######## bnn_dot_initiator ########
### src/rtl/bnn_dot_initiator.sv
// bnn_dot_initiator: streams (a, b) word pairs through a combinational CFU-L0 BNN
// responder, accumulates popcounts and returns the signed dot product 2*popsum - len*W.
`default_nettype none

package bnn_dot_cfu_pkg;
    typedef enum logic [1:0] {
        CFU_OK      = 2'd0,
        CFU_ERROR   = 2'd1,
        CFU_TIMEOUT = 2'd2,
        CFU_INVALID = 2'd3
    } cfu_status_t;
endpackage

module bnn_dot_initiator
    import bnn_dot_cfu_pkg::*;
#(
    parameter int CFU_DATA_W    = 32,
    parameter int CFU_CFU_ID_W  = 0,
    parameter int CFU_FUNC_ID_W = 0,
    parameter int MAX_WORDS     = 256,
    parameter int ACC_W         = 32,
    localparam int LEN_W        = $clog2(MAX_WORDS + 1),
    localparam int CFU_ID_PW    = (CFU_CFU_ID_W > 0) ? CFU_CFU_ID_W : 1,
    localparam int FUNC_ID_PW   = (CFU_FUNC_ID_W > 0) ? CFU_FUNC_ID_W : 1
) (
    input  logic                    clk,
    input  logic                    rst_n,
    input  logic                    cmd_valid,
    output logic                    cmd_ready,
    input  logic [LEN_W-1:0]        cmd_len,
    input  logic                    in_valid,
    output logic                    in_ready,
    input  logic [CFU_DATA_W-1:0]   in_a,
    input  logic [CFU_DATA_W-1:0]   in_b,
    output logic                    req_valid,
    output logic [CFU_ID_PW-1:0]    req_cfu,
    output logic [FUNC_ID_PW-1:0]   req_func,
    output logic [CFU_DATA_W-1:0]   req_data0,
    output logic [CFU_DATA_W-1:0]   req_data1,
    input  cfu_status_t             resp_status,
    input  logic [CFU_DATA_W-1:0]   resp_data,
    output logic                    out_valid,
    input  logic                    out_ready,
    output logic signed [ACC_W-1:0] out_dot,
    output logic                    out_err
);

    localparam int PS_W = LEN_W + $clog2(CFU_DATA_W);
    localparam logic [LEN_W-1:0] MAX_LEN = LEN_W'(MAX_WORDS);
    localparam logic [LEN_W-1:0] ONE_LEN = LEN_W'(1);
    localparam logic [ACC_W-1:0] DW_ACC  = ACC_W'(CFU_DATA_W);

    if (!(CFU_DATA_W == 32 || CFU_DATA_W == 64)) begin : g_bad_data_w
        $error("bnn_dot_initiator: CFU_DATA_W must be 32 or 64");
    end
    if (ACC_W < $clog2(MAX_WORDS * CFU_DATA_W + 1) + 1) begin : g_bad_acc_w
        $error("bnn_dot_initiator: ACC_W too narrow for MAX_WORDS*CFU_DATA_W");
    end

    typedef enum logic [1:0] {
        ST_IDLE = 2'd0,
        ST_RUN  = 2'd1,
        ST_DONE = 2'd2
    } state_t;

    state_t                    state_q;
    logic [LEN_W-1:0]          remaining_q;
    logic [LEN_W-1:0]          len_q;
    logic [PS_W-1:0]           popsum_q;
    logic                      err_q;
    logic                      cmd_ready_q;
    logic                      in_ready_q;
    logic                      out_valid_q;
    logic                      out_err_q;
    logic signed [ACC_W-1:0]   out_dot_q;

    logic [LEN_W-1:0]          len_clamped;
    logic [PS_W-1:0]           popsum_d;
    logic                      err_d;
    logic signed [ACC_W-1:0]   dot_d;
    logic                      beat;
    logic                      w_unused;

    assign len_clamped = (cmd_len > MAX_LEN) ? MAX_LEN : cmd_len;
    assign beat        = in_valid & in_ready_q;

    // Next popsum/err include the beat in flight, so the final dot is ready on the last beat.
    always_comb begin
        popsum_d = popsum_q + resp_data[PS_W-1:0];
        err_d    = err_q | (resp_status != CFU_OK);
        dot_d    = $signed(ACC_W'({popsum_d, 1'b0}) - ACC_W'(len_q) * DW_ACC);
    end

    assign w_unused = ^resp_data[CFU_DATA_W-1:PS_W];

    always_ff @(posedge clk or negedge rst_n) begin
        if (!rst_n) begin
            state_q     <= ST_IDLE;
            remaining_q <= '0;
            len_q       <= '0;
            popsum_q    <= '0;
            err_q       <= 1'b0;
            cmd_ready_q <= 1'b1;
            in_ready_q  <= 1'b0;
            out_valid_q <= 1'b0;
            out_err_q   <= 1'b0;
            out_dot_q   <= '0;
        end else begin
            case (state_q)
                ST_IDLE: begin
                    if (cmd_valid) begin
                        remaining_q <= len_clamped;
                        len_q       <= len_clamped;
                        popsum_q    <= '0;
                        err_q       <= 1'b0;
                        cmd_ready_q <= 1'b0;
                        if (len_clamped == '0) begin
                            state_q     <= ST_DONE;
                            out_valid_q <= 1'b1;
                            out_dot_q   <= '0;
                            out_err_q   <= 1'b0;
                        end else begin
                            state_q    <= ST_RUN;
                            in_ready_q <= 1'b1;
                        end
                    end
                end
                ST_RUN: begin
                    if (beat) begin
                        popsum_q    <= popsum_d;
                        err_q       <= err_d;
                        remaining_q <= remaining_q - ONE_LEN;
                        if (remaining_q == ONE_LEN) begin
                            state_q     <= ST_DONE;
                            in_ready_q  <= 1'b0;
                            out_valid_q <= 1'b1;
                            out_dot_q   <= dot_d;
                            out_err_q   <= err_d;
                        end
                    end
                end
                ST_DONE: begin
                    if (out_ready) begin
                        state_q     <= ST_IDLE;
                        out_valid_q <= 1'b0;
                        cmd_ready_q <= 1'b1;
                    end
                end
                default: begin
                    state_q     <= ST_IDLE;
                    cmd_ready_q <= 1'b1;
                    in_ready_q  <= 1'b0;
                    out_valid_q <= 1'b0;
                end
            endcase
        end
    end

    assign cmd_ready = cmd_ready_q;
    assign in_ready  = in_ready_q;
    assign out_valid = out_valid_q;
    assign out_dot   = out_dot_q;
    assign out_err   = out_err_q;

    // Responder inputs are held at zero outside RUN so it sees no toggling.
    assign req_valid = beat;
    assign req_data0 = in_ready_q ? in_a : '0;
    assign req_data1 = in_ready_q ? in_b : '0;
    assign req_cfu   = '0;
    assign req_func  = '0;

endmodule

`default_nettype wire

### config.mk
export PLATFORM = sky130hd
export DESIGN_NAME = bnn_dot_initiator
export DESIGN_NICKNAME = d
export VERILOG_FILES = /design/src/rtl/bnn_dot_initiator.sv
export SDC_FILE = /design/constraint.sdc
export NUM_CORES = 1
export LEC_CHECK = 0
export CAP_MARGIN = 25
export CORE_UTILIZATION = 43
export CTS_CLUSTER_DIAMETER = 200
export DETAILED_ROUTE_END_ITERATION = 8
export PLACE_DENSITY_LB_ADDON = 0.05
export SLEW_MARGIN = 20
export SYNTH_ARGS = -nofsm -noshare
export SYNTH_HDL_FRONTEND = slang
export SYNTH_SLANG_ARGS = --single-unit
### constraint.sdc
create_clock -name clk -period 5.1 [get_ports clk]
set_clock_uncertainty 0.2 [all_clocks]
set_input_delay 1.02 -clock clk [delete_from_list [all_inputs] [get_ports clk]]
set_output_delay 1.02 -clock clk [all_outputs]
set_load 0.005 [all_outputs]
==> results_slide.txt <==
Key Metrics from the Run

Status
  – Status: finished with violations
  – Failing checks: DRC

Finish
  – Non-Filler Instances: 742
  – Fin util: 67.3%
  – Sequential Area: 1350 sq um

Clock network
  – H-tree depth: 2
  – Post-CTS Resized: 0
  – CTS tree: done

Power and ir drop
  – Max VDD drop: 0.106 mV
  – P_sw: 0.000233 W

Place
  – Input/output buffers: 193
  – Placed cells: 734

Critical path
  – Crit-path cells: clkdlybuf4s50_1, ha_1, inv_1, fa_1, nor2b_1, o21a_1, o21ai_2, nand2b_1, a21oi_1, xnor2_1, ha_1, nor2b_1, o31ai_1, a21oi_1, o21ai_0, nand2b_1, a211oi_1, a22o_1
  – Worst-path fanout max: 4
  – CP required: 5.16 ns
  – Critical path class: in2reg

Logic synthesis
  – Yosys top cell by instances: and2_1
  – Register share after synthesis: 34.2%
  – Post-Synthesis Cells: 468
  – Ys cells: 468
  – Dominant Register Cell: dfrtp_1
  – Unique cell type count in the Yosys netlist: 58

Global routing
  – Largest net degree at the start of global routing: 55
  – Met3 GRT Util: 4.37%

Drt
  – DRC violations left: 7
  – Vias per std cell: 5.29

Floorplan
  – Core Footprint: 8810 sq um
  – I/O pin total: 215

Job
  – Count of tool warnings: 45
## cells by family after synthesis
| group | share of synthesized area [%] |
|---|---|
| AND/OR/NAND/NOR | 24.4 |
| AND-OR/OR-AND | 20.7 |
| buffers and inverters | 8.40 |
| flip-flops | 34.2 |
| adder cells (fa/ha/maj) | 8.59 |
| XOR/XNOR | 3.10 |
| multiplexers | 0.569 |
| other | 0.0947 |
## layout make-up
type                       instances  area share [%]
multi-input combinational        352            38.6
timing repair buffer             196            32.9
sequential                        54            22.8
tap                              108            2.28
inverter                          24            1.54
clock buffer                       6            1.23
clock inverter                     2           0.634
## worst max-delay path: cells and delay by family
family	cells	cell delay, ns
and+or+nand+nor	4	0.55
adders and majority gates	3	0.87
AOI/OAI and AO/OA	8	1.41
buffers and inverters	2	0.53
xor gates and xnor gates	1	0.20
## cell usage in the layout, fill, tap and decap left out, types with 6 or more instances in the layout
master,n
clkdlybuf4s50_1,192
and2_1,66
o21a_1,7
ha_1,24
nand3_1,6
dfrtp_1,53
nor3_1,10
nor2_1,19
a21oi_1,20
nand2_1,53
nor2b_1,6
inv_1,22
xnor2_1,10
o21ai_0,39
a22o_1,11
**bnn_dot_initiator: the metal 3 layer**

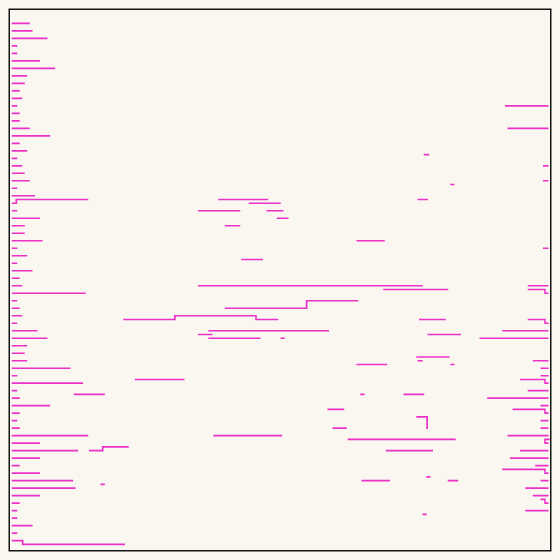
125 nets have wire on it. The wires run mostly horizontal. The layer carries 679 um of wire. The longest straight run is 40.5 um.

**bnn_dot_initiator: clock wiring as the flow saved it**

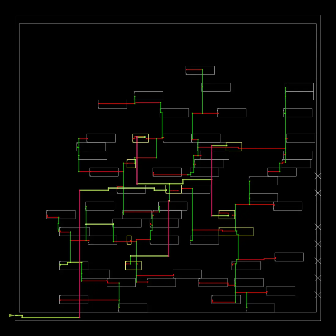
Worst-Skew Late Latency: 0.32 ns
CTS Sinks: 54


######## frame_mem_read_arb ########
[src/rtl/frame_mem_read_arb.sv]
// rtl/frame_mem_read_arb.sv - NCH-channel round-robin/fixed-priority arbiter for the memory read port
// Define RDATA_REG_EN to register ch_rvalid/ch_rdata/ch_rerr (latency MEM_LAT+1).
module frame_mem_read_arb #(
  parameter int ADDR_W    = 32,
  parameter int DATA_W    = 8,
  parameter int NCH       = 3,
  parameter int MEM_DEPTH = 262144,
  parameter int MEM_LAT   = 1,
  parameter int PRIO_MODE = 0
) (
  input  logic                  clk,
  input  logic                  rst,
  input  logic [NCH-1:0]        ch_req,
  input  logic [NCH*ADDR_W-1:0] ch_addr,
  output logic [NCH-1:0]        ch_ack,
  output logic [NCH-1:0]        ch_rvalid,
  output logic [DATA_W-1:0]     ch_rdata,
  output logic                  ch_rerr,
  output logic [ADDR_W-1:0]     mem_addr,
  input  logic [DATA_W-1:0]     mem_q
);
  localparam int PTR_W = $clog2(NCH);
  localparam logic [ADDR_W:0] DEPTH_C = (ADDR_W+1)'(MEM_DEPTH);

  logic [PTR_W-1:0]  rr_ptr;
  logic [NCH-1:0]    hi_mask, req_hi, pick, gnt_oh;
  logic              gnt_vld, gnt_oor;
  logic [PTR_W-1:0]  gnt_idx;
  logic [ADDR_W-1:0] sel_addr, gnt_addr, mem_addr_q;

  // Tag pipeline: bit 0 is the newest entry, MEM_LAT-1 lines up with mem_q.
  logic [MEM_LAT-1:0]            pv, perr;
  logic [MEM_LAT-1:0][PTR_W-1:0] pch;
  logic                          tail_v, tail_err;
  logic [PTR_W-1:0]              tail_ch;
  logic [NCH-1:0]                rv_d;
  logic [DATA_W-1:0]             rd_d;
  logic                          re_d;

  assign tail_v   = pv[MEM_LAT-1];
  assign tail_err = perr[MEM_LAT-1];
  assign tail_ch  = pch[MEM_LAT-1];

  always_comb begin
    logic [PTR_W-1:0] idx;
    idx      = '0;
    hi_mask  = '0;
    rv_d     = '0;
    gnt_idx  = '0;
    sel_addr = '0;
    for (int i = 0; i < NCH; i++) begin
      idx          = PTR_W'(i);
      hi_mask[idx] = (idx >= rr_ptr);
      rv_d[idx]    = tail_v && (tail_ch == idx);
    end
    // Requesters at or above rr_ptr win first; otherwise wrap to the lowest requester.
    req_hi = ch_req & hi_mask;
    pick   = (PRIO_MODE == 0 && req_hi != '0) ? req_hi : ch_req;
    gnt_oh = pick & ~(pick - NCH'(1));
    for (int i = 0; i < NCH; i++) begin
      idx = PTR_W'(i);
      if (gnt_oh[idx]) begin
        gnt_idx  = idx;
        sel_addr = ADDR_W'(ch_addr >> (i * ADDR_W));
      end
    end
  end

  assign gnt_vld  = rst && (ch_req != '0);
  assign ch_ack   = gnt_vld ? gnt_oh : '0;
  assign gnt_oor  = {1'b0, sel_addr} >= DEPTH_C;
  assign gnt_addr = gnt_oor ? '0 : sel_addr;
  assign mem_addr = gnt_vld ? gnt_addr : mem_addr_q;

  always_ff @(posedge clk) begin
    if (!rst) begin
      rr_ptr     <= '0;
      mem_addr_q <= '0;
      pv         <= '0;
      perr       <= '0;
      pch        <= '0;
    end else begin
      pv   <= MEM_LAT'({pv, gnt_vld});
      perr <= MEM_LAT'({perr, gnt_vld && gnt_oor});
      pch  <= (MEM_LAT*PTR_W)'({pch, gnt_idx});
      if (gnt_vld) begin
        mem_addr_q <= gnt_addr;
        if (PRIO_MODE == 0)
          rr_ptr <= (gnt_idx == PTR_W'(NCH-1)) ? '0 : gnt_idx + PTR_W'(1);
      end
    end
  end

  // Out-of-range reads still hit address 0; their data is forced to zero here.
  assign rd_d = (tail_v && !tail_err) ? mem_q : '0;
  assign re_d = tail_v && tail_err;

`ifdef RDATA_REG_EN
  always_ff @(posedge clk) begin
    if (!rst) begin
      ch_rvalid <= '0;
      ch_rdata  <= '0;
      ch_rerr   <= 1'b0;
    end else begin
      ch_rvalid <= rv_d;
      ch_rdata  <= rd_d;
      ch_rerr   <= re_d;
    end
  end
`else
  assign ch_rvalid = rv_d;
  assign ch_rdata  = rd_d;
  assign ch_rerr   = re_d;
`endif

endmodule

[config.mk]
export PLATFORM = sky130hd
export DESIGN_NAME = frame_mem_read_arb
export DESIGN_NICKNAME = d
export VERILOG_FILES = /design/src/rtl/frame_mem_read_arb.sv
export SDC_FILE = /design/constraint.sdc
export NUM_CORES = 1
export LEC_CHECK = 0
export CORE_ASPECT_RATIO = 2
export CORE_MARGIN = 1
export CORE_UTILIZATION = 30
export CTS_CLUSTER_SIZE = 25
export DETAILED_ROUTE_END_ITERATION = 10
export PLACE_DENSITY_LB_ADDON = 0.25
export SETUP_SLACK_MARGIN = 0.5
export SLEW_MARGIN = 0
export SYNTH_ARGS = -nofsm -noshare
export SYNTH_HDL_FRONTEND = slang
export SYNTH_SLANG_ARGS = --single-unit
[constraint.sdc]
create_clock -name clk -period 2.04 [get_ports clk]
set_input_delay 0.408 -clock clk [delete_from_list [all_inputs] [get_ports clk]]
set_output_delay 0.408 -clock clk [all_outputs]
set_load 0.01 [all_outputs]
**frame_mem_read_arb: M2 wires**

The bar under the picture is 20 um long.
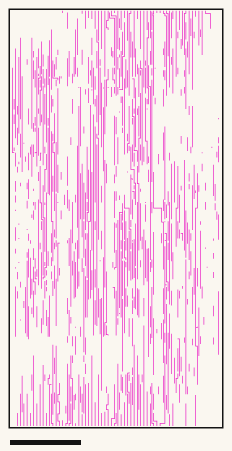
The wires run mostly vertical. 478 nets have wire on it. The layer carries 5,050 um of wire. The longest straight run is 62.6 um. The layer holds 60% of the routed length.

flip-flops by register name, summed over array words and instances, names as in the netlist:
signal and cells:
mem_addr_q 32, pch 2, perr 1, pv 1, rr_ptr 2
routing by layer:
| metal | wire (um) | vias to the layer above | track usage, % |
|---|---|---|---|
| met5 | 0 | - | 0 |
| met4 | 191 | 0 | 9.74 |
| met3 | 390 | 17 | 2.52 |
| met2 | 5050 | 109 | 45.0 |
| met1 | 2800 | 1215 | 24.2 |
| li1 | - | 1242 | - |
final timing paths:
kind,endpoint,from,slack [ns],cells after the start
setup / recovery,mem_addr[10],rr_ptr[0]$_SDFFE_PN0P_,-0.52,8
hold / removal,mem_addr_q[22]$_SDFF_PN0_,mem_addr_q[22]$_SDFF_PN0_,0.48,1
setup reg to reg,mem_addr_q[10]$_SDFF_PN0_,rr_ptr[0]$_SDFFE_PN0P_,0.03,8
hold reg to reg,mem_addr_q[22]$_SDFF_PN0_,mem_addr_q[22]$_SDFF_PN0_,0.48,1
report_power, final:
| group | total, W | internal (W) | switching [W] |
|---|---|---|---|
| clock network | 0.000868 | 0.000572 | 0.000296 |
| logic | 0.000931 | 0.000577 | 0.000354 |
| registers | 0.000797 | 0.000780 | 0.0000167 |
==> results_slide.txt <==
Key Metrics from the Run

Status
  – Status: finished with violations
  – Failing checks: setup timing

Timing
  – Max Freq: 0.390 GHz
  – Setup Skew: 0.00523 ns
  – Setup violations, final: 23
  – Period utilization: 126%
  – PnR worst setup slack: -0.522 ns

Hold path
  – Worst min-delay path category: reg2reg

Clock network
  – Post-CTS Resized: 294
  – CTS Buffer Depth: 2
  – Total CTS buffers: 5
  – Worst-Skew Late Latency: 0.28 ns
  – Root Driver: clkbuf_16
  – H-tree depth: 2

Logic synthesis
  – XOR/XNOR Area Share: 0%
  – FFs w/ async S/R, synth: 0%

Critical path
  – CP required: 1.63 ns
  – CP max stage cell: o31a_1

Place
  – Placed cells: 479

Floorplan
  – I/O pin total: 156

Finish
  – Non-clk invs: 2

Global routing
  – Vias in the first global route: 2,602

######## digit_scan_mux ########
**digit_scan_mux: wiring by layer**

The bar under the picture is 20 um long. Two of the layers only.
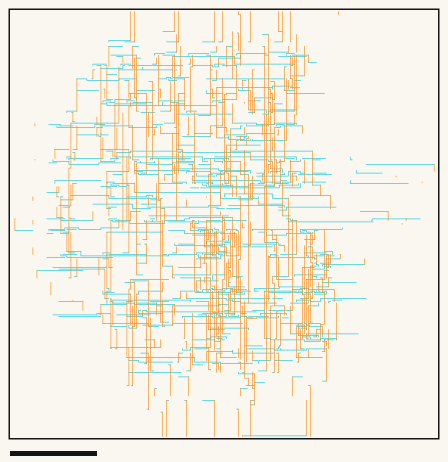
**digit_scan_mux: clock wiring as the flow saved it**

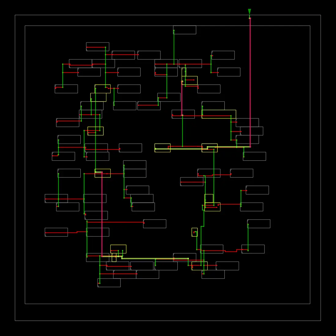
$ cat src/rtl/display_pkg.sv
`default_nettype none
// ============================================================================
//  Module      : display_pkg
//  Description : Shared display definitions. These are the digit code type and
//                the code the seven-seg decoder renders as a dark digit.
//  Revision    : 1.0 - initial release
// ============================================================================
package display_pkg;

    // Reference digit width that the shared digit type is built on.
    localparam int DISPLAY_DIGIT_W = 4;

    typedef logic [DISPLAY_DIGIT_W-1:0] digit_t;

    // Decoder input code that leaves every segment unlit.
    localparam digit_t BLANK_CODE = 4'd11;

endpackage : display_pkg
`default_nettype wire

$ cat src/rtl/scan_timer.sv
`default_nettype none
// ============================================================================
//  Module      : scan_timer
//  Description : Digit-slot prescaler and digit index counter for the scanned
//                display. The prescaler counts 0..SCAN_DIV-1. When it wraps,
//                the index moves to the next digit and goes from NUM_DIGITS-1
//                back to 0.
//  Ports       : clk        in  system clock, rising edge
//                reset      in  synchronous, active-high
//                slot_end   out last cycle of the current digit slot
//                index      out digit currently being scanned
//                frame_end  out last cycle of the last slot of a frame
//  Revision    : 1.0 - initial release
// ============================================================================
module scan_timer #(
    parameter  int NUM_DIGITS = 4,
    parameter  int SCAN_DIV   = 1000,
    localparam int SEL_W      = $clog2(NUM_DIGITS)
) (
    input  logic             clk,
    input  logic             reset,
    output logic             slot_end,
    output logic [SEL_W-1:0] index,
    output logic             frame_end
);

    localparam int               c_pre_w    = $clog2(SCAN_DIV);
    localparam logic [c_pre_w-1:0] c_pre_last = c_pre_w'(SCAN_DIV - 1);
    localparam logic [SEL_W-1:0]   c_idx_last = SEL_W'(NUM_DIGITS - 1);

    logic [c_pre_w-1:0] r_presc;
    logic [SEL_W-1:0]   r_index;

    assign slot_end  = (r_presc == c_pre_last);
    assign frame_end = slot_end && (r_index == c_idx_last);
    assign index     = r_index;

    always_ff @(posedge clk) begin
        if (reset) begin
            r_presc <= '0;
            r_index <= '0;
        end else begin
            if (slot_end) begin
                r_presc <= '0;
                // Wrap explicitly so that a non-power-of-two digit count
                // never reaches an unused index.
                if (r_index == c_idx_last) begin
                    r_index <= '0;
                end else begin
                    r_index <= r_index + SEL_W'(1);
                end
            end else begin
                r_presc <= r_presc + c_pre_w'(1);
            end
        end
    end

endmodule : scan_timer
`default_nettype wire

$ cat src/rtl/digit_scan_mux.sv
`default_nettype none
// ============================================================================
//  Module      : digit_scan_mux
//  Description : Holds NUM_DIGITS BCD digits in double-buffered registers and
//                time-multiplexes them onto one seven-seg decoder input. It
//                can blank leading zeros and blink the whole display.
//  Ports       : clk          in  system clock, rising edge
//                reset        in  synchronous, active-high
//                load_valid   in  writer offers a new digit set
//                load_ready   out pending buffer is free
//                load_digits  in  digit i at [i*DIGIT_W +: DIGIT_W]
//                lz_blank_en  in  1 = blank leading zeros
//                blink_en     in  1 = blink whole display
//                digit_sel    out index of the digit now shown
//                digit_en     out one-hot digit enable (bit digit_sel)
//                digit_val    out code to decoder, BLANK_CODE = dark
//                frame_tick   out one-cycle pulse after each full scan
//  Revision    : 1.0 - initial release
// ============================================================================
module digit_scan_mux
    import display_pkg::*;
#(
    parameter  int NUM_DIGITS   = 4,
    parameter  int DIGIT_W      = 4,
    parameter  int SCAN_DIV     = 1000,
    parameter  int BLINK_FRAMES = 64,
    localparam int SEL_W        = $clog2(NUM_DIGITS)
) (
    input  logic                          clk,
    input  logic                          reset,
    input  logic                          load_valid,
    output logic                          load_ready,
    input  logic [NUM_DIGITS*DIGIT_W-1:0] load_digits,
    input  logic                          lz_blank_en,
    input  logic                          blink_en,
    output logic [SEL_W-1:0]              digit_sel,
    output logic [NUM_DIGITS-1:0]         digit_en,
    output logic [DIGIT_W-1:0]            digit_val,
    output logic                          frame_tick
);

    localparam logic [DIGIT_W-1:0]    c_blank       = DIGIT_W'(BLANK_CODE);
    localparam logic [NUM_DIGITS-1:0] c_en_base     = NUM_DIGITS'(1);
    localparam int                    c_blk_w       = $clog2(BLINK_FRAMES) + 1;
    localparam logic [c_blk_w-1:0]    c_frames_last = c_blk_w'(BLINK_FRAMES - 1);

    // ------------------------------------------------------------------
    // Scan timing
    // ------------------------------------------------------------------
    logic             w_slot_end;
    logic             w_frame_end;
    logic [SEL_W-1:0] w_index;
    logic             w_wrap;

    scan_timer #(
        .NUM_DIGITS (NUM_DIGITS),
        .SCAN_DIV   (SCAN_DIV)
    ) u_scan_timer (
        .clk       (clk),
        .reset     (reset),
        .slot_end  (w_slot_end),
        .index     (w_index),
        .frame_end (w_frame_end)
    );

    // The frame boundary is the slot_end that sends the index back to 0. Every
    // frame-aligned action (commit, blink count, frame_tick) uses this strobe.
    assign w_wrap = w_slot_end & w_frame_end;

    // ------------------------------------------------------------------
    // Double buffer. The writer fills pending. Pending moves to active only
    // at a frame boundary, so no frame ever shows a mix of two sets.
    // ------------------------------------------------------------------
    logic [NUM_DIGITS*DIGIT_W-1:0] r_active;
    logic [NUM_DIGITS*DIGIT_W-1:0] r_pending;
    logic                          r_pending_vld;
    logic                          w_xfer;

    assign load_ready = ~r_pending_vld;
    assign w_xfer     = load_valid & ~r_pending_vld;

    // Commit needs pending_vld=1 and transfer needs pending_vld=0, so the
    // two branches never fire in the same cycle. A transfer on the wrap
    // cycle therefore waits in pending for the next frame boundary.
    always_ff @(posedge clk) begin
        if (reset) begin
            r_active      <= {NUM_DIGITS{c_blank}};
            r_pending     <= {NUM_DIGITS{c_blank}};
            r_pending_vld <= 1'b0;
        end else begin
            if (w_wrap && r_pending_vld) begin
                r_active      <= r_pending;
                r_pending_vld <= 1'b0;
            end
            if (w_xfer) begin
                r_pending     <= load_digits;
                r_pending_vld <= 1'b1;
            end
        end
    end

    // ------------------------------------------------------------------
    // Blink phase. The counter always runs, so the blink cadence stays
    // aligned even while blink_en is low.
    // ------------------------------------------------------------------
    logic [c_blk_w-1:0] r_frame_cnt;
    logic               r_phase_on;

    always_ff @(posedge clk) begin
        if (reset) begin
            r_frame_cnt <= '0;
            r_phase_on  <= 1'b1;
        end else if (w_wrap) begin
            if (r_frame_cnt == c_frames_last) begin
                r_frame_cnt <= '0;
                r_phase_on  <= ~r_phase_on;
            end else begin
                r_frame_cnt <= r_frame_cnt + c_blk_w'(1);
            end
        end
    end

    // ------------------------------------------------------------------
    // Leading-zero mask. Walk from the most significant digit down while
    // every digit seen so far is zero or already dark. Digit 0 is never
    // masked, so an all-zero value still reads "0".
    // ------------------------------------------------------------------
    logic [NUM_DIGITS-1:0] w_lz_mask;
    logic                  w_lz_run;
    logic [DIGIT_W-1:0]    w_lz_digit;

    always_comb begin
        w_lz_mask  = '0;
        w_lz_run   = 1'b1;
        w_lz_digit = '0;
        for (int i = NUM_DIGITS - 1; i >= 0; i--) begin
            w_lz_digit = r_active[i*DIGIT_W +: DIGIT_W];
            w_lz_run   = w_lz_run & ((w_lz_digit == '0) | (w_lz_digit == c_blank));
            if (i != 0) begin
                w_lz_mask[i] = w_lz_run;
            end
        end
    end

    // ------------------------------------------------------------------
    // Digit select and blanking priority:
    //   blink-off > leading-zero blank > active digit
    // ------------------------------------------------------------------
    logic [DIGIT_W-1:0] w_cur_digit;
    logic               w_cur_lz;
    logic [DIGIT_W-1:0] w_next_val;

    always_comb begin
        w_cur_digit = c_blank;
        w_cur_lz    = 1'b0;
        for (int i = 0; i < NUM_DIGITS; i++) begin
            if (w_index == SEL_W'(i)) begin
                w_cur_digit = r_active[i*DIGIT_W +: DIGIT_W];
                w_cur_lz    = w_lz_mask[i];
            end
        end
        w_next_val = w_cur_digit;
        if (blink_en && !r_phase_on) begin
            w_next_val = c_blank;
        end else if (lz_blank_en && w_cur_lz) begin
            w_next_val = c_blank;
        end
    end

    // ------------------------------------------------------------------
    // Registered outputs. They follow the scan index one cycle later.
    // ------------------------------------------------------------------
    always_ff @(posedge clk) begin
        if (reset) begin
            digit_sel  <= '0;
            digit_en   <= '0;
            digit_val  <= c_blank;
            frame_tick <= 1'b0;
        end else begin
            digit_sel  <= w_index;
            digit_en   <= c_en_base << w_index;
            digit_val  <= w_next_val;
            frame_tick <= w_wrap;
        end
    end

endmodule : digit_scan_mux
`default_nettype wire

$ cat config.mk
export PLATFORM = sky130hd
export DESIGN_NAME = digit_scan_mux
export DESIGN_NICKNAME = d
export VERILOG_FILES = /design/src/rtl/display_pkg.sv /design/src/rtl/scan_timer.sv /design/src/rtl/digit_scan_mux.sv
export SDC_FILE = /design/constraint.sdc
export NUM_CORES = 1
export LEC_CHECK = 0
export CORE_MARGIN = 3
export CORE_UTILIZATION = 30
export CTS_CLUSTER_SIZE = 10
export DETAILED_ROUTE_END_ITERATION = 10
export GPL_TIMING_DRIVEN = 1
export SYNTH_ARGS = -nofsm -noshare
export SYNTH_HDL_FRONTEND = slang
export SYNTH_SLANG_ARGS = --single-unit
$ cat constraint.sdc
create_clock -name clk -period 2.71 [get_ports clk]
set_clock_uncertainty 0.2 [all_clocks]
set_input_delay 0.271 -clock clk [delete_from_list [all_inputs] [get_ports clk]]
set_output_delay 0.271 -clock clk [all_outputs]
set_load 0.01 [all_outputs]
==> results_slide.txt <==
Key Metrics from the Run

Status
  – Status: complete, no violations

Finish
  – Logic cell area: 1210 sq um

Logic synthesis
  – Ys cells: 277
  – Main logic family: simple AND/OR/NAND/NOR gates

Power and ir drop
  – Combinational power: 0.0000960 W
  – Sw Share: 21.2%

Global routing
  – Initial antenna violation count: 0

Timing
  – Min Tclk post-route: 2.37 ns

Clock network
  – CTS Buffer Depth: 2

Place
  – Post-Place Setup Slack: 0.317 ns

Drt
  – Vias per std cell: 4.47
  – DRC violations left: 0
  – Number of detailed-routing iterations run before antenna repair: 4

Floorplan
  – Starting Density: 31.2%

Critical path
  – CP startpoint: u_scan_timer.index[1]$_SDFFE_PP0N_
Notes on 'wiring by layer' of digit_scan_mux above:
Orange is met2, wire length 2,320 um. Cyan is met1, wire length 2,590 um.
Routed Wire Length: 5.13 mm
Total Routing Usage GR: 11.2%
routed vias: 1,877
WL/cell: 12.2 um

Notes on 'clock wiring as the flow saved it' of digit_scan_mux above:
CTS Sinks: 64
clk_buf instances: 12
total CTS buffers: 9
P_clk: 0.000781 W
flop count: 64

[Yosys cell counts (6+ instances only)]
master | count | share of area, %
o21ai_0 | 7 | 1.4
nor2_1 | 23 | 3.4
dfxtp_1 | 64 | 50
mux2i_1 | 33 | 13
nor3_1 | 8 | 1.6
or3_1 | 7 | 1.7
ha_1 | 6 | 2.9
clkbuf_1 | 11 | 1.6
a21oi_1 | 14 | 2.7
inv_1 | 8 | 1.2
nand2_1 | 37 | 5.4
nand3_1 | 9 | 1.7
nand2b_1 | 6 | 1.5
[path summary, 6_finish.rpt]
kind	endpoint	slack (ns)
worst max-delay path	r_frame_cnt[0]$_SDFFE_PP0P_	0.34
worst min-delay path	u_scan_timer.r_presc[0]$_SDFF_PP0_	0.27
worst max register to register	r_frame_cnt[0]$_SDFFE_PP0P_	0.34
worst min register to register	u_scan_timer.r_presc[0]$_SDFF_PP0_	0.27
[worst max-delay path, stage by stage, from the launching register on]
cell     delay, ns
dfxtp_1       0.42
ha_1          0.20
inv_1         0.08
or4_1         0.66
buf_4         0.23
o21ai_0       0.38
nor2_1        0.09

######## median_filter_bypass_flat ########
`src/rtl/median_filter_bypass_if.sv`:
```
`timescale 1ns/1ps
`default_nettype none
// ============================================================================
// Module : axi4_stream_if / mf_ctrl_if
// Brief  : Pixel stream (tuser = SOF) and median-filter control interfaces.
// Rev    : 1.0
// ============================================================================

interface axi4_stream_if #(
    parameter int PX_WIDTH = 10
);
    logic [PX_WIDTH-1:0] tdata;
    logic                tvalid;
    logic                tready;
    logic                tuser;
    logic                tlast;

    modport master (output tdata, output tvalid, output tuser, output tlast, input tready);
    modport slave  (input tdata, input tvalid, input tuser, input tlast, output tready);
endinterface

interface mf_ctrl_if;
    logic en;

    modport master (output en);
    modport slave  (input en);
endinterface

`default_nettype wire

```
`src/rtl/median_filter_bypass.sv`:
```
`timescale 1ns/1ps
`default_nettype none
// ============================================================================
// Module : median_filter_bypass
// Brief  : Frame-aligned switch between the median filter path and a bypass.
// Rev    : 1.0
// ============================================================================

module median_filter_bypass #(
    parameter int PX_WIDTH = 10,
    parameter int CNT_W    = 16
) (
    input  wire logic     clk_i,
    input  wire logic     rst_i,
    mf_ctrl_if.slave      mf_ctrl_i,
    axi4_stream_if.slave  video_i,
    axi4_stream_if.master mf_video_o,
    axi4_stream_if.slave  mf_video_i,
    axi4_stream_if.master video_o,
    output logic          mode_o,
    output logic          err_o
);

    localparam logic [1:0] c_FILTER = 2'd0;
    localparam logic [1:0] c_BYPASS = 2'd1;
    localparam logic [1:0] c_DRAIN  = 2'd2;
    localparam logic [CNT_W-1:0] c_CNT_ZERO = '0;
    localparam logic [CNT_W-1:0] c_CNT_ONE  = {{(CNT_W-1){1'b0}}, 1'b1};

    logic [1:0]          state_q, state_d;
    logic                mode_q, mode_d;
    logic                en_req_q;
    logic [CNT_W-1:0]    cnt_q, cnt_d;
    logic                err_q, err_d;

    logic                w_sof_hold;
    logic                w_inc;
    logic                w_dec;
    logic [PX_WIDTH-1:0] w_vo_data;
    logic                w_vo_user;
    logic                w_vo_last;

    // An SOF beat is held back whenever the requested path differs from the active one.
    assign w_sof_hold = ((state_q == c_FILTER) || (state_q == c_BYPASS)) &&
                        (en_req_q != mode_q) && video_i.tvalid && video_i.tuser;

    assign w_inc = mf_video_o.tvalid & mf_video_o.tready;
    assign w_dec = mf_video_i.tvalid & mf_video_i.tready;

    always_comb begin
        mf_video_o.tdata  = video_i.tdata;
        mf_video_o.tuser  = video_i.tuser;
        mf_video_o.tlast  = video_i.tlast;
        mf_video_o.tvalid = 1'b0;
        video_i.tready    = 1'b0;
        mf_video_i.tready = 1'b0;
        video_o.tvalid    = 1'b0;
        w_vo_data         = mf_video_i.tdata;
        w_vo_user         = mf_video_i.tuser;
        w_vo_last         = mf_video_i.tlast;
        case (state_q)
            c_FILTER: begin
                mf_video_o.tvalid = video_i.tvalid & ~w_sof_hold;
                video_i.tready    = mf_video_o.tready & ~w_sof_hold;
                video_o.tvalid    = mf_video_i.tvalid;
                mf_video_i.tready = video_o.tready;
            end
            c_BYPASS: begin
                w_vo_data      = video_i.tdata;
                w_vo_user      = video_i.tuser;
                w_vo_last      = video_i.tlast;
                video_o.tvalid = video_i.tvalid & ~w_sof_hold;
                video_i.tready = video_o.tready & ~w_sof_hold;
            end
            c_DRAIN: begin
                if (mode_q) begin
                    video_o.tvalid    = mf_video_i.tvalid;
                    mf_video_i.tready = video_o.tready;
                end
            end
            default: ;
        endcase
        // Handshakes are cut combinationally so nothing moves while reset is asserted.
        if (!rst_i) begin
            mf_video_o.tvalid = 1'b0;
            video_i.tready    = 1'b0;
            mf_video_i.tready = 1'b0;
            video_o.tvalid    = 1'b0;
        end
    end

    assign video_o.tdata = w_vo_data;
    assign video_o.tuser = w_vo_user;
    assign video_o.tlast = w_vo_last;

    always_comb begin
        state_d = state_q;
        mode_d  = mode_q;
        case (state_q)
            c_FILTER, c_BYPASS: begin
                if (w_sof_hold) state_d = c_DRAIN;
            end
            c_DRAIN: begin
                if (cnt_q == c_CNT_ZERO) begin
                    mode_d  = en_req_q;
                    state_d = en_req_q ? c_FILTER : c_BYPASS;
                end
            end
            default: state_d = c_FILTER;
        endcase
    end

    always_comb begin
        cnt_d = cnt_q;
        err_d = err_q;
        if (w_inc && !w_dec) begin
            if (&cnt_q) err_d = 1'b1;
            else        cnt_d = cnt_q + c_CNT_ONE;
        end else if (w_dec && !w_inc) begin
            if (cnt_q == c_CNT_ZERO) err_d = 1'b1;
            else                     cnt_d = cnt_q - c_CNT_ONE;
        end
    end

    always_ff @(posedge clk_i or negedge rst_i) begin
        if (!rst_i) begin
            state_q  <= c_FILTER;
            mode_q   <= 1'b1;
            en_req_q <= 1'b1;
            cnt_q    <= c_CNT_ZERO;
            err_q    <= 1'b0;
        end else begin
            state_q  <= state_d;
            mode_q   <= mode_d;
            en_req_q <= mf_ctrl_i.en;
            cnt_q    <= cnt_d;
            err_q    <= err_d;
        end
    end

    assign mode_o = mode_q;
    assign err_o  = err_q;

endmodule

`default_nettype wire

```
`src/flat_wrapper.sv`:
```
// flat-port wrapper written by rule: the top's interface ports become plain ports
module median_filter_bypass_flat 
#(
    parameter int PX_WIDTH = 10,
    parameter int CNT_W    = 16
)
  (clk_i, rst_i, mode_o, err_o, mf_ctrl_i_en, video_i_tdata, video_i_tvalid, video_i_tuser, video_i_tlast, video_i_tready, mf_video_o_tdata, mf_video_o_tvalid, mf_video_o_tuser, mf_video_o_tlast, mf_video_o_tready, mf_video_i_tdata, mf_video_i_tvalid, mf_video_i_tuser, mf_video_i_tlast, mf_video_i_tready, video_o_tdata, video_o_tvalid, video_o_tuser, video_o_tlast, video_o_tready);
  mf_ctrl_if mf_ctrl_i_i ();
  axi4_stream_if #(.PX_WIDTH(PX_WIDTH)) video_i_i ();
  axi4_stream_if #(.PX_WIDTH(PX_WIDTH)) mf_video_o_i ();
  axi4_stream_if #(.PX_WIDTH(PX_WIDTH)) mf_video_i_i ();
  axi4_stream_if #(.PX_WIDTH(PX_WIDTH)) video_o_i ();
  input  wire logic clk_i;
  input  wire logic rst_i;
  output logic mode_o;
  output logic err_o;
  input wire logic [$bits(mf_ctrl_i_i.en)-1:0] mf_ctrl_i_en;
  input wire logic [$bits(video_i_i.tdata)-1:0] video_i_tdata;
  input wire logic [$bits(video_i_i.tvalid)-1:0] video_i_tvalid;
  input wire logic [$bits(video_i_i.tuser)-1:0] video_i_tuser;
  input wire logic [$bits(video_i_i.tlast)-1:0] video_i_tlast;
  output wire logic [$bits(video_i_i.tready)-1:0] video_i_tready;
  output wire logic [$bits(mf_video_o_i.tdata)-1:0] mf_video_o_tdata;
  output wire logic [$bits(mf_video_o_i.tvalid)-1:0] mf_video_o_tvalid;
  output wire logic [$bits(mf_video_o_i.tuser)-1:0] mf_video_o_tuser;
  output wire logic [$bits(mf_video_o_i.tlast)-1:0] mf_video_o_tlast;
  input wire logic [$bits(mf_video_o_i.tready)-1:0] mf_video_o_tready;
  input wire logic [$bits(mf_video_i_i.tdata)-1:0] mf_video_i_tdata;
  input wire logic [$bits(mf_video_i_i.tvalid)-1:0] mf_video_i_tvalid;
  input wire logic [$bits(mf_video_i_i.tuser)-1:0] mf_video_i_tuser;
  input wire logic [$bits(mf_video_i_i.tlast)-1:0] mf_video_i_tlast;
  output wire logic [$bits(mf_video_i_i.tready)-1:0] mf_video_i_tready;
  output wire logic [$bits(video_o_i.tdata)-1:0] video_o_tdata;
  output wire logic [$bits(video_o_i.tvalid)-1:0] video_o_tvalid;
  output wire logic [$bits(video_o_i.tuser)-1:0] video_o_tuser;
  output wire logic [$bits(video_o_i.tlast)-1:0] video_o_tlast;
  input wire logic [$bits(video_o_i.tready)-1:0] video_o_tready;
  assign mf_ctrl_i_i.en = mf_ctrl_i_en;
  assign video_i_i.tdata = video_i_tdata;
  assign video_i_i.tvalid = video_i_tvalid;
  assign video_i_i.tuser = video_i_tuser;
  assign video_i_i.tlast = video_i_tlast;
  assign video_i_tready = video_i_i.tready;
  assign mf_video_o_tdata = mf_video_o_i.tdata;
  assign mf_video_o_tvalid = mf_video_o_i.tvalid;
  assign mf_video_o_tuser = mf_video_o_i.tuser;
  assign mf_video_o_tlast = mf_video_o_i.tlast;
  assign mf_video_o_i.tready = mf_video_o_tready;
  assign mf_video_i_i.tdata = mf_video_i_tdata;
  assign mf_video_i_i.tvalid = mf_video_i_tvalid;
  assign mf_video_i_i.tuser = mf_video_i_tuser;
  assign mf_video_i_i.tlast = mf_video_i_tlast;
  assign mf_video_i_tready = mf_video_i_i.tready;
  assign video_o_tdata = video_o_i.tdata;
  assign video_o_tvalid = video_o_i.tvalid;
  assign video_o_tuser = video_o_i.tuser;
  assign video_o_tlast = video_o_i.tlast;
  assign video_o_i.tready = video_o_tready;
  median_filter_bypass #(.PX_WIDTH(PX_WIDTH), .CNT_W(CNT_W)) u_core (.clk_i(clk_i), .rst_i(rst_i), .mf_ctrl_i(mf_ctrl_i_i), .video_i(video_i_i), .mf_video_o(mf_video_o_i), .mf_video_i(mf_video_i_i), .video_o(video_o_i), .mode_o(mode_o), .err_o(err_o));
endmodule
```
`config.mk`:
```
export PLATFORM = sky130hd
export DESIGN_NAME = median_filter_bypass_flat
export DESIGN_NICKNAME = d
export VERILOG_FILES = /design/src/rtl/median_filter_bypass_if.sv /design/src/rtl/median_filter_bypass.sv /design/src/flat_wrapper.sv
export SDC_FILE = /design/constraint.sdc
export NUM_CORES = 1
export LEC_CHECK = 0
export CAP_MARGIN = 10
export CORE_MARGIN = 2
export CORE_UTILIZATION = 42
export DETAILED_ROUTE_END_ITERATION = 8
export MAX_ROUTING_LAYER = met4
export PLACE_DENSITY_LB_ADDON = 0.3
export REMOVE_ABC_BUFFERS = 1
export SLEW_MARGIN = 15
export SYNTH_ARGS = -nofsm -noshare
export SYNTH_HDL_FRONTEND = slang
export SYNTH_SLANG_ARGS = --single-unit
```
`constraint.sdc`:
```
create_clock -name clk_i -period 3.2 [get_ports clk_i]
set_input_delay 0.96 -clock clk_i [delete_from_list [all_inputs] [get_ports clk_i]]
set_output_delay 0.96 -clock clk_i [all_outputs]
set_load 0.01 [all_outputs]
```
==> results_slide.txt <==
Key Metrics from the Run

Place
  – Hpwl dp: 4.45 mm

Timing
  – Slew @ Worst Pin: 0.333 ns
  – Setup violations, final: 1
  – Min Tclk post-route: 3.22 ns
  – PnR worst setup slack: -0.0211 ns

Critical path
  – Crit-path cells: buf_6, a31oi_4, and3_4, and2_4, ha_4, inv_8, buf_16, ha_4, a21oi_1, nand2_1, o41ai_2, buf_4, nand3_1, a21o_1, xnor2_2
  – CP startpoint: video_i_tvalid
  – CP Launch Type: input pin

Finish
  – Most numerous logic cell after layout: buf_4
  – N_diodes: 0
  – Share of cells above drive strength 1: 36.8%

Status
  – Status: finished with violations
  – Failing checks: setup timing

Drt
  – WL met2: 3.43 mm
  – Detail Route Antenna Nets: 0

Clock network
  – Worst-Skew Late Latency: 0.26 ns
  – H-tree depth: 1

Logic synthesis
  – Post-Synth AOI/OAI Area: 17.9%

Hold path
  – Hold worst-path end: u_core.err_o$_DFFE_PN0P_
  – Hold path start: u_core.err_o$_DFFE_PN0P_

Job
  – Count of tool warnings: 30

Floorplan
  – Starting Density: 43.7%
  – DIE AREA: 5080 sq um

Global routing
  – Met3 GRT Util: 2.81%
[flip-flops by register name, summed over array words and instances (netlist names)]
register / cells
u_core.state_q: 2
u_core.err_o: 1
u_core.cnt_q: 16
u_core.mode_o: 1
u_core.en_req_q: 1
[Yosys cell counts, types with 2 or more instances]
cell type	n
o21ai_0	21
a21oi_1	13
xor2_1	7
nor2_1	7
and2_1	3
a211oi_1	3
buf_4	14
nor4_1	4
nand3_1	8
a31oi_1	3
o211ai_1	2
nor2b_1	4
nand3b_1	2
nand2_1	23
inv_1	6
nand2b_1	3
clkbuf_1	2
ha_1	18
nand4_1	4
mux2_2	14
a21o_1	5
xnor2_1	9
a311oi_1	2
and3_1	4
dfrtp_1	19
dfstp_2	2
[power breakdown]
group | leakage, nW | internal [W] | switching, W | total, W
combinational | 1.14 | 0.00117 | 0.000894 | 0.00206
sequential | 0.257 | 0.000375 | 0.000200 | 0.000575
clock | 0.0228 | 0.0000888 | 0.0000939 | 0.000183
total | 1.42 | 0.00163 | 0.00119 | 0.00282
[area by class of cell]
type	count	area share, %
multi-input cells	172	45.8
repair buffers	120	34.0
flip-flops and latches	21	16.0
well taps	52	1.97
clock buffers	4	1.36
inverters	6	0.907
**median_filter_bypass_flat: the metal 3 layer**

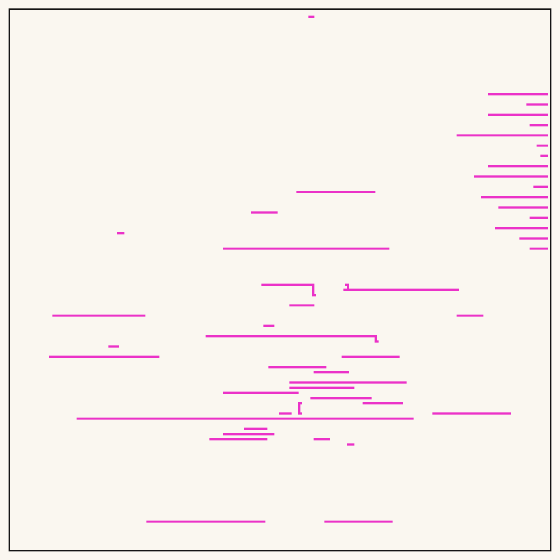
The layer holds 5.5% of the routed length. The longest straight run is 44.2 um. 43 nets have wire on it.

**median_filter_bypass_flat: wiring by layer**

The bar under the picture is 20 um long. Two of the layers only.
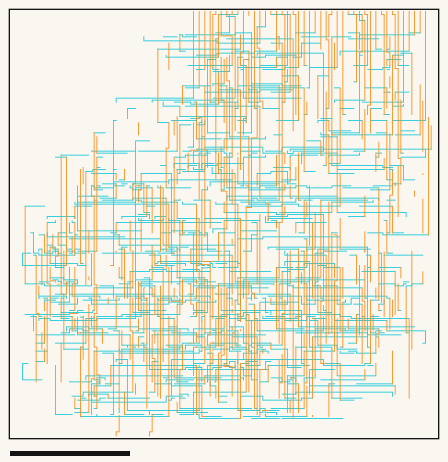
Orange is met2, wire length 3,430 um. Cyan is met1, wire length 2,800 um.

**median_filter_bypass_flat: clock wiring as the flow saved it**

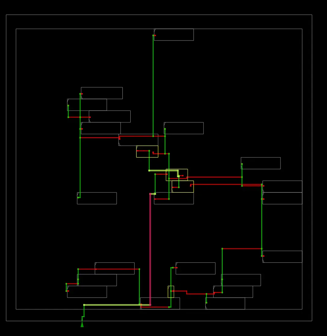
flop count: 21
P_clk: 0.000183 W
clk_buf instances: 4
CTS Sinks: 21
total CTS buffers: 3


######## alu_seq_datapath ########
**alu_seq_datapath: PDN straps and rails**

The bar under the picture is 50 um long. Pins as bars on the die edge.
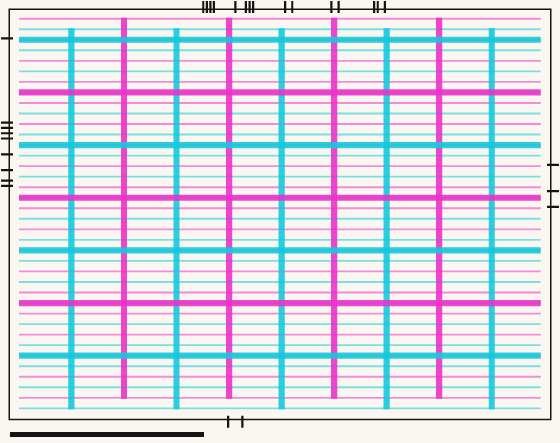
**alu_seq_datapath: M2 wires**

The bar under the picture is 50 um long.
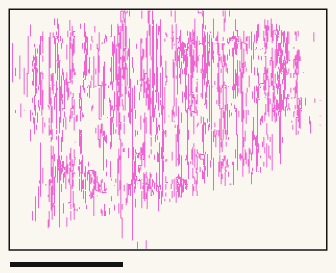
**alu_seq_datapath: clock wiring as the flow saved it**

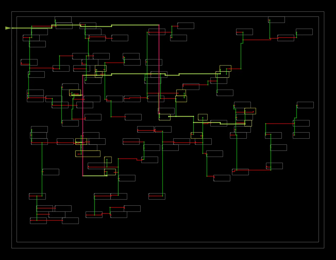
### src/rtl/alu_pkg.sv
// Shared types for the sequential ALU datapath: opcode and FSM state encodings
// plus the opcode legality helper.
package alu_pkg;

    typedef enum logic [2:0] {
        OP_ADD  = 3'b000,
        OP_SUB  = 3'b001,
        OP_PAR  = 3'b010,
        OP_COMP = 3'b011,
        OP_AND  = 3'b100,
        OP_OR   = 3'b101,
        OP_MUL  = 3'b110,
        OP_ILL  = 3'b111
    } opcode_e;

    typedef enum logic [1:0] {
        S_IDLE,
        S_EXEC,
        S_MUL_ITER,
        S_DONE
    } state_e;

    function automatic logic op_is_legal(input opcode_e op);
        return op != OP_ILL;
    endfunction

endpackage

### src/rtl/alu_seq_multiplier.sv
// Unsigned shift-add multiplier: one multiplier bit per step, W steps per product.
module alu_seq_multiplier #(
    parameter int W = 8
) (
    input  logic           clk,
    input  logic           reset,
    input  logic           load,
    input  logic           step,
    input  logic [W-1:0]   a,
    input  logic [W-1:0]   b,
    output logic           done,
    output logic [2*W-1:0] product
);

    localparam int CW = (W > 2) ? $clog2(W) : 1;

    logic [2*W-1:0] r_mcand;
    logic [W-1:0]   r_mplier;
    logic [2*W-1:0] r_prod;
    logic [CW-1:0]  r_cnt;

    always_ff @(posedge clk) begin
        if (reset) begin
            r_mcand  <= '0;
            r_mplier <= '0;
            r_prod   <= '0;
            r_cnt    <= '0;
        end else if (load) begin
            r_mcand  <= {{W{1'b0}}, a};
            r_mplier <= b;
            r_prod   <= '0;
            r_cnt    <= '0;
        end else if (step) begin
            if (r_mplier[0])
                r_prod <= r_prod + r_mcand;
            r_mcand  <= r_mcand << 1;
            r_mplier <= r_mplier >> 1;
            r_cnt    <= r_cnt + 1'b1;
        end
    end

    // Asserted during the final step; the product is complete after that edge.
    assign done    = step && (r_cnt == CW'(W - 1));
    assign product = r_prod;

endmodule

### src/rtl/alu_seq_datapath.sv
// Sequential ALU: operands loaded over a shared bus, op launched by start,
// result/flags registered and flagged with a one-cycle alu_done pulse.
module alu_seq_datapath
    import alu_pkg::*;
#(
    parameter int DATA_WIDTH = 8
) (
    input  logic                  clk,
    input  logic                  reset,
    input  logic [DATA_WIDTH-1:0] alu_data,
    input  logic [2:0]            opcode_value,
    input  logic                  store_a,
    input  logic                  store_b,
    input  logic                  use_result,
    input  logic                  start,
    output logic                  busy,
    output logic                  alu_done,
    output logic [DATA_WIDTH-1:0] result,
    output logic                  overflow_def,
    output logic                  error
);

    localparam int W = DATA_WIDTH;

    state_e         r_state, w_next;
    opcode_e        r_op;
    logic [W-1:0]   r_buf_a, r_buf_b, r_opa, r_opb;
    logic [W-1:0]   r_result;
    logic           r_ovf, r_err;

    logic           w_launch, w_mul_load, w_mul_step, w_mul_last;
    logic [W-1:0]   w_opa_sel;
    logic [2*W-1:0] w_product;
    logic [W:0]     w_sum, w_diff;
    logic [W-1:0]   w_res;
    logic           w_ovf;

    assign w_launch   = (r_state == S_IDLE) && start && !store_a && !store_b;
    assign w_opa_sel  = use_result ? r_result : r_buf_a;
    assign w_mul_load = w_launch && (opcode_e'(opcode_value) == OP_MUL);
    assign w_mul_step = (r_state == S_MUL_ITER);

    alu_seq_multiplier #(.W(W)) u_mul (
        .clk     (clk),
        .reset   (reset),
        .load    (w_mul_load),
        .step    (w_mul_step),
        .a       (w_opa_sel),
        .b       (r_buf_b),
        .done    (w_mul_last),
        .product (w_product)
    );

    always_ff @(posedge clk) begin
        if (reset) r_state <= S_IDLE;
        else       r_state <= w_next;
    end

    // MUL routes through EXEC after its last step so the finished product is
    // captured on the same edge as every other op's result.
    always_comb begin
        w_next = r_state;
        case (r_state)
            S_IDLE:     if (w_launch)
                            w_next = (opcode_e'(opcode_value) == OP_MUL) ? S_MUL_ITER : S_EXEC;
            S_MUL_ITER: if (w_mul_last) w_next = S_EXEC;
            S_EXEC:     w_next = S_DONE;
            S_DONE:     w_next = S_IDLE;
            default:    w_next = S_IDLE;
        endcase
    end

    assign w_sum  = {1'b0, r_opa} + {1'b0, r_opb};
    assign w_diff = {1'b0, r_opa} - {1'b0, r_opb};

    always_comb begin
        w_res = '0;
        w_ovf = 1'b0;
        case (r_op)
            OP_ADD:  begin w_res = w_sum[W-1:0];  w_ovf = w_sum[W];  end
            OP_SUB:  begin w_res = w_diff[W-1:0]; w_ovf = w_diff[W]; end
            OP_PAR:  w_res = {{(W-1){1'b0}}, ^(r_opa ^ r_opb)};
            OP_COMP: w_res = r_opa ~^ r_opb;
            OP_AND:  w_res = r_opa & r_opb;
            OP_OR:   w_res = r_opa | r_opb;
            OP_MUL:  begin w_res = w_product[W-1:0]; w_ovf = |w_product[2*W-1:W]; end
            default: begin w_res = '0; w_ovf = 1'b0; end
        endcase
    end

    always_ff @(posedge clk) begin
        if (reset) begin
            r_buf_a  <= '0;
            r_buf_b  <= '0;
            r_opa    <= '0;
            r_opb    <= '0;
            r_op     <= OP_ADD;
            r_result <= '0;
            r_ovf    <= 1'b0;
            r_err    <= 1'b0;
        end else begin
            if (r_state == S_IDLE) begin
                if (store_a)
                    r_buf_a <= alu_data;
                else if (store_b)
                    r_buf_b <= alu_data;
                else if (start) begin
                    r_op  <= opcode_e'(opcode_value);
                    r_opa <= w_opa_sel;
                    r_opb <= r_buf_b;
                end
            end
            if (r_state == S_EXEC) begin
                r_result <= w_res;
                r_ovf    <= w_ovf;
                r_err    <= !op_is_legal(r_op);
            end
        end
    end

    assign busy         = (r_state != S_IDLE);
    assign alu_done     = (r_state == S_DONE);
    assign result       = r_result;
    assign overflow_def = r_ovf;
    assign error        = r_err;

endmodule

### config.mk
export PLATFORM = sky130hd
export DESIGN_NAME = alu_seq_datapath
export DESIGN_NICKNAME = d
export VERILOG_FILES = /design/src/rtl/alu_pkg.sv /design/src/rtl/alu_seq_multiplier.sv /design/src/rtl/alu_seq_datapath.sv
export SDC_FILE = /design/constraint.sdc
export NUM_CORES = 1
export LEC_CHECK = 0
export CAP_MARGIN = 20
export CORE_ASPECT_RATIO = 0.75
export CORE_MARGIN = 2
export CORE_UTILIZATION = 40
export CTS_BUF_LIST = sky130_fd_sc_hd__clkbuf_8
export CTS_CLUSTER_SIZE = 14
export DETAILED_ROUTE_END_ITERATION = 6
export GPL_ROUTABILITY_DRIVEN = 0
export SLEW_MARGIN = 20
export SYNTH_ARGS = -nofsm -noshare
export SYNTH_HDL_FRONTEND = slang
export SYNTH_SLANG_ARGS = --single-unit
export TNS_END_PERCENT = 100
### constraint.sdc
create_clock -name clk -period 3.1 [get_ports clk]
set_input_delay 0.93 -clock clk [delete_from_list [all_inputs] [get_ports clk]]
set_output_delay 0.93 -clock clk [all_outputs]
set_load 0.005 [all_outputs]
==> results_slide.txt <==
Key Metrics from the Run

Clock network
  – Total CTS buffers: 9

Status
  – Status: complete, no violations

Drt
  – M1 WL: 7.33 mm
  – DR WL met3: 1.20 mm
  – Top Metal Used: met4

Critical path
  – R2r endpoint: overflow_def$_SDFFE_PP0P_
  – CP required: 2.17 ns
  – Family with the most delay on the worst path: buffers and inverters
  – Crit-path cells: inv_1, ha_1, inv_1, clkdlybuf4s50_1
  – Critical path's largest stage delay: 0.51 ns

Place
  – Post-DP Area: 5970 sq um
  – Placed cells: 834

Logic synthesis
  – Synth warn: 0
  – EDFF count, synth: 0
  – Register share after synthesis: 32.7%
  – Syn_area_per_cell: 8.43 sq um
  – Commonest cells post-synth: 90 x dfxtp_1, 65 x nand2_1, 61 x a21oi_1, 54 x nor2_1, 49 x ha_1

Timing
  – Final count of hold timing violations: 0
  – Rel. slew slack: 38.9%

Power and ir drop
  – Leak: 2.43 nW
  – Clk pwr share: 32.3%

Finish
  – Most numerous logic cell after layout: dfxtp_1
  – Synth-to-layout area growth: 12.3%

Job
  – MaxCap Viol Count: 0

Floorplan
  – DIE AREA: 14,700 sq um

Hold path
  – Hold path cells: 2
  – Worst min-delay path category: reg2reg
## Picture notes: 'PDN straps and rails' of alu_seq_datapath
Magenta is VDD. Cyan is VSS.
38 met1 rails follow the rows. 7 straps on met5. The core has 37 rows. 29 signal pins sit on the boundary.
Max VDD drop: 0.211 mV
Die W: 139 um
Core Footprint: 13,600 sq um

## Picture notes: 'M2 wires' of alu_seq_datapath
The longest straight run is 67.3 um. The layer carries 6,010 um of wire. 577 nets have wire on it.

## Picture notes: 'clock wiring as the flow saved it' of alu_seq_datapath
Setup Skew: 0.0101 ns
flop count: 90
clk_buf instances: 9
CTS Sinks: 90

-- worst min-delay path: stages, from the launching register on --
cell,delay (ns)
dfxtp_1,0.33
nor2_1,0.08
nor3_1,0.05
-- cells by family after synthesis --
group	Yosys count	share of synthesized area, %
XOR/XNOR	13	2.07
flip-flops	90	32.7
adder cells (fa/ha/maj)	52	12.2
AND-OR/OR-AND	177	21.5
multiplexers	49	8.93
buffers and inverters	76	5.66
AND/OR/NAND/NOR	196	17.0
-- final cells by class --
cell class	instances	area (sq um)	area share, %
Clock buffer	9	124	2.00
Clock inverter	7	95.1	1.54
Inverter	34	128	2.06
Multi-Input combinational cell	487	3390	54.9
Sequential cell	90	1800	29.1
Tap cell	175	219	3.54
Timing Repair Buffer	48	425	6.88
-- flip-flops by register name, summed over array words and instances, names as in the netlist --
register,flops
u_mul.r_mcand,16
u_mul.r_mplier,8
r_opa,8
r_opb,8
r_state,2
result,8
r_buf_a,8
r_op,3
error,1
overflow_def,1
u_mul.r_cnt,3
r_buf_b,8
u_mul.product,16

######## uart_rx_tx_cfg ########
File: src/rtl/uart_rx_tx_cfg.sv
// Full-duplex UART with parametrised data/timer width and run-time parity/stop config.
// Tx and Rx share one free-running oversample timer (16 ticks per bit).
module uart_rx_tx_cfg #(
  parameter int DBIT        = 8,
  parameter int TIMER_BITS  = 11,
  parameter int SYNC_STAGES = 2
) (
  input  logic                  clk,
  input  logic                  reset_n,
  input  logic [TIMER_BITS-1:0] timer_final_value,
  input  logic [1:0]            cfg_parity,
  input  logic                  cfg_stop2,
  input  logic [DBIT-1:0]       tx_din,
  input  logic                  tx_start,
  output logic                  tx,
  output logic                  tx_busy,
  output logic                  tx_done_tick,
  input  logic                  rx,
  output logic [DBIT-1:0]       rx_dout,
  output logic                  rx_done_tick,
  output logic                  rx_parity_err,
  output logic                  rx_frame_err
);

  localparam logic [2:0] S_IDLE   = 3'd0;
  localparam logic [2:0] S_START  = 3'd1;
  localparam logic [2:0] S_DATA   = 3'd2;
  localparam logic [2:0] S_PARITY = 3'd3;
  localparam logic [2:0] S_STOP   = 3'd4;

  localparam logic [3:0] LAST_BIT = 4'(DBIT - 1);

  logic [TIMER_BITS-1:0] timer_cnt;
  logic                  tick;

  // >= rather than == so lowering timer_final_value at run time cannot strand the counter
  assign tick = (timer_cnt >= timer_final_value);

  always_ff @(posedge clk or negedge reset_n) begin
    if (!reset_n)  timer_cnt <= '0;
    else if (tick) timer_cnt <= '0;
    else           timer_cnt <= timer_cnt + 1'b1;
  end

  logic [2:0]      tx_state;
  logic [4:0]      tx_scnt;
  logic [3:0]      tx_ncnt;
  logic [DBIT-1:0] tx_shreg;
  logic            tx_par_en;
  logic            tx_par_bit;
  logic            tx_stop2;
  logic            tx_last_stop;

  assign tx_last_stop = tx_stop2 ? (tx_scnt == 5'd31) : (tx_scnt == 5'd15);
  assign tx_done_tick = (tx_state == S_STOP) && tick && tx_last_stop;
  assign tx_busy      = (tx_state != S_IDLE);

  always_comb begin
    tx = 1'b1;
    case (tx_state)
      S_START:  tx = 1'b0;
      S_DATA:   tx = tx_shreg[0];
      S_PARITY: tx = tx_par_bit;
      default:  tx = 1'b1;
    endcase
  end

  // Everything the frame needs is captured at launch so later input changes cannot corrupt it
  always_ff @(posedge clk or negedge reset_n) begin
    if (!reset_n) begin
      tx_state   <= S_IDLE;
      tx_scnt    <= '0;
      tx_ncnt    <= '0;
      tx_shreg   <= '0;
      tx_par_en  <= 1'b0;
      tx_par_bit <= 1'b0;
      tx_stop2   <= 1'b0;
    end else begin
      case (tx_state)
        S_IDLE: begin
          if (tx_start) begin
            tx_state   <= S_START;
            tx_scnt    <= '0;
            tx_ncnt    <= '0;
            tx_shreg   <= tx_din;
            tx_par_en  <= (cfg_parity == 2'b01) || (cfg_parity == 2'b10);
            tx_par_bit <= (^tx_din) ^ (cfg_parity == 2'b10);
            tx_stop2   <= cfg_stop2;
          end
        end
        S_START: begin
          if (tick) begin
            if (tx_scnt == 5'd15) begin
              tx_scnt  <= '0;
              tx_state <= S_DATA;
            end else begin
              tx_scnt <= tx_scnt + 5'd1;
            end
          end
        end
        S_DATA: begin
          if (tick) begin
            if (tx_scnt == 5'd15) begin
              tx_scnt  <= '0;
              tx_shreg <= tx_shreg >> 1;
              if (tx_ncnt == LAST_BIT) tx_state <= tx_par_en ? S_PARITY : S_STOP;
              else                     tx_ncnt  <= tx_ncnt + 4'd1;
            end else begin
              tx_scnt <= tx_scnt + 5'd1;
            end
          end
        end
        S_PARITY: begin
          if (tick) begin
            if (tx_scnt == 5'd15) begin
              tx_scnt  <= '0;
              tx_state <= S_STOP;
            end else begin
              tx_scnt <= tx_scnt + 5'd1;
            end
          end
        end
        S_STOP: begin
          if (tick) begin
            if (tx_last_stop) begin
              tx_scnt  <= '0;
              tx_state <= S_IDLE;
            end else begin
              tx_scnt <= tx_scnt + 5'd1;
            end
          end
        end
        default: tx_state <= S_IDLE;
      endcase
    end
  end

  logic [SYNC_STAGES-1:0] rx_sync;
  logic                   rx_s;

  always_ff @(posedge clk or negedge reset_n) begin
    if (!reset_n) rx_sync <= '1;
    else          rx_sync <= {rx_sync[SYNC_STAGES-2:0], rx};
  end

  assign rx_s = rx_sync[SYNC_STAGES-1];

  logic [2:0]      rx_state;
  logic [3:0]      rx_scnt;
  logic [3:0]      rx_ncnt;
  logic [DBIT-1:0] rx_shreg;
  logic            rx_par_en;
  logic            rx_par_odd;
  logic            rx_par_sample;

  // Start is re-checked at tick 7 (mid-bit); every later sample is 16 ticks on, so all land mid-bit
  always_ff @(posedge clk or negedge reset_n) begin
    if (!reset_n) begin
      rx_state      <= S_IDLE;
      rx_scnt       <= '0;
      rx_ncnt       <= '0;
      rx_shreg      <= '0;
      rx_par_en     <= 1'b0;
      rx_par_odd    <= 1'b0;
      rx_par_sample <= 1'b0;
      rx_dout       <= '0;
      rx_done_tick  <= 1'b0;
      rx_parity_err <= 1'b0;
      rx_frame_err  <= 1'b0;
    end else begin
      rx_done_tick <= 1'b0;
      case (rx_state)
        S_IDLE: begin
          if (!rx_s) begin
            rx_state   <= S_START;
            rx_scnt    <= '0;
            rx_par_en  <= (cfg_parity == 2'b01) || (cfg_parity == 2'b10);
            rx_par_odd <= (cfg_parity == 2'b10);
          end
        end
        S_START: begin
          if (tick) begin
            if (rx_scnt == 4'd7) begin
              rx_scnt  <= '0;
              rx_ncnt  <= '0;
              rx_state <= rx_s ? S_IDLE : S_DATA;
            end else begin
              rx_scnt <= rx_scnt + 4'd1;
            end
          end
        end
        S_DATA: begin
          if (tick) begin
            if (rx_scnt == 4'd15) begin
              rx_scnt  <= '0;
              rx_shreg <= {rx_s, rx_shreg[DBIT-1:1]};
              if (rx_ncnt == LAST_BIT) rx_state <= rx_par_en ? S_PARITY : S_STOP;
              else                     rx_ncnt  <= rx_ncnt + 4'd1;
            end else begin
              rx_scnt <= rx_scnt + 4'd1;
            end
          end
        end
        S_PARITY: begin
          if (tick) begin
            if (rx_scnt == 4'd15) begin
              rx_scnt       <= '0;
              rx_par_sample <= rx_s;
              rx_state      <= S_STOP;
            end else begin
              rx_scnt <= rx_scnt + 4'd1;
            end
          end
        end
        S_STOP: begin
          if (tick) begin
            if (rx_scnt == 4'd15) begin
              rx_scnt       <= '0;
              rx_done_tick  <= 1'b1;
              rx_dout       <= rx_shreg;
              rx_frame_err  <= ~rx_s;
              rx_parity_err <= rx_par_en && (rx_par_sample != ((^rx_shreg) ^ rx_par_odd));
              rx_state      <= S_IDLE;
            end else begin
              rx_scnt <= rx_scnt + 4'd1;
            end
          end
        end
        default: rx_state <= S_IDLE;
      endcase
    end
  end

endmodule

File: config.mk
export PLATFORM = sky130hd
export DESIGN_NAME = uart_rx_tx_cfg
export DESIGN_NICKNAME = d
export VERILOG_FILES = /design/src/rtl/uart_rx_tx_cfg.sv
export SDC_FILE = /design/constraint.sdc
export NUM_CORES = 1
export LEC_CHECK = 0
export CORE_ASPECT_RATIO = 0.5
export CORE_UTILIZATION = 57
export CTS_CLUSTER_DIAMETER = 100
export DETAILED_ROUTE_END_ITERATION = 10
export PLACE_DENSITY = 0.8
export SKIP_LAST_GASP = 1
export SLEW_MARGIN = 20
export SYNTH_ARGS = -nofsm -noshare
export SYNTH_HDL_FRONTEND = slang
export SYNTH_SLANG_ARGS = --single-unit
File: constraint.sdc
create_clock -name clk -period 3.45 [get_ports clk]
set_input_delay 0.69 -clock clk [delete_from_list [all_inputs] [get_ports clk]]
set_output_delay 0.69 -clock clk [all_outputs]
set_load 0.1 [all_outputs]
**uart_rx_tx_cfg: wiring by layer**

The bar under the picture is 20 um long. Two of the layers only.
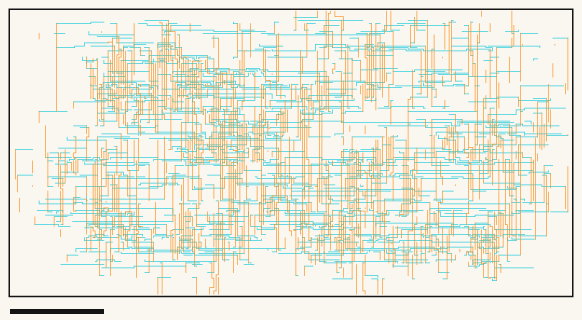
Orange is met2, wire length 4,160 um. Cyan is met1, wire length 4,010 um.

**uart_rx_tx_cfg: PDN straps and rails**

The bar under the picture is 20 um long. Pins as bars on the die edge.
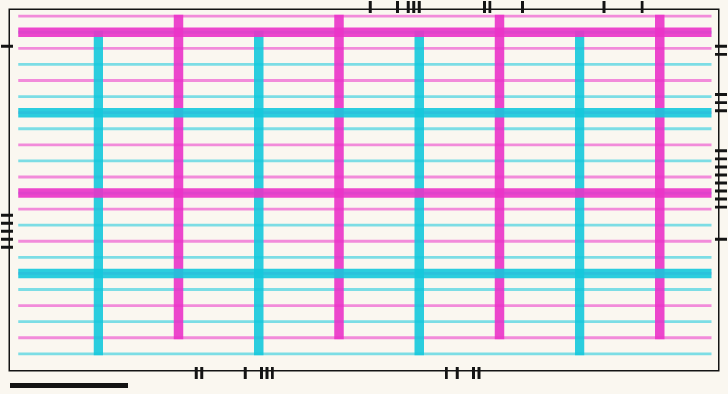
Magenta is VDD. Cyan is VSS.
22 met1 rails follow the rows. 8 straps on met4. The core has 21 rows.

==> results_slide.txt <==
Key Metrics from the Run

Status
  – Status: complete, no violations

Logic synthesis
  – Top cells, area: dfrtp_1 42%, ha_1 6.3%, mux2_2 5.1%
  – Post-synth top area cell: dfrtp_1

Power and ir drop
  – P_clk: 0.000974 W
  – Final Power: 0.00330 W

Floorplan
  – Die height: 60.9 um
  – DIE AREA: 7290 sq um
  – Starting Density: 59.0%
  – Die W: 120 um

Finish
  – Most frequent cells in the layout: 67 x dfrtp_1, 35 x clkdlybuf4s50_1, 28 x nand2_1

Critical path
  – Worst Path Buf+Inv: 3
  – Critical path class: in2out
  – Worst R2R Setup Slack: 0.80 ns

Job
  – MaxCap Viol Count: 0

Place
  – Post-Place Setup Slack: 0.0983 ns

Drt
  – Routed Wire Length: 8.76 mm
==> state kept, by name, summed over array words and instances (netlist names), 2 cells and up <==
| signal | cells |
|---|---|
| tx_ncnt | 4 |
| rx_sync | 2 |
| rx_shreg | 8 |
| tx_scnt | 5 |
| rx_state | 3 |
| rx_ncnt | 4 |
| tx_shreg | 8 |
| rx_scnt | 4 |
| tx_state | 3 |
| rx_dout | 8 |
| timer_cnt | 11 |
==> cell type report <==
class / count / area (sq um) / area share [%]
Clock buffer: 9 / 225 / 4.69
Clock inverter: 6 / 88.8 / 1.85
Inverter: 26 / 97.6 / 2.03
Multi-Input combinational cell: 280 / 2080 / 43.4
Sequential cell: 69 / 1730 / 36.0
Tap cell: 92 / 115 / 2.40
Timing Repair Buffer: 48 / 458 / 9.54
==> per-layer routing <==
layer | vias to the layer above | wire, um | track usage, %
met5 | - | 0 | 0
met4 | 0 | 94 | 7.14
met3 | 10 | 505 | 7.14
met2 | 114 | 4160 | 43.9
met1 | 1550 | 4010 | 34.0
li1 | 1506 | - | -

######## pc_fetch_unit ########
**pc_fetch_unit: M2 wires**

The bar under the picture is 50 um long.
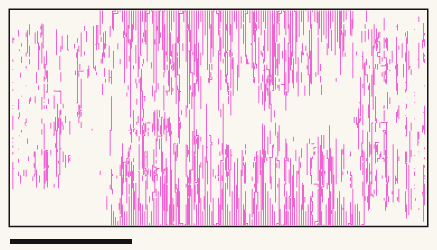
**pc_fetch_unit: clock wiring as the flow saved it**

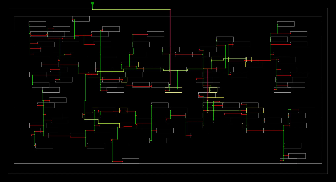
`src/rtl/pc_fetch_unit_pkg.sv`:
```
// Shared types and constants for the LEGv8 PC/fetch unit.
// Holds the fetch FSM encoding and the PC alignment rule.
package pc_fetch_unit_pkg;

  typedef enum logic [2:0] {
    S_IDLE,
    S_REQ,
    S_WAIT,
    S_HOLD,
    S_FAULT
  } fetch_state_e;

  localparam int PC_W        = 64;
  localparam int INSTR_BYTES = 4;
  localparam int ALIGN_W     = $clog2(INSTR_BYTES);
  localparam logic [ALIGN_W-1:0] ALIGN_OK = 2'b00;

  function automatic logic pc_aligned(input logic [PC_W-1:0] pc);
    return pc[ALIGN_W-1:0] == ALIGN_OK;
  endfunction

endpackage

```
`src/rtl/pc_fetch_unit.sv`:
```
// Architectural PC register and single-outstanding instruction fetch FSM.
// Fetched words are handed to decode under valid/ready; a misaligned PC is a sticky fault.
module pc_fetch_unit
  import pc_fetch_unit_pkg::*;
#(
  parameter logic [PC_W-1:0] RESET_PC = '0,
  parameter int              INSTR_W  = 32
) (
  input  logic               CLK,
  input  logic               Reset,
  output logic [PC_W-1:0]    CurrentPC,
  input  logic [PC_W-1:0]    NextPC,
  output logic               imem_req_valid,
  input  logic               imem_req_ready,
  output logic [PC_W-1:0]    imem_addr,
  input  logic               imem_rsp_valid,
  input  logic [INSTR_W-1:0] imem_rsp_data,
  output logic               instr_valid,
  input  logic               instr_ready,
  output logic [INSTR_W-1:0] instr,
  output logic [PC_W-1:0]    instr_pc,
  output logic               fetch_fault
);

  fetch_state_e        r_state;
  fetch_state_e        w_state_nxt;
  logic [PC_W-1:0]     r_pc;
  logic [INSTR_W-1:0]  r_instr;
  logic                w_pc_ld;
  logic                w_instr_ld;

  always_ff @(posedge CLK or posedge Reset) begin
    if (Reset) begin
      r_state <= S_IDLE;
      r_pc    <= RESET_PC;
      r_instr <= '0;
    end else begin
      r_state <= w_state_nxt;
      if (w_pc_ld)    r_pc    <= NextPC;
      if (w_instr_ld) r_instr <= imem_rsp_data;
    end
  end

  // Responses outside WAIT are stray and dropped; only one request may be in flight.
  always_comb begin
    w_state_nxt = r_state;
    w_pc_ld     = 1'b0;
    w_instr_ld  = 1'b0;
    unique case (r_state)
      S_IDLE: w_state_nxt = pc_aligned(RESET_PC) ? S_REQ : S_FAULT;
      S_REQ:  if (imem_req_ready) w_state_nxt = S_WAIT;
      S_WAIT: if (imem_rsp_valid) begin
        w_instr_ld  = 1'b1;
        w_state_nxt = S_HOLD;
      end
      S_HOLD: if (instr_ready) begin
        w_pc_ld     = 1'b1;
        w_state_nxt = pc_aligned(NextPC) ? S_REQ : S_FAULT;
      end
      default: w_state_nxt = S_FAULT;
    endcase
  end

  assign CurrentPC      = r_pc;
  assign imem_addr      = r_pc;
  assign instr_pc       = r_pc;
  assign instr          = r_instr;
  assign imem_req_valid = (r_state == S_REQ);
  assign instr_valid    = (r_state == S_HOLD);
  assign fetch_fault    = (r_state == S_FAULT);

endmodule

```
`config.mk`:
```
export PLATFORM = sky130hd
export DESIGN_NAME = pc_fetch_unit
export DESIGN_NICKNAME = d
export VERILOG_FILES = /design/src/rtl/pc_fetch_unit_pkg.sv /design/src/rtl/pc_fetch_unit.sv
export SDC_FILE = /design/constraint.sdc
export NUM_CORES = 1
export LEC_CHECK = 0
export ABC_AREA = 1
export CAP_MARGIN = 20
export CORE_ASPECT_RATIO = 0.5
export CORE_MARGIN = 3
export CORE_UTILIZATION = 36
export CTS_CLUSTER_SIZE = 20
export DETAILED_ROUTE_END_ITERATION = 7
export PLACE_DENSITY_LB_ADDON = 0.3
export RECOVER_POWER = 50
export SYNTH_ARGS = -nofsm -noshare
export SYNTH_HDL_FRONTEND = slang
export SYNTH_SLANG_ARGS = --single-unit
```
`constraint.sdc`:
```
create_clock -name CLK -period 3.78 [get_ports CLK]
set_input_delay 0.756 -clock CLK [delete_from_list [all_inputs] [get_ports CLK]]
set_output_delay 0.756 -clock CLK [all_outputs]
set_load 0.02 [all_outputs]
```
==> results_slide.txt <==
Key Metrics from the Run

Finish
  – Number of signal-net buffers in the layout: 335
  – Logic cell area: 1200 sq um
  – Combinational Gates: 280
  – Flop share of the area: 32.3%

Logic synthesis
  – Unique cell type count in the Yosys netlist: 21
  – Max-area cell share: 50.3%
  – Post-Synthesis Cells: 572
  – Yosys reg bits: 99
  – Mapped Area: 4930 sq um
  – Chip Area, Yosys: 4930 sq um

Status
  – Status: finished with violations
  – Failing checks: capacitance limit, slew limit

Timing
  – Max Freq: 0.338 GHz
  – Final Max Tran Viols: 106

Floorplan
  – Die height: 88.7 um
  – Core Footprint: 13,000 sq um

Critical path
  – Critical path class: in2reg

Job
  – MaxCap Viol Count: 2
  – Count of tool warnings: 26

Clock network
  – Worst-Skew Late Latency: 0.35 ns
  – Root Driver: clkbuf_16
  – Number of setup buffers added after CTS: 0

Drt
  – WL met2: 7.43 mm
  – Top Metal Used: met4

Global routing
  – Met1 Use GR: 21.4%
  – Initial antenna violation count: 0
Notes on 'M2 wires' of pc_fetch_unit above:
The wires run mostly vertical. The layer carries 7,430 um of wire. The layer holds 53% of the routed length. The longest straight run is 41.8 um. 693 nets have wire on it.
Routed Wire Length: 14.0 mm
routed vias: 4,118
met2 usage: 31.8%

Notes on 'clock wiring as the flow saved it' of pc_fetch_unit above:
Setup Skew: 0.00945 ns
clk_buf instances: 9

[cell families after synthesis]
logic type | Yosys count | synth area share, %
flip-flops | 99 | 50.3
buffers and inverters | 193 | 25.2
AND-OR/OR-AND | 36 | 3.71
AND/OR/NAND/NOR | 244 | 20.8
[Yosys cell counts (2+ instances only)]
master	number
nand2_1	164
buf_4	132
dfrtp_1	99
nand3_1	66
inv_1	39
o21ai_0	32
buf_2	11
clkbuf_1	8
nor2_1	6
a21oi_1	2
buf_1	2
nor3_1	2
[registers in the layout (all words and copies together), names as in the netlist]
signal     flops
instr         32
r_state        3
CurrentPC     64
[worst min-delay path, stage by stage, from the launching register on]
cell	delay [ns]
dfrtp_1	0.34
nand2_1	0.05
o21ai_0	0.06
[power by group]
part / switching, W / total, W / internal, W
sequential: 0 / 0.00106 / 0.00106
combinational: 0.0000520 / 0.000147 / 0.0000955
clock: 0.000433 / 0.000898 / 0.000465
[per-stage QoR]
stage	setup WS [ns]	total power (W)	instance area, sq um	std cells
floorplan	0.434	0.00111	4930	572
global placement	1.22	0.00123	7360	921
detailed placement	1.03	0.00123	7390	922
CTS	0.970	0.00214	7680	938
global route	0.490	0.00219	7670	939
finish	0.825	0.00210	7670	939

######## reqrsp_mem_responder ########
**reqrsp_mem_responder: the metal 3 layer**

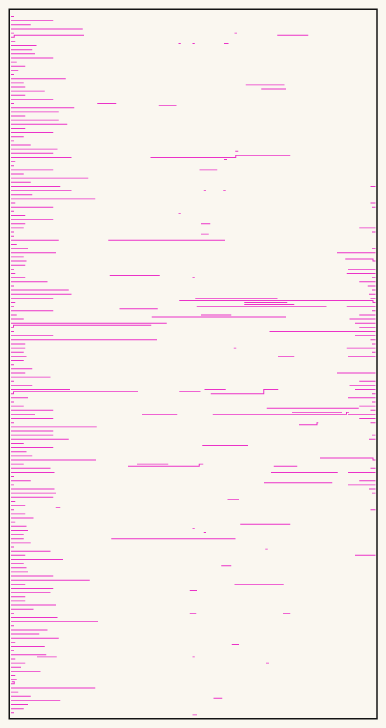
**reqrsp_mem_responder: PDN straps and rails**

The bar under the picture is 20 um long. Pins as bars on the die edge.
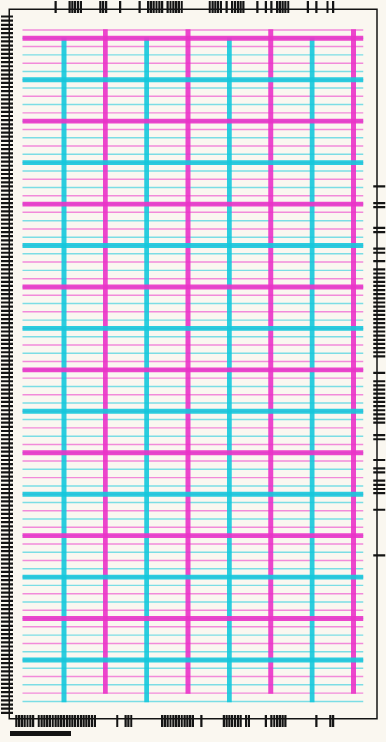
### src/rtl/reqrsp_mem_responder_pkg.sv
// Shared types for the reqrsp memory responder: AMO opcodes, size encoding
// and default request/response structs for the standard 32/64/1 bus shape.
package reqrsp_mem_responder_pkg;

    typedef enum logic [3:0] {
        AMONone = 4'h0,
        AMOSwap = 4'h1,
        AMOAdd  = 4'h2,
        AMOAnd  = 4'h3,
        AMOOr   = 4'h4,
        AMOXor  = 4'h5,
        AMOMax  = 4'h6,
        AMOMaxu = 4'h7,
        AMOMin  = 4'h8,
        AMOMinu = 4'h9,
        AMOLR   = 4'hA,
        AMOSC   = 4'hB
    } amo_op_e;

    typedef logic [2:0] size_t;

    // q channel payload for a 32-bit address, 64-bit data, 1-bit user bus
    typedef struct packed {
        logic [31:0] addr;
        logic        write;
        amo_op_e     amo;
        logic [63:0] data;
        logic [7:0]  strb;
        size_t       size;
        logic [0:0]  user;
    } reqrsp_req_chan_t;

    typedef struct packed {
        reqrsp_req_chan_t q;
        logic             q_valid;
        logic             p_ready;
    } reqrsp_req_t;

    typedef struct packed {
        logic [63:0] data;
        logic        error;
    } reqrsp_rsp_chan_t;

    typedef struct packed {
        reqrsp_rsp_chan_t p;
        logic             p_valid;
        logic             q_ready;
    } reqrsp_rsp_t;

endpackage

### src/rtl/reqrsp_mem_responder_rsp_fifo.sv
// In-order response FIFO with synchronous active-high reset, plus the
// overflow checker that watches it.
module reqrsp_rsp_fifo_chk (
    input logic clk,
    input logic rst,
    input logic push,
    input logic pop,
    input logic full
);
    // A push into a full FIFO is only legal when a pop frees the slot the same cycle.
    no_overflow_a: assert property (@(posedge clk) disable iff (rst) !(push && full && !pop));
endmodule

module reqrsp_rsp_fifo #(
    parameter int unsigned Depth = 4,
    parameter type         T     = logic
) (
    input  logic                         clk,
    input  logic                         rst,
    input  logic                         push,
    input  T                             push_data,
    input  logic                         pop,
    output T                             head,
    output logic                         full,
    output logic                         empty,
    output logic [$clog2(Depth+1)-1:0]   count
);
    localparam int unsigned     PtrW    = (Depth > 1) ? $clog2(Depth) : 1;
    localparam int unsigned     CntW    = $clog2(Depth + 1);
    localparam logic [PtrW-1:0] LastPtr = PtrW'(Depth - 1);
    localparam logic [PtrW-1:0] PtrOne  = PtrW'(32'd1);
    localparam logic [CntW-1:0] FullCnt = CntW'(Depth);
    localparam logic [CntW-1:0] CntOne  = CntW'(32'd1);

    T                storage_r [Depth];
    logic [PtrW-1:0] rd_ptr_r;
    logic [PtrW-1:0] wr_ptr_r;
    logic [CntW-1:0] count_r;
    logic            do_push_s;
    logic            do_pop_s;

    // Pop only real entries; a full FIFO accepts a push only alongside a pop.
    always_comb begin
        do_pop_s  = pop & (count_r != {CntW{1'b0}});
        do_push_s = push & ((count_r != FullCnt) | do_pop_s);
    end

    // Pointer and occupancy bookkeeping.
    always_ff @(posedge clk) begin
        if (rst) begin
            rd_ptr_r <= {PtrW{1'b0}};
            wr_ptr_r <= {PtrW{1'b0}};
            count_r  <= {CntW{1'b0}};
        end else begin
            if (do_push_s) begin
                wr_ptr_r <= (wr_ptr_r == LastPtr) ? {PtrW{1'b0}} : wr_ptr_r + PtrOne;
            end
            if (do_pop_s) begin
                rd_ptr_r <= (rd_ptr_r == LastPtr) ? {PtrW{1'b0}} : rd_ptr_r + PtrOne;
            end
            case ({do_push_s, do_pop_s})
                2'b10:   count_r <= count_r + CntOne;
                2'b01:   count_r <= count_r - CntOne;
                default: count_r <= count_r;
            endcase
        end
    end

    // Entry storage; contents of empty slots are never observed.
    always_ff @(posedge clk) begin
        if (do_push_s) begin
            storage_r[wr_ptr_r] <= push_data;
        end
    end

    assign head  = storage_r[rd_ptr_r];
    assign empty = (count_r == {CntW{1'b0}});
    assign full  = (count_r == FullCnt);
    assign count = count_r;

    reqrsp_rsp_fifo_chk i_chk (
        .clk  (clk),
        .rst  (rst),
        .push (push),
        .pop  (do_pop_s),
        .full (full)
    );

endmodule

### src/rtl/reqrsp_mem_responder.sv
// reqrsp responder terminating the bus on a fixed-latency single-port SRAM.
// Credits bound the requests in flight so the response FIFO never overflows;
// responses come back strictly in request order.
module reqrsp_mem_responder
    import reqrsp_mem_responder_pkg::*;
#(
    parameter int unsigned AddrWidth  = 32,
    parameter int unsigned DataWidth  = 64,
    parameter int unsigned UserWidth  = 1,
    parameter int unsigned NumWords   = 1024,
    parameter int unsigned MemLatency = 1,
    parameter int unsigned RspDepth   = 4,
    parameter type         req_t      = reqrsp_req_t,
    parameter type         rsp_t      = reqrsp_rsp_t
) (
    input  logic                        clk_i,
    input  logic                        rst_i,
    input  req_t                        slv_req_i,
    output rsp_t                        slv_rsp_o,
    output logic                        mem_req_o,
    output logic [$clog2(NumWords)-1:0] mem_addr_o,
    output logic                        mem_we_o,
    output logic [DataWidth/8-1:0]      mem_be_o,
    output logic [DataWidth-1:0]        mem_wdata_o,
    input  logic [DataWidth-1:0]        mem_rdata_i
);
    localparam int unsigned     ByteOffW    = $clog2(DataWidth / 8);
    localparam int unsigned     WordW       = AddrWidth - ByteOffW;
    localparam int unsigned     MemAddrW    = $clog2(NumWords);
    localparam int unsigned     CntW        = $clog2(RspDepth + 1);
    localparam logic [WordW:0]  NumWordsExt = (WordW + 1)'(NumWords);
    localparam logic [CntW-1:0] CreditsInit = CntW'(RspDepth);
    localparam logic [CntW-1:0] CreditOne  = CntW'(32'd1);

    typedef struct packed {
        logic [DataWidth-1:0] data;
        logic                 error;
    } entry_t;

    logic                  ready_en_r;
    logic [CntW-1:0]       credits_r;
    logic                  q_ready_s;
    logic                  accept_s;
    logic [WordW-1:0]      word_s;
    logic                  err_s;
    logic [MemLatency-1:0] pipe_valid_r;
    logic [MemLatency-1:0] pipe_write_r;
    logic [MemLatency-1:0] pipe_err_r;
    logic                  push_s;
    entry_t                push_entry_s;
    logic                  pop_s;
    logic                  p_valid_s;
    entry_t                head_s;
    logic                  full_s;
    logic                  empty_s;
    logic [CntW-1:0]       count_s;
    logic [UserWidth-1:0]  unused_user_s;
    logic                  unused_s;

    assign unused_user_s = slv_req_i.q.user;
    assign unused_s      = ^{slv_req_i.q.size, slv_req_i.q.addr, full_s, count_s, unused_user_s};

    // Handshake and decode: ready comes from credits only, never from q_valid.
    always_comb begin
        q_ready_s = ready_en_r & ~rst_i & (credits_r != {CntW{1'b0}});
        accept_s  = slv_req_i.q_valid & q_ready_s;
        word_s    = slv_req_i.q.addr[AddrWidth-1:ByteOffW];
        err_s     = ({1'b0, word_s} >= NumWordsExt) | (slv_req_i.q.amo != AMONone);
        p_valid_s = ~empty_s & ~rst_i;
        pop_s     = p_valid_s & slv_req_i.p_ready;
    end

    // SRAM strobe: only error-free accepted requests touch the memory.
    always_comb begin
        mem_req_o   = 1'b0;
        mem_addr_o  = {MemAddrW{1'b0}};
        mem_we_o    = 1'b0;
        mem_be_o    = {(DataWidth/8){1'b0}};
        mem_wdata_o = {DataWidth{1'b0}};
        if (accept_s & ~err_s) begin
            mem_req_o   = 1'b1;
            mem_addr_o  = word_s[MemAddrW-1:0];
            mem_we_o    = slv_req_i.q.write;
            mem_be_o    = slv_req_i.q.strb;
            mem_wdata_o = slv_req_i.q.data;
        end else begin
            mem_req_o = 1'b0;
        end
    end

    // Credit counter and post-reset ready enable.
    always_ff @(posedge clk_i) begin
        if (rst_i) begin
            credits_r  <= CreditsInit;
            ready_en_r <= 1'b0;
        end else begin
            ready_en_r <= 1'b1;
            case ({accept_s, pop_s})
                2'b10:   credits_r <= credits_r - CreditOne;
                2'b01:   credits_r <= credits_r + CreditOne;
                default: credits_r <= credits_r;
            endcase
        end
    end

    // Latency-matching shift register tracking each request until its SRAM data arrives.
    always_ff @(posedge clk_i) begin
        if (rst_i) begin
            pipe_valid_r <= {MemLatency{1'b0}};
            pipe_write_r <= {MemLatency{1'b0}};
            pipe_err_r   <= {MemLatency{1'b0}};
        end else begin
            pipe_valid_r[0] <= accept_s;
            pipe_write_r[0] <= slv_req_i.q.write;
            pipe_err_r[0]   <= err_s;
            for (int i = 1; i < int'(MemLatency); i++) begin
                pipe_valid_r[i] <= pipe_valid_r[i-1];
                pipe_write_r[i] <= pipe_write_r[i-1];
                pipe_err_r[i]   <= pipe_err_r[i-1];
            end
        end
    end

    // Build the FIFO entry for the request leaving the pipeline this cycle.
    always_comb begin
        push_s             = pipe_valid_r[MemLatency-1];
        push_entry_s.data  = {DataWidth{1'b0}};
        push_entry_s.error = 1'b0;
        if (pipe_err_r[MemLatency-1]) begin
            push_entry_s.error = 1'b1;
        end else if (pipe_write_r[MemLatency-1]) begin
            push_entry_s.data = {DataWidth{1'b0}};
        end else begin
            push_entry_s.data = mem_rdata_i;
        end
    end

    reqrsp_rsp_fifo #(
        .Depth (RspDepth),
        .T     (entry_t)
    ) i_rsp_fifo (
        .clk       (clk_i),
        .rst       (rst_i),
        .push      (push_s),
        .push_data (push_entry_s),
        .pop       (pop_s),
        .head      (head_s),
        .full      (full_s),
        .empty     (empty_s),
        .count     (count_s)
    );

    // Response channel: payload is forced to zero whenever nothing is presented.
    always_comb begin
        slv_rsp_o         = {$bits(rsp_t){1'b0}};
        slv_rsp_o.q_ready = q_ready_s;
        slv_rsp_o.p_valid = p_valid_s;
        if (p_valid_s) begin
            slv_rsp_o.p.data  = head_s.data;
            slv_rsp_o.p.error = head_s.error;
        end else begin
            slv_rsp_o.p.data  = {DataWidth{1'b0}};
            slv_rsp_o.p.error = 1'b0;
        end
    end

endmodule
### config.mk
export PLATFORM = sky130hd
export DESIGN_NAME = reqrsp_mem_responder
export DESIGN_NICKNAME = d
export VERILOG_FILES = /design/src/rtl/reqrsp_mem_responder_pkg.sv /design/src/rtl/reqrsp_mem_responder_rsp_fifo.sv /design/src/rtl/reqrsp_mem_responder.sv
export SDC_FILE = /design/constraint.sdc
export NUM_CORES = 1
export LEC_CHECK = 0
export ABC_CLOCK_PERIOD_IN_PS = 3180
export CAP_MARGIN = 40
export CORE_ASPECT_RATIO = 2
export CORE_MARGIN = 4
export CORE_UTILIZATION = 49
export DETAILED_ROUTE_END_ITERATION = 12
export PLACE_DENSITY_LB_ADDON = 0.2
export SYNTH_ARGS = -nofsm -noshare
export SYNTH_HDL_FRONTEND = slang
export SYNTH_HIERARCHICAL = 1
export SYNTH_SLANG_ARGS = --single-unit
### constraint.sdc
create_clock -name clk_i -period 3.18 [get_ports clk_i]
set_input_delay 0.477 -clock clk_i [delete_from_list [all_inputs] [get_ports clk_i]]
set_output_delay 0.477 -clock clk_i [all_outputs]
set_load 0.1 [all_outputs]
==> results_slide.txt <==
Key Metrics from the Run

Status
  – Status: complete, no violations

Drt
  – Number of detailed-routing iterations run before antenna repair: 4
  – Routed vias: 7,613
  – DRC violations left: 0

Job
  – Count of tool warnings: 37

Critical path
  – CP Data Arrival Time: 2.59 ns
  – CP Launch Type: input pin
  – Worst R2R Setup Slack: 0.34 ns
  – R2R cell count: 12
  – CP required: 2.70 ns

Power and ir drop
  – Leak: 6.32 nW
  – Power per cell area: 393 nW/um^2

Global routing
  – Total Routing Usage GR: 21.1%
  – Gr ovfl total: 0

Floorplan
  – Starting Density: 50.1%
  – Core Footprint: 24,600 sq um

Timing
  – Worst hold slack: 0.480 ns
  – PnR worst setup slack: 0.110 ns
  – Setup Skew: 0.0141 ns

Place
  – Post-Place Setup Slack: -0.0153 ns

Finish
  – Share of cells above drive strength 1: 33.3%
  – Number of signal-net buffers in the layout: 344
About 'the metal 3 layer' of reqrsp_mem_responder:
The layer carries 2,550 um of wire. The longest straight run is 63.5 um.
Routed Wire Length: 29.4 mm
met3 GRT Util: 6.39%

About 'PDN straps and rails' of reqrsp_mem_responder:
Magenta is VDD. Cyan is VSS.
16 straps on met5. The core has 81 rows.

[report_power, final]
| part | leakage, nW | switching (W) | internal [W] |
|---|---|---|---|
| Sequential | 2.52 | 0.0000175 | 0.00402 |
| Clock | 0.315 | 0.00116 | 0.00133 |
| Combinational | 3.49 | 0.000388 | 0.000362 |
| Total | 6.32 | 0.00157 | 0.00571 |
[state kept, by name (all words and copies together), names as in the netlist, named ones only]
name                  count
credits_r                 3
i_rsp_fifo/count          3
i_rsp_fifo/rd_ptr_r       2
i_rsp_fifo/storage_r    260
i_rsp_fifo/wr_ptr_r       2
pipe_err_r                1
pipe_valid_r              1
pipe_write_r              1
ready_en_r                1
[critical path, cell delays in order]
cell and delay (ns):
clkdlybuf4s50_1 0.44, nor4_2 0.34, buf_4 0.17, nand4_1 0.17, buf_12 0.29, nor4_2 0.40
buf_12 0.23
[per-layer routing]
layer / wire (um) / global-route usage [%] / share of wire, %
met5: 46 / 0 / 0.16
met2: 15800 / 37.6 / 54
met4: 769 / 7.46 / 2.6
met3: 2550 / 6.39 / 8.7
met1: 10300 / 24.0 / 35
[timing repair]
item	in CTS	in global routing
hold endpoints to repair	0	0
endpoints found under the setup margin	8	0
hold buffers	0	0
resized	1	0

######## nlp_biu_flat ########
**nlp_biu_flat: wiring by layer**

The bar under the picture is 50 um long. Two of the layers only.
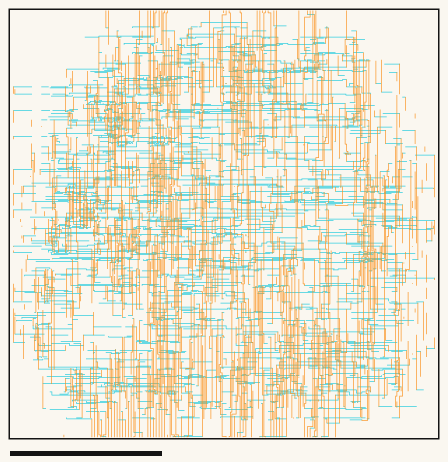
**nlp_biu_flat: clock wiring as the flow saved it**

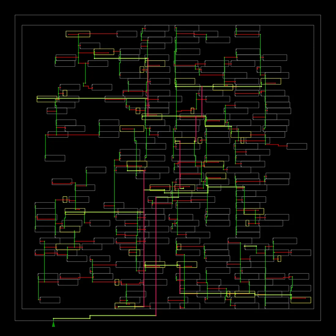
$ cat config.mk
export PLATFORM = sky130hd
export DESIGN_NAME = nlp_biu_flat
export DESIGN_NICKNAME = d
export VERILOG_FILES = /design/src/rtl/nlp_biu_if.sv /design/src/rtl/nlp_biu.sv /design/src/flat_wrapper.sv
export SDC_FILE = /design/constraint.sdc
export NUM_CORES = 1
export LEC_CHECK = 0
export CELL_PAD_IN_SITES_DETAIL_PLACEMENT = 1
export CELL_PAD_IN_SITES_GLOBAL_PLACEMENT = 1
export CORE_MARGIN = 3
export CORE_UTILIZATION = 46
export DETAILED_ROUTE_END_ITERATION = 16
export GPL_ROUTABILITY_DRIVEN = 0
export PLACE_DENSITY = 0.92
export SLEW_MARGIN = 20
export SYNTH_ARGS = -nofsm -noshare
export SYNTH_HDL_FRONTEND = slang
export SYNTH_SLANG_ARGS = --single-unit
$ cat constraint.sdc
create_clock -name i_clk -period 3.9 [get_ports i_clk]
set_clock_uncertainty 0.1 [all_clocks]
set_input_delay 0.78 -clock i_clk [delete_from_list [all_inputs] [get_ports i_clk]]
set_output_delay 0.78 -clock i_clk [all_outputs]
set_load 0.03 [all_outputs]
$ cat src/rtl/nlp_biu_if.sv
// ============================================================================
// nlp_biu_if : core / prefetch / memory signal bundle for the nlp_biu block
// Rev 1.0
// ============================================================================
`default_nettype none

interface nlp_biu_if #(
  parameter int DATA_W = 16,
  parameter int ADDR_W = 16
);
  logic              i_req_valid;
  logic              o_req_ready;
  logic              i_req_wr;
  logic [ADDR_W-1:0] i_req_addr;
  logic [DATA_W-1:0] i_req_wdata;
  logic              o_rsp_valid;
  logic [DATA_W-1:0] o_rsp_rdata;
  logic              i_pf_en;
  logic              i_pf_flush;
  logic [ADDR_W-1:0] i_pf_pc;
  logic              o_if_valid;
  logic [DATA_W-1:0] o_if_data;
  logic [ADDR_W-1:0] o_if_addr;
  logic              i_if_pop;
  logic              o_mem_valid;
  logic              i_mem_ready;
  logic              o_mem_wr;
  logic [ADDR_W-1:0] o_mem_addr;
  logic [DATA_W-1:0] o_mem_wdata;
  logic [DATA_W-1:0] i_mem_rdata;

  modport slave (
    input  i_req_valid, i_req_wr, i_req_addr, i_req_wdata,
    input  i_pf_en, i_pf_flush, i_pf_pc, i_if_pop,
    input  i_mem_ready, i_mem_rdata,
    output o_req_ready, o_rsp_valid, o_rsp_rdata,
    output o_if_valid, o_if_data, o_if_addr,
    output o_mem_valid, o_mem_wr, o_mem_addr, o_mem_wdata
  );

  modport master (
    output i_req_valid, i_req_wr, i_req_addr, i_req_wdata,
    output i_pf_en, i_pf_flush, i_pf_pc, i_if_pop,
    output i_mem_ready, i_mem_rdata,
    input  o_req_ready, o_rsp_valid, o_rsp_rdata,
    input  o_if_valid, o_if_data, o_if_addr,
    input  o_mem_valid, o_mem_wr, o_mem_addr, o_mem_wdata
  );
endinterface

`default_nettype wire

$ cat src/rtl/nlp_biu.sv
// ============================================================================
// nlp_biu : single-port bus interface unit arbitrating core data accesses
//           against an instruction prefetch queue
// Rev 1.0
// ============================================================================
`default_nettype none

module nlp_biu #(
  parameter int DATA_W   = 16,
  parameter int ADDR_W   = 16,
  parameter int PQ_DEPTH = 4
) (
  input  wire logic   i_clk,
  input  wire logic   i_rst,
  nlp_biu_if.slave    bus
);
  localparam int              PTR_W  = $clog2(PQ_DEPTH);
  localparam logic [PTR_W:0]  C_FULL = (PTR_W+1)'(PQ_DEPTH);

  typedef enum logic [1:0] {
    S_IDLE  = 2'd0,
    S_DATA  = 2'd1,
    S_FETCH = 2'd2
  } state_t;

  state_t            r_state, w_next;
  logic              w_start_data, w_start_fetch;
  logic              w_mem_done, w_fetch_done, w_push, w_pop, w_nonempty;

  logic              r_mem_valid, r_mem_wr;
  logic [ADDR_W-1:0] r_mem_addr;
  logic [DATA_W-1:0] r_mem_wdata;
  logic              r_rsp_valid;
  logic [DATA_W-1:0] r_rsp_rdata;
  logic [ADDR_W-1:0] r_pf_ptr;
  logic              r_discard;

  logic [DATA_W-1:0] r_q_data [PQ_DEPTH];
  logic [ADDR_W-1:0] r_q_addr [PQ_DEPTH];
  logic [PTR_W-1:0]  r_wr_ptr, r_rd_ptr;
  logic [PTR_W:0]    r_count;

  assign w_mem_done   = r_mem_valid && bus.i_mem_ready;
  assign w_fetch_done = w_mem_done && (r_state == S_FETCH);
  // A flush landing on the completing fetch cycle also drops that word.
  assign w_push       = w_fetch_done && !r_discard && !bus.i_pf_flush;
  assign w_nonempty   = (r_count != '0);
  assign w_pop        = bus.i_if_pop && w_nonempty && !bus.i_pf_flush;

  always_ff @(posedge i_clk or posedge i_rst) begin
    if (i_rst) r_state <= S_IDLE;
    else       r_state <= w_next;
  end

  always_comb begin
    w_next        = r_state;
    w_start_data  = 1'b0;
    w_start_fetch = 1'b0;
    case (r_state)
      S_IDLE: begin
        if (bus.i_req_valid) begin
          w_next       = S_DATA;
          w_start_data = 1'b1;
        end else if (bus.i_pf_en && !bus.i_pf_flush && (r_count < C_FULL)) begin
          w_next        = S_FETCH;
          w_start_fetch = 1'b1;
        end
      end
      S_DATA, S_FETCH: begin
        if (w_mem_done) w_next = S_IDLE;
      end
      default: w_next = S_IDLE;
    endcase
  end

  always_ff @(posedge i_clk or posedge i_rst) begin
    if (i_rst) begin
      r_mem_valid <= 1'b0;
      r_mem_wr    <= 1'b0;
      r_mem_addr  <= '0;
      r_mem_wdata <= '0;
    end else if (w_start_data) begin
      r_mem_valid <= 1'b1;
      r_mem_wr    <= bus.i_req_wr;
      r_mem_addr  <= bus.i_req_addr;
      r_mem_wdata <= bus.i_req_wdata;
    end else if (w_start_fetch) begin
      r_mem_valid <= 1'b1;
      r_mem_wr    <= 1'b0;
      r_mem_addr  <= r_pf_ptr;
      r_mem_wdata <= '0;
    end else if (w_mem_done) begin
      r_mem_valid <= 1'b0;
    end
  end

  always_ff @(posedge i_clk or posedge i_rst) begin
    if (i_rst) begin
      r_rsp_valid <= 1'b0;
      r_rsp_rdata <= '0;
    end else begin
      r_rsp_valid <= w_mem_done && (r_state == S_DATA);
      r_rsp_rdata <= (w_mem_done && (r_state == S_DATA) && !r_mem_wr) ? bus.i_mem_rdata : '0;
    end
  end

  // Flushing mid-fetch marks the outstanding word as stale; memory still completes it.
  always_ff @(posedge i_clk or posedge i_rst) begin
    if (i_rst) begin
      r_pf_ptr  <= '0;
      r_discard <= 1'b0;
    end else if (bus.i_pf_flush) begin
      r_pf_ptr  <= bus.i_pf_pc;
      r_discard <= (r_state == S_FETCH) && !w_mem_done;
    end else if (w_fetch_done) begin
      if (!r_discard) r_pf_ptr <= r_pf_ptr + ADDR_W'(1);
      r_discard <= 1'b0;
    end
  end

  always_ff @(posedge i_clk or posedge i_rst) begin
    if (i_rst) begin
      r_wr_ptr <= '0;
      r_rd_ptr <= '0;
      r_count  <= '0;
    end else if (bus.i_pf_flush) begin
      r_wr_ptr <= '0;
      r_rd_ptr <= '0;
      r_count  <= '0;
    end else begin
      if (w_push) r_wr_ptr <= r_wr_ptr + PTR_W'(1);
      if (w_pop)  r_rd_ptr <= r_rd_ptr + PTR_W'(1);
      case ({w_push, w_pop})
        2'b10:   r_count <= r_count + (PTR_W+1)'(1);
        2'b01:   r_count <= r_count - (PTR_W+1)'(1);
        default: r_count <= r_count;
      endcase
    end
  end

  always_ff @(posedge i_clk) begin
    if (w_push) begin
      r_q_data[r_wr_ptr] <= bus.i_mem_rdata;
      r_q_addr[r_wr_ptr] <= r_mem_addr;
    end
  end

  assign bus.o_req_ready = (r_state == S_IDLE);
  assign bus.o_rsp_valid = r_rsp_valid;
  assign bus.o_rsp_rdata = r_rsp_rdata;
  assign bus.o_if_valid  = w_nonempty;
  assign bus.o_if_data   = w_nonempty ? r_q_data[r_rd_ptr] : '0;
  assign bus.o_if_addr   = w_nonempty ? r_q_addr[r_rd_ptr] : '0;
  assign bus.o_mem_valid = r_mem_valid;
  assign bus.o_mem_wr    = r_mem_wr;
  assign bus.o_mem_addr  = r_mem_addr;
  assign bus.o_mem_wdata = r_mem_wdata;
endmodule

`default_nettype wire

$ cat src/flat_wrapper.sv
// flat-port wrapper written by rule: the top's interface ports become plain ports
module nlp_biu_flat 
#(
  parameter int DATA_W   = 16,
  parameter int ADDR_W   = 16,
  parameter int PQ_DEPTH = 4
)
  (i_clk, i_rst, bus_i_req_valid, bus_i_req_wr, bus_i_req_addr, bus_i_req_wdata, bus_i_pf_en, bus_i_pf_flush, bus_i_pf_pc, bus_i_if_pop, bus_i_mem_ready, bus_i_mem_rdata, bus_o_req_ready, bus_o_rsp_valid, bus_o_rsp_rdata, bus_o_if_valid, bus_o_if_data, bus_o_if_addr, bus_o_mem_valid, bus_o_mem_wr, bus_o_mem_addr, bus_o_mem_wdata);
  nlp_biu_if #(.DATA_W(DATA_W), .ADDR_W(ADDR_W)) bus_i ();
  input  wire logic i_clk;
  input  wire logic i_rst;
  input wire logic [$bits(bus_i.i_req_valid)-1:0] bus_i_req_valid;
  input wire logic [$bits(bus_i.i_req_wr)-1:0] bus_i_req_wr;
  input wire logic [$bits(bus_i.i_req_addr)-1:0] bus_i_req_addr;
  input wire logic [$bits(bus_i.i_req_wdata)-1:0] bus_i_req_wdata;
  input wire logic [$bits(bus_i.i_pf_en)-1:0] bus_i_pf_en;
  input wire logic [$bits(bus_i.i_pf_flush)-1:0] bus_i_pf_flush;
  input wire logic [$bits(bus_i.i_pf_pc)-1:0] bus_i_pf_pc;
  input wire logic [$bits(bus_i.i_if_pop)-1:0] bus_i_if_pop;
  input wire logic [$bits(bus_i.i_mem_ready)-1:0] bus_i_mem_ready;
  input wire logic [$bits(bus_i.i_mem_rdata)-1:0] bus_i_mem_rdata;
  output wire logic [$bits(bus_i.o_req_ready)-1:0] bus_o_req_ready;
  output wire logic [$bits(bus_i.o_rsp_valid)-1:0] bus_o_rsp_valid;
  output wire logic [$bits(bus_i.o_rsp_rdata)-1:0] bus_o_rsp_rdata;
  output wire logic [$bits(bus_i.o_if_valid)-1:0] bus_o_if_valid;
  output wire logic [$bits(bus_i.o_if_data)-1:0] bus_o_if_data;
  output wire logic [$bits(bus_i.o_if_addr)-1:0] bus_o_if_addr;
  output wire logic [$bits(bus_i.o_mem_valid)-1:0] bus_o_mem_valid;
  output wire logic [$bits(bus_i.o_mem_wr)-1:0] bus_o_mem_wr;
  output wire logic [$bits(bus_i.o_mem_addr)-1:0] bus_o_mem_addr;
  output wire logic [$bits(bus_i.o_mem_wdata)-1:0] bus_o_mem_wdata;
  assign bus_i.i_req_valid = bus_i_req_valid;
  assign bus_i.i_req_wr = bus_i_req_wr;
  assign bus_i.i_req_addr = bus_i_req_addr;
  assign bus_i.i_req_wdata = bus_i_req_wdata;
  assign bus_i.i_pf_en = bus_i_pf_en;
  assign bus_i.i_pf_flush = bus_i_pf_flush;
  assign bus_i.i_pf_pc = bus_i_pf_pc;
  assign bus_i.i_if_pop = bus_i_if_pop;
  assign bus_i.i_mem_ready = bus_i_mem_ready;
  assign bus_i.i_mem_rdata = bus_i_mem_rdata;
  assign bus_o_req_ready = bus_i.o_req_ready;
  assign bus_o_rsp_valid = bus_i.o_rsp_valid;
  assign bus_o_rsp_rdata = bus_i.o_rsp_rdata;
  assign bus_o_if_valid = bus_i.o_if_valid;
  assign bus_o_if_data = bus_i.o_if_data;
  assign bus_o_if_addr = bus_i.o_if_addr;
  assign bus_o_mem_valid = bus_i.o_mem_valid;
  assign bus_o_mem_wr = bus_i.o_mem_wr;
  assign bus_o_mem_addr = bus_i.o_mem_addr;
  assign bus_o_mem_wdata = bus_i.o_mem_wdata;
  nlp_biu #(.DATA_W(DATA_W), .ADDR_W(ADDR_W), .PQ_DEPTH(PQ_DEPTH)) u_core (.i_clk(i_clk), .i_rst(i_rst), .bus(bus_i));
endmodule
==> results_slide.txt <==
Key Metrics from the Run

Power and ir drop
  – Sw Share: 33.2%
  – Int Pwr: 0.00494 W

Critical path
  – Crit-path cells: buf_4, mux4_2, and2_1, clkdlybuf4s50_1
  – Worst-path fanout max: 15

Logic synthesis
  – Ys cells: 527
  – Syn_area_per_cell: 15.8 sq um
  – FFs w/ async S/R, synth: 37.6%
  – EDFF count, synth: 128

Status
  – Status: complete, no violations

Finish
  – Most frequent cells in the layout: 156 x clkdlybuf4s50_1, 128 x edfxtp_1, 76 x dfrtp_1

Clock network
  – H-tree depth: 1
  – CTS Sinks: 205

Floorplan
  – Die W: 141 um
  – Die height: 141 um

Timing
  – Final count of hold timing violations: 0

Drt
  – Vias per std cell: 5.66
  – Detail Route Antenna Nets: 0
About 'wiring by layer' of nlp_biu_flat:
Orange is met2, wire length 12,000 um. Cyan is met1, wire length 8,250 um.
Total Routing Usage GR: 22.1%
routed vias: 5,283

About 'clock wiring as the flow saved it' of nlp_biu_flat:
total CTS buffers: 22
Worst-Skew Late Latency: 0.49 ns

[metrics by stage]
stage	hold slack (ns)	cells	setup WS (ns)	util [%]
2_1_floorplan	0.416	527	1.05	-
6_report	0.401	933	0.197	62.3
5_1_grt	0.414	933	0.0310	62.3
3_3_place_gp	0.385	894	0.760	58.1
4_1_cts	0.407	933	0.128	62.3
3_5_place_dp	0.387	894	0.662	58.1
[routing by layer]
layer	vias up	track usage (%)	share of wire, %
met5	-	0	0
met4	0	5.10	2.1
met3	32	3.60	4.8
met2	172	41.5	55
met1	2769	26.7	38
li1	2310	-	-
[area by class of cell]
class	count	area share [%]
sequential	205	52.8
multi-input combinational	281	22.0
timing repair buffer	172	15.5
clock buffer	26	5.46
tap	225	2.58
clock inverter	13	1.25
inverter	11	0.389
[kinds of logic (layout without fill, tap and decap cells)]
group	count (synthesis)	after routing	synth area share [%]
compound gates	76	76	6.22
xor+xnor	12	12	1.26
fa+ha+maj	9	9	1.44
buf+inv	41	222	2.08
flops	205	205	69.2
mux	40	40	9.75
simple gates	144	144	10.1

######## dac_stream_ctrl ########
**dac_stream_ctrl: wiring by layer**

The bar under the picture is 20 um long. Two of the layers only.
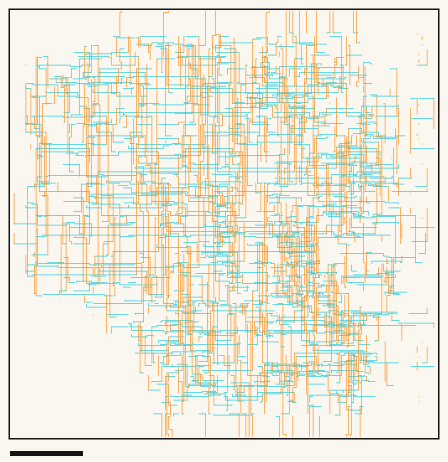
**dac_stream_ctrl: M2 wires**

The bar under the picture is 20 um long.
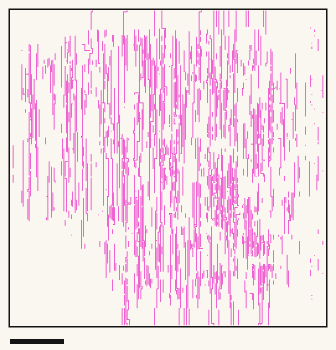
$ cat config.mk
export PLATFORM = sky130hd
export DESIGN_NAME = dac_stream_ctrl
export DESIGN_NICKNAME = d
export VERILOG_FILES = /design/src/rtl/dac_stream_ctrl.sv
export SDC_FILE = /design/constraint.sdc
export NUM_CORES = 1
export LEC_CHECK = 0
export CAP_MARGIN = 20
export CORE_MARGIN = 4
export CORE_UTILIZATION = 55
export CTS_CLUSTER_SIZE = 10
export DETAILED_ROUTE_END_ITERATION = 16
export PLACE_DENSITY = 0.79
export SLEW_MARGIN = 25
export SYNTH_ARGS = -nofsm -noshare
export SYNTH_HDL_FRONTEND = slang
export SYNTH_SLANG_ARGS = --single-unit
$ cat constraint.sdc
create_clock -name clkin -period 5.3 [get_ports clkin]
set_clock_uncertainty 0.15 [all_clocks]
set_input_delay 1.06 -clock clkin [delete_from_list [all_inputs] [get_ports clkin]]
set_output_delay 1.06 -clock clkin [all_outputs]
set_load 0.05 [all_outputs]
$ cat src/rtl/dac_stream_ctrl.sv
// dac_stream_ctrl: buffers DAC codes and releases one per sample period as binary + thermometer data.
// Optional macro DAC_DEM_EN enables rotating data-weighted-averaging of the thermometer elements.
module dac_stream_ctrl #(
    parameter int CODE_W     = 10,
    parameter int BIN_W      = 7,
    parameter int THERM_W    = 17,
    parameter int FIFO_DEPTH = 8,
    parameter int SETTLE_CYC = 16
) (
    input  logic               clkin,
    input  logic               rstb,
    input  logic               en,
    input  logic [7:0]         div,
    input  logic               s_valid,
    input  logic [CODE_W-1:0]  s_code,
    output logic               s_ready,
    output logic               pdb,
    output logic [0:BIN_W-1]   datainbin,
    output logic [0:BIN_W-1]   datainbinb,
    output logic [0:THERM_W-1] dataintherm,
    output logic [0:THERM_W-1] datainthermb,
    output logic               running,
    output logic [7:0]         underflow_cnt
);

    localparam int MSB_W = CODE_W - BIN_W;
    localparam int PTR_W = $clog2(FIFO_DEPTH);
    localparam int CNT_W = PTR_W + 1;
    localparam int SET_W = $clog2(SETTLE_CYC + 1);

    typedef enum logic [1:0] {ST_OFF, ST_SETTLE, ST_RUN, ST_DRAIN} state_t;

    state_t             state_q, state_d;
    logic [SET_W-1:0]   settle_q, settle_d;
    logic [7:0]         strb_q, strb_d;
    logic [7:0]         div_q, div_d;
    logic [7:0]         unf_q, unf_d;
    logic               running_q, running_d;
    logic [CODE_W-1:0]  mem_q [FIFO_DEPTH];
    logic [PTR_W-1:0]   wr_q, wr_d, rd_q, rd_d;
    logic [CNT_W-1:0]   count_q, count_d;
    logic [0:BIN_W-1]   bin_q, bin_d, binb_q, binb_d;
    logic [0:THERM_W-1] therm_q, therm_d, thermb_q, thermb_d;

    logic               active, strobe, settle_done, empty, full;
    logic               push, pop, flush, start;
    logic [CODE_W-1:0]  head;
    logic [MSB_W-1:0]   msb_n;
    logic [0:BIN_W-1]   bin_dec;
    logic [0:THERM_W-1] therm_dec;

    assign active      = (state_q == ST_RUN) || (state_q == ST_DRAIN);
    assign strobe      = active && (strb_q == div_q);
    assign settle_done = (settle_q == SET_W'(SETTLE_CYC - 1));
    assign empty       = (count_q == '0);
    assign full        = (count_q == CNT_W'(FIFO_DEPTH));
    assign pop         = strobe && !empty;
    assign push        = s_valid && s_ready;
    assign start       = (state_q == ST_OFF) && en;
    assign flush       = (state_d == ST_OFF);
    assign head        = mem_q[rd_q];
    assign msb_n       = head[CODE_W-1:BIN_W];

    always_ff @(posedge clkin or negedge rstb) begin
        if (!rstb) begin
            state_q <= ST_OFF;
        end else begin
            state_q <= state_d;
        end
    end

    always_comb begin
        state_d = state_q;
        case (state_q)
            ST_OFF: begin
                if (en) state_d = ST_SETTLE;
            end
            ST_SETTLE: begin
                if (!en) state_d = ST_OFF;
                else if (settle_done) state_d = ST_RUN;
            end
            ST_RUN: begin
                if (!en) state_d = ST_DRAIN;
            end
            ST_DRAIN: begin
                if (strobe && empty) state_d = ST_OFF;
            end
            default: state_d = ST_OFF;
        endcase
    end

    // While full, a slot is offered only in a cycle where the head is popped.
    always_comb begin
        pdb     = 1'b1;
        s_ready = 1'b0;
        case (state_q)
            ST_OFF:    pdb = 1'b0;
            ST_SETTLE: s_ready = !full;
            ST_RUN:    s_ready = !full || pop;
            default:   ;
        endcase
    end

`ifdef DAC_DEM_EN
    localparam int P_W = $clog2(THERM_W);

    logic [P_W-1:0] p_q, p_d;
    logic [P_W:0]   p_sum;

    assign p_sum = {1'b0, p_q} + (P_W+1)'(msb_n);

    always_comb begin
        p_d = p_q;
        if (flush) begin
            p_d = '0;
        end else if (pop) begin
            p_d = (p_sum >= (P_W+1)'(THERM_W)) ? P_W'(p_sum - (P_W+1)'(THERM_W)) : P_W'(p_sum);
        end
    end

    always_ff @(posedge clkin or negedge rstb) begin
        if (!rstb) begin
            p_q <= '0;
        end else begin
            p_q <= p_d;
        end
    end
`endif

    // Element i is lit when its distance past the rotation pointer is below the MSB count.
    always_comb begin
        int off;
        off       = 0;
        bin_dec   = '0;
        therm_dec = '0;
        for (int i = 0; i < BIN_W; i++) begin
            bin_dec[i] = head[i];
        end
        for (int i = 0; i < THERM_W; i++) begin
`ifdef DAC_DEM_EN
            off = (i >= int'(p_q)) ? i - int'(p_q) : i + THERM_W - int'(p_q);
`else
            off = i;
`endif
            therm_dec[i] = (off < int'(msb_n));
        end
    end

    always_comb begin
        settle_d  = (state_q == ST_SETTLE) ? settle_q + SET_W'(1) : '0;
        strb_d    = '0;
        if (active) strb_d = strobe ? '0 : strb_q + 8'd1;
        div_d     = start ? div : div_q;
        running_d = (state_d == ST_RUN);

        unf_d = unf_q;
        if (start) begin
            unf_d = '0;
        end else if ((state_q == ST_RUN) && strobe && empty && (unf_q != 8'hFF)) begin
            unf_d = unf_q + 8'd1;
        end

        wr_d    = wr_q;
        rd_d    = rd_q;
        count_d = count_q;
        if (flush) begin
            wr_d    = '0;
            rd_d    = '0;
            count_d = '0;
        end else begin
            if (push) wr_d = wr_q + PTR_W'(1);
            if (pop)  rd_d = rd_q + PTR_W'(1);
            if (push && !pop)      count_d = count_q + CNT_W'(1);
            else if (pop && !push) count_d = count_q - CNT_W'(1);
        end

        bin_d    = bin_q;
        binb_d   = binb_q;
        therm_d  = therm_q;
        thermb_d = thermb_q;
        if (flush) begin
            bin_d    = '0;
            binb_d   = '1;
            therm_d  = '0;
            thermb_d = '1;
        end else if (pop) begin
            bin_d    = bin_dec;
            binb_d   = ~bin_dec;
            therm_d  = therm_dec;
            thermb_d = ~therm_dec;
        end
    end

    always_ff @(posedge clkin or negedge rstb) begin
        if (!rstb) begin
            settle_q  <= '0;
            strb_q    <= '0;
            div_q     <= '0;
            unf_q     <= '0;
            running_q <= 1'b0;
            wr_q      <= '0;
            rd_q      <= '0;
            count_q   <= '0;
            bin_q     <= '0;
            binb_q    <= '1;
            therm_q   <= '0;
            thermb_q  <= '1;
        end else begin
            settle_q  <= settle_d;
            strb_q    <= strb_d;
            div_q     <= div_d;
            unf_q     <= unf_d;
            running_q <= running_d;
            wr_q      <= wr_d;
            rd_q      <= rd_d;
            count_q   <= count_d;
            bin_q     <= bin_d;
            binb_q    <= binb_d;
            therm_q   <= therm_d;
            thermb_q  <= thermb_d;
        end
    end

    always_ff @(posedge clkin) begin
        if (push) mem_q[wr_q] <= s_code;
    end

    assign datainbin     = bin_q;
    assign datainbinb    = binb_q;
    assign dataintherm   = therm_q;
    assign datainthermb  = thermb_q;
    assign running       = running_q;
    assign underflow_cnt = unf_q;

endmodule

==> results_slide.txt <==
Key Metrics from the Run

Status
  – Status: complete, no violations

Finish
  – Top cell category: registers

Floorplan
  – I/O pin total: 81
  – Die W: 117 um
  – DIE AREA: 13,800 sq um
  – Tap cell count: 143
  – Starting Density: 56.8%

Timing
  – Final count of hold timing violations: 0
  – Final Max Tran Viols: 0

Critical path
  – CP Data Arrival Time: 3.31 ns
  – Worst R2R Setup Slack: 1.28 ns
  – Worst Path Buf+Inv: 2

Logic synthesis
  – EDFF count, synth: 80
  – Mapped Area: 6570 sq um

Global routing
  – Vias in the first global route: 4,050

Clock network
  – CTS Sinks: 150
  – Post-CTS Resized: 0
  – Clk slew on worst S/H paths: 0.06 ns

Hold path
  – Worst min-delay path category: reg2reg

Place
  – Hpwl dp: 8.54 mm
  – Post-DP Area: 7300 sq um

Drt
  – Number of detailed-routing iterations run before antenna repair: 4
  – DR WL met3: 776 um

Power and ir drop
  – Flop pwr share: 40.6%
  – Power per cell area: 446 nW/um^2
Notes on 'wiring by layer' of dac_stream_ctrl above:
Cyan is met1, wire length 5,330 um. Orange is met2, wire length 6,570 um.
routed vias: 3,989
WL/cell: 18.5 um
Routed Wire Length: 12.9 mm

Notes on 'M2 wires' of dac_stream_ctrl above:
The layer holds 51% of the routed length. The wires run mostly vertical. 520 nets have wire on it. The longest straight run is 44.7 um. The layer carries 6,570 um of wire.

-- cells by family (layout without fill, tap and decap cells) --
kind of cell    count (synthesis)  count (layout)
other cells                     2              20
buf+inv                        50             119
compound gates                 59              59
mux                            42              42
fa+ha+maj                      14              14
xor+xnor                       26              26
flops                         150             150
simple gates                  125             125
-- how the worst min path moves through the flow --
stage / start / end / slack [ns] / cells past startpoint
after floorplan: settle_q[0]$_DFF_PN0_ / settle_q[0]$_DFF_PN0_ / 0.28 / 1
after detailed placement: settle_q[0]$_DFF_PN0_ / settle_q[0]$_DFF_PN0_ / 0.30 / 1
after global routing: settle_q[0]$_DFF_PN0_ / settle_q[0]$_DFF_PN0_ / 0.32 / 1
after global placement: datainthermb[1]$_DFFE_PN1P_ / datainthermb[1]$_DFFE_PN1P_ / 0.30 / 2
after CTS: settle_q[0]$_DFF_PN0_ / settle_q[0]$_DFF_PN0_ / 0.31 / 1
final: settle_q[0]$_DFF_PN0_ / settle_q[0]$_DFF_PN0_ / 0.31 / 1

######## pipe_hazard_ctrl ########
$ cat config.mk
export PLATFORM = sky130hd
export DESIGN_NAME = pipe_hazard_ctrl
export DESIGN_NICKNAME = d
export VERILOG_FILES = /design/src/rtl/pipe_hazard_ctrl_pkg.sv /design/src/rtl/pipe_hazard_ctrl_mdu_timer.sv /design/src/rtl/pipe_hazard_ctrl.sv
export SDC_FILE = /design/constraint.sdc
export NUM_CORES = 1
export LEC_CHECK = 0
export ABC_AREA = 1
export CAP_MARGIN = 20
export CORE_MARGIN = 1
export CORE_UTILIZATION = 44
export CTS_CLUSTER_SIZE = 40
export DETAILED_ROUTE_END_ITERATION = 6
export GPL_ROUTABILITY_DRIVEN = 0
export PLACE_DENSITY = 0.84
export SYNTH_ARGS = -nofsm -noshare
export SYNTH_HDL_FRONTEND = slang
export SYNTH_SLANG_ARGS = --single-unit
$ cat constraint.sdc
create_clock -name clk -period 3.5 [get_ports clk]
set_clock_uncertainty 0.1 [all_clocks]
set_input_delay 0.525 -clock clk [delete_from_list [all_inputs] [get_ports clk]]
set_output_delay 0.525 -clock clk [all_outputs]
set_load 0.03 [all_outputs]
$ cat src/rtl/pipe_hazard_ctrl_pkg.sv
// Shared encodings for the pipeline hazard controller: the writeback-source code
// that marks a load, and the state encodings of the MDU and data-memory FSMs.
package pipe_hazard_ctrl_pkg;

  localparam logic [1:0] RFWSRC_DM = 2'b01;

  localparam int CNT_W = 8;

  typedef enum logic {
    M_RUN  = 1'b0,
    M_BUSY = 1'b1
  } mdu_state_e;

  typedef enum logic {
    M_IDLE = 1'b0,
    M_WAIT = 1'b1
  } mem_state_e;

endpackage

$ cat src/rtl/pipe_hazard_ctrl_mdu_timer.sv
// Residency timer for a multi-cycle mul/div sitting in EX.
//
// state  | meaning
// M_RUN  | no MDU op in flight; a start stalls and arms the counter
// M_BUSY | MDU op in EX; counter runs down to 0, then done and back to M_RUN
//
// freeze holds state and counter (data-memory wait has priority) and masks done.
module pipe_hazard_mdu_timer
  import pipe_hazard_ctrl_pkg::*;
#(
  parameter int MDU_LAT = 32
) (
  input  logic clk,
  input  logic rst,
  input  logic start,
  input  logic freeze,
  output logic busy,
  output logic done
);

  mdu_state_e             state_q, state_d;
  logic [CNT_W-1:0]       cnt_q, cnt_d;

  // state register
  always_ff @(posedge clk or negedge rst) begin
    if (!rst) begin
      state_q <= M_RUN;
      cnt_q   <= '0;
    end else begin
      state_q <= state_d;
      cnt_q   <= cnt_d;
    end
  end

  // next state: arm on start, count down while busy, nothing moves when frozen
  always_comb begin
    state_d = state_q;
    cnt_d   = cnt_q;
    if (!freeze) begin
      unique case (state_q)
        M_RUN: begin
          if (start) begin
            cnt_d   = CNT_W'(MDU_LAT - 2);
            state_d = M_BUSY;
          end
        end
        M_BUSY: begin
          if (cnt_q != '0) cnt_d = cnt_q - 1'b1;
          else             state_d = M_RUN;
        end
        default: state_d = M_RUN;
      endcase
    end
  end

  // outputs: busy is the registered residency flag, done marks the last EX cycle
  always_comb begin
    busy = (state_q == M_BUSY);
    done = (state_q == M_BUSY) && (cnt_q == '0) && !freeze;
  end

endmodule

$ cat src/rtl/pipe_hazard_ctrl.sv
// Central stall/flush controller for the five-stage pipeline.
// Resolves data-memory wait (with watchdog), MDU residency, EX redirects and
// load-use hazards, in that priority order. Stop/flush outputs are combinational.
// Build option: define PIPE_HAZARD_MDU_EN to include the MDU residency timer;
// without it ex_is_mdu is ignored and mdu_done stays 0.
//
// state  | meaning
// M_IDLE | no outstanding data-memory wait
// M_WAIT | access stalled waiting for dm_ack; wait_cnt counts waited cycles
module pipe_hazard_ctrl
  import pipe_hazard_ctrl_pkg::*;
#(
  parameter int MDU_LAT     = 32,
  parameter int MEM_TIMEOUT = 255
) (
  input  logic       clk,
  input  logic       rst,
  input  logic [4:0] id_rs1,
  input  logic [4:0] id_rs2,
  input  logic       id_rs1_used,
  input  logic       id_rs2_used,
  input  logic [4:0] ex_rfwaddr,
  input  logic       ex_RFWe,
  input  logic [1:0] ex_RFWsrc,
  input  logic       ex_redirect,
  input  logic       ex_is_mdu,
  input  logic       mem_dm_req,
  input  logic       dm_ack,
  output logic       pc_stop,
  output logic       if_id_stop,
  output logic       id_ex_stop,
  output logic       ex_mem_stop,
  output logic       if_id_flush,
  output logic       id_ex_flush,
  output logic       ex_mem_flush,
  output logic       mem_wb_flush,
  output logic       mdu_done,
  output logic       mem_timeout
);

  mem_state_e       mem_state_q, mem_state_d;
  logic [CNT_W-1:0] wait_cnt_q, wait_cnt_d;
  logic             mem_stall, mem_to;
  logic             mdu_busy, mdu_done_w, mdu_stall;
  logic             lu_hit, rd_hit;

`ifdef PIPE_HAZARD_MDU_EN
  pipe_hazard_mdu_timer #(
    .MDU_LAT (MDU_LAT)
  ) u_mdu_timer (
    .clk    (clk),
    .rst    (rst),
    .start  (ex_is_mdu),
    .freeze (mem_stall),
    .busy   (mdu_busy),
    .done   (mdu_done_w)
  );
  assign mdu_stall = (ex_is_mdu && !mdu_busy) || (mdu_busy && !mdu_done_w);
`else
  localparam int unused_mdu_lat = MDU_LAT;
  logic unused_mdu_in;
  assign unused_mdu_in = ex_is_mdu;
  assign mdu_busy      = 1'b0;
  assign mdu_done_w    = 1'b0;
  assign mdu_stall     = 1'b0;
`endif

  // mem FSM state register
  always_ff @(posedge clk or negedge rst) begin
    if (!rst) begin
      mem_state_q <= M_IDLE;
      wait_cnt_q  <= '0;
    end else begin
      mem_state_q <= mem_state_d;
      wait_cnt_q  <= wait_cnt_d;
    end
  end

  // mem wait decode: stall until ack, watchdog fires once wait_cnt reaches the limit
  always_comb begin
    mem_stall = 1'b0;
    mem_to    = 1'b0;
    unique case (mem_state_q)
      M_IDLE: mem_stall = mem_dm_req && !dm_ack;
      M_WAIT: begin
        if (!dm_ack) begin
          if (wait_cnt_q == CNT_W'(MEM_TIMEOUT)) mem_to    = 1'b1;
          else                                   mem_stall = 1'b1;
        end
      end
      default: mem_stall = 1'b0;
    endcase
  end

  // mem FSM next state; the entry cycle already counts as the first waited cycle
  always_comb begin
    mem_state_d = mem_state_q;
    wait_cnt_d  = wait_cnt_q;
    unique case (mem_state_q)
      M_IDLE: begin
        if (mem_stall) begin
          mem_state_d = M_WAIT;
          wait_cnt_d  = CNT_W'(1);
        end
      end
      M_WAIT: begin
        if (dm_ack || mem_to) begin
          mem_state_d = M_IDLE;
          wait_cnt_d  = '0;
        end else begin
          wait_cnt_d  = wait_cnt_q + 1'b1;
        end
      end
      default: mem_state_d = M_IDLE;
    endcase
  end

  // hazard decode; a redirect is meaningless while EX holds an MDU op
  always_comb begin
    lu_hit = ex_RFWe && (ex_RFWsrc == RFWSRC_DM) && (ex_rfwaddr != 5'd0) &&
             ((id_rs1_used && (id_rs1 == ex_rfwaddr)) ||
              (id_rs2_used && (id_rs2 == ex_rfwaddr)));
    rd_hit = ex_redirect && !mdu_busy;
  end

  // priority mux: mem wait > MDU > redirect > load-use; everything quiet in reset
  always_comb begin
    pc_stop      = 1'b0;
    if_id_stop   = 1'b0;
    id_ex_stop   = 1'b0;
    ex_mem_stop  = 1'b0;
    if_id_flush  = 1'b0;
    id_ex_flush  = 1'b0;
    ex_mem_flush = 1'b0;
    mem_wb_flush = 1'b0;
    mdu_done     = 1'b0;
    mem_timeout  = 1'b0;
    if (rst) begin
      if (mem_stall) begin
        pc_stop      = 1'b1;
        if_id_stop   = 1'b1;
        id_ex_stop   = 1'b1;
        ex_mem_stop  = 1'b1;
        mem_wb_flush = 1'b1;
      end else begin
        if (mem_to) begin
          mem_timeout  = 1'b1;
          mem_wb_flush = 1'b1;
        end
        mdu_done = mdu_done_w;
        if (mdu_stall) begin
          pc_stop      = 1'b1;
          if_id_stop   = 1'b1;
          id_ex_stop   = 1'b1;
          ex_mem_flush = 1'b1;
        end else if (rd_hit) begin
          if_id_flush  = 1'b1;
          id_ex_flush  = 1'b1;
        end else if (lu_hit) begin
          pc_stop      = 1'b1;
          if_id_stop   = 1'b1;
          id_ex_flush  = 1'b1;
        end
      end
    end
  end

endmodule
**pipe_hazard_ctrl: M2 wires**

The bar under the picture is 10 um long.
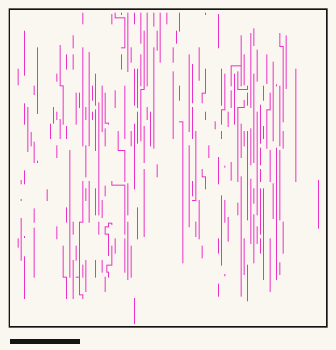
The layer carries 946 um of wire. 156 nets have wire on it. The wires run mostly vertical. The layer holds 53% of the routed length.

**pipe_hazard_ctrl: the metal 3 layer**

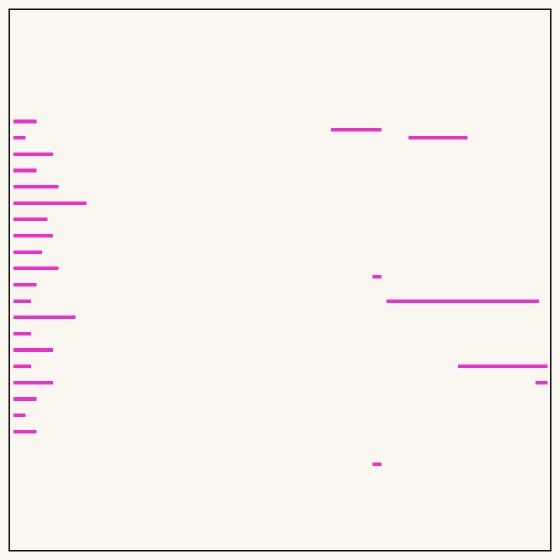
The layer carries 76.1 um of wire. The layer holds 4.3% of the routed length. The wires run mostly horizontal. 24 nets have wire on it.

==> results_slide.txt <==
Key Metrics from the Run

Critical path
  – R2r endpoint: wait_cnt_q[7]$_DFFE_PN0P_
  – Family with the most delay on the worst path: buffers and inverters
  – Critical path's largest stage delay: 0.69 ns

Finish
  – Share of cells above drive strength 1: 8.59%
  – # nets final: 191
  – Final instance area: 1170 sq um

Timing
  – PnR worst setup slack: 0.447 ns
  – Setup TNS: 0 ns
  – Final Max Tran Viols: 0

Floorplan
  – I/O pin total: 36
  – DIE AREA: 2020 sq um

Drt
  – DRC violations left: 0
  – M1 WL: 742 um
  – WL met2: 946 um

Global routing
  – Met1 Use GR: 23.3%
  – Total Routing Usage GR: 20.9%
  – Met2 usage: 38.8%
  – Initial antenna violation count: 0

Status
  – Status: complete, no violations

Logic synthesis
  – Mapped Area: 813 sq um
  – Yosys reg bits: 9
  – Unique cell type count in the Yosys netlist: 21

Hold path
  – Worst min-delay path category: reg2reg
  – Hold path start: mem_state_q$_DFF_PN0_
  – Hold path cells: 3
  – Hold worst-path end: wait_cnt_q[0]$_DFFE_PN0P_

Place
  – Placed cells: 184
  – Post-DP Area: 1150 sq um
[layout make-up]
type | count | share of cell area (%)
Clock buffer | 4 | 2.24
Inverter | 27 | 8.64
Multi-Input combinational cell | 90 | 39.3
Sequential cell | 9 | 19.2
Tap cell | 25 | 2.67
Timing Repair Buffer | 33 | 28.0
[cells in the mapped netlist]
master / instances / area (sq um)
nor2_1: 15 / 56.3
conb_1: 1 / 3.75
nand3_1: 8 / 40.0
o22ai_1: 3 / 18.8
buf_4: 4 / 30.0
dfrtp_1: 9 / 225
o21ai_0: 3 / 15.0
ha_1: 1 / 12.5
nand2_1: 39 / 146
xnor2_1: 2 / 17.5
inv_1: 26 / 97.6
nor3_4: 1 / 16.3
nand2_2: 2 / 12.5
xor2_1: 4 / 35.0
inv_2: 1 / 3.75
o21ai_2: 1 / 8.76
nand3_2: 2 / 20.0
o21ai_1: 2 / 10.0
nand2_4: 2 / 22.5
nand4_1: 2 / 12.5
a21oi_2: 1 / 8.76
[cells by family after synthesis]
kind of cell    share of synthesized area (%)
flops                                    27.7
compound gates                           7.54
buf+inv                                  16.2
other cells                             0.461
fa+ha+maj                                1.54
xor+xnor                                 6.46
simple gates                             40.2

######## cochlea_readout_rx ########
--- src/rtl/cochlea_readout_rx.sv ---
// cochlea_readout_rx: receive end of a channel core readout bus.
// Integrates 2-bit I/Q feedback codes over WINDOW strobes into signed
// counts, then queues each finished window as a frame in a small FIFO
// with a valid/ready drain port.
// Optional build macro: COCHLEA_RX_ILLEGAL_CNT_EN enables the saturating
// count of illegal (2'b11) codes on illegal_cnt; otherwise it reads 0.
module cochlea_readout_rx #(
    parameter int WINDOW = 64,
    parameter int ACC_W  = 8,
    parameter int DEPTH  = 4
) (
    input  logic               clk_master,
    input  logic               rstb,
    input  logic               run_en,
    input  logic               sample_en,
    input  logic [1:0]         read_out_I,
    input  logic [1:0]         read_out_Q,
    output logic               out_valid,
    input  logic               out_ready,
    output logic [2*ACC_W-1:0] out_data,
    output logic [3:0]         out_seq,
    output logic               ovf,
    input  logic               ovf_clr,
    output logic [7:0]         illegal_cnt
);

    localparam int CNT_W = $clog2(WINDOW + 1);
    localparam int AW    = (DEPTH > 1) ? $clog2(DEPTH) : 1;
    localparam logic [CNT_W-1:0] LAST_SMP = CNT_W'(WINDOW - 1);
    localparam logic [AW:0]      FULL_CNT = (AW + 1)'(DEPTH);

    // +1 for fb1, -1 for fb2; idle and illegal codes add nothing
    function automatic logic signed [ACC_W-1:0] dec(input logic [1:0] code);
        case (code)
            2'b10:   dec = ACC_W'(1);
            2'b01:   dec = '1;
            default: dec = '0;
        endcase
    endfunction

    logic signed [ACC_W-1:0] acc_i, acc_q, sum_i, sum_q;
    logic [CNT_W-1:0]        smp_cnt;
    logic                    accept, close;

    assign accept = run_en & sample_en;
    assign close  = accept && (smp_cnt == LAST_SMP);
    assign sum_i  = acc_i + dec(read_out_I);
    assign sum_q  = acc_q + dec(read_out_Q);

    // Window integration; the closing strobe's contribution goes straight
    // into the pushed frame while the accumulators restart from zero.
    always_ff @(posedge clk_master or negedge rstb) begin
        if (!rstb) begin
            acc_i   <= '0;
            acc_q   <= '0;
            smp_cnt <= '0;
        end else if (!run_en) begin
            acc_i   <= '0;
            acc_q   <= '0;
            smp_cnt <= '0;
        end else if (accept) begin
            if (close) begin
                acc_i   <= '0;
                acc_q   <= '0;
                smp_cnt <= '0;
            end else begin
                acc_i   <= sum_i;
                acc_q   <= sum_q;
                smp_cnt <= smp_cnt + 1'b1;
            end
        end
    end

    logic [2*ACC_W-1:0] mem_data [DEPTH];
    logic [3:0]         mem_seq  [DEPTH];
    logic [AW-1:0]      wr_ptr, rd_ptr;
    logic [AW:0]        count;
    logic [3:0]         frame_seq;
    logic               full, pop, push_ok, drop;

    assign full    = (count == FULL_CNT);
    assign pop     = out_valid & out_ready;
    assign push_ok = close & (~full | pop);
    assign drop    = close & full & ~pop;

    // Frame storage; a pop in the same cycle frees the slot for a full push
    always_ff @(posedge clk_master or negedge rstb) begin
        if (!rstb) begin
            for (int k = 0; k < DEPTH; k++) begin
                mem_data[k] <= '0;
                mem_seq[k]  <= '0;
            end
        end else if (push_ok) begin
            mem_data[wr_ptr] <= {sum_i, sum_q};
            mem_seq[wr_ptr]  <= frame_seq;
        end
    end

    // Pointers, occupancy and the frame counter (which also counts drops)
    always_ff @(posedge clk_master or negedge rstb) begin
        if (!rstb) begin
            wr_ptr    <= '0;
            rd_ptr    <= '0;
            count     <= '0;
            frame_seq <= '0;
        end else begin
            if (push_ok) wr_ptr <= wr_ptr + 1'b1;
            if (pop)     rd_ptr <= rd_ptr + 1'b1;
            if (push_ok && !pop)      count <= count + 1'b1;
            else if (!push_ok && pop) count <= count - 1'b1;
            if (close) frame_seq <= frame_seq + 1'b1;
        end
    end

    // Sticky drop flag; a new drop beats a simultaneous clear
    always_ff @(posedge clk_master or negedge rstb) begin
        if (!rstb)        ovf <= 1'b0;
        else if (drop)    ovf <= 1'b1;
        else if (ovf_clr) ovf <= 1'b0;
    end

    assign out_valid = (count != '0);
    assign out_data  = out_valid ? mem_data[rd_ptr] : '0;
    assign out_seq   = out_valid ? mem_seq[rd_ptr]  : '0;

`ifdef COCHLEA_RX_ILLEGAL_CNT_EN
    logic [7:0] ill_cnt;
    logic [1:0] ill_inc;
    logic [8:0] ill_sum;

    assign ill_inc = {1'b0, (read_out_I == 2'b11)} + {1'b0, (read_out_Q == 2'b11)};
    assign ill_sum = {1'b0, ill_cnt} + {7'b0, ill_inc};

    // Saturating count of illegal codes, one per offending lane
    always_ff @(posedge clk_master or negedge rstb) begin
        if (!rstb)        ill_cnt <= '0;
        else if (ovf_clr) ill_cnt <= '0;
        else if (accept)  ill_cnt <= ill_sum[8] ? 8'hFF : ill_sum[7:0];
    end

    assign illegal_cnt = ill_cnt;
`else
    assign illegal_cnt = '0;
`endif

endmodule

--- config.mk ---
export PLATFORM = sky130hd
export DESIGN_NAME = cochlea_readout_rx
export DESIGN_NICKNAME = d
export VERILOG_FILES = /design/src/rtl/cochlea_readout_rx.sv
export SDC_FILE = /design/constraint.sdc
export NUM_CORES = 1
export LEC_CHECK = 0
export ABC_AREA = 1
export CELL_PAD_IN_SITES_DETAIL_PLACEMENT = 0
export CELL_PAD_IN_SITES_GLOBAL_PLACEMENT = 1
export CORE_MARGIN = 1
export CORE_UTILIZATION = 48
export CTS_CLUSTER_SIZE = 12
export DETAILED_ROUTE_END_ITERATION = 6
export GPL_ROUTABILITY_DRIVEN = 1
export PLACE_DENSITY = 0.87
export SYNTH_ARGS = -nofsm -noshare
export SYNTH_HDL_FRONTEND = slang
export SYNTH_SLANG_ARGS = --single-unit
--- constraint.sdc ---
create_clock -name clk_master -period 5.89 [get_ports clk_master]
set_input_delay 1.178 -clock clk_master [delete_from_list [all_inputs] [get_ports clk_master]]
set_output_delay 1.178 -clock clk_master [all_outputs]
set_load 0.005 [all_outputs]
==> results_slide.txt <==
Key Metrics from the Run

Clock network
  – CTS tree: done
  – Clk slew on worst S/H paths: 0.05 ns
  – Total CTS buffers: 17

Finish
  – N_diodes: 0
  – Most numerous logic cell after layout: nand2_1

Logic synthesis
  – Yosys reg bits: 115
  – Post-Synth AOI/OAI Area: 13.9%
  – Post-synth top area cell: dfrtp_1
  – Commonest cells post-synth: 206 x nand2_1, 115 x dfrtp_1, 99 x nor2_1, 66 x inv_1, 64 x o21ai_0
  – Mapped Area: 6220 sq um
  – XOR/XNOR Area Share: 2.39%

Floorplan
  – Core Footprint: 12,600 sq um
  – I/O pin total: 40

Hold path
  – Hold worst-path end: mem_data[40]$_DFFE_PN0P_

Critical path
  – Family with the most delay on the worst path: buffers and inverters
  – Crit path depth: 5

Timing
  – Rel. slew slack: 28.5%
  – Setup TNS: 0 ns

Status
  – Status: complete, no violations
## power by group
part,total (W),internal [W],switching (W)
Combinational,0.000763,0.000335,0.000429
Sequential,0.000865,0.000819,0.0000458
Clock,0.00103,0.000674,0.000356
Total,0.00266,0.00183,0.000830
## stage by stage
stage	setup slack (ns)	power [W]	hold slack [ns]	instance area [sq um]	util, %
global placement	2.14	0.00163	0.460	6530	51.7
floorplan	3.15	0.00131	0.442	6250	-
global route	1.50	0.00281	0.503	7110	56.4
detailed placement	2.11	0.00164	0.461	6530	51.7
CTS	1.66	0.00268	0.476	7110	56.4
finish	1.67	0.00266	0.477	7110	56.4
## layout make-up
class | count | area (sq um) | area share (%)
Clock inverter | 9 | 130 | 1.83
Multi-Input combinational cell | 563 | 2830 | 39.7
Tap cell | 172 | 215 | 3.02
Timing Repair Buffer | 34 | 330 | 4.64
Inverter | 72 | 277 | 3.89
Clock buffer | 23 | 458 | 6.44
Sequential cell | 115 | 2880 | 40.5
## routing by layer
layer  part of all wire, %  global-route usage [%]
met1                    46                    31.2
met2                    48                    38.5
met3                   4.1                    6.54
met4                   2.1                    8.55
met5                     0                       0
**cochlea_readout_rx: clock wiring as the flow saved it**

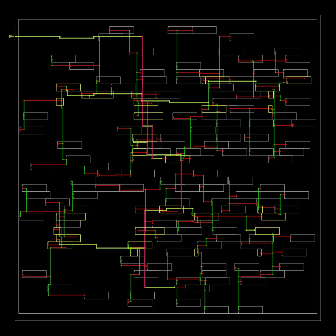
CTS Sinks: 115
P_clk: 0.00103 W

**cochlea_readout_rx: M2 wires**

The bar under the picture is 20 um long.
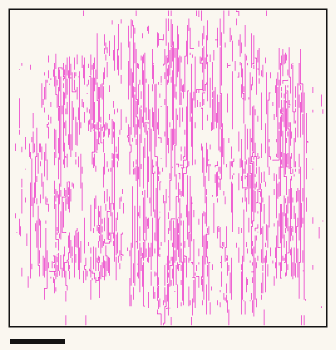
649 nets have wire on it. The wires run mostly vertical. The longest straight run is 75.8 um. The layer holds 48% of the routed length.


######## alu_ctrl ########
**alu_ctrl: clock wiring as the flow saved it**

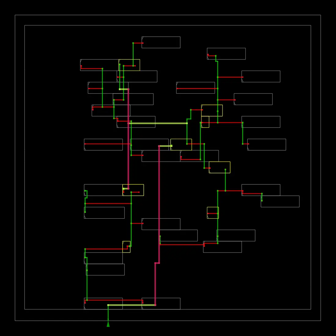
**alu_ctrl: PDN straps and rails**

The bar under the picture is 20 um long. Pins as bars on the die edge.
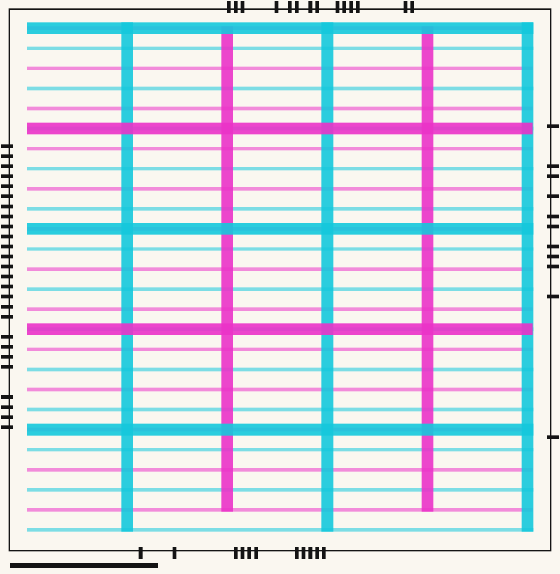
**src/rtl/alu_ctrl.sv**
```systemverilog
// Purpose: two-requester front end for a shared combinational ALU; arbitrates A/B, drives
//          the ALU, waits SETTLE cycles, captures the result and offers it as a response.
// Latency: rsp_valid rises SETTLE cycles after the acceptance edge; one op per SETTLE+2 cycles.
// Backpressure: requests wait (ready low) while busy; the response holds until rsp_ready.
//
// Ports:
//   clk, rst_n                 clock, asynchronous active-low reset
//   a_valid/a_op/a_in1/a_in2   requester A operation; a_ready = accepted this cycle
//   b_valid/b_op/b_in1/b_in2   requester B operation; b_ready = accepted this cycle
//   alu_op/alu_in1/alu_in2     registered drive to the shared ALU; alu_out = its result
//   rsp_valid/rsp_data/rsp_id  captured result and requester (0=A, 1=B); rsp_ready = taken
//   busy                       high whenever the controller is not idle
//
// Build option: define ALU_CTRL_RR_EN for round-robin arbitration between A and B;
// left undefined, A has fixed priority over B.
// SETTLE must lie in 1..15.

module alu_ctrl #(
  parameter int SETTLE = 2
) (
  input  logic       clk,
  input  logic       rst_n,
  input  logic       a_valid,
  input  logic [3:0] a_op,
  input  logic [3:0] a_in1,
  input  logic [3:0] a_in2,
  input  logic       b_valid,
  input  logic [3:0] b_op,
  input  logic [3:0] b_in1,
  input  logic [3:0] b_in2,
  output logic       a_ready,
  output logic       b_ready,
  output logic [3:0] alu_in1,
  output logic [3:0] alu_in2,
  output logic [3:0] alu_op,
  input  logic [7:0] alu_out,
  output logic       rsp_valid,
  output logic [7:0] rsp_data,
  output logic       rsp_id,
  input  logic       rsp_ready,
  output logic       busy
);

  typedef enum logic [1:0] {
    IDLE = 2'd0,
    EXEC = 2'd1,
    RESP = 2'd2
  } state_t;

  localparam logic [3:0] SETTLE_M1 = 4'(SETTLE - 1);

  state_t     state_q;
  logic [3:0] cnt_q;
  logic [3:0] alu_in1_q;
  logic [3:0] alu_in2_q;
  logic [3:0] alu_op_q;
  logic       rsp_valid_q;
  logic [7:0] rsp_data_q;
  logic       rsp_id_q;
  logic       rst_ok_q;
  logic       grant_b;
  logic       accept;

  // Single-stage release flop: reset is removed asynchronously but the FSM only
  // starts moving once this flop has seen one edge, so the first possible state
  // change lands on the second rising edge after rst_n goes high.
  always_ff @(posedge clk or negedge rst_n) begin
    if (!rst_n) begin
      rst_ok_q <= 1'b0;
    end else begin
      rst_ok_q <= 1'b1;
    end
  end

`ifdef ALU_CTRL_RR_EN
  // 1 = B was granted last; resets to "B last" so the first contest goes to A.
  logic last_b_q;

  always_ff @(posedge clk or negedge rst_n) begin
    if (!rst_n) begin
      last_b_q <= 1'b1;
    end else if (accept) begin
      last_b_q <= grant_b;
    end
  end

  assign grant_b = b_valid && (!a_valid || !last_b_q);
`else
  assign grant_b = b_valid && !a_valid;
`endif

  // Ready is a pure function of the idle state and the request lines, so at most
  // one of a_ready/b_ready can be high and neither is high while busy.
  assign a_ready = rst_ok_q && (state_q == IDLE) && a_valid && !grant_b;
  assign b_ready = rst_ok_q && (state_q == IDLE) && grant_b;
  assign accept  = a_ready || b_ready;

  always_ff @(posedge clk or negedge rst_n) begin
    if (!rst_n) begin
      state_q     <= IDLE;
      cnt_q       <= 4'd0;
      alu_in1_q   <= 4'd0;
      alu_in2_q   <= 4'd0;
      alu_op_q    <= 4'b1111;
      rsp_valid_q <= 1'b0;
      rsp_data_q  <= 8'd0;
      rsp_id_q    <= 1'b0;
    end else if (rst_ok_q) begin
      case (state_q)
        IDLE: begin
          if (accept) begin
            alu_op_q  <= grant_b ? b_op  : a_op;
            alu_in1_q <= grant_b ? b_in1 : a_in1;
            alu_in2_q <= grant_b ? b_in2 : a_in2;
            rsp_id_q  <= grant_b;
            cnt_q     <= SETTLE_M1;
            state_q   <= EXEC;
          end
        end
        EXEC: begin
          // Counter reaches zero on the SETTLE-th edge after acceptance; the
          // ALU inputs have been stable for SETTLE cycles by then.
          if (cnt_q == 4'd0) begin
            rsp_data_q  <= alu_out;
            rsp_valid_q <= 1'b1;
            state_q     <= RESP;
          end else begin
            cnt_q <= cnt_q - 4'd1;
          end
        end
        RESP: begin
          if (rsp_ready) begin
            rsp_valid_q <= 1'b0;
            state_q     <= IDLE;
          end
        end
        default: begin
          state_q <= IDLE;
        end
      endcase
    end
  end

  assign alu_in1   = alu_in1_q;
  assign alu_in2   = alu_in2_q;
  assign alu_op    = alu_op_q;
  assign rsp_valid = rsp_valid_q;
  assign rsp_data  = rsp_data_q;
  assign rsp_id    = rsp_id_q;
  assign busy      = (state_q != IDLE);

endmodule

```
**config.mk**
```make
export PLATFORM = sky130hd
export DESIGN_NAME = alu_ctrl
export DESIGN_NICKNAME = d
export VERILOG_FILES = /design/src/rtl/alu_ctrl.sv
export SDC_FILE = /design/constraint.sdc
export NUM_CORES = 1
export LEC_CHECK = 0
export ABC_AREA = 1
export CORE_MARGIN = 2
export CORE_UTILIZATION = 30
export CTS_BUF_LIST = sky130_fd_sc_hd__clkbuf_8
export DETAILED_ROUTE_END_ITERATION = 7
export GPL_ROUTABILITY_DRIVEN = 1
export PLACE_DENSITY = 0.7
export SLEW_MARGIN = 30
export SYNTH_ARGS = -nofsm -noshare
export SYNTH_HDL_FRONTEND = slang
export SYNTH_SLANG_ARGS = --single-unit
```
**constraint.sdc**
```tcl
create_clock -name clk -period 1.85 [get_ports clk]
set_input_delay 0.37 -clock clk [delete_from_list [all_inputs] [get_ports clk]]
set_output_delay 0.37 -clock clk [all_outputs]
set_load 0.1 [all_outputs]
```
==> results_slide.txt <==
Key Metrics from the Run

Clock network
  – Post-CTS Resized: 0

Timing
  – Worst hold slack: 0.483 ns
  – Min Tclk post-route: 1.73 ns

Critical path
  – Critical path's largest stage delay: 0.44 ns
  – Family with the most delay on the worst path: buffers and inverters
  – CP Launch Type: input pin
  – Crit-path most repeated cell: inv_1

Floorplan
  – DIE AREA: 5360 sq um
  – Starting Density: 30.8%
  – Row count: 25

Global routing
  – Gr ovfl total: 0
  – Met1 Use GR: 14.7%

Drt
  – Number of detailed-routing iterations run before antenna repair: 4

Logic synthesis
  – Mapped Area: 1440 sq um
  – Unique cell type count in the Yosys netlist: 22
  – Syn_area_per_cell: 7.44 sq um

Job
  – Count of tool warnings: 26

Status
  – Status: complete, no violations
About 'clock wiring as the flow saved it' of alu_ctrl:
flop count: 29
total CTS buffers: 5
Setup Skew: 0.00517 ns

About 'PDN straps and rails' of alu_ctrl:
Magenta is VDD. Cyan is VSS.
62 signal pins sit on the boundary. 5 straps on met4. 5 straps on met5.

## registers in the layout, indices dropped and copies added (netlist names)
signal	count
rsp_data	8
alu_in1	4
alu_in2	4
alu_op	4
cnt_q	4
state_q	2
rsp_id	1
rsp_valid	1
rst_ok_q	1
## placed cells by master (no fill, tap or decap), types with 2 or more instances in the layout
cell / n
clkbuf_8: 5
buf_4: 6
dfrtp_1: 25
inv_1: 17
o21ai_0: 9
nand2_2: 2
dfstp_2: 4
clkinvlp_4: 2
a21oi_1: 2
nand4_1: 2
clkinv_2: 2
nand2_1: 91
buf_12: 25
clkdlybuf4s50_1: 36
nor2_1: 6
inv_2: 3
nand3_1: 18
## final cells by class
class                   instances  area, sq um  share of cell area [%]
multi-input cells             137          597                    24.2
well taps                      54         67.6                    2.74
inverters                      21         82.6                    3.34
clock buffers                   5         68.8                    2.79
repair buffers                 67          906                    36.7
clock inverters                 3         17.5                   0.709
flip-flops and latches         29          731                    29.6
## cell families after synthesis
logic type	synth area share [%]
and+or+nand+nor	35.8
DFF	50.9
buffers and inverters	7.93
AOI/OAI and AO/OA	4.27
adders and majority gates	0.871
other	0.261

######## tx_lane_scheduler_flat ########
===== src/rtl/tx_lane_scheduler_if.sv =====
// tx_lane_scheduler_if
//   Groups the lane-side handshakes, the far-end status and the serializer /
//   recirculation outputs of tx_lane_scheduler into one bundle.
//   master : lane sources and the far-end status (drive lanes and active)
//   slave  : the scheduler (drives ready_out*, data_out, valid_out, lane_out,
//            recirc_data, recirc_valid, tx_count)
interface tx_lane_scheduler_if #(
  parameter int DATA_W = 8,
  parameter int CNT_W  = 16
);
  logic [DATA_W-1:0] data_in0, data_in1, data_in2, data_in3;
  logic              valid_in0, valid_in1, valid_in2, valid_in3;
  logic              ready_out0, ready_out1, ready_out2, ready_out3;
  logic              active;
  logic [DATA_W-1:0] data_out;
  logic              valid_out;
  logic [1:0]        lane_out;
  logic [DATA_W-1:0] recirc_data;
  logic              recirc_valid;
  logic [CNT_W-1:0]  tx_count;

  modport master (
    output data_in0, data_in1, data_in2, data_in3,
    output valid_in0, valid_in1, valid_in2, valid_in3,
    output active,
    input  ready_out0, ready_out1, ready_out2, ready_out3,
    input  data_out, valid_out, lane_out, recirc_data, recirc_valid, tx_count
  );

  modport slave (
    input  data_in0, data_in1, data_in2, data_in3,
    input  valid_in0, valid_in1, valid_in2, valid_in3,
    input  active,
    output ready_out0, ready_out1, ready_out2, ready_out3,
    output data_out, valid_out, lane_out, recirc_data, recirc_valid, tx_count
  );
endinterface


===== src/rtl/tx_lane_scheduler.sv =====
// tx_lane_scheduler
//   Round-robin scheduler merging four byte lanes into the PHY TX serializer
//   stream at clk_4f. Each lane has a one-deep holding register; one held
//   byte is granted per cycle. With the far end active the byte goes to
//   data_out, otherwise it is diverted to recirc_data while data_out idles.
// Ports
//   clk_4f : block clock (four byte slots per clk_f period)
//   reset  : asynchronous, active-low
//   bus    : tx_lane_scheduler_if.slave (lane handshakes, active, outputs)
module tx_lane_scheduler #(
  parameter int                DATA_W   = 8,
  parameter logic [DATA_W-1:0] IDLE_SYM = 8'hBC,
  parameter int                CNT_W    = 16
) (
  input  logic                 clk_4f,
  input  logic                 reset,
  tx_lane_scheduler_if.slave   bus
);

  logic [3:0]        valid_in;
  logic [3:0]        ready;
  logic [3:0]        grant;
  logic [3:0]        hold_v;
  logic [DATA_W-1:0] din    [4];
  logic [DATA_W-1:0] hold_d [4];
  logic [1:0]        ptr;
  logic [1:0]        scan_idx;
  logic [1:0]        gnt_idx;
  logic              gnt_any;

  logic [DATA_W-1:0] data_out_q;
  logic              valid_out_q;
  logic [1:0]        lane_out_q;
  logic [DATA_W-1:0] recirc_data_q;
  logic              recirc_valid_q;
  logic [CNT_W-1:0]  tx_count_q;

  assign valid_in = {bus.valid_in3, bus.valid_in2, bus.valid_in1, bus.valid_in0};
  assign din[0]   = bus.data_in0;
  assign din[1]   = bus.data_in1;
  assign din[2]   = bus.data_in2;
  assign din[3]   = bus.data_in3;

  // Scan from ptr upward (mod 4); the first holding lane wins.
  // NOTE: every variable written here gets a default at the top of the block,
  // so no path leaves one unassigned and no latch is inferred.
  always_comb begin
    gnt_any  = 1'b0;
    gnt_idx  = ptr;
    scan_idx = ptr;
    grant    = '0;
    for (int k = 0; k < 4; k++) begin
      scan_idx = ptr + k[1:0];
      if (!gnt_any && hold_v[scan_idx]) begin
        gnt_any = 1'b1;
        gnt_idx = scan_idx;
      end
    end
    if (gnt_any) grant[gnt_idx] = 1'b1;
  end

  // A lane being granted this cycle frees its slot for a new byte at the
  // same edge, which sustains one byte per cycle on a single lane.
  assign ready = ~hold_v | grant;

  assign bus.ready_out0 = ready[0];
  assign bus.ready_out1 = ready[1];
  assign bus.ready_out2 = ready[2];
  assign bus.ready_out3 = ready[3];

  // NOTE: hold_d is datapath only and is qualified by hold_v, so it carries
  // no reset; dropping hold_v is enough to discard held bytes.
  always_ff @(posedge clk_4f) begin
    for (int i = 0; i < 4; i++) begin
      if (valid_in[i] && ready[i]) hold_d[i] <= din[i];
    end
  end

  // NOTE: sequential state uses non-blocking assignments so every register
  // samples the pre-edge values of grant/ready computed above.
  always_ff @(posedge clk_4f or negedge reset) begin
    if (!reset) begin
      hold_v         <= '0;
      ptr            <= '0;
      data_out_q     <= IDLE_SYM;
      valid_out_q    <= 1'b0;
      lane_out_q     <= '0;
      recirc_data_q  <= '0;
      recirc_valid_q <= 1'b0;
      tx_count_q     <= '0;
    end else begin
      for (int i = 0; i < 4; i++) begin
        if (valid_in[i] && ready[i]) hold_v[i] <= 1'b1;
        else if (grant[i])           hold_v[i] <= 1'b0;
      end

      if (gnt_any) begin
        ptr        <= gnt_idx + 2'd1;
        lane_out_q <= gnt_idx;
        if (bus.active) begin
          data_out_q     <= hold_d[gnt_idx];
          valid_out_q    <= 1'b1;
          recirc_valid_q <= 1'b0;
          tx_count_q     <= tx_count_q + 1'b1;
        end else begin
          recirc_data_q  <= hold_d[gnt_idx];
          recirc_valid_q <= 1'b1;
          data_out_q     <= IDLE_SYM;
          valid_out_q    <= 1'b0;
        end
      end else begin
        // recirc_data and lane_out keep the last granted byte's values.
        data_out_q     <= IDLE_SYM;
        valid_out_q    <= 1'b0;
        recirc_valid_q <= 1'b0;
      end
    end
  end

  assign bus.data_out     = data_out_q;
  assign bus.valid_out    = valid_out_q;
  assign bus.lane_out     = lane_out_q;
  assign bus.recirc_data  = recirc_data_q;
  assign bus.recirc_valid = recirc_valid_q;
  assign bus.tx_count     = tx_count_q;

endmodule


===== src/flat_wrapper.sv =====
// flat-port wrapper written by rule: the top's interface ports become plain ports
module tx_lane_scheduler_flat 
#(
  parameter int                DATA_W   = 8,
  parameter logic [DATA_W-1:0] IDLE_SYM = 8'hBC,
  parameter int                CNT_W    = 16
)
  (clk_4f, reset, bus_data_in0, bus_data_in1, bus_data_in2, bus_data_in3, bus_valid_in0, bus_valid_in1, bus_valid_in2, bus_valid_in3, bus_active, bus_ready_out0, bus_ready_out1, bus_ready_out2, bus_ready_out3, bus_data_out, bus_valid_out, bus_lane_out, bus_recirc_data, bus_recirc_valid, bus_tx_count);
  tx_lane_scheduler_if #(.DATA_W(DATA_W), .CNT_W(CNT_W)) bus_i ();
  input  logic clk_4f;
  input  logic reset;
  input wire logic [$bits(bus_i.data_in0)-1:0] bus_data_in0;
  input wire logic [$bits(bus_i.data_in1)-1:0] bus_data_in1;
  input wire logic [$bits(bus_i.data_in2)-1:0] bus_data_in2;
  input wire logic [$bits(bus_i.data_in3)-1:0] bus_data_in3;
  input wire logic [$bits(bus_i.valid_in0)-1:0] bus_valid_in0;
  input wire logic [$bits(bus_i.valid_in1)-1:0] bus_valid_in1;
  input wire logic [$bits(bus_i.valid_in2)-1:0] bus_valid_in2;
  input wire logic [$bits(bus_i.valid_in3)-1:0] bus_valid_in3;
  input wire logic [$bits(bus_i.active)-1:0] bus_active;
  output wire logic [$bits(bus_i.ready_out0)-1:0] bus_ready_out0;
  output wire logic [$bits(bus_i.ready_out1)-1:0] bus_ready_out1;
  output wire logic [$bits(bus_i.ready_out2)-1:0] bus_ready_out2;
  output wire logic [$bits(bus_i.ready_out3)-1:0] bus_ready_out3;
  output wire logic [$bits(bus_i.data_out)-1:0] bus_data_out;
  output wire logic [$bits(bus_i.valid_out)-1:0] bus_valid_out;
  output wire logic [$bits(bus_i.lane_out)-1:0] bus_lane_out;
  output wire logic [$bits(bus_i.recirc_data)-1:0] bus_recirc_data;
  output wire logic [$bits(bus_i.recirc_valid)-1:0] bus_recirc_valid;
  output wire logic [$bits(bus_i.tx_count)-1:0] bus_tx_count;
  assign bus_i.data_in0 = bus_data_in0;
  assign bus_i.data_in1 = bus_data_in1;
  assign bus_i.data_in2 = bus_data_in2;
  assign bus_i.data_in3 = bus_data_in3;
  assign bus_i.valid_in0 = bus_valid_in0;
  assign bus_i.valid_in1 = bus_valid_in1;
  assign bus_i.valid_in2 = bus_valid_in2;
  assign bus_i.valid_in3 = bus_valid_in3;
  assign bus_i.active = bus_active;
  assign bus_ready_out0 = bus_i.ready_out0;
  assign bus_ready_out1 = bus_i.ready_out1;
  assign bus_ready_out2 = bus_i.ready_out2;
  assign bus_ready_out3 = bus_i.ready_out3;
  assign bus_data_out = bus_i.data_out;
  assign bus_valid_out = bus_i.valid_out;
  assign bus_lane_out = bus_i.lane_out;
  assign bus_recirc_data = bus_i.recirc_data;
  assign bus_recirc_valid = bus_i.recirc_valid;
  assign bus_tx_count = bus_i.tx_count;
  tx_lane_scheduler #(.DATA_W(DATA_W), .IDLE_SYM(IDLE_SYM), .CNT_W(CNT_W)) u_core (.clk_4f(clk_4f), .reset(reset), .bus(bus_i));
endmodule

===== config.mk =====
export PLATFORM = sky130hd
export DESIGN_NAME = tx_lane_scheduler_flat
export DESIGN_NICKNAME = d
export VERILOG_FILES = /design/src/rtl/tx_lane_scheduler_if.sv /design/src/rtl/tx_lane_scheduler.sv /design/src/flat_wrapper.sv
export SDC_FILE = /design/constraint.sdc
export NUM_CORES = 1
export LEC_CHECK = 0
export ABC_AREA = 1
export CAP_MARGIN = 30
export CORE_ASPECT_RATIO = 1.1
export CORE_MARGIN = 5
export CORE_UTILIZATION = 55
export CTS_CLUSTER_DIAMETER = 100
export DETAILED_ROUTE_END_ITERATION = 12
export GPL_TIMING_DRIVEN = 0
export PLACE_DENSITY_LB_ADDON = 0.15
export SLEW_MARGIN = 20
export SYNTH_ARGS = -nofsm -noshare
export SYNTH_HDL_FRONTEND = slang
export SYNTH_SLANG_ARGS = --single-unit

===== constraint.sdc =====
create_clock -name clk_4f -period 6.5 [get_ports clk_4f]
set_clock_uncertainty 0.05 [all_clocks]
set_input_delay 0.975 -clock clk_4f [delete_from_list [all_inputs] [get_ports clk_4f]]
set_output_delay 0.975 -clock clk_4f [all_outputs]
set_load 0.1 [all_outputs]

**tx_lane_scheduler_flat: PDN straps and rails**

The bar under the picture is 20 um long. Pins as bars on the die edge.
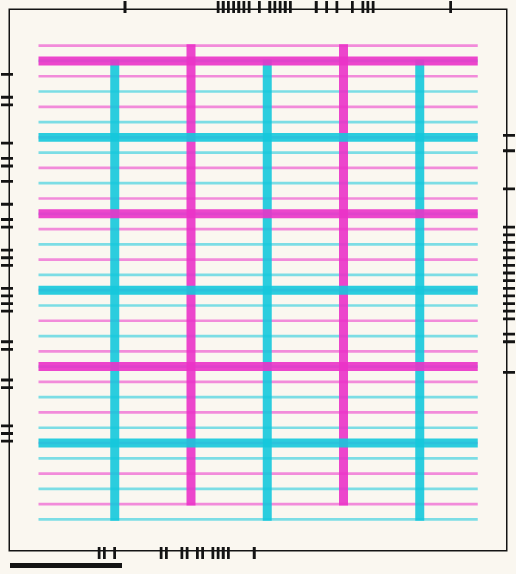
Cyan is VSS. Magenta is VDD.
5 straps on met4. The core has 31 rows. 32 met1 rails follow the rows. 79 signal pins sit on the boundary. 6 straps on met5.
die height: 96.1 um
Die W: 88.3 um

==> results_slide.txt <==
Key Metrics from the Run

Finish
  – # nets final: 511
  – Most frequent cells in the layout: 130 x nand2_1, 77 x clkdlybuf4s50_1, 42 x nand3_1
  – Flop count: 74

Timing
  – Setup TNS: 0 ns
  – RSZ-0062 raised after global routing: no
  – Period utilization: 68.2%

Logic synthesis
  – Mapped Area: 3710 sq um
  – Net Count, Synth: 420
  – Max-area cell share: 25.9%
  – FFs w/ async S/R, synth: 56.8%

Job
  – MaxCap Viol Count: 0

Status
  – Status: complete, no violations

Floorplan
  – Row count: 31

Drt
  – Detail Route Antenna Nets: 0

Global routing
  – Gr ovfl total: 0

Hold path
  – Worst min-delay path category: reg2reg

Critical path
  – Crit-path most repeated cell: nand2_1
**tx_lane_scheduler_flat: the metal 3 layer**

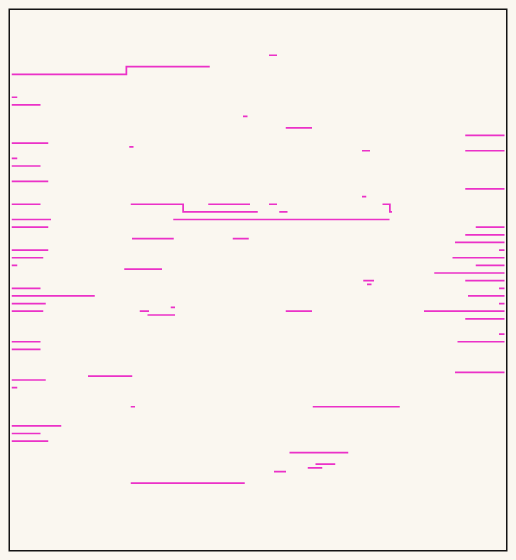
The layer carries 445 um of wire. The wires run mostly horizontal. 59 nets have wire on it. The longest straight run is 38.2 um. The layer holds 5.4% of the routed length.

-- per-layer routing --
metal | track usage, % | vias up
met5 | 0 | -
met4 | 8.69 | 0
met3 | 4.37 | 20
met2 | 38.0 | 86
met1 | 24.6 | 1385
li1 | - | 1432
-- logic make-up (layout without fill, tap and decap cells) --
logic type / count (synthesis) / in the layout / synth area share, %
flops: 74 / 74 / 54.4
fa+ha+maj: 1 / 1 / 0.337
compound gates: 14 / 14 / 2.06
xor+xnor: 14 / 14 / 3.31
simple gates: 241 / 241 / 34.2
buf+inv: 36 / 132 / 5.70
-- worst reg2reg max path, delay by kind of cell (launching register included) --
kind,cells,cell delay (ns)
AND-OR/OR-AND,1,0.71
buffers and inverters,4,0.50
flip-flops,1,0.37
AND/OR/NAND/NOR,8,0.85
-- sequential cells by signal, indices dropped and copies added (netlist names) --
name,count
u_core.hold_d,32
u_core.bus.tx_count,16
u_core.bus.data_out,8
u_core.bus.recirc_data,8
u_core.hold_v,4
u_core.bus.lane_out,2
u_core.ptr,2
u_core.bus.recirc_valid,1
u_core.bus.valid_out,1

######## pt_frame_ctrl ########
## src/rtl/pt_frame_ctrl.sv

```systemverilog
// pt_frame_ctrl: serialises a 12-symbol tri-state code word into OOK chips.
// Each symbol is 32 chips and is followed, per frame, by a 128-chip sync bit.
// Each accepted word is sent REPEATS times back-to-back. tx_out is registered,
// so the first chip of a word appears in the cycle after it is accepted.
//
// Handshake: a word transfers on a rising clk edge where frame_valid=1 and
// frame_ready=1 (and abort=0). frame_ready is high exactly when the controller
// is idle, which includes the single done cycle. The requester may hold
// frame_valid high across transmissions. frame_data is latched when the word
// transfers and is ignored otherwise.
module pt_frame_ctrl #(
    parameter int unsigned REPEATS = 4
) (
    input  logic        clk,
    input  logic        rst_n,
    input  logic        frame_valid,
    input  logic [23:0] frame_data,
    input  logic        abort,
    output logic        frame_ready,
    output logic        tx_out,
    output logic        busy,
    output logic        done,
    output logic [1:0]  dbg_state_o
);

    localparam logic [1:0] ST_IDLE = 2'd0;
    localparam logic [1:0] ST_CODE = 2'd1;
    localparam logic [1:0] ST_SYNC = 2'd2;

    localparam logic [4:0] REPS      = 5'(REPEATS);
    localparam logic [3:0] LAST_SYM  = 4'd11;
    localparam logic [6:0] LAST_CODE = 7'd31;
    localparam logic [6:0] LAST_SYNC = 7'd127;

    // Counters describe the chip currently shown on tx_out.
    logic [1:0]  state_q, state_d;
    logic [23:0] word_q,  word_d;
    logic [3:0]  sym_q,   sym_d;
    logic [6:0]  smp_q,   smp_d;
    logic [3:0]  rep_q,   rep_d;
    logic        tx_q,    tx_d;
    logic        done_q,  done_d;

    // Selects symbol idx of a word; symbol 0 sits in the top two bits.
    function automatic logic [1:0] symbol_at(input logic [23:0] w,
                                             input logic [3:0]  idx);
        logic [23:0] sh;
        sh = w << {idx, 1'b0};
        return sh[23:22];
    endfunction

    // Chip value of a code symbol. Each half is a high run then a low run.
    // First half: long (12) for one, short (4) otherwise.
    // Second half: short (4) for zero, long (12) for one and float.
    function automatic logic code_sample(input logic [1:0] sym,
                                         input logic [4:0] idx);
        logic       long_run;
        logic [3:0] off;
        off = idx[3:0];
        if (!idx[4]) begin
            long_run = (sym == 2'b01);
        end else begin
            long_run = (sym != 2'b00);
        end
        return long_run ? (off < 4'd12) : (off < 4'd4);
    endfunction

    // Sync bit: four chips of carrier, then silence for the rest of 128.
    function automatic logic sync_sample(input logic [6:0] idx);
        return idx < 7'd4;
    endfunction

    // Next-state, counter and next-chip computation.
    always_comb begin
        state_d = state_q;
        word_d  = word_q;
        sym_d   = sym_q;
        smp_d   = smp_q;
        rep_d   = rep_q;
        tx_d    = 1'b0;
        done_d  = 1'b0;

        case (state_q)
            ST_IDLE: begin
                // abort wins over a word offered in the same cycle
                if (frame_valid && !abort) begin
                    word_d  = frame_data;
                    sym_d   = 4'd0;
                    smp_d   = 7'd0;
                    rep_d   = 4'd0;
                    state_d = ST_CODE;
                    tx_d    = code_sample(frame_data[23:22], 5'd0);
                end
            end

            ST_CODE: begin
                if (abort) begin
                    state_d = ST_IDLE;
                    sym_d   = 4'd0;
                    smp_d   = 7'd0;
                    rep_d   = 4'd0;
                end else if (smp_q == LAST_CODE) begin
                    smp_d = 7'd0;
                    if (sym_q == LAST_SYM) begin
                        sym_d   = 4'd0;
                        state_d = ST_SYNC;
                        tx_d    = sync_sample(7'd0);
                    end else begin
                        sym_d = sym_q + 4'd1;
                        tx_d  = code_sample(symbol_at(word_q, sym_q + 4'd1), 5'd0);
                    end
                end else begin
                    smp_d = smp_q + 7'd1;
                    tx_d  = code_sample(symbol_at(word_q, sym_q), smp_q[4:0] + 5'd1);
                end
            end

            ST_SYNC: begin
                if (abort) begin
                    state_d = ST_IDLE;
                    sym_d   = 4'd0;
                    smp_d   = 7'd0;
                    rep_d   = 4'd0;
                end else if (smp_q == LAST_SYNC) begin
                    smp_d = 7'd0;
                    sym_d = 4'd0;
                    if (({1'b0, rep_q} + 5'd1) < REPS) begin
                        rep_d   = rep_q + 4'd1;
                        state_d = ST_CODE;
                        tx_d    = code_sample(word_q[23:22], 5'd0);
                    end else begin
                        rep_d   = 4'd0;
                        state_d = ST_IDLE;
                        done_d  = 1'b1;
                    end
                end else begin
                    smp_d = smp_q + 7'd1;
                    tx_d  = sync_sample(smp_q + 7'd1);
                end
            end

            default: begin
                state_d = ST_IDLE;
                sym_d   = 4'd0;
                smp_d   = 7'd0;
                rep_d   = 4'd0;
            end
        endcase
    end

    // State, latched word, counters and registered outputs.
    always_ff @(posedge clk or negedge rst_n) begin
        if (!rst_n) begin
            state_q <= ST_IDLE;
            word_q  <= 24'd0;
            sym_q   <= 4'd0;
            smp_q   <= 7'd0;
            rep_q   <= 4'd0;
            tx_q    <= 1'b0;
            done_q  <= 1'b0;
        end else begin
            state_q <= state_d;
            word_q  <= word_d;
            sym_q   <= sym_d;
            smp_q   <= smp_d;
            rep_q   <= rep_d;
            tx_q    <= tx_d;
            done_q  <= done_d;
        end
    end

    assign frame_ready = (state_q == ST_IDLE);
    assign busy        = (state_q != ST_IDLE);
    assign tx_out      = tx_q;
    assign done        = done_q;
    assign dbg_state_o = state_q;

endmodule

```

## config.mk

```make
export PLATFORM = sky130hd
export DESIGN_NAME = pt_frame_ctrl
export DESIGN_NICKNAME = d
export VERILOG_FILES = /design/src/rtl/pt_frame_ctrl.sv
export SDC_FILE = /design/constraint.sdc
export NUM_CORES = 1
export LEC_CHECK = 0
export CAP_MARGIN = 10
export CORE_MARGIN = 8
export CORE_UTILIZATION = 36
export CTS_BUF_LIST = sky130_fd_sc_hd__clkbuf_4 sky130_fd_sc_hd__clkbuf_8 sky130_fd_sc_hd__clkbuf_16
export CTS_CLUSTER_SIZE = 16
export DETAILED_ROUTE_END_ITERATION = 8
export GPL_TIMING_DRIVEN = 0
export PLACE_DENSITY = 0.6
export SLEW_MARGIN = 20
export SYNTH_ARGS = -nofsm -noshare
export SYNTH_HDL_FRONTEND = slang
export SYNTH_SLANG_ARGS = --single-unit
```

## constraint.sdc

```tcl
create_clock -name clk -period 2.4 [get_ports clk]
set_input_delay 0.48 -clock clk [delete_from_list [all_inputs] [get_ports clk]]
set_output_delay 0.48 -clock clk [all_outputs]
set_load 0.05 [all_outputs]
```

**pt_frame_ctrl: M2 wires**

The bar under the picture is 20 um long.
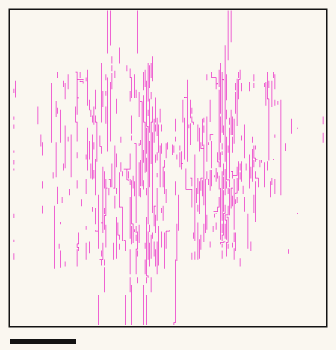
The layer carries 2,350 um of wire. The wires run mostly vertical. 251 nets have wire on it.
Routed Wire Length: 5.10 mm
met2 usage: 19.8%
routed vias: 1,879

**pt_frame_ctrl: the metal 3 layer**

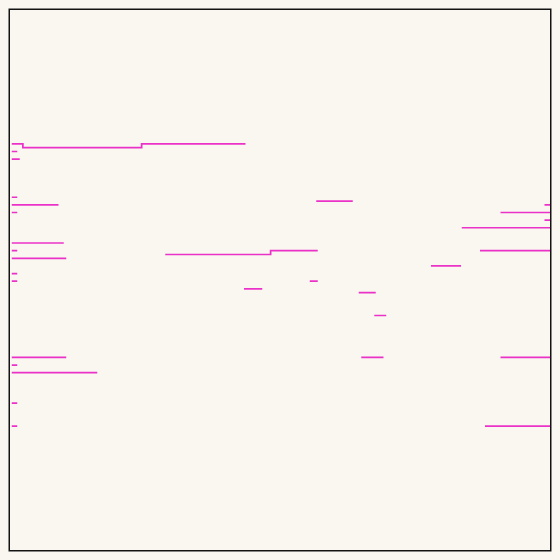
28 nets have wire on it. The longest straight run is 21.2 um. The wires run mostly horizontal. The layer holds 4.1% of the routed length. The layer carries 210 um of wire.
met3 GRT Util: 3.43%

==> results_slide.txt <==
Key Metrics from the Run

Drt
  – DR WL met3: 209 um

Power and ir drop
  – Combinational power: 0.00138 W
  – Max VDD drop: 0.805 mV
  – Final Power: 0.00301 W
  – Flop pwr share: 38.6%
  – Leak: 1.35 nW

Logic synthesis
  – Mapped Area: 2320 sq um
  – Commonest cells post-synth: 92 x nand2_1, 43 x dfrtp_1, 17 x o21ai_0, 10 x nor2_1, 8 x clkbuf_1
  – Top cells, area: dfrtp_1 46%, nand2_1 15%, ha_1 3.8%
  – FFs w/ async S/R, synth: 100%

Critical path
  – Critical path class: reg2reg

Global routing
  – Met1 Use GR: 15.4%

Clock network
  – Root Driver: clkbuf_8
  – CTS Buffer Depth: 2
  – Post-CTS Resized: 0

Finish
  – Top reg by flops: word_q

Place
  – Final GP Congestion: 0.789

Status
  – Status: complete, no violations

Floorplan
  – Core Footprint: 6280 sq um

Timing
  – Slew @ Worst Pin: 0.532 ns
  – Max Freq: 0.451 GHz
## worst max-delay path, cell delays in order (launching register included)
cell and delay [ns]:
dfrtp_2 0.45, inv_1 0.09, ha_1 0.16, nor2b_1 0.38
a2bb2oi_1 0.27, o21ai_1 0.11, nand2_1 0.10, buf_2 0.21
nor2_1 0.07, mux2_2 0.26
## per-stage QoR
stage	worst slack (ns)	util [%]	instance area, sq um
after floorplan	0.0162	-	2330
after global placement	-0.519	43.9	2750
after detailed placement	-0.121	44.1	2770
after CTS	0.00214	45.5	2860
after global routing	0.00125	45.6	2860
final	0.181	45.6	2860
## cells by family after synthesis
kind of cell / synth area share (%)
AND/OR/NAND/NOR: 24.0
buffers and inverters: 4.37
XOR/XNOR: 0.377
adder cells (fa/ha/maj): 3.77
multiplexers: 7.87
flip-flops: 46.4
AND-OR/OR-AND: 13.2
## area by class of cell
type | instances | area [sq um] | share of cell area (%)
inverters | 7 | 26.3 | 0.917
clock inverters | 1 | 5.00 | 0.175
plain buffers | 14 | 75.1 | 2.62
well taps | 77 | 96.3 | 3.36
clock buffers | 7 | 83.8 | 2.93
repair buffers | 34 | 350 | 12.2
multi-input cells | 195 | 1150 | 40.1
flip-flops and latches | 43 | 1080 | 37.7

######## player_shot_reporter ########
**player_shot_reporter: wiring by layer**

The bar under the picture is 20 um long. Two of the layers only.
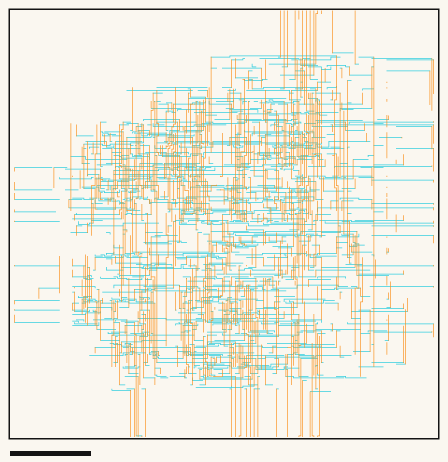
<file path="src/rtl/player_shot_reporter.sv">
// Player shot owner and kill-request initiator: spawns, moves and renders the bullet,
// latches the first enemy overlap per frame and holds it until the enemy block scores it.
// Optional ack timeout in REPORT: define SHOT_ACK_TIMEOUT_EN.
module player_shot_reporter #(
    parameter int          PLAYER_Y        = 440,
    parameter int          GUN_OFFSET      = 21,
    parameter int          BULLET_W        = 4,
    parameter int          BULLET_H        = 12,
    parameter int          BULLET_SPEED    = 8,
    parameter int          Y_MIN           = 0,
    parameter int          COOLDOWN_FRAMES = 4,
    parameter logic [23:0] BULLET_COLOR    = 24'hFFFFFF
`ifdef SHOT_ACK_TIMEOUT_EN
    ,
    parameter int          ACK_TIMEOUT     = 1024
`endif
) (
    input  logic        clk,
    input  logic        rst,
    input  logic [11:0] lcd_xpos,
    input  logic [11:0] lcd_ypos,
    input  logic        enable,
    input  logic        freeze,
    input  logic        fire,
    input  logic [11:0] player_x,
    input  logic        enemy_pixel_valid,
    input  logic [1:0]  plus_score,
    output logic [11:0] killed_enemy_x,
    output logic [11:0] killed_enemy_y,
    output logic        valid_enemy_collision,
    output logic [23:0] bullet_pixel,
    output logic        bullet_pixel_valid,
    output logic        shot_active
);

    typedef enum logic [1:0] {IDLE, FLYING, REPORT, COOLDOWN} state_t;

    typedef struct packed {
        logic [11:0] x;
        logic [11:0] y;
    } coord_t;

    localparam int CD_W    = (COOLDOWN_FRAMES < 2) ? 1 : $clog2(COOLDOWN_FRAMES);
    localparam int CD_LAST = (COOLDOWN_FRAMES == 0) ? 0 : COOLDOWN_FRAMES - 1;

    localparam logic [11:0] SPAWN_Y  = 12'(PLAYER_Y - BULLET_H);
    localparam logic [11:0] LOST_Y   = 12'(Y_MIN + BULLET_SPEED);
    localparam logic [11:0] GUN_X    = 12'(GUN_OFFSET);
    localparam logic [11:0] STEP_Y   = 12'(BULLET_SPEED);
    localparam logic [12:0] W13      = 13'(BULLET_W);
    localparam logic [12:0] H13      = 13'(BULLET_H);
    localparam logic [CD_W-1:0] CD_END = CD_W'(CD_LAST);

    state_t          state, state_nx;
    coord_t          bullet, bullet_nx;
    coord_t          killed, killed_nx;
    logic            hit, hit_nx;
    logic [CD_W-1:0] cd_cnt, cd_cnt_nx;
    logic            valid_nx;

    logic frame_rate;
    logic in_x, in_y, in_bullet;

`ifdef SHOT_ACK_TIMEOUT_EN
    localparam logic [10:0] ACK_END = 11'(ACK_TIMEOUT - 1);
    logic [10:0] ack_cnt, ack_cnt_nx;
`endif

    assign frame_rate = (lcd_xpos == 12'd0) && (lcd_ypos == 12'd0);

    // Right/bottom edges are formed in 13 bits so a bullet near 4095 cannot wrap.
    assign in_x = (lcd_xpos >= bullet.x) && ({1'b0, lcd_xpos} < ({1'b0, bullet.x} + W13));
    assign in_y = (lcd_ypos >= bullet.y) && ({1'b0, lcd_ypos} < ({1'b0, bullet.y} + H13));
    assign in_bullet = in_x && in_y;

    always_comb begin
        state_nx  = state;
        bullet_nx = bullet;
        killed_nx = killed;
        hit_nx    = hit;
        cd_cnt_nx = cd_cnt;
`ifdef SHOT_ACK_TIMEOUT_EN
        ack_cnt_nx = ack_cnt;
`endif
        if (freeze) begin
            state_nx = state;
        end else if (!enable) begin
            state_nx = IDLE;
            hit_nx   = 1'b0;
        end else begin
            unique case (state)
                IDLE: begin
                    if (fire) begin
                        bullet_nx.x = player_x + GUN_X;
                        bullet_nx.y = SPAWN_Y;
                        state_nx    = FLYING;
                    end
                end
                FLYING: begin
                    if (!frame_rate) begin
                        // Only the first qualifying pixel of the frame is kept.
                        if (in_bullet && enemy_pixel_valid && !hit) begin
                            hit_nx      = 1'b1;
                            killed_nx.x = lcd_xpos;
                            killed_nx.y = lcd_ypos;
                        end
                    end else if (hit) begin
                        hit_nx   = 1'b0;
                        state_nx = REPORT;
`ifdef SHOT_ACK_TIMEOUT_EN
                        ack_cnt_nx = '0;
`endif
                    end else if (bullet.y < LOST_Y) begin
                        cd_cnt_nx = '0;
                        state_nx  = COOLDOWN;
                    end else begin
                        bullet_nx.y = bullet.y - STEP_Y;
                    end
                end
                REPORT: begin
                    if (plus_score != 2'b00) begin
                        cd_cnt_nx = '0;
                        state_nx  = COOLDOWN;
                    end
`ifdef SHOT_ACK_TIMEOUT_EN
                    else if (ack_cnt == ACK_END) begin
                        cd_cnt_nx = '0;
                        state_nx  = COOLDOWN;
                    end else begin
                        ack_cnt_nx = ack_cnt + 11'd1;
                    end
`endif
                end
                COOLDOWN: begin
                    if (frame_rate) begin
                        if (cd_cnt >= CD_END) begin
                            cd_cnt_nx = '0;
                            state_nx  = IDLE;
                        end else begin
                            cd_cnt_nx = cd_cnt + 1'b1;
                        end
                    end
                end
                default: state_nx = IDLE;
            endcase
        end
        // Registered request: high exactly while the FSM sits in REPORT.
        valid_nx = (state_nx == REPORT);
    end

    always_ff @(posedge clk or posedge rst) begin
        if (rst) begin
            state                 <= IDLE;
            bullet                <= '0;
            killed                <= '0;
            hit                   <= 1'b0;
            cd_cnt                <= '0;
            valid_enemy_collision <= 1'b0;
        end else begin
            state                 <= state_nx;
            bullet                <= bullet_nx;
            killed                <= killed_nx;
            hit                   <= hit_nx;
            cd_cnt                <= cd_cnt_nx;
            valid_enemy_collision <= valid_nx;
        end
    end

`ifdef SHOT_ACK_TIMEOUT_EN
    always_ff @(posedge clk or posedge rst) begin
        if (rst) ack_cnt <= '0;
        else     ack_cnt <= ack_cnt_nx;
    end
`endif

    assign killed_enemy_x     = killed.x;
    assign killed_enemy_y     = killed.y;
    assign bullet_pixel_valid = (state == FLYING) && in_bullet;
    assign bullet_pixel       = bullet_pixel_valid ? BULLET_COLOR : 24'h000000;
    assign shot_active        = (state != IDLE);

endmodule

</file>
<file path="config.mk">
export PLATFORM = sky130hd
export DESIGN_NAME = player_shot_reporter
export DESIGN_NICKNAME = d
export VERILOG_FILES = /design/src/rtl/player_shot_reporter.sv
export SDC_FILE = /design/constraint.sdc
export NUM_CORES = 1
export LEC_CHECK = 0
export CAP_MARGIN = 20
export CORE_MARGIN = 10
export CORE_UTILIZATION = 55
export DETAILED_ROUTE_END_ITERATION = 8
export GPL_ROUTABILITY_DRIVEN = 0
export PLACE_DENSITY = 0.85
export SYNTH_ARGS = -nofsm -noshare
export SYNTH_HDL_FRONTEND = slang
export SYNTH_SLANG_ARGS = --single-unit
</file>
<file path="constraint.sdc">
create_clock -name clk -period 11.4 [get_ports clk]
set_input_delay 1.71 -clock clk [delete_from_list [all_inputs] [get_ports clk]]
set_output_delay 1.71 -clock clk [all_outputs]
set_load 0.05 [all_outputs]
</file>
==> results_slide.txt <==
Key Metrics from the Run

Global routing
  – Met1 Use GR: 20.7%

Timing
  – Period utilization: 56.0%
  – RSZ-0062 raised after global routing: no

Finish
  – Top reg by flops: bullet
  – Fill cells: 535
  – N_diodes: 0
  – Max FFs per register: 22

Clock network
  – Worst-Skew Late Latency: 0.30 ns
  – Post-CTS Resized: 0
  – H-tree depth: 2

Power and ir drop
  – Sw Share: 39.9%

Logic synthesis
  – Yosys reg bits: 52

Job
  – MaxCap Viol Count: 0

Drt
  – WL/cell: 16.9 um

Critical path
  – Family with the most delay on the worst path: buffers and inverters

Status
  – Status: complete, no violations
About 'wiring by layer' of player_shot_reporter:
Orange is met2, wire length 4,560 um. Cyan is met1, wire length 4,350 um.

==> area by class of cell <==
cell class	count	area [sq um]	area share, %
multi-input combinational	291	2340	47.2
clock buffer	6	82.6	1.67
tap	99	124	2.50
timing repair buffer	98	987	19.9
clock inverter	2	10.0	0.202
inverter	29	109	2.20
sequential	52	1300	26.3
==> worst min-delay path: stages, from the launching register on <==
cell,delay [ns]
dfrtp_1,0.35
nand2_1,0.05
o21ai_0,0.06
==> power groups by stage <==
stage	Sequential, W	Clock (W)	Combinational [W]
after detailed placement	0.000243	0	0.000283
after CTS	0.000239	0.000112	0.000285
final	0.000239	0.000110	0.000285
after global routing	0.000244	0.000116	0.000311
after floorplan	0.000278	0	0.000158
after global placement	0.000241	0	0.000270
==> cell families (layout without fill, tap and decap cells) <==
logic type | after synthesis | in the layout | share of synthesized area, %
AND-OR/OR-AND | 70 | 70 | 11.4
XOR/XNOR | 33 | 33 | 7.23
adder cells (fa/ha/maj) | 49 | 49 | 15.3
buffers and inverters | 62 | 135 | 9.17
flip-flops | 52 | 52 | 32.5
multiplexers | 27 | 27 | 9.36
AND/OR/NAND/NOR | 112 | 112 | 15.0

######## speck_encrypt_core ########
**speck_encrypt_core: the metal 3 layer**

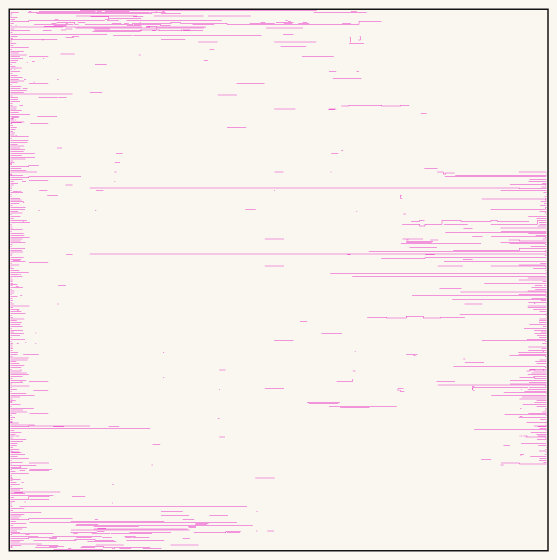
**speck_encrypt_core: PDN straps and rails**

The bar under the picture is 100 um long. Pins as bars on the die edge.
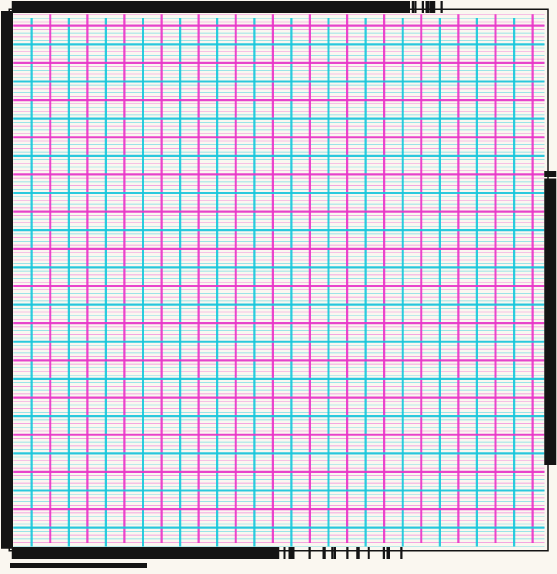
**speck_encrypt_core: wiring by layer**

The bar under the picture is 100 um long. Two of the layers only.
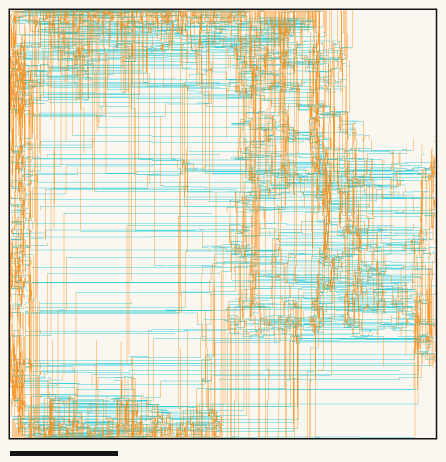
File: src/rtl/speck_encrypt_core.sv
// Iterative Speck64/128 encryption core, one round per clock.
//
// Consumes the flattened round-key bus and status of the upstream key-schedule
// block. Accepts one plaintext block (x, y) through a valid/ready handshake,
// runs ROUNDS rounds using rk[i] = i_rk_flat[i*W +: W], and holds the
// ciphertext on a valid/ready output until the consumer takes it.
//
// Ports:
//   i_clk        system clock, rising edge
//   i_rst_n      asynchronous active-low reset
//   i_rk_flat    round keys, rk[i] = i_rk_flat[i*W +: W]
//   i_ks_busy    key schedule running, round keys not valid
//   i_ks_done    one-cycle pulse, round keys complete
//   o_key_lock   high while a block is being encrypted
//   o_key_ok     a valid key schedule is loaded
//   i_in_valid   plaintext valid
//   o_in_ready   core can accept a plaintext
//   i_pt_x       plaintext high word
//   i_pt_y       plaintext low word
//   o_out_valid  ciphertext valid
//   i_out_ready  consumer accepts the ciphertext
//   o_ct_x       ciphertext high word
//   o_ct_y       ciphertext low word
module speck_encrypt_core #(
  parameter int unsigned W      = 32,
  parameter int unsigned ROUNDS = 27,
  parameter int unsigned ALPHA  = 8,
  parameter int unsigned BETA   = 3
) (
  input  logic                  i_clk,
  input  logic                  i_rst_n,
  input  logic [W*ROUNDS-1:0]   i_rk_flat,
  input  logic                  i_ks_busy,
  input  logic                  i_ks_done,
  output logic                  o_key_lock,
  output logic                  o_key_ok,
  input  logic                  i_in_valid,
  output logic                  o_in_ready,
  input  logic [W-1:0]          i_pt_x,
  input  logic [W-1:0]          i_pt_y,
  output logic                  o_out_valid,
  input  logic                  i_out_ready,
  output logic [W-1:0]          o_ct_x,
  output logic [W-1:0]          o_ct_y
);

  localparam int unsigned RW = 5;

  typedef enum logic [1:0] {
    StIdle,
    StRun,
    StHold
  } state_e;

  state_e        r_state, w_state_d;
  logic [W-1:0]  r_x, w_x_d;
  logic [W-1:0]  r_y, w_y_d;
  logic [RW-1:0] r_round, w_round_d;
  logic [W-1:0]  r_ct_x, w_ct_x_d;
  logic [W-1:0]  r_ct_y, w_ct_y_d;
  logic          r_out_valid, w_out_valid_d;
  logic          r_key_ok, w_key_ok_d;

  logic [W-1:0]  w_rk;
  logic [W-1:0]  w_x_ror;
  logic [W-1:0]  w_y_rol;
  logic [W-1:0]  w_x_new;
  logic [W-1:0]  w_y_new;
  logic          w_last;
  logic          w_in_ready;

  // Round datapath: x' = (ROR(x) + y) ^ rk[round], y' = ROL(y) ^ x'.
  assign w_rk    = i_rk_flat[r_round*W +: W];
  assign w_x_ror = (r_x >> ALPHA) | (r_x << (W - ALPHA));
  assign w_x_new = (w_x_ror + r_y) ^ w_rk;
  assign w_y_rol = (r_y << BETA) | (r_y >> (W - BETA));
  assign w_y_new = w_y_rol ^ w_x_new;
  assign w_last  = (r_round == RW'(ROUNDS - 1));

  // ks_busy gates in_ready combinationally so a rekey blocks intake the same cycle.
  assign w_in_ready = (r_state == StIdle) && r_key_ok && !i_ks_busy;

  always_comb begin
    w_state_d     = r_state;
    w_x_d         = r_x;
    w_y_d         = r_y;
    w_round_d     = r_round;
    w_ct_x_d      = r_ct_x;
    w_ct_y_d      = r_ct_y;
    w_out_valid_d = r_out_valid;

    // ks_done wins over ks_busy when both are seen together.
    if (i_ks_done) begin
      w_key_ok_d = 1'b1;
    end else if (i_ks_busy) begin
      w_key_ok_d = 1'b0;
    end else begin
      w_key_ok_d = r_key_ok;
    end

    unique case (r_state)
      StIdle: begin
        if (i_in_valid && w_in_ready) begin
          w_x_d     = i_pt_x;
          w_y_d     = i_pt_y;
          w_round_d = '0;
          w_state_d = StRun;
        end
      end
      StRun: begin
        w_x_d     = w_x_new;
        w_y_d     = w_y_new;
        w_round_d = r_round + RW'(1);
        if (w_last) begin
          w_ct_x_d      = w_x_new;
          w_ct_y_d      = w_y_new;
          w_out_valid_d = 1'b1;
          w_round_d     = '0;
          w_state_d     = StHold;
        end
      end
      StHold: begin
        // Ciphertext registers keep their value after the handoff.
        if (i_out_ready) begin
          w_out_valid_d = 1'b0;
          w_state_d     = StIdle;
        end
      end
      default: begin
        w_state_d = StIdle;
      end
    endcase
  end

  always_ff @(posedge i_clk or negedge i_rst_n) begin
    if (!i_rst_n) begin
      r_state     <= StIdle;
      r_x         <= '0;
      r_y         <= '0;
      r_round     <= '0;
      r_ct_x      <= '0;
      r_ct_y      <= '0;
      r_out_valid <= 1'b0;
      r_key_ok    <= 1'b0;
    end else begin
      r_state     <= w_state_d;
      r_x         <= w_x_d;
      r_y         <= w_y_d;
      r_round     <= w_round_d;
      r_ct_x      <= w_ct_x_d;
      r_ct_y      <= w_ct_y_d;
      r_out_valid <= w_out_valid_d;
      r_key_ok    <= w_key_ok_d;
    end
  end

  assign o_key_lock  = (r_state == StRun);
  assign o_key_ok    = r_key_ok;
  assign o_in_ready  = w_in_ready;
  assign o_out_valid = r_out_valid;
  assign o_ct_x      = r_ct_x;
  assign o_ct_y      = r_ct_y;

endmodule

File: config.mk
export PLATFORM = sky130hd
export DESIGN_NAME = speck_encrypt_core
export DESIGN_NICKNAME = d
export VERILOG_FILES = /design/src/rtl/speck_encrypt_core.sv
export SDC_FILE = /design/constraint.sdc
export NUM_CORES = 1
export LEC_CHECK = 0
export ABC_CLOCK_PERIOD_IN_PS = 3590
export CORE_AREA = 2 2 391 393
export CTS_BUF_LIST = sky130_fd_sc_hd__clkbuf_4 sky130_fd_sc_hd__clkbuf_8 sky130_fd_sc_hd__clkbuf_16
export DETAILED_ROUTE_END_ITERATION = 10
export DIE_AREA = 0 0 393 395
export DONT_BUFFER_PORTS = 1
export PLACE_DENSITY = 0.3
export SETUP_SLACK_MARGIN = 0.05
export SLEW_MARGIN = 20
export SYNTH_ARGS = -nofsm -noshare
export SYNTH_HDL_FRONTEND = slang
export SYNTH_SLANG_ARGS = --single-unit
File: constraint.sdc
create_clock -name i_clk -period 3.59 [get_ports i_clk]
set_clock_uncertainty 0.05 [all_clocks]
set_input_delay 0.359 -clock i_clk [delete_from_list [all_inputs] [get_ports i_clk]]
set_output_delay 0.359 -clock i_clk [all_outputs]
set_load 0.05 [all_outputs]
==> results_slide.txt <==
Key Metrics from the Run

Status
  – Status: complete, no violations

Timing
  – Setup violations, final: 0
  – Final count of hold timing violations: 0

Finish
  – Clk_buf instances: 18
  – Share of cells above drive strength 1: 30.4%
  – Buffering overhead: 10.5%
  – Top cell category: multi-input combinational cells
  – Clock network area share: 2.98%

Drt
  – DRT iter0 DRCs: 1,105
  – WL met2: 56.6 mm

Floorplan
  – DIE AREA: 155,000 sq um
  – I/O pin total: 1,002

Clock network
  – CTS tree: done
  – Post-CTS Resized: 17

Critical path
  – Critical path's largest stage delay: 0.50 ns
  – CP Capture Type: register
  – Critical path class: reg2reg
  – CP max stage cell: mux4_2

Global routing
  – Gr ovfl total: 0

Logic synthesis
  – Synth warn: 0
  – Post-Synthesis Cells: 1,333
  – Adder Share, Synth: 2.98%
  – Unique cell type count in the Yosys netlist: 58

Place
  – Final GP Congestion: 0.961

Hold path
  – Hold worst-path end: r_y[1]$_DFFE_PN0P_
## Picture notes: 'the metal 3 layer' of speck_encrypt_core
The wires run mostly horizontal. 611 nets have wire on it. The layer carries 10,500 um of wire. The longest straight run is 334 um. The layer holds 8.1% of the routed length.
Routed Wire Length: 129 mm
routed vias: 13.7k
met3 GRT Util: 4.59%

## Picture notes: 'PDN straps and rails' of speck_encrypt_core
Cyan is VSS. Magenta is VDD.
28 straps on met4. The core has 143 rows. 144 met1 rails follow the rows.

## Picture notes: 'wiring by layer' of speck_encrypt_core
Cyan is met1, wire length 58.9 mm. Orange is met2, wire length 56.6 mm.
WL/cell: 36.5 um
Total Routing Usage GR: 15.9%

[power breakdown]
| group | internal, W | switching [W] | total, W |
|---|---|---|---|
| sequential | 0.00229 | 0.00127 | 0.00357 |
| combinational | 0.00973 | 0.0126 | 0.0224 |
| clock | 0.00104 | 0.000842 | 0.00188 |
[layout by cell type, fill, tap and decap left out, types with 14 or more instances in the layout]
cell type | synthesis | routed
mux4_2 | 204 | 204
nand2_1 | 144 | 142
dfrtp_1 | 137 | 133
buf_4 | 11 | 131
mux2i_1 | 89 | 82
o21ai_1 | 82 | 82
a22oi_1 | 72 | 72
o21ai_0 | 68 | 68
diode_2 | 0 | 64
a21oi_1 | 59 | 59
dlygate4sd3_1 | 0 | 59
xnor2_1 | 54 | 49
nor2_1 | 45 | 44
ha_1 | 33 | 33
o22ai_1 | 29 | 28
xor2_1 | 28 | 27
clkbuf_16 | 0 | 21
a21o_1 | 15 | 15
mux2_2 | 14 | 14
[critical path, delay by kind of cell, from the launching register on]
family                    cells  cell delay [ns]
AOI/OAI and AO/OA             3             0.76
xor gates and xnor gates      2             0.48
buffers and inverters         4             0.75
DFF                           1             0.47
muxes                         2             0.79

######## hazard_ctrl ########
File: src/rtl/hazard_pkg.sv
// Shared encodings and the per-stage tracking entry for the pipeline hazard controller.
package hazard_pkg;

  localparam logic [1:0] FWD_D_GRF       = 2'd0;
  localparam logic [1:0] FWD_D_M_CALC    = 2'd1;
  localparam logic [1:0] FWD_D_E_SETWORD = 2'd2;

  localparam logic [1:0] FWD_E_REG       = 2'd0;
  localparam logic [1:0] FWD_E_W_REGDATA = 2'd1;
  localparam logic [1:0] FWD_E_M_CALC    = 2'd2;

  localparam logic [1:0] FWD_M_REG       = 2'd0;
  localparam logic [1:0] FWD_M_W_REGDATA = 2'd1;

  localparam logic [1:0] TNEW_SETWORD = 2'd0;
  localparam logic [1:0] TNEW_ALU     = 2'd1;
  localparam logic [1:0] TNEW_LOAD    = 2'd2;

  localparam logic [1:0] TUSE_D    = 2'd0;
  localparam logic [1:0] TUSE_E    = 2'd1;
  localparam logic [1:0] TUSE_M    = 2'd2;
  localparam logic [1:0] TUSE_NONE = 2'd3;

  typedef struct packed {
    logic [4:0] rs;
    logic [4:0] rt;
    logic [4:0] wa;
    logic [1:0] tnew;
  } track_t;

  // Register 0 is hardwired, so a zero destination never matches anything.
  function automatic logic hit(input track_t x, input logic [4:0] s);
    return (x.wa != 5'd0) && (x.wa == s);
  endfunction

  function automatic logic [1:0] tnew_dec(input logic [1:0] t);
    return (t == 2'd0) ? 2'd0 : t - 2'd1;
  endfunction

endpackage

File: src/rtl/md_busy_cnt.sv
// Multiply/divide unit busy tracker: flags a start sitting in E, then counts down the unit latency.
module md_busy_cnt #(
  parameter int MULT_CYCLES = 5,
  parameter int DIV_CYCLES  = 10
) (
  input  logic clk,
  input  logic reset,
  input  logic start,
  input  logic start_div,
  output logic busy
);

  logic       md_start_e_q, md_start_e_d;
  logic       md_div_e_q,   md_div_e_d;
  logic [3:0] md_cnt_q,     md_cnt_d;

  always_comb begin
    md_start_e_d = start;
    md_div_e_d   = start & start_div;
    md_cnt_d     = md_cnt_q;
    // The latency count begins once the start instruction has moved past E.
    if (md_start_e_q) begin
      md_cnt_d = md_div_e_q ? 4'(DIV_CYCLES) : 4'(MULT_CYCLES);
    end else if (md_cnt_q != 4'd0) begin
      md_cnt_d = md_cnt_q - 4'd1;
    end
  end

  always_ff @(posedge clk) begin
    if (reset) begin
      md_start_e_q <= 1'b0;
      md_div_e_q   <= 1'b0;
      md_cnt_q     <= 4'd0;
    end else begin
      md_start_e_q <= md_start_e_d;
      md_div_e_q   <= md_div_e_d;
      md_cnt_q     <= md_cnt_d;
    end
  end

  assign busy = md_start_e_q | (md_cnt_q != 4'd0);

endmodule

File: src/rtl/hazard_ctrl.sv
// Stall and forwarding control for a five-stage pipeline using Tuse/Tnew tracking.
module hazard_ctrl
  import hazard_pkg::*;
#(
  parameter int MULT_CYCLES = 5,
  parameter int DIV_CYCLES  = 10
) (
  input  logic       clk,
  input  logic       reset,
  input  logic [4:0] D_rs,
  input  logic [4:0] D_rt,
  input  logic [1:0] D_rs_tuse,
  input  logic [1:0] D_rt_tuse,
  input  logic [4:0] D_wa,
  input  logic [1:0] D_tnew,
  input  logic       D_md_use,
  input  logic       D_md_start,
  input  logic       D_md_div,
  output logic       stall,
  output logic [1:0] D_GRF_rs_ForwardSrc,
  output logic [1:0] D_GRF_rt_ForwardSrc,
  output logic [1:0] E_GRF_rs_ForwardSrc,
  output logic [1:0] E_GRF_rt_ForwardSrc,
  output logic [1:0] M_GRF_rt_ForwardSrc
);

  track_t e_q, e_d;
  track_t m_q, m_d;
  track_t w_q, w_d;
  logic   md_busy;
  logic   md_stall;

  function automatic logic src_stall(input logic [4:0] s, input logic [1:0] tuse,
                                     input track_t e, input track_t m);
    return (tuse != TUSE_NONE) &&
           ((hit(e, s) && (e.tnew > tuse)) || (hit(m, s) && (m.tnew > tuse)));
  endfunction

  function automatic logic [1:0] d_fwd(input logic [4:0] s, input track_t e, input track_t m);
    if (hit(e, s) && (e.tnew == 2'd0))      return FWD_D_E_SETWORD;
    else if (hit(m, s) && (m.tnew == 2'd0)) return FWD_D_M_CALC;
    else                                    return FWD_D_GRF;
  endfunction

  function automatic logic [1:0] e_fwd(input logic [4:0] s, input track_t m, input track_t w);
    if (hit(m, s) && (m.tnew == 2'd0)) return FWD_E_M_CALC;
    else if (hit(w, s))                return FWD_E_W_REGDATA;
    else                               return FWD_E_REG;
  endfunction

  assign md_stall = D_md_use & md_busy;

  always_comb begin
    stall = src_stall(D_rs, D_rs_tuse, e_q, m_q) |
            src_stall(D_rt, D_rt_tuse, e_q, m_q) |
            md_stall;
    D_GRF_rs_ForwardSrc = d_fwd(D_rs, e_q, m_q);
    D_GRF_rt_ForwardSrc = d_fwd(D_rt, e_q, m_q);
    E_GRF_rs_ForwardSrc = e_fwd(e_q.rs, m_q, w_q);
    E_GRF_rt_ForwardSrc = e_fwd(e_q.rt, m_q, w_q);
    M_GRF_rt_ForwardSrc = hit(w_q, m_q.rt) ? FWD_M_W_REGDATA : FWD_M_REG;
  end

  // D enters E with its raw result class; later advances count it down.
  always_comb begin
    e_d = '0;
    if (!stall) begin
      e_d.rs   = D_rs;
      e_d.rt   = D_rt;
      e_d.wa   = D_wa;
      e_d.tnew = D_tnew;
    end
    m_d      = e_q;
    m_d.tnew = tnew_dec(e_q.tnew);
    w_d      = m_q;
    w_d.tnew = tnew_dec(m_q.tnew);
  end

  always_ff @(posedge clk) begin
    if (reset) begin
      e_q <= '0;
      m_q <= '0;
      w_q <= '0;
    end else begin
      e_q <= e_d;
      m_q <= m_d;
      w_q <= w_d;
    end
  end

  md_busy_cnt #(
    .MULT_CYCLES(MULT_CYCLES),
    .DIV_CYCLES (DIV_CYCLES)
  ) u_md_busy (
    .clk      (clk),
    .reset    (reset),
    .start    (D_md_start & ~stall),
    .start_div(D_md_div),
    .busy     (md_busy)
  );

endmodule

File: config.mk
export PLATFORM = sky130hd
export DESIGN_NAME = hazard_ctrl
export DESIGN_NICKNAME = d
export VERILOG_FILES = /design/src/rtl/hazard_pkg.sv /design/src/rtl/md_busy_cnt.sv /design/src/rtl/hazard_ctrl.sv
export SDC_FILE = /design/constraint.sdc
export NUM_CORES = 1
export LEC_CHECK = 0
export ABC_AREA = 1
export CAP_MARGIN = 30
export CORE_UTILIZATION = 55
export DETAILED_ROUTE_END_ITERATION = 10
export GPL_TIMING_DRIVEN = 0
export PLACE_DENSITY = 0.9
export SLEW_MARGIN = 15
export SYNTH_ARGS = -nofsm -noshare
export SYNTH_HDL_FRONTEND = slang
export SYNTH_SLANG_ARGS = --single-unit
File: constraint.sdc
create_clock -name clk -period 2.9 [get_ports clk]
set_clock_uncertainty 0.1 [all_clocks]
set_input_delay 0.29 -clock clk [delete_from_list [all_inputs] [get_ports clk]]
set_output_delay 0.29 -clock clk [all_outputs]
set_load 0.01 [all_outputs]
**hazard_ctrl: the metal 3 layer**

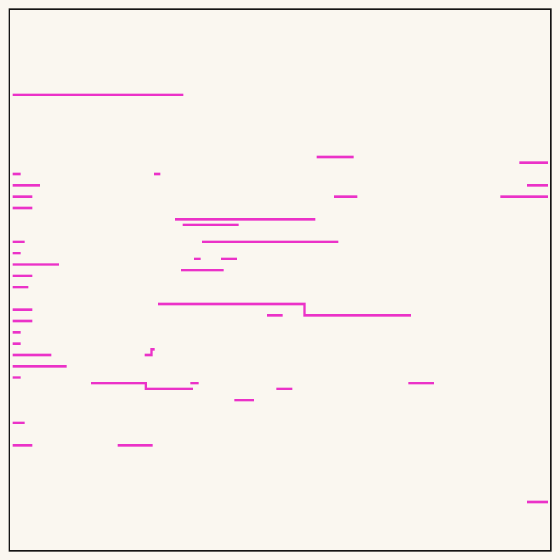
The longest straight run is 20.2 um. The layer holds 3.9% of the routed length.

**hazard_ctrl: PDN straps and rails**

The bar under the picture is 20 um long. Pins as bars on the die edge.
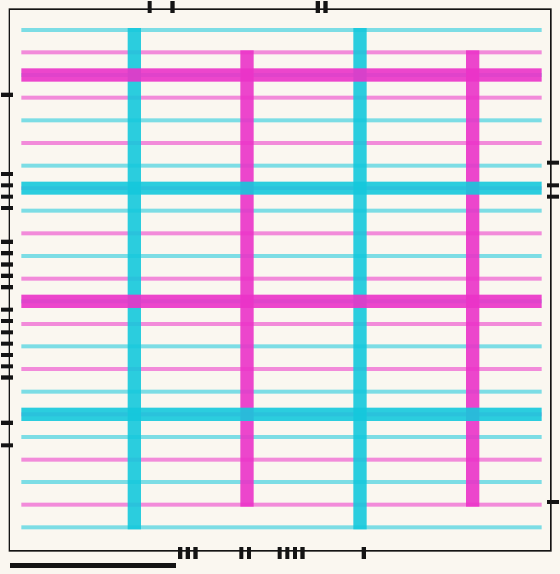
Magenta is VDD. Cyan is VSS.
37 signal pins sit on the boundary. 23 met1 rails follow the rows. The core has 22 rows.

**hazard_ctrl: wiring by layer**

The bar under the picture is 20 um long. Two of the layers only.
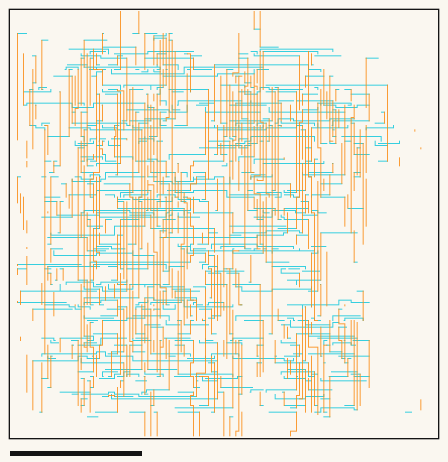
Cyan is met1, wire length 1,940 um. Orange is met2, wire length 2,470 um.
WL/cell: 12.3 um
Routed Wire Length: 4.69 mm
routed vias: 1,922
Total Routing Usage GR: 26.1%

==> results_slide.txt <==
Key Metrics from the Run

Status
  – Status: complete, no violations

Job
  – Count of tool warnings: 27

Logic synthesis
  – Yosys reg bits: 40
  – Net Count, Synth: 328
  – EDFF count, synth: 0
  – FFs w/ async S/R, synth: 0%
  – Ys cells: 291
  – Post-Synthesis Cells: 291

Drt
  – DRC violations left: 0
  – Detail Route Antenna Nets: 0

Global routing
  – First-pass GRT wire length: 8.38 mm

Timing
  – Worst hold slack: 0.334 ns
  – RSZ-0062 raised after global routing: no
  – Final count of hold timing violations: 0
  – PnR worst setup slack: 0.235 ns

Critical path
  – Critical path's largest stage delay: 0.48 ns
  – Critical path class: in2out
  – Worst R2R Setup Slack: 1.03 ns

Finish
  – Combinational Gates: 190
  – Number of signal-net buffers in the layout: 39

Hold path
  – Worst min-delay path category: reg2reg

Power and ir drop
  – Leak: 1.25 nW

Clock network
  – Number of setup buffers added after CTS: 0
state kept, by name, summed over array words and instances, names as in the netlist:
signal                  flops
u_md_busy.md_cnt_q          4
e_q                        17
u_md_busy.md_start_e_q      1
w_q                         5
u_md_busy.md_div_e_q        1
m_q                        12
cell families (layout without fill, tap and decap cells):
group,Yosys count,in the layout,synth area share [%]
AND/OR/NAND/NOR,120,120,25.7
buffers and inverters,61,103,11.2
flip-flops,40,40,36.7
XOR/XNOR,31,31,12.5
AND-OR/OR-AND,27,27,7.41
adder cells (fa/ha/maj),11,11,6.31
other,1,1,0.172
layer usage:
| metal | vias up | share of wire [%] |
|---|---|---|
| met3 | 14 | 3.9 |
| met1 | 868 | 41 |
| met5 | - | 0 |
| met2 | 50 | 53 |
| met4 | 0 | 2.2 |
| li1 | 990 | - |
cells in the final DEF, fill, tap and decap left out, drive strengths merged, types with 8 or more instances in the layout:
master	instances
a21oi	14
nand2	39
xnor2	18
dfxtp	40
ha	11
nor3	8
nor2	52
clkdlybuf4s50	35
xor2	13
inv	57
nand4	10
where the power goes:
part | total (W) | internal, W | switching (W)
clock | 0.000361 | 0.000163 | 0.000198
sequential | 0.000696 | 0.000628 | 0.0000679
combinational | 0.000555 | 0.000253 | 0.000302

######## duty_clk_ctrl_flat ########
**duty_clk_ctrl_flat: wiring by layer**

The bar under the picture is 50 um long. Two of the layers only.
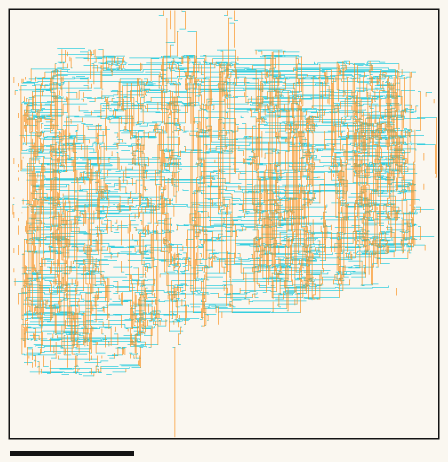
**duty_clk_ctrl_flat: clock wiring as the flow saved it**

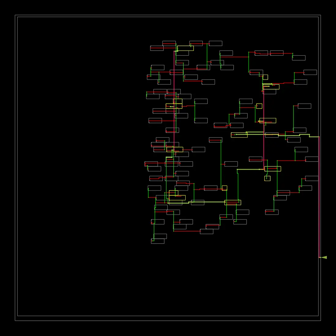
**duty_clk_ctrl_flat: M2 wires**

The bar under the picture is 50 um long.
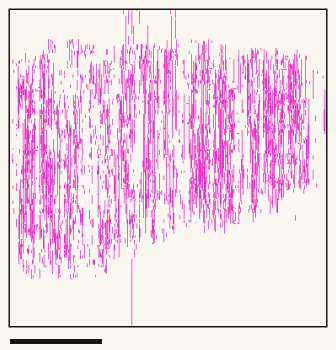
File: src/rtl/duty_clk_ctrl_if.sv
//==============================================================================
// Module      : duty_clk_ctrl_if
// Description : Configuration handshake bundle for duty_clk_ctrl.
// Revision    : 1.0 - initial release
//==============================================================================
`default_nettype none

interface duty_clk_ctrl_if #(
    parameter int CNT_W = 16
);
    logic             cfg_valid;
    logic             cfg_ready;
    logic [CNT_W-1:0] cfg_period;
    logic [7:0]       cfg_duty;
    logic             cfg_err;

    modport master (
        output cfg_valid,
        output cfg_period,
        output cfg_duty,
        input  cfg_ready,
        input  cfg_err
    );

    modport slave (
        input  cfg_valid,
        input  cfg_period,
        input  cfg_duty,
        output cfg_ready,
        output cfg_err
    );
endinterface

`default_nettype wire

File: src/rtl/duty_clk_ctrl.sv
//==============================================================================
// Module      : duty_clk_ctrl
// Description : Programmable period / 8-bit duty divided-clock generator.
//               DUTY_CLK_CTRL_GLITCHFREE_EN: defer new configurations to
//               IDLE or the period boundary (otherwise apply immediately).
// Revision    : 1.0 - initial release
//==============================================================================
`default_nettype none

module duty_clk_ctrl #(
    parameter int CNT_W = 16
) (
    input  wire            clk,
    input  wire            rst,
    input  wire            en,
    duty_clk_ctrl_if.slave cfg,
    output logic           clk_out,
    output logic           period_done,
    output logic           running
);

    typedef enum logic [1:0] {
        S_IDLE = 2'd0,
        S_HIGH = 2'd1,
        S_LOW  = 2'd2
    } state_t;

    localparam logic [CNT_W-1:0] c_one = CNT_W'(1);
    localparam logic [CNT_W-1:0] c_two = CNT_W'(2);

    state_t           r_state;
    state_t           w_state_nxt;
    state_t           w_start_state;
    logic [CNT_W-1:0] r_cnt;
    logic [CNT_W-1:0] w_cnt_nxt;
    logic [CNT_W-1:0] w_start_cnt;
    logic [CNT_W-1:0] r_sh_ton;
    logic [CNT_W-1:0] r_sh_toff;
    logic [CNT_W-1:0] r_act_ton;
    logic [CNT_W-1:0] r_act_toff;
    logic [CNT_W-1:0] w_ton;
    logic [CNT_W-1:0] w_toff;
    logic [CNT_W-1:0] w_new_ton;
    logic [CNT_W+7:0] w_prod;
    logic             r_pending;
    logic             r_act_valid;
    logic             r_clk_out;
    logic             r_cfg_err;
    logic             w_hs;
    logic             w_illegal;
    logic             w_apply;
    logic             w_boundary;

    assign w_hs       = cfg.cfg_valid && !r_pending;
    assign w_illegal  = cfg.cfg_period < c_two;
    assign w_prod     = {8'd0, cfg.cfg_period} * {{CNT_W{1'b0}}, cfg.cfg_duty};
    assign w_new_ton  = CNT_W'(w_prod >> 8);
    assign w_boundary = (r_state == S_LOW) && (r_cnt == '0);

`ifdef DUTY_CLK_CTRL_GLITCHFREE_EN
    assign w_apply = r_pending && ((r_state == S_IDLE) || w_boundary);
`else
    assign w_apply = r_pending;
`endif

    // Values that the next period starts from, including a shadow applied this edge
    assign w_ton  = w_apply ? r_sh_ton  : r_act_ton;
    assign w_toff = w_apply ? r_sh_toff : r_act_toff;

    always_comb begin
        w_start_state = S_HIGH;
        w_start_cnt   = w_ton - c_one;
        if (w_ton == '0) begin
            w_start_state = S_LOW;
            w_start_cnt   = w_toff - c_one;
        end
    end

    always_comb begin
        w_state_nxt = r_state;
        w_cnt_nxt   = r_cnt;
        case (r_state)
            S_IDLE: begin
                if (en && r_act_valid && !r_pending) begin
                    w_state_nxt = w_start_state;
                    w_cnt_nxt   = w_start_cnt;
                end
            end
            S_HIGH: begin
                if (r_cnt == '0) begin
                    w_state_nxt = S_LOW;
                    w_cnt_nxt   = r_act_toff - c_one;
                end else begin
                    w_cnt_nxt = r_cnt - c_one;
                end
            end
            S_LOW: begin
                if (w_boundary) begin
                    if (!en) begin
                        w_state_nxt = S_IDLE;
                    end else begin
                        w_state_nxt = w_start_state;
                        w_cnt_nxt   = w_start_cnt;
                    end
                end else begin
                    w_cnt_nxt = r_cnt - c_one;
                end
            end
            default: begin
                w_state_nxt = S_IDLE;
                w_cnt_nxt   = '0;
            end
        endcase
`ifndef DUTY_CLK_CTRL_GLITCHFREE_EN
        // Immediate reconfiguration abandons the running period
        if (r_pending && (r_state != S_IDLE)) begin
            w_state_nxt = w_start_state;
            w_cnt_nxt   = w_start_cnt;
        end
`endif
    end

    always_ff @(posedge clk) begin
        if (rst) begin
            r_state     <= S_IDLE;
            r_cnt       <= '0;
            r_sh_ton    <= '0;
            r_sh_toff   <= '0;
            r_act_ton   <= '0;
            r_act_toff  <= '0;
            r_pending   <= 1'b0;
            r_act_valid <= 1'b0;
            r_clk_out   <= 1'b0;
            r_cfg_err   <= 1'b0;
        end else begin
            r_state   <= w_state_nxt;
            r_cnt     <= w_cnt_nxt;
            r_clk_out <= (w_state_nxt == S_HIGH);
            r_cfg_err <= w_hs && w_illegal;
            if (w_apply) begin
                r_act_ton   <= r_sh_ton;
                r_act_toff  <= r_sh_toff;
                r_act_valid <= 1'b1;
                r_pending   <= 1'b0;
            end else if (w_hs && !w_illegal) begin
                r_sh_ton  <= w_new_ton;
                r_sh_toff <= cfg.cfg_period - w_new_ton;
                r_pending <= 1'b1;
            end
        end
    end

    assign clk_out       = r_clk_out;
    assign period_done   = w_boundary;
    assign running       = (r_state != S_IDLE);
    assign cfg.cfg_ready = !r_pending;
    assign cfg.cfg_err   = r_cfg_err;

endmodule

`default_nettype wire

File: src/flat_wrapper.sv
// flat-port wrapper written by rule: the top's interface ports become plain ports
module duty_clk_ctrl_flat 
#(
    parameter int CNT_W = 16
)
  (clk, rst, en, clk_out, period_done, running, cfg_cfg_valid, cfg_cfg_period, cfg_cfg_duty, cfg_cfg_ready, cfg_cfg_err);
  duty_clk_ctrl_if #(.CNT_W(CNT_W)) cfg_i ();
  input  wire clk;
  input  wire rst;
  input  wire en;
  output logic clk_out;
  output logic period_done;
  output logic running;
  input wire logic [$bits(cfg_i.cfg_valid)-1:0] cfg_cfg_valid;
  input wire logic [$bits(cfg_i.cfg_period)-1:0] cfg_cfg_period;
  input wire logic [$bits(cfg_i.cfg_duty)-1:0] cfg_cfg_duty;
  output wire logic [$bits(cfg_i.cfg_ready)-1:0] cfg_cfg_ready;
  output wire logic [$bits(cfg_i.cfg_err)-1:0] cfg_cfg_err;
  assign cfg_i.cfg_valid = cfg_cfg_valid;
  assign cfg_i.cfg_period = cfg_cfg_period;
  assign cfg_i.cfg_duty = cfg_cfg_duty;
  assign cfg_cfg_ready = cfg_i.cfg_ready;
  assign cfg_cfg_err = cfg_i.cfg_err;
  duty_clk_ctrl #(.CNT_W(CNT_W)) u_core (.clk(clk), .rst(rst), .en(en), .cfg(cfg_i), .clk_out(clk_out), .period_done(period_done), .running(running));
endmodule
File: config.mk
export PLATFORM = sky130hd
export DESIGN_NAME = duty_clk_ctrl_flat
export DESIGN_NICKNAME = d
export VERILOG_FILES = /design/src/rtl/duty_clk_ctrl_if.sv /design/src/rtl/duty_clk_ctrl.sv /design/src/flat_wrapper.sv
export SDC_FILE = /design/constraint.sdc
export NUM_CORES = 1
export LEC_CHECK = 0
export CORE_UTILIZATION = 33
export CTS_CLUSTER_SIZE = 40
export DETAILED_ROUTE_END_ITERATION = 8
export GPL_TIMING_DRIVEN = 0
export HOLD_SLACK_MARGIN = 0.02
export PLACE_DENSITY_LB_ADDON = 0.3
export SLEW_MARGIN = 10
export SYNTH_ARGS = -nofsm -noshare
export SYNTH_HDL_FRONTEND = slang
export SYNTH_SLANG_ARGS = --single-unit
File: constraint.sdc
create_clock -name clk -period 10.51 [get_ports clk]
set_input_delay 1.5765 -clock clk [delete_from_list [all_inputs] [get_ports clk]]
set_output_delay 1.5765 -clock clk [all_outputs]
set_load 0.05 [all_outputs]
==> results_slide.txt <==
Key Metrics from the Run

Finish
  – Final instance area: 10,700 sq um
  – Share of cells above drive strength 1: 4.52%

Job
  – Count of tool warnings: 26

Timing
  – Setup Skew: 0.0105 ns

Logic synthesis
  – Yosys top cell by instances: nor2_1
  – Register share after synthesis: 18.0%
  – Post-synth top area cell: dfxtp_1

Hold path
  – Hold worst-path end: u_core.r_sh_ton[0]$_SDFFE_PP0P_
  – Worst min-delay path category: reg2reg

Floorplan
  – Die W: 172 um

Clock network
  – H-tree depth: 3
  – CTS Buffer Depth: 2

Global routing
  – Met2 usage: 33.2%
  – First-pass GRT wire length: 43.7 mm

Place
  – Input/output buffers: 31

Status
  – Status: complete, no violations

Drt
  – M1 WL: 12.7 mm
  – WL/cell: 16.4 um

Critical path
  – RR Startpoint: u_core.r_pending$_SDFF_PP0_
  – CP max stage cell: clkdlybuf4s50_1
About 'wiring by layer' of duty_clk_ctrl_flat:
Orange is met2, wire length 12,600 um. Cyan is met1, wire length 12,700 um.

About 'clock wiring as the flow saved it' of duty_clk_ctrl_flat:
clk_buf instances: 11
total CTS buffers: 9
CTS Sinks: 86
P_clk: 0.000313 W
Worst-Skew Late Latency: 0.35 ns

About 'M2 wires' of duty_clk_ctrl_flat:
The longest straight run is 63.6 um. 1,117 nets have wire on it. The layer carries 12,600 um of wire. The layer holds 47% of the routed length. The wires run mostly vertical.

[flip-flops by register name, indices dropped and copies added (netlist names), 2 cells and up]
signal             cells
u_core.r_sh_ton       16
u_core.r_sh_toff      16
u_core.r_act_ton      16
u_core.r_state         2
u_core.r_cnt          16
u_core.r_act_toff     16
[logic make-up after synthesis]
group	share of synthesized area, %
AOI/OAI and AO/OA	17.6
xor gates and xnor gates	5.83
adders and majority gates	24.9
buffers and inverters	7.74
DFF	18.0
muxes	3.34
and+or+nand+nor	22.7
[worst max path at each step]
stage | start | to | cells past startpoint
floorplan | cfg_cfg_duty[2] | u_core.r_sh_toff[14]$_SDFFE_PP0P_ | 29
global placement | cfg_cfg_duty[2] | u_core.r_sh_toff[12]$_SDFFE_PP0P_ | 31
detailed placement | cfg_cfg_duty[2] | u_core.r_sh_toff[12]$_SDFFE_PP0P_ | 30
CTS | cfg_cfg_duty[2] | u_core.r_sh_toff[12]$_SDFFE_PP0P_ | 30
global route | cfg_cfg_duty[2] | u_core.r_sh_toff[12]$_SDFFE_PP0P_ | 31
finish | cfg_cfg_duty[2] | u_core.r_sh_toff[12]$_SDFFE_PP0P_ | 30

######## spi_master_ctrl ########
**spi_master_ctrl: wiring by layer**

The bar under the picture is 20 um long. Two of the layers only.
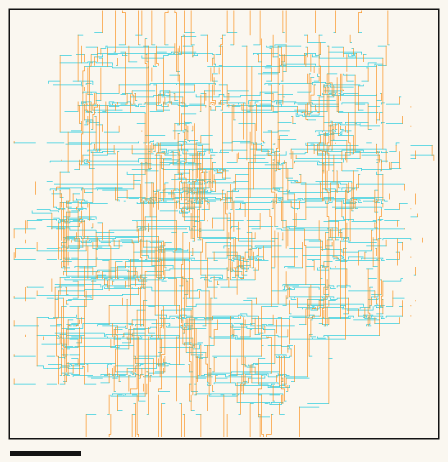
[config.mk]
export PLATFORM = sky130hd
export DESIGN_NAME = spi_master_ctrl
export DESIGN_NICKNAME = d
export VERILOG_FILES = /design/src/rtl/spi_master_ctrl.sv
export SDC_FILE = /design/constraint.sdc
export NUM_CORES = 1
export LEC_CHECK = 0
export ABC_CLOCK_PERIOD_IN_PS = 2400
export CAP_MARGIN = 20
export CORE_MARGIN = 4
export CORE_UTILIZATION = 35
export DETAILED_ROUTE_END_ITERATION = 16
export GPL_TIMING_DRIVEN = 0
export PLACE_DENSITY_LB_ADDON = 0.1
export SLEW_MARGIN = 10
export SYNTH_ARGS = -nofsm -noshare
export SYNTH_HDL_FRONTEND = slang
export SYNTH_SLANG_ARGS = --single-unit
[constraint.sdc]
create_clock -name clk -period 2.4 [get_ports clk]
set_input_delay 0.48 -clock clk [delete_from_list [all_inputs] [get_ports clk]]
set_output_delay 0.48 -clock clk [all_outputs]
set_load 0.01 [all_outputs]
[src/rtl/spi_master_ctrl.sv]
// SPI master for the CPU's MTC0/MFC0 path: one full-duplex, mode-0, MSB-first word per command.
// The core is stalled from the command cycle through HOLD; DONE releases it for one cycle.
module spi_master_ctrl #(
    parameter int W_DATA     = 32,
    parameter int CLK_DIV    = 2,
    parameter int W_SPI_CTRL = 2
) (
    input  logic                  clk,
    input  logic                  rst,
    input  logic [W_SPI_CTRL-1:0] spi_ctrl,
    input  logic [W_DATA-1:0]     tx_data,
    output logic [W_DATA-1:0]     rx_data,
    output logic                  stall,
    output logic                  done,
    output logic                  sclk,
    output logic                  cs_n,
    output logic                  mosi,
    input  logic                  miso
);

    // Command codes; every other code behaves as SPI_NOP.
    localparam logic [W_SPI_CTRL-1:0] SPI_MOSI = W_SPI_CTRL'(1);
    localparam logic [W_SPI_CTRL-1:0] SPI_MISO = W_SPI_CTRL'(2);

    localparam int DIV_W = (CLK_DIV > 1) ? $clog2(CLK_DIV) : 1;
    localparam int BIT_W = $clog2(W_DATA);

    typedef enum logic [2:0] {
        S_IDLE,
        S_SETUP,
        S_SHIFT,
        S_HOLD,
        S_DONE
    } state_t;

    state_t              state_q, state_d;
    logic [DIV_W-1:0]    div_q, div_d;
    logic [BIT_W-1:0]    bit_q, bit_d;
    logic                phase_q, phase_d;
    logic [W_DATA-1:0]   shift_out_q, shift_out_d;
    logic [W_DATA-1:0]   shift_in_q, shift_in_d;
    logic [W_DATA-1:0]   rx_q, rx_d;
    logic                sclk_q, sclk_d;
    logic                cs_n_q, cs_n_d;
    logic                mosi_q, mosi_d;

    logic                cmd_valid;
    logic                div_end;
    logic [W_DATA-1:0]   load_word;

    assign cmd_valid = (spi_ctrl == SPI_MOSI) || (spi_ctrl == SPI_MISO);
    assign div_end   = (div_q == DIV_W'(CLK_DIV - 1));
    // MFC0 clocks out all-ones; the transfer itself is otherwise identical.
    assign load_word = (spi_ctrl == SPI_MOSI) ? tx_data : '1;

    always_ff @(posedge clk) begin
        if (rst) begin
            state_q     <= S_IDLE;
            div_q       <= '0;
            bit_q       <= '0;
            phase_q     <= 1'b0;
            shift_out_q <= '0;
            shift_in_q  <= '0;
            rx_q        <= '0;
            sclk_q      <= 1'b0;
            cs_n_q      <= 1'b1;
            mosi_q      <= 1'b0;
        end else begin
            state_q     <= state_d;
            div_q       <= div_d;
            bit_q       <= bit_d;
            phase_q     <= phase_d;
            shift_out_q <= shift_out_d;
            shift_in_q  <= shift_in_d;
            rx_q        <= rx_d;
            sclk_q      <= sclk_d;
            cs_n_q      <= cs_n_d;
            mosi_q      <= mosi_d;
        end
    end

    always_comb begin
        state_d     = state_q;
        div_d       = div_q;
        bit_d       = bit_q;
        phase_d     = phase_q;
        shift_out_d = shift_out_q;
        shift_in_d  = shift_in_q;
        rx_d        = rx_q;
        sclk_d      = sclk_q;
        cs_n_d      = cs_n_q;
        mosi_d      = mosi_q;

        case (state_q)
            S_IDLE: begin
                if (cmd_valid) begin
                    shift_out_d = load_word;
                    mosi_d      = load_word[W_DATA-1];
                    cs_n_d      = 1'b0;
                    sclk_d      = 1'b0;
                    div_d       = '0;
                    state_d     = S_SETUP;
                end
            end
            S_SETUP: begin
                if (div_end) begin
                    div_d   = '0;
                    bit_d   = '0;
                    phase_d = 1'b0;
                    state_d = S_SHIFT;
                end else begin
                    div_d = div_q + 1'b1;
                end
            end
            S_SHIFT: begin
                if (!div_end) begin
                    div_d = div_q + 1'b1;
                end else if (!phase_q) begin
                    // Rising edge: sample the slave's bit.
                    div_d      = '0;
                    phase_d    = 1'b1;
                    sclk_d     = 1'b1;
                    shift_in_d = {shift_in_q[W_DATA-2:0], miso};
                end else begin
                    // Falling edge: advance to the next outgoing bit, or finish.
                    div_d   = '0;
                    phase_d = 1'b0;
                    sclk_d  = 1'b0;
                    if (bit_q == BIT_W'(W_DATA - 1)) begin
                        bit_d   = '0;
                        state_d = S_HOLD;
                    end else begin
                        bit_d       = bit_q + 1'b1;
                        shift_out_d = {shift_out_q[W_DATA-2:0], 1'b0};
                        mosi_d      = shift_out_q[W_DATA-2];
                    end
                end
            end
            S_HOLD: begin
                if (div_end) begin
                    div_d   = '0;
                    cs_n_d  = 1'b1;
                    mosi_d  = 1'b0;
                    rx_d    = shift_in_q;
                    state_d = S_DONE;
                end else begin
                    div_d = div_q + 1'b1;
                end
            end
            S_DONE: begin
                state_d = S_IDLE;
            end
            default: begin
                state_d = S_IDLE;
            end
        endcase
    end

    assign stall   = ((state_q == S_IDLE) && cmd_valid) || (state_q == S_SETUP)
                   || (state_q == S_SHIFT) || (state_q == S_HOLD);
    assign done    = (state_q == S_DONE);
    assign rx_data = rx_q;
    assign sclk    = sclk_q;
    assign cs_n    = cs_n_q;
    assign mosi    = mosi_q;

endmodule

==> results_slide.txt <==
Key Metrics from the Run

Critical path
  – R2r endpoint: shift_out_q[25]$_SDFFE_PP0P_
  – CP startpoint: state_q[2]$_SDFFE_PP0P_
  – CP Data Arrival Time: 1.81 ns

Status
  – Status: complete, no violations

Finish
  – Fill cells: 1,249
  – Non-Filler Instances: 808
  – Buffering overhead: 16.5%
  – Combinational Gates: 390
  – Share of cells above drive strength 1: 5.31%

Clock network
  – Root Driver: clkbuf_16

Hold path
  – Hold path start: rx_data[26]$_SDFFE_PP0P_

Logic synthesis
  – Unique cell type count in the Yosys netlist: 34
  – Synth warn: 0
  – Post-synth top area cell: dfxtp_1
  – Post-Synth AOI/OAI Area: 19.5%
  – Register share after synthesis: 49.2%
  – XOR/XNOR Area Share: 0.199%

Place
  – Input/output buffers: 72
  – Post-Place Setup Slack: -0.162 ns
  – Post-DP Area: 5330 sq um

Power and ir drop
  – Int Pwr: 0.00301 W
  – Clk pwr share: 36.1%
  – P_seq: 0.00200 W

Global routing
  – Total Routing Usage GR: 14.5%
  – Global routing's busiest layer: met2
Notes on 'wiring by layer' of spi_master_ctrl above:
Orange is met2, wire length 4,930 um. Cyan is met1, wire length 5,070 um.
routed vias: 3,945
WL/cell: 13.2 um

[timing repair]
| item | in CTS | in global routing |
|---|---|---|
| setup endpoints to repair | 1 | 9 |
| resized | 1 | 7 |
| hold buffers | 0 | 0 |
[flip-flops by register name, summed over array words and instances, names as in the netlist]
| register | count |
|---|---|
| shift_in_q | 32 |
| cs_n | 1 |
| mosi | 1 |
| state_q | 3 |
| rx_data | 32 |
| phase_q | 1 |
| bit_q | 5 |
| div_end | 1 |
| shift_out_q | 31 |
| sclk | 1 |
[Yosys cell counts]
cell       instances
buf_6              3
nand3b_1          31
o2111ai_1          1
dfxtp_1          108
nand2_1          165
o2111a_1           1
a21oi_1          103
or3b_1             2
xnor2_1            1
o211ai_1          30
clkbuf_1          34
nand2b_1           7
o41ai_1            1
nand3_1            3
nor3b_2            1
o31ai_1            1
a311o_1            1
o22ai_1            1
nor3b_1            1
ha_1               3
and3_1             1
nor3_1             7
and2_1             3
mux2i_1            2
nor2_1             7
and3b_1            1
or3_1              2
nor2b_1            3
inv_1              8
a21o_1             1
o21ai_0            8
a2111oi_0          1
a21oi_2            1
buf_2              9

######## pipe_stage_reg ########
File: src/rtl/pipe_pkg.sv
// rtl/pipe_pkg.sv - shared constants and state encoding for the pipeline stage register
package pipe_pkg;

    // Occupancy encoding as reported on the occupancy port.
    localparam logic [1:0] OCC_EMPTY = 2'd0;
    localparam logic [1:0] OCC_ONE   = 2'd1;
    localparam logic [1:0] OCC_FULL  = 2'd2;

    // Skid-mode FSM states; encoded to match the occupancy values.
    typedef enum logic [1:0] {
        ST_EMPTY = OCC_EMPTY,
        ST_ONE   = OCC_ONE,
        ST_FULL  = OCC_FULL
    } skid_state_e;

endpackage

File: src/rtl/pipe_slot.sv
// rtl/pipe_slot.sv - one valid+data holding register with load and clear
//
// Ports:
//   clk, rst      rising-edge clock, asynchronous active-low reset
//   load          capture d and mark the slot valid
//   clear         drop valid (data is kept); wins over load
//   d             payload to capture
//   valid, q      held valid flag and payload
module pipe_slot
    import pipe_pkg::*;
#(
    parameter int DATA_W = 128
) (
    input  logic              clk,
    input  logic              rst,
    input  logic              load,
    input  logic              clear,
    input  logic [DATA_W-1:0] d,
    output logic              valid,
    output logic [DATA_W-1:0] q
);

    always_ff @(posedge clk or negedge rst) begin
        if (!rst) begin
            valid <= 1'b0;
            q     <= '0;
        end else if (clear) begin
            valid <= 1'b0;
        end else if (load) begin
            valid <= 1'b1;
            q     <= d;
        end
    end

endmodule

File: src/rtl/pipe_stage_reg.sv
// rtl/pipe_stage_reg.sv - inter-stage pipeline register with valid/ready, optional skid and flush
//
// Ports:
//   clk, rst              rising-edge clock, asynchronous active-low reset
//   flush                 kill held entries and the entry offered this cycle
//   in_valid/in_ready     upstream handshake, in_data payload
//   out_valid/out_ready   downstream handshake, out_data payload
//   occupancy             number of held entries (0..2)
// The low CTRL_W payload bits are forced to zero whenever out_valid is low,
// so a bubble never triggers a write enable or strobe downstream.
module pipe_stage_reg
    import pipe_pkg::*;
#(
    parameter int DATA_W = 128,
    parameter int CTRL_W = 4,
    parameter int SKID   = 1
) (
    input  logic              clk,
    input  logic              rst,
    input  logic              flush,
    input  logic              in_valid,
    output logic              in_ready,
    input  logic [DATA_W-1:0] in_data,
    output logic              out_valid,
    input  logic              out_ready,
    output logic [DATA_W-1:0] out_data,
    output logic [1:0]        occupancy
);

    logic              accept;
    logic              out_xfer;
    logic              main_load;
    logic              main_clear;
    logic [DATA_W-1:0] main_d;
    logic              main_valid;
    logic [DATA_W-1:0] main_q;
    logic [DATA_W-1:0] ctrl_mask;

    // An offered entry during flush is consumed and dropped, never loaded.
    assign accept    = in_valid & in_ready & ~flush;
    assign out_xfer  = out_valid & out_ready;
    assign out_valid = main_valid;

    pipe_slot #(.DATA_W(DATA_W)) u_main (
        .clk   (clk),
        .rst   (rst),
        .load  (main_load),
        .clear (main_clear),
        .d     (main_d),
        .valid (main_valid),
        .q     (main_q)
    );

    generate
        if (SKID == 0) begin : g_single
            // Ready whenever the current entry is gone or leaving this edge.
            assign in_ready   = ~main_valid | out_ready;
            assign main_load  = accept;
            assign main_d     = in_data;
            assign main_clear = flush | (out_xfer & ~accept);
            assign occupancy  = main_valid ? OCC_ONE : OCC_EMPTY;
        end else begin : g_skid
            skid_state_e       state;
            skid_state_e       state_nxt;
            logic              in_ready_q;
            logic              skid_load;
            logic              skid_clear;
            logic              skid_valid;
            logic [DATA_W-1:0] skid_q;
            logic              m_load;
            logic              m_clear;
            logic [DATA_W-1:0] m_d;

            pipe_slot #(.DATA_W(DATA_W)) u_skid (
                .clk   (clk),
                .rst   (rst),
                .load  (skid_load),
                .clear (skid_clear),
                .d     (in_data),
                .valid (skid_valid),
                .q     (skid_q)
            );

            always_ff @(posedge clk or negedge rst) begin
                if (!rst) begin
                    state      <= ST_EMPTY;
                    in_ready_q <= 1'b1;
                end else begin
                    state      <= state_nxt;
                    // Registered ready: drops the edge the stage becomes full.
                    in_ready_q <= (state_nxt != ST_FULL);
                end
            end

            always_comb begin
                state_nxt  = state;
                m_load     = 1'b0;
                m_clear    = 1'b0;
                m_d        = in_data;
                skid_load  = 1'b0;
                skid_clear = 1'b0;
                case (state)
                    ST_EMPTY: begin
                        if (accept) begin
                            state_nxt = ST_ONE;
                            m_load    = 1'b1;
                        end
                    end
                    ST_ONE: begin
                        if (accept && out_xfer) begin
                            m_load = 1'b1;
                        end else if (accept) begin
                            state_nxt = ST_FULL;
                            skid_load = 1'b1;
                        end else if (out_xfer) begin
                            state_nxt = ST_EMPTY;
                            m_clear   = 1'b1;
                        end
                    end
                    ST_FULL: begin
                        if (out_xfer) begin
                            state_nxt  = ST_ONE;
                            m_load     = 1'b1;
                            m_d        = skid_q;
                            skid_clear = 1'b1;
                        end
                    end
                    default: state_nxt = ST_EMPTY;
                endcase
                if (flush) begin
                    state_nxt  = ST_EMPTY;
                    m_load     = 1'b0;
                    skid_load  = 1'b0;
                    m_clear    = 1'b1;
                    skid_clear = 1'b1;
                end
            end

            assign in_ready   = in_ready_q;
            assign main_load  = m_load;
            assign main_clear = m_clear;
            assign main_d     = m_d;
            assign occupancy  = skid_valid ? OCC_FULL : (main_valid ? OCC_ONE : OCC_EMPTY);
        end
    endgenerate

    always_comb begin
        ctrl_mask = '0;
        for (int i = 0; i < DATA_W; i++) begin
            ctrl_mask[i] = (i < CTRL_W);
        end
    end

    // Upper bits show stale main contents; only the control bits are gated.
    assign out_data = out_valid ? main_q : (main_q & ~ctrl_mask);

endmodule

File: config.mk
export PLATFORM = sky130hd
export DESIGN_NAME = pipe_stage_reg
export DESIGN_NICKNAME = d
export VERILOG_FILES = /design/src/rtl/pipe_pkg.sv /design/src/rtl/pipe_slot.sv /design/src/rtl/pipe_stage_reg.sv
export SDC_FILE = /design/constraint.sdc
export NUM_CORES = 1
export LEC_CHECK = 0
export ABC_AREA = 1
export CORE_MARGIN = 2
export CORE_UTILIZATION = 55
export DETAILED_ROUTE_END_ITERATION = 10
export GPL_TIMING_DRIVEN = 0
export PLACE_DENSITY = 0.94
export RECOVER_POWER = 25
export SLEW_MARGIN = 20
export SYNTH_ARGS = -nofsm -noshare
export SYNTH_HDL_FRONTEND = slang
export SYNTH_HIERARCHICAL = 1
export SYNTH_SLANG_ARGS = --single-unit
File: constraint.sdc
create_clock -name clk -period 2.5 [get_ports clk]
set_input_delay 0.5 -clock clk [delete_from_list [all_inputs] [get_ports clk]]
set_output_delay 0.5 -clock clk [all_outputs]
set_load 0.01 [all_outputs]
**pipe_stage_reg: M2 wires**

The bar under the picture is 50 um long.
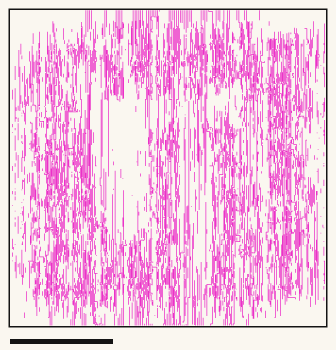
1,634 nets have wire on it. The layer carries 17,800 um of wire. The wires run mostly vertical. The longest straight run is 67.3 um. The layer holds 49% of the routed length.
met2 usage: 51.7%
routed vias: 12.1k
Routed Wire Length: 36.6 mm

**pipe_stage_reg: PDN straps and rails**

The bar under the picture is 50 um long. Pins as bars on the die edge.
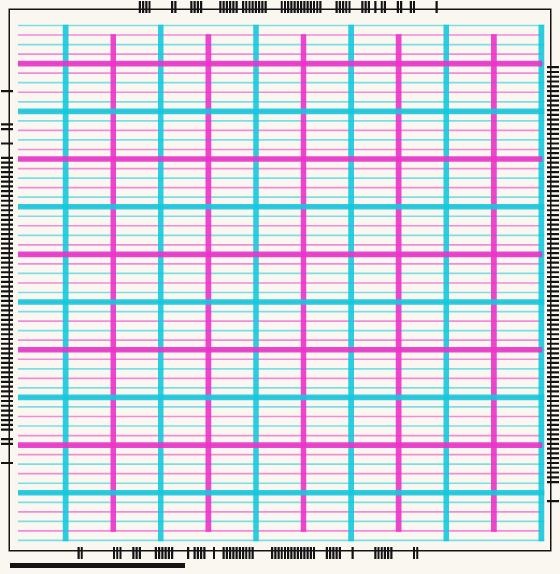
Cyan is VSS. Magenta is VDD.
55 met1 rails follow the rows. 11 straps on met4. 265 signal pins sit on the boundary. 10 straps on met5. The core has 54 rows.
Core Footprint: 22,000 sq um
die height: 154 um
Max VDD drop: 0.600 mV
Die W: 154 um

==> results_slide.txt <==
Key Metrics from the Run

Finish
  – # nets final: 2,018
  – Synth-to-layout area growth: 31.5%

Logic synthesis
  – Commonest cells post-synth: 787 x nand2_1, 389 x nand3_1, 260 x dfrtp_1, 79 x buf_2, 27 x buf_6
  – XOR/XNOR Area Share: 0%
  – Yosys top cell by instances: nand2_1
  – MUX area fraction: 0%
  – Mapped Area: 12,400 sq um

Critical path
  – R2R cell count: 11
  – Critical path's largest stage delay: 0.47 ns
  – CP Capture Type: register
  – CP startpoint: u_main/valid$_DFFE_PN0P_
  – CP required: 2.98 ns
  – Worst R2R Setup Slack: 0.13 ns

Timing
  – Final Max Tran Viols: 98
  – Setup Skew: 0.0102 ns
  – Setup violations, final: 0

Drt
  – DRC violations left: 0
  – Top Metal Used: met5
  – Detail Route Antenna Nets: 0

Status
  – Failing checks: capacitance limit, slew limit
  – Status: finished with violations

Global routing
  – Vias in the first global route: 11.7k
  – Largest net degree at the start of global routing: 103
  – Global routing's busiest layer: met2
  – Total Routing Usage GR: 30.5%

Job
  – MaxCap Viol Count: 1
  – Count of tool warnings: 29

Floorplan
  – Starting Density: 56.4%

Clock network
  – Total CTS buffers: 28
  – CTS Buffer Depth: 3
## layout by cell type (no fill, tap or decap), drive strengths merged
master	synthesis	final
clkinvlp	0	1
clkinv	0	5
nand2	791	791
dfrtp	260	260
nor2	7	7
dfstp	1	1
clkdlybuf4s50	0	263
a21oi	2	2
buf	121	124
diode	0	2
clkbuf	6	46
inv	12	12
nand3	389	389
bufinv	0	1
## where the power goes
part	internal (W)	leakage [nW]	switching [W]
logic	0.00162	4.98	0.00159
registers	0.00539	3.31	0.000658
clock network	0.00229	0.422	0.00163
## per-stage QoR
| stage | total power, W | hold slack (ns) |
|---|---|---|
| finish | 0.0132 | 0.468 |
| global route | 0.0139 | 0.481 |
| CTS | 0.0133 | 0.00994 |
| detailed placement | 0.00927 | 0.457 |
| global placement | 0.00909 | 0.452 |
| floorplan | 0.00739 | 0.204 |
## area by class of cell
cell class | instances | area, sq um
Clock buffer | 40 | 797
Buffer | 127 | 835
Sequential cell | 261 | 6530
Multi-Input combinational cell | 1189 | 4970
Antenna cell | 2 | 5.00
Tap cell | 280 | 350
Fill cell | 1503 | 5680
Clock inverter | 7 | 62.6
Timing Repair Buffer | 266 | 2690
Inverter | 12 | 45.0

######## block_dispatcher ########
**config.mk**
```make
export PLATFORM = sky130hd
export DESIGN_NAME = block_dispatcher
export DESIGN_NICKNAME = d
export VERILOG_FILES = /design/src/rtl/block_dispatcher.sv
export SDC_FILE = /design/constraint.sdc
export NUM_CORES = 1
export LEC_CHECK = 0
export CAP_MARGIN = 20
export CORE_MARGIN = 2
export CORE_UTILIZATION = 55
export DETAILED_ROUTE_END_ITERATION = 8
export PLACE_DENSITY = 0.79
export SLEW_MARGIN = 5
export SYNTH_ARGS = -nofsm -noshare
export SYNTH_HDL_FRONTEND = slang
export SYNTH_SLANG_ARGS = --single-unit
```
**constraint.sdc**
```tcl
create_clock -name clk -period 3.35 [get_ports clk]
set_input_delay 0.5025 -clock clk [delete_from_list [all_inputs] [get_ports clk]]
set_output_delay 0.5025 -clock clk [all_outputs]
set_load 0.05 [all_outputs]
```
**src/rtl/block_dispatcher.sv**
```systemverilog
// block_dispatcher: splits a kernel launch into blocks and issues each block to the lowest free core.
module block_dispatcher #(
  parameter int NUM_CORES = 2,
  parameter int THREADS_PER_BLOCK = 4
) (
  input  logic                   clk,
  input  logic                   reset,
  input  logic                   start,
  input  logic [7:0]             thread_count,
  input  logic [NUM_CORES-1:0]   core_done_flat,
  output logic [NUM_CORES-1:0]   core_start_flat,
  output logic [NUM_CORES*8-1:0] core_block_id_flat,
  output logic [NUM_CORES*8-1:0] core_thread_count_flat,
  output logic                   done
);
  typedef enum logic [1:0] {IDLE, RUN, DONE} state_t;
  state_t state_q, state_d;
  logic [NUM_CORES-1:0] busy_q, busy_d, start_q, start_d, ret, iss;
  logic [8:0] disp_q, disp_d, fin_q, fin_d, total_q, total_d, fin_sum;
  logic [7:0] tc_q, tc_d, lane_tc;
  logic [NUM_CORES*8-1:0] bid_q, bid_d, tcnt_q, tcnt_d;
  logic done_q, done_d;
  logic [9:0] rem;
  always_ff @(posedge clk or posedge reset)
    if (reset) begin
      state_q <= IDLE;
      busy_q  <= '0;
      start_q <= '0;
      disp_q  <= '0;
      fin_q   <= '0;
      total_q <= '0;
      tc_q    <= '0;
      bid_q   <= '0;
      tcnt_q  <= '0;
      done_q  <= 1'b0;
    end else begin
      state_q <= state_d;
      busy_q  <= busy_d;
      start_q <= start_d;
      disp_q  <= disp_d;
      fin_q   <= fin_d;
      total_q <= total_d;
      tc_q    <= tc_d;
      bid_q   <= bid_d;
      tcnt_q  <= tcnt_d;
      done_q  <= done_d;
    end
  // a core's done is stale while its start pulse is visible, so it never retires in that cycle
  always_comb begin
    ret = busy_q & core_done_flat & ~start_q;
    fin_sum = fin_q;
    for (int i = 0; i < NUM_CORES; i++) fin_sum = fin_sum + 9'(ret[i]);
    rem = 10'(tc_q) - 10'(disp_q) * 10'(THREADS_PER_BLOCK);
    lane_tc = rem >= 10'(THREADS_PER_BLOCK) ? 8'(THREADS_PER_BLOCK) : rem[7:0];
    iss = (state_q == RUN && disp_q < total_q) ? ~busy_q & (busy_q + 1'b1) : '0;
    state_d = state_q;
    busy_d = busy_q;
    start_d = '0;
    disp_d = disp_q;
    fin_d = fin_q;
    total_d = total_q;
    tc_d = tc_q;
    bid_d = bid_q;
    tcnt_d = tcnt_q;
    done_d = done_q;
    case (state_q)
      IDLE: if (start) begin
        tc_d = thread_count;
        total_d = 9'((10'(thread_count) + 10'(THREADS_PER_BLOCK - 1)) / 10'(THREADS_PER_BLOCK));
        disp_d = '0;
        fin_d = '0;
        busy_d = '0;
        done_d = thread_count == 8'd0;
        state_d = thread_count == 8'd0 ? DONE : RUN;
      end
      RUN: begin
        busy_d = (busy_q & ~ret) | iss;
        fin_d = fin_sum;
        start_d = iss;
        disp_d = disp_q + 9'(|iss);
        for (int i = 0; i < NUM_CORES; i++)
          if (iss[i]) begin
            bid_d[i*8 +: 8] = disp_q[7:0];
            tcnt_d[i*8 +: 8] = lane_tc;
          end
        if (fin_sum == total_q) begin
          state_d = DONE;
          done_d = 1'b1;
        end
      end
      DONE: state_d = start ? DONE : IDLE;
      default: state_d = IDLE;
    endcase
  end
  assign core_start_flat = start_q;
  assign core_block_id_flat = bid_q;
  assign core_thread_count_flat = tcnt_q;
  assign done = done_q;
endmodule

```
**Block_dispatcher: M2 wires**

The bar under the picture is 20 um long.
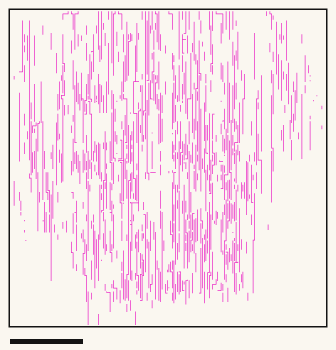
The wires run mostly vertical. 382 nets have wire on it. The longest straight run is 38.1 um.

**Block_dispatcher: the metal 3 layer**

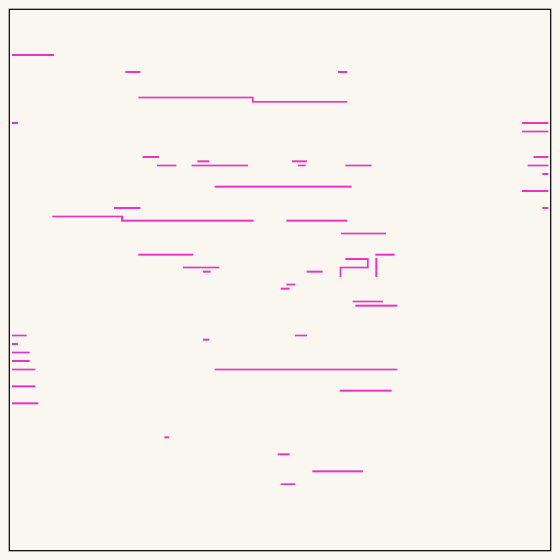
The layer holds 3.4% of the routed length. 34 nets have wire on it. The wires run mostly horizontal. The longest straight run is 29.0 um. The layer carries 275 um of wire.
met3 GRT Util: 4.00%
Routed Wire Length: 8.04 mm
routed vias: 2,884

==> results_slide.txt <==
Key Metrics from the Run

Drt
  – Top Metal Used: met4
  – DRT iter0 DRCs: 178

Clock network
  – Worst-Skew Late Latency: 0.36 ns
  – CTS Sinks: 72
  – H-tree depth: 3
  – CTS tree: done

Status
  – Status: complete, no violations

Finish
  – Most frequent cells in the layout: 72 x dfrtp_1, 59 x nand2_1, 47 x clkdlybuf4s50_1
  – Share of cells above drive strength 1: 13.2%

Logic synthesis
  – Syn_area_per_cell: 9.99 sq um
  – Dominant Register Cell: dfrtp_1

Critical path
  – Crit-path cells: inv_1, ha_1, o211ai_1, a21oi_1, a21oi_1, nor3b_2, or2_2, ha_1, ha_1, and3_1, and3_1, nand4_1, nand3_1, o21ai_0
  – Critical path's largest stage delay: 0.49 ns
  – Critical path class: reg2reg

Timing
  – PnR worst setup slack: 0.252 ns
  – RSZ-0062 raised after global routing: no
  – Setup TNS: 0 ns

Power and ir drop
  – Max VDD drop: 0.557 mV
  – Final Power: 0.00449 W

Global routing
  – Vias in the first global route: 2,806

Floorplan
  – DIE AREA: 7470 sq um
  – Row count: 30
-- area by class of cell --
class / instances / area [sq um] / area share [%]
clock buffer: 9 / 124 / 2.75
tap: 80 / 100 / 2.22
sequential: 72 / 1800 / 40.0
clock inverter: 7 / 78.8 / 1.75
inverter: 22 / 82.6 / 1.83
multi-input combinational: 265 / 1770 / 39.3
timing repair buffer: 56 / 551 / 12.2
-- repair_timing --
action,CTS,global route
resized,0,1
hold endpoints to repair,0,0
setup endpoints to repair,0,2
hold buffers,0,0
-- report_power, final --
part	internal [W]	switching (W)
clock	0.000352	0.000348
combinational	0.000941	0.00143
sequential	0.00115	0.000271
-- cells by family (layout without fill, tap and decap cells) --
logic type / after synthesis / count (layout) / synth area share, %
multiplexers: 17 / 17 / 5.06
adder cells (fa/ha/maj): 17 / 17 / 6.09
AND/OR/NAND/NOR: 141 / 141 / 18.7
buffers and inverters: 37 / 94 / 4.52
XOR/XNOR: 13 / 13 / 3.05
flip-flops: 72 / 72 / 48.2
AND-OR/OR-AND: 77 / 77 / 14.4

######## fetch_unit ########
**fetch_unit: M2 wires**

The bar under the picture is 50 um long.
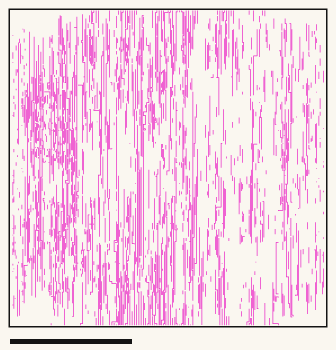
==> src/rtl/fetch_unit.sv <==
// Instruction-fetch front end: one request in flight, small registered FIFO toward decode.
// Redirects flush the buffer and any in-flight fetch.
module fetch_unit #(
  parameter int unsigned         XLEN       = 32,
  parameter logic [XLEN-1:0]     RESET_PC   = '0,
  parameter int unsigned         FIFO_DEPTH = 2
) (
  input  logic            clk,
  input  logic            reset,
  input  logic [XLEN-1:0] current_pc,
  output logic [XLEN-1:0] next_pc,
  output logic            imem_req_valid,
  input  logic            imem_req_ready,
  output logic [XLEN-1:0] imem_req_addr,
  input  logic            imem_resp_valid,
  input  logic [XLEN-1:0] imem_resp_data,
  input  logic            redirect_valid,
  input  logic [XLEN-1:0] redirect_pc,
  output logic            inst_valid,
  input  logic            inst_ready,
  output logic [XLEN-1:0] inst_data,
  output logic [XLEN-1:0] inst_pc
);

  localparam int unsigned AW = (FIFO_DEPTH > 1) ? $clog2(FIFO_DEPTH) : 1;
  localparam int unsigned CW = AW + 1;
  localparam logic [CW-1:0] FULL = CW'(FIFO_DEPTH);

  typedef enum logic [1:0] {
    IDLE,
    WAIT,
    DROP
  } state_t;

  state_t          state;
  logic [XLEN-1:0] req_pc;
  logic [CW-1:0]   count;
  logic [AW-1:0]   rd_ptr;
  logic [AW-1:0]   wr_ptr;
  logic [XLEN-1:0] buf_data [FIFO_DEPTH];
  logic [XLEN-1:0] buf_pc   [FIFO_DEPTH];

  logic handshake;
  logic push;
  logic pop;

  // Gating with reset keeps the request quiet while the async reset is held.
  always_comb begin
    imem_req_valid = reset && (state == IDLE) && !redirect_valid && (count < FULL);
    imem_req_addr  = current_pc;
    handshake      = imem_req_valid && imem_req_ready;
    push           = (state == WAIT) && imem_resp_valid && !redirect_valid;
    inst_valid     = (count != '0);
    pop            = inst_valid && inst_ready && !redirect_valid;
    inst_data      = inst_valid ? buf_data[rd_ptr] : '0;
    inst_pc        = inst_valid ? buf_pc[rd_ptr]   : '0;
  end

  always_comb begin
    if (!reset)              next_pc = RESET_PC;
    else if (redirect_valid) next_pc = redirect_pc;
    else if (handshake)      next_pc = current_pc + XLEN'(4);
    else                     next_pc = current_pc;
  end

  always_ff @(posedge clk or negedge reset) begin
    if (!reset) begin
      state  <= IDLE;
      req_pc <= '0;
      count  <= '0;
      rd_ptr <= '0;
      wr_ptr <= '0;
    end else begin
      case (state)
        IDLE: begin
          if (handshake) begin
            state  <= WAIT;
            req_pc <= current_pc;
          end
        end
        WAIT: begin
          if (imem_resp_valid)     state <= IDLE;
          else if (redirect_valid) state <= DROP;
        end
        DROP: begin
          if (imem_resp_valid) state <= IDLE;
        end
        default: state <= IDLE;
      endcase

      if (redirect_valid) begin
        count  <= '0;
        rd_ptr <= '0;
        wr_ptr <= '0;
      end else begin
        if (push) wr_ptr <= wr_ptr + 1'b1;
        if (pop)  rd_ptr <= rd_ptr + 1'b1;
        case ({push, pop})
          2'b10:   count <= count + 1'b1;
          2'b01:   count <= count - 1'b1;
          default: count <= count;
        endcase
      end
    end
  end

  // Storage needs no reset: contents are only visible when count says so.
  always_ff @(posedge clk) begin
    if (push) begin
      buf_data[wr_ptr] <= imem_resp_data;
      buf_pc[wr_ptr]   <= req_pc;
    end
  end

endmodule

==> config.mk <==
export PLATFORM = sky130hd
export DESIGN_NAME = fetch_unit
export DESIGN_NICKNAME = d
export VERILOG_FILES = /design/src/rtl/fetch_unit.sv
export SDC_FILE = /design/constraint.sdc
export NUM_CORES = 1
export LEC_CHECK = 0
export ABC_CLOCK_PERIOD_IN_PS = 7200
export CORE_UTILIZATION = 47
export DETAILED_ROUTE_END_ITERATION = 6
export GPL_TIMING_DRIVEN = 0
export PLACE_DENSITY = 0.82
export SYNTH_ARGS = -nofsm -noshare
export SYNTH_HDL_FRONTEND = slang
export SYNTH_SLANG_ARGS = --single-unit
==> constraint.sdc <==
create_clock -name clk -period 7.2 [get_ports clk]
set_input_delay 0.72 -clock clk [delete_from_list [all_inputs] [get_ports clk]]
set_output_delay 0.72 -clock clk [all_outputs]
set_load 0.005 [all_outputs]
==> results_slide.txt <==
Key Metrics from the Run

Global routing
  – Total Routing Usage GR: 23.9%
  – Vias in the first global route: 5,908

Finish
  – Fin util: 69.4%
  – Non-Filler Instances: 1,139
  – Most numerous logic cell after layout: clkdlybuf4s50_1

Timing
  – Setup Skew: 0.00697 ns
  – Worst hold slack: 0.216 ns
  – Setup TNS: 0 ns

Drt
  – Detail Route Antenna Nets: 0
  – DRT iter0 DRCs: 349

Critical path
  – Crit path depth: 8
  – Crit-path most repeated cell: clkdlybuf4s50_1
  – Worst R2R Setup Slack: 4.79 ns
  – R2R cell count: 6
  – Family with the most delay on the worst path: simple AND/OR/NAND/NOR gates

Place
  – Input/output buffers: 231

Power and ir drop
  – P_clk: 0.000940 W
  – Combinational power: 0.000266 W
  – Flop pwr share: 48.3%
  – Clk pwr share: 40.3%
  – Gate power share: 11.4%

Logic synthesis
  – Chip Area, Yosys: 7600 sq um
  – Post-Synthesis Cells: 647
  – Max-area cell share: 50.6%
  – Unique cell type count in the Yosys netlist: 40
  – Net Count, Synth: 750
  – Top cells, area: edfxtp_1 51%, dfrtp_1 13%, mux2i_1 8.8%

Clock network
  – Worst-Skew Late Latency: 0.42 ns

Job
  – Count of tool warnings: 26

Status
  – Status: complete, no violations
About 'M2 wires' of fetch_unit:
The wires run mostly vertical. The longest straight run is 73.1 um. The layer carries 9,750 um of wire.

layout make-up:
class	instances	area, sq um	area share [%]
Clock buffer	19	453	4.13
Multi-Input combinational cell	411	2420	22.1
Clock inverter	13	170	1.55
Inverter	5	18.8	0.171
Tap cell	216	270	2.46
Timing Repair Buffer	244	2470	22.5
Sequential cell	166	4790	43.7
Buffer	65	372	3.39
cell families after synthesis:
family,share of synthesized area (%)
simple gates,15.1
flops,63.1
buf+inv,5.14
compound gates,5.15
mux,8.82
xor+xnor,2.54
fa+ha+maj,0.165
worst max-delay path by stage:
stage | to | slack [ns]
after floorplan | buf_data[1][0]$_DFFE_PP_ | 0.77
after global placement | buf_data[1][21]$_DFFE_PP_ | -3.01
after detailed placement | next_pc[30] | 2.84
after CTS | next_pc[30] | 2.85
after global routing | next_pc[30] | 2.74
final | next_pc[30] | 2.81
routing by layer:
metal / vias up / share of wire [%] / track usage [%]
met5: - / 0 / 0
met4: 0 / 2.4 / 9.69
met3: 32 / 6.9 / 5.95
met2: 227 / 51 / 42.5
met1: 2783 / 40 / 27.6
li1: 2796 / - / -


## Gallery

Wiring by layer.
picture 1
The bar under the picture is 20 um long. Two of the layers only.
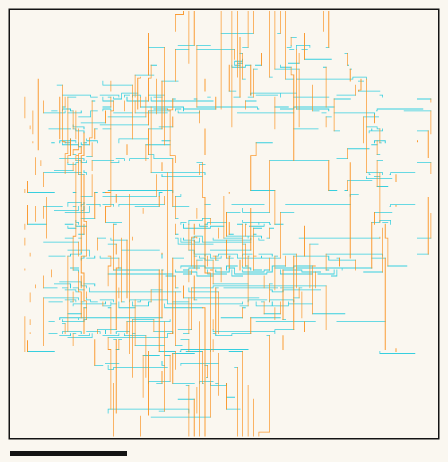
picture 2
The bar under the picture is 20 um long. Two of the layers only.
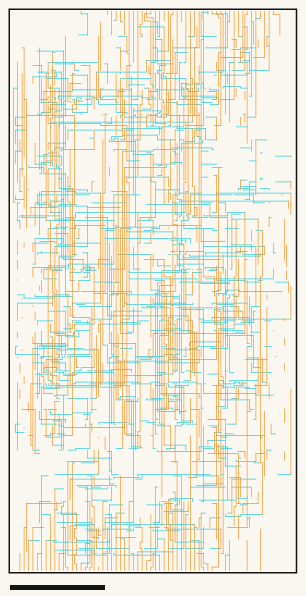
picture 3
The bar under the picture is 20 um long. Two of the layers only.
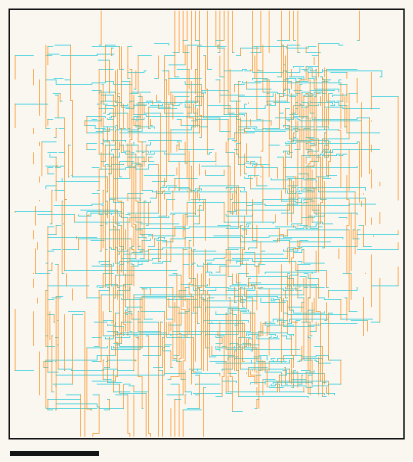
picture 4
The bar under the picture is 50 um long. Two of the layers only.
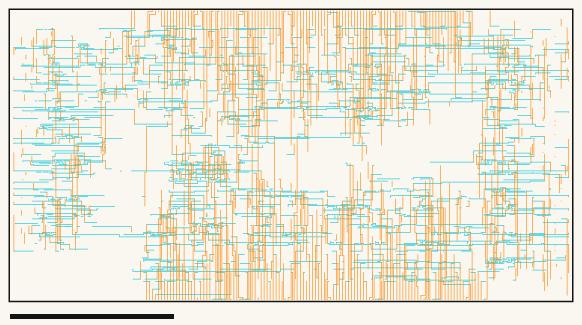
picture 5
The bar under the picture is 20 um long. Two of the layers only.
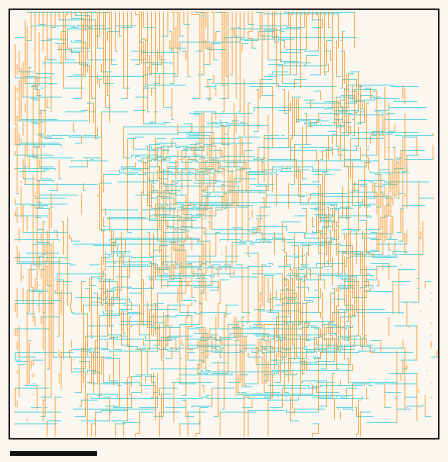
picture 6
The bar under the picture is 50 um long. Two of the layers only.
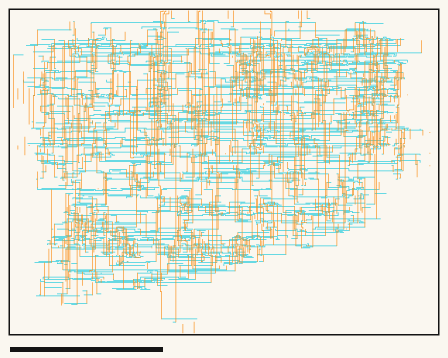
For pc_fetch_unit, see picture 4.
For tx_lane_scheduler_flat, see picture 3.
For bnn_dot_initiator, see picture 5.
For frame_mem_read_arb, see picture 2.
For alu_seq_datapath, see picture 6.
For alu_ctrl, see picture 1.


==> screenshots <==
Wiring by layer.
panel A
The bar under the picture is 10 um long. Two of the layers only.
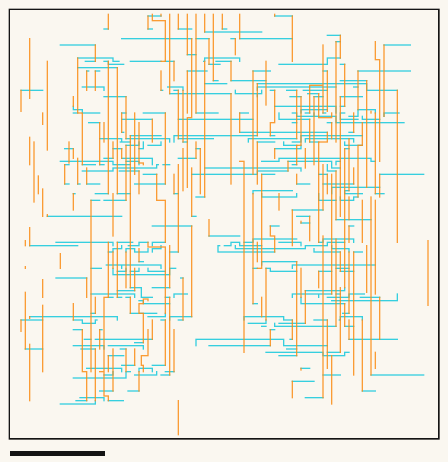
panel B
The bar under the picture is 20 um long. Two of the layers only.
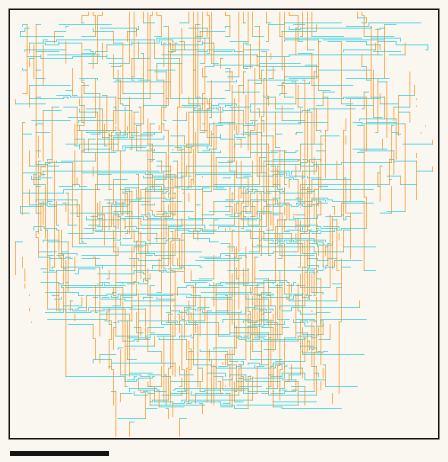
panel C
The bar under the picture is 20 um long. Two of the layers only.
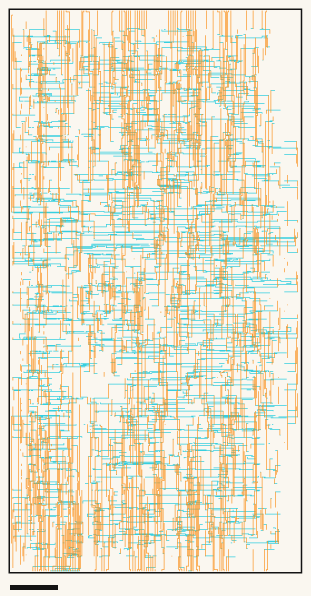
panel D
The bar under the picture is 50 um long. Two of the layers only.
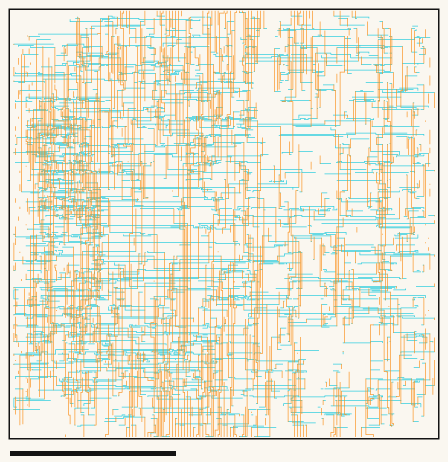
panel E
The bar under the picture is 20 um long. Two of the layers only.
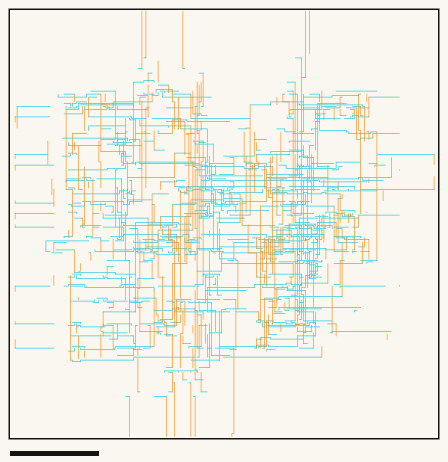
panel F
The bar under the picture is 50 um long. Two of the layers only.
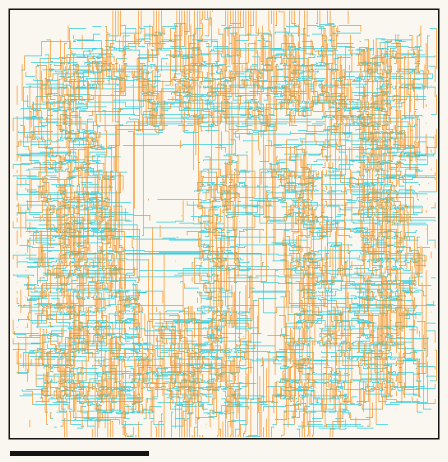
- least wire: panel A
- largest die: panel C
pt_frame_ctrl -> panel E
pipe_stage_reg -> panel F
block_dispatcher -> panel B
fetch_unit -> panel D
pipe_hazard_ctrl -> panel A
reqrsp_mem_responder -> panel C

Power is estimated from default activity; no workload was simulated.
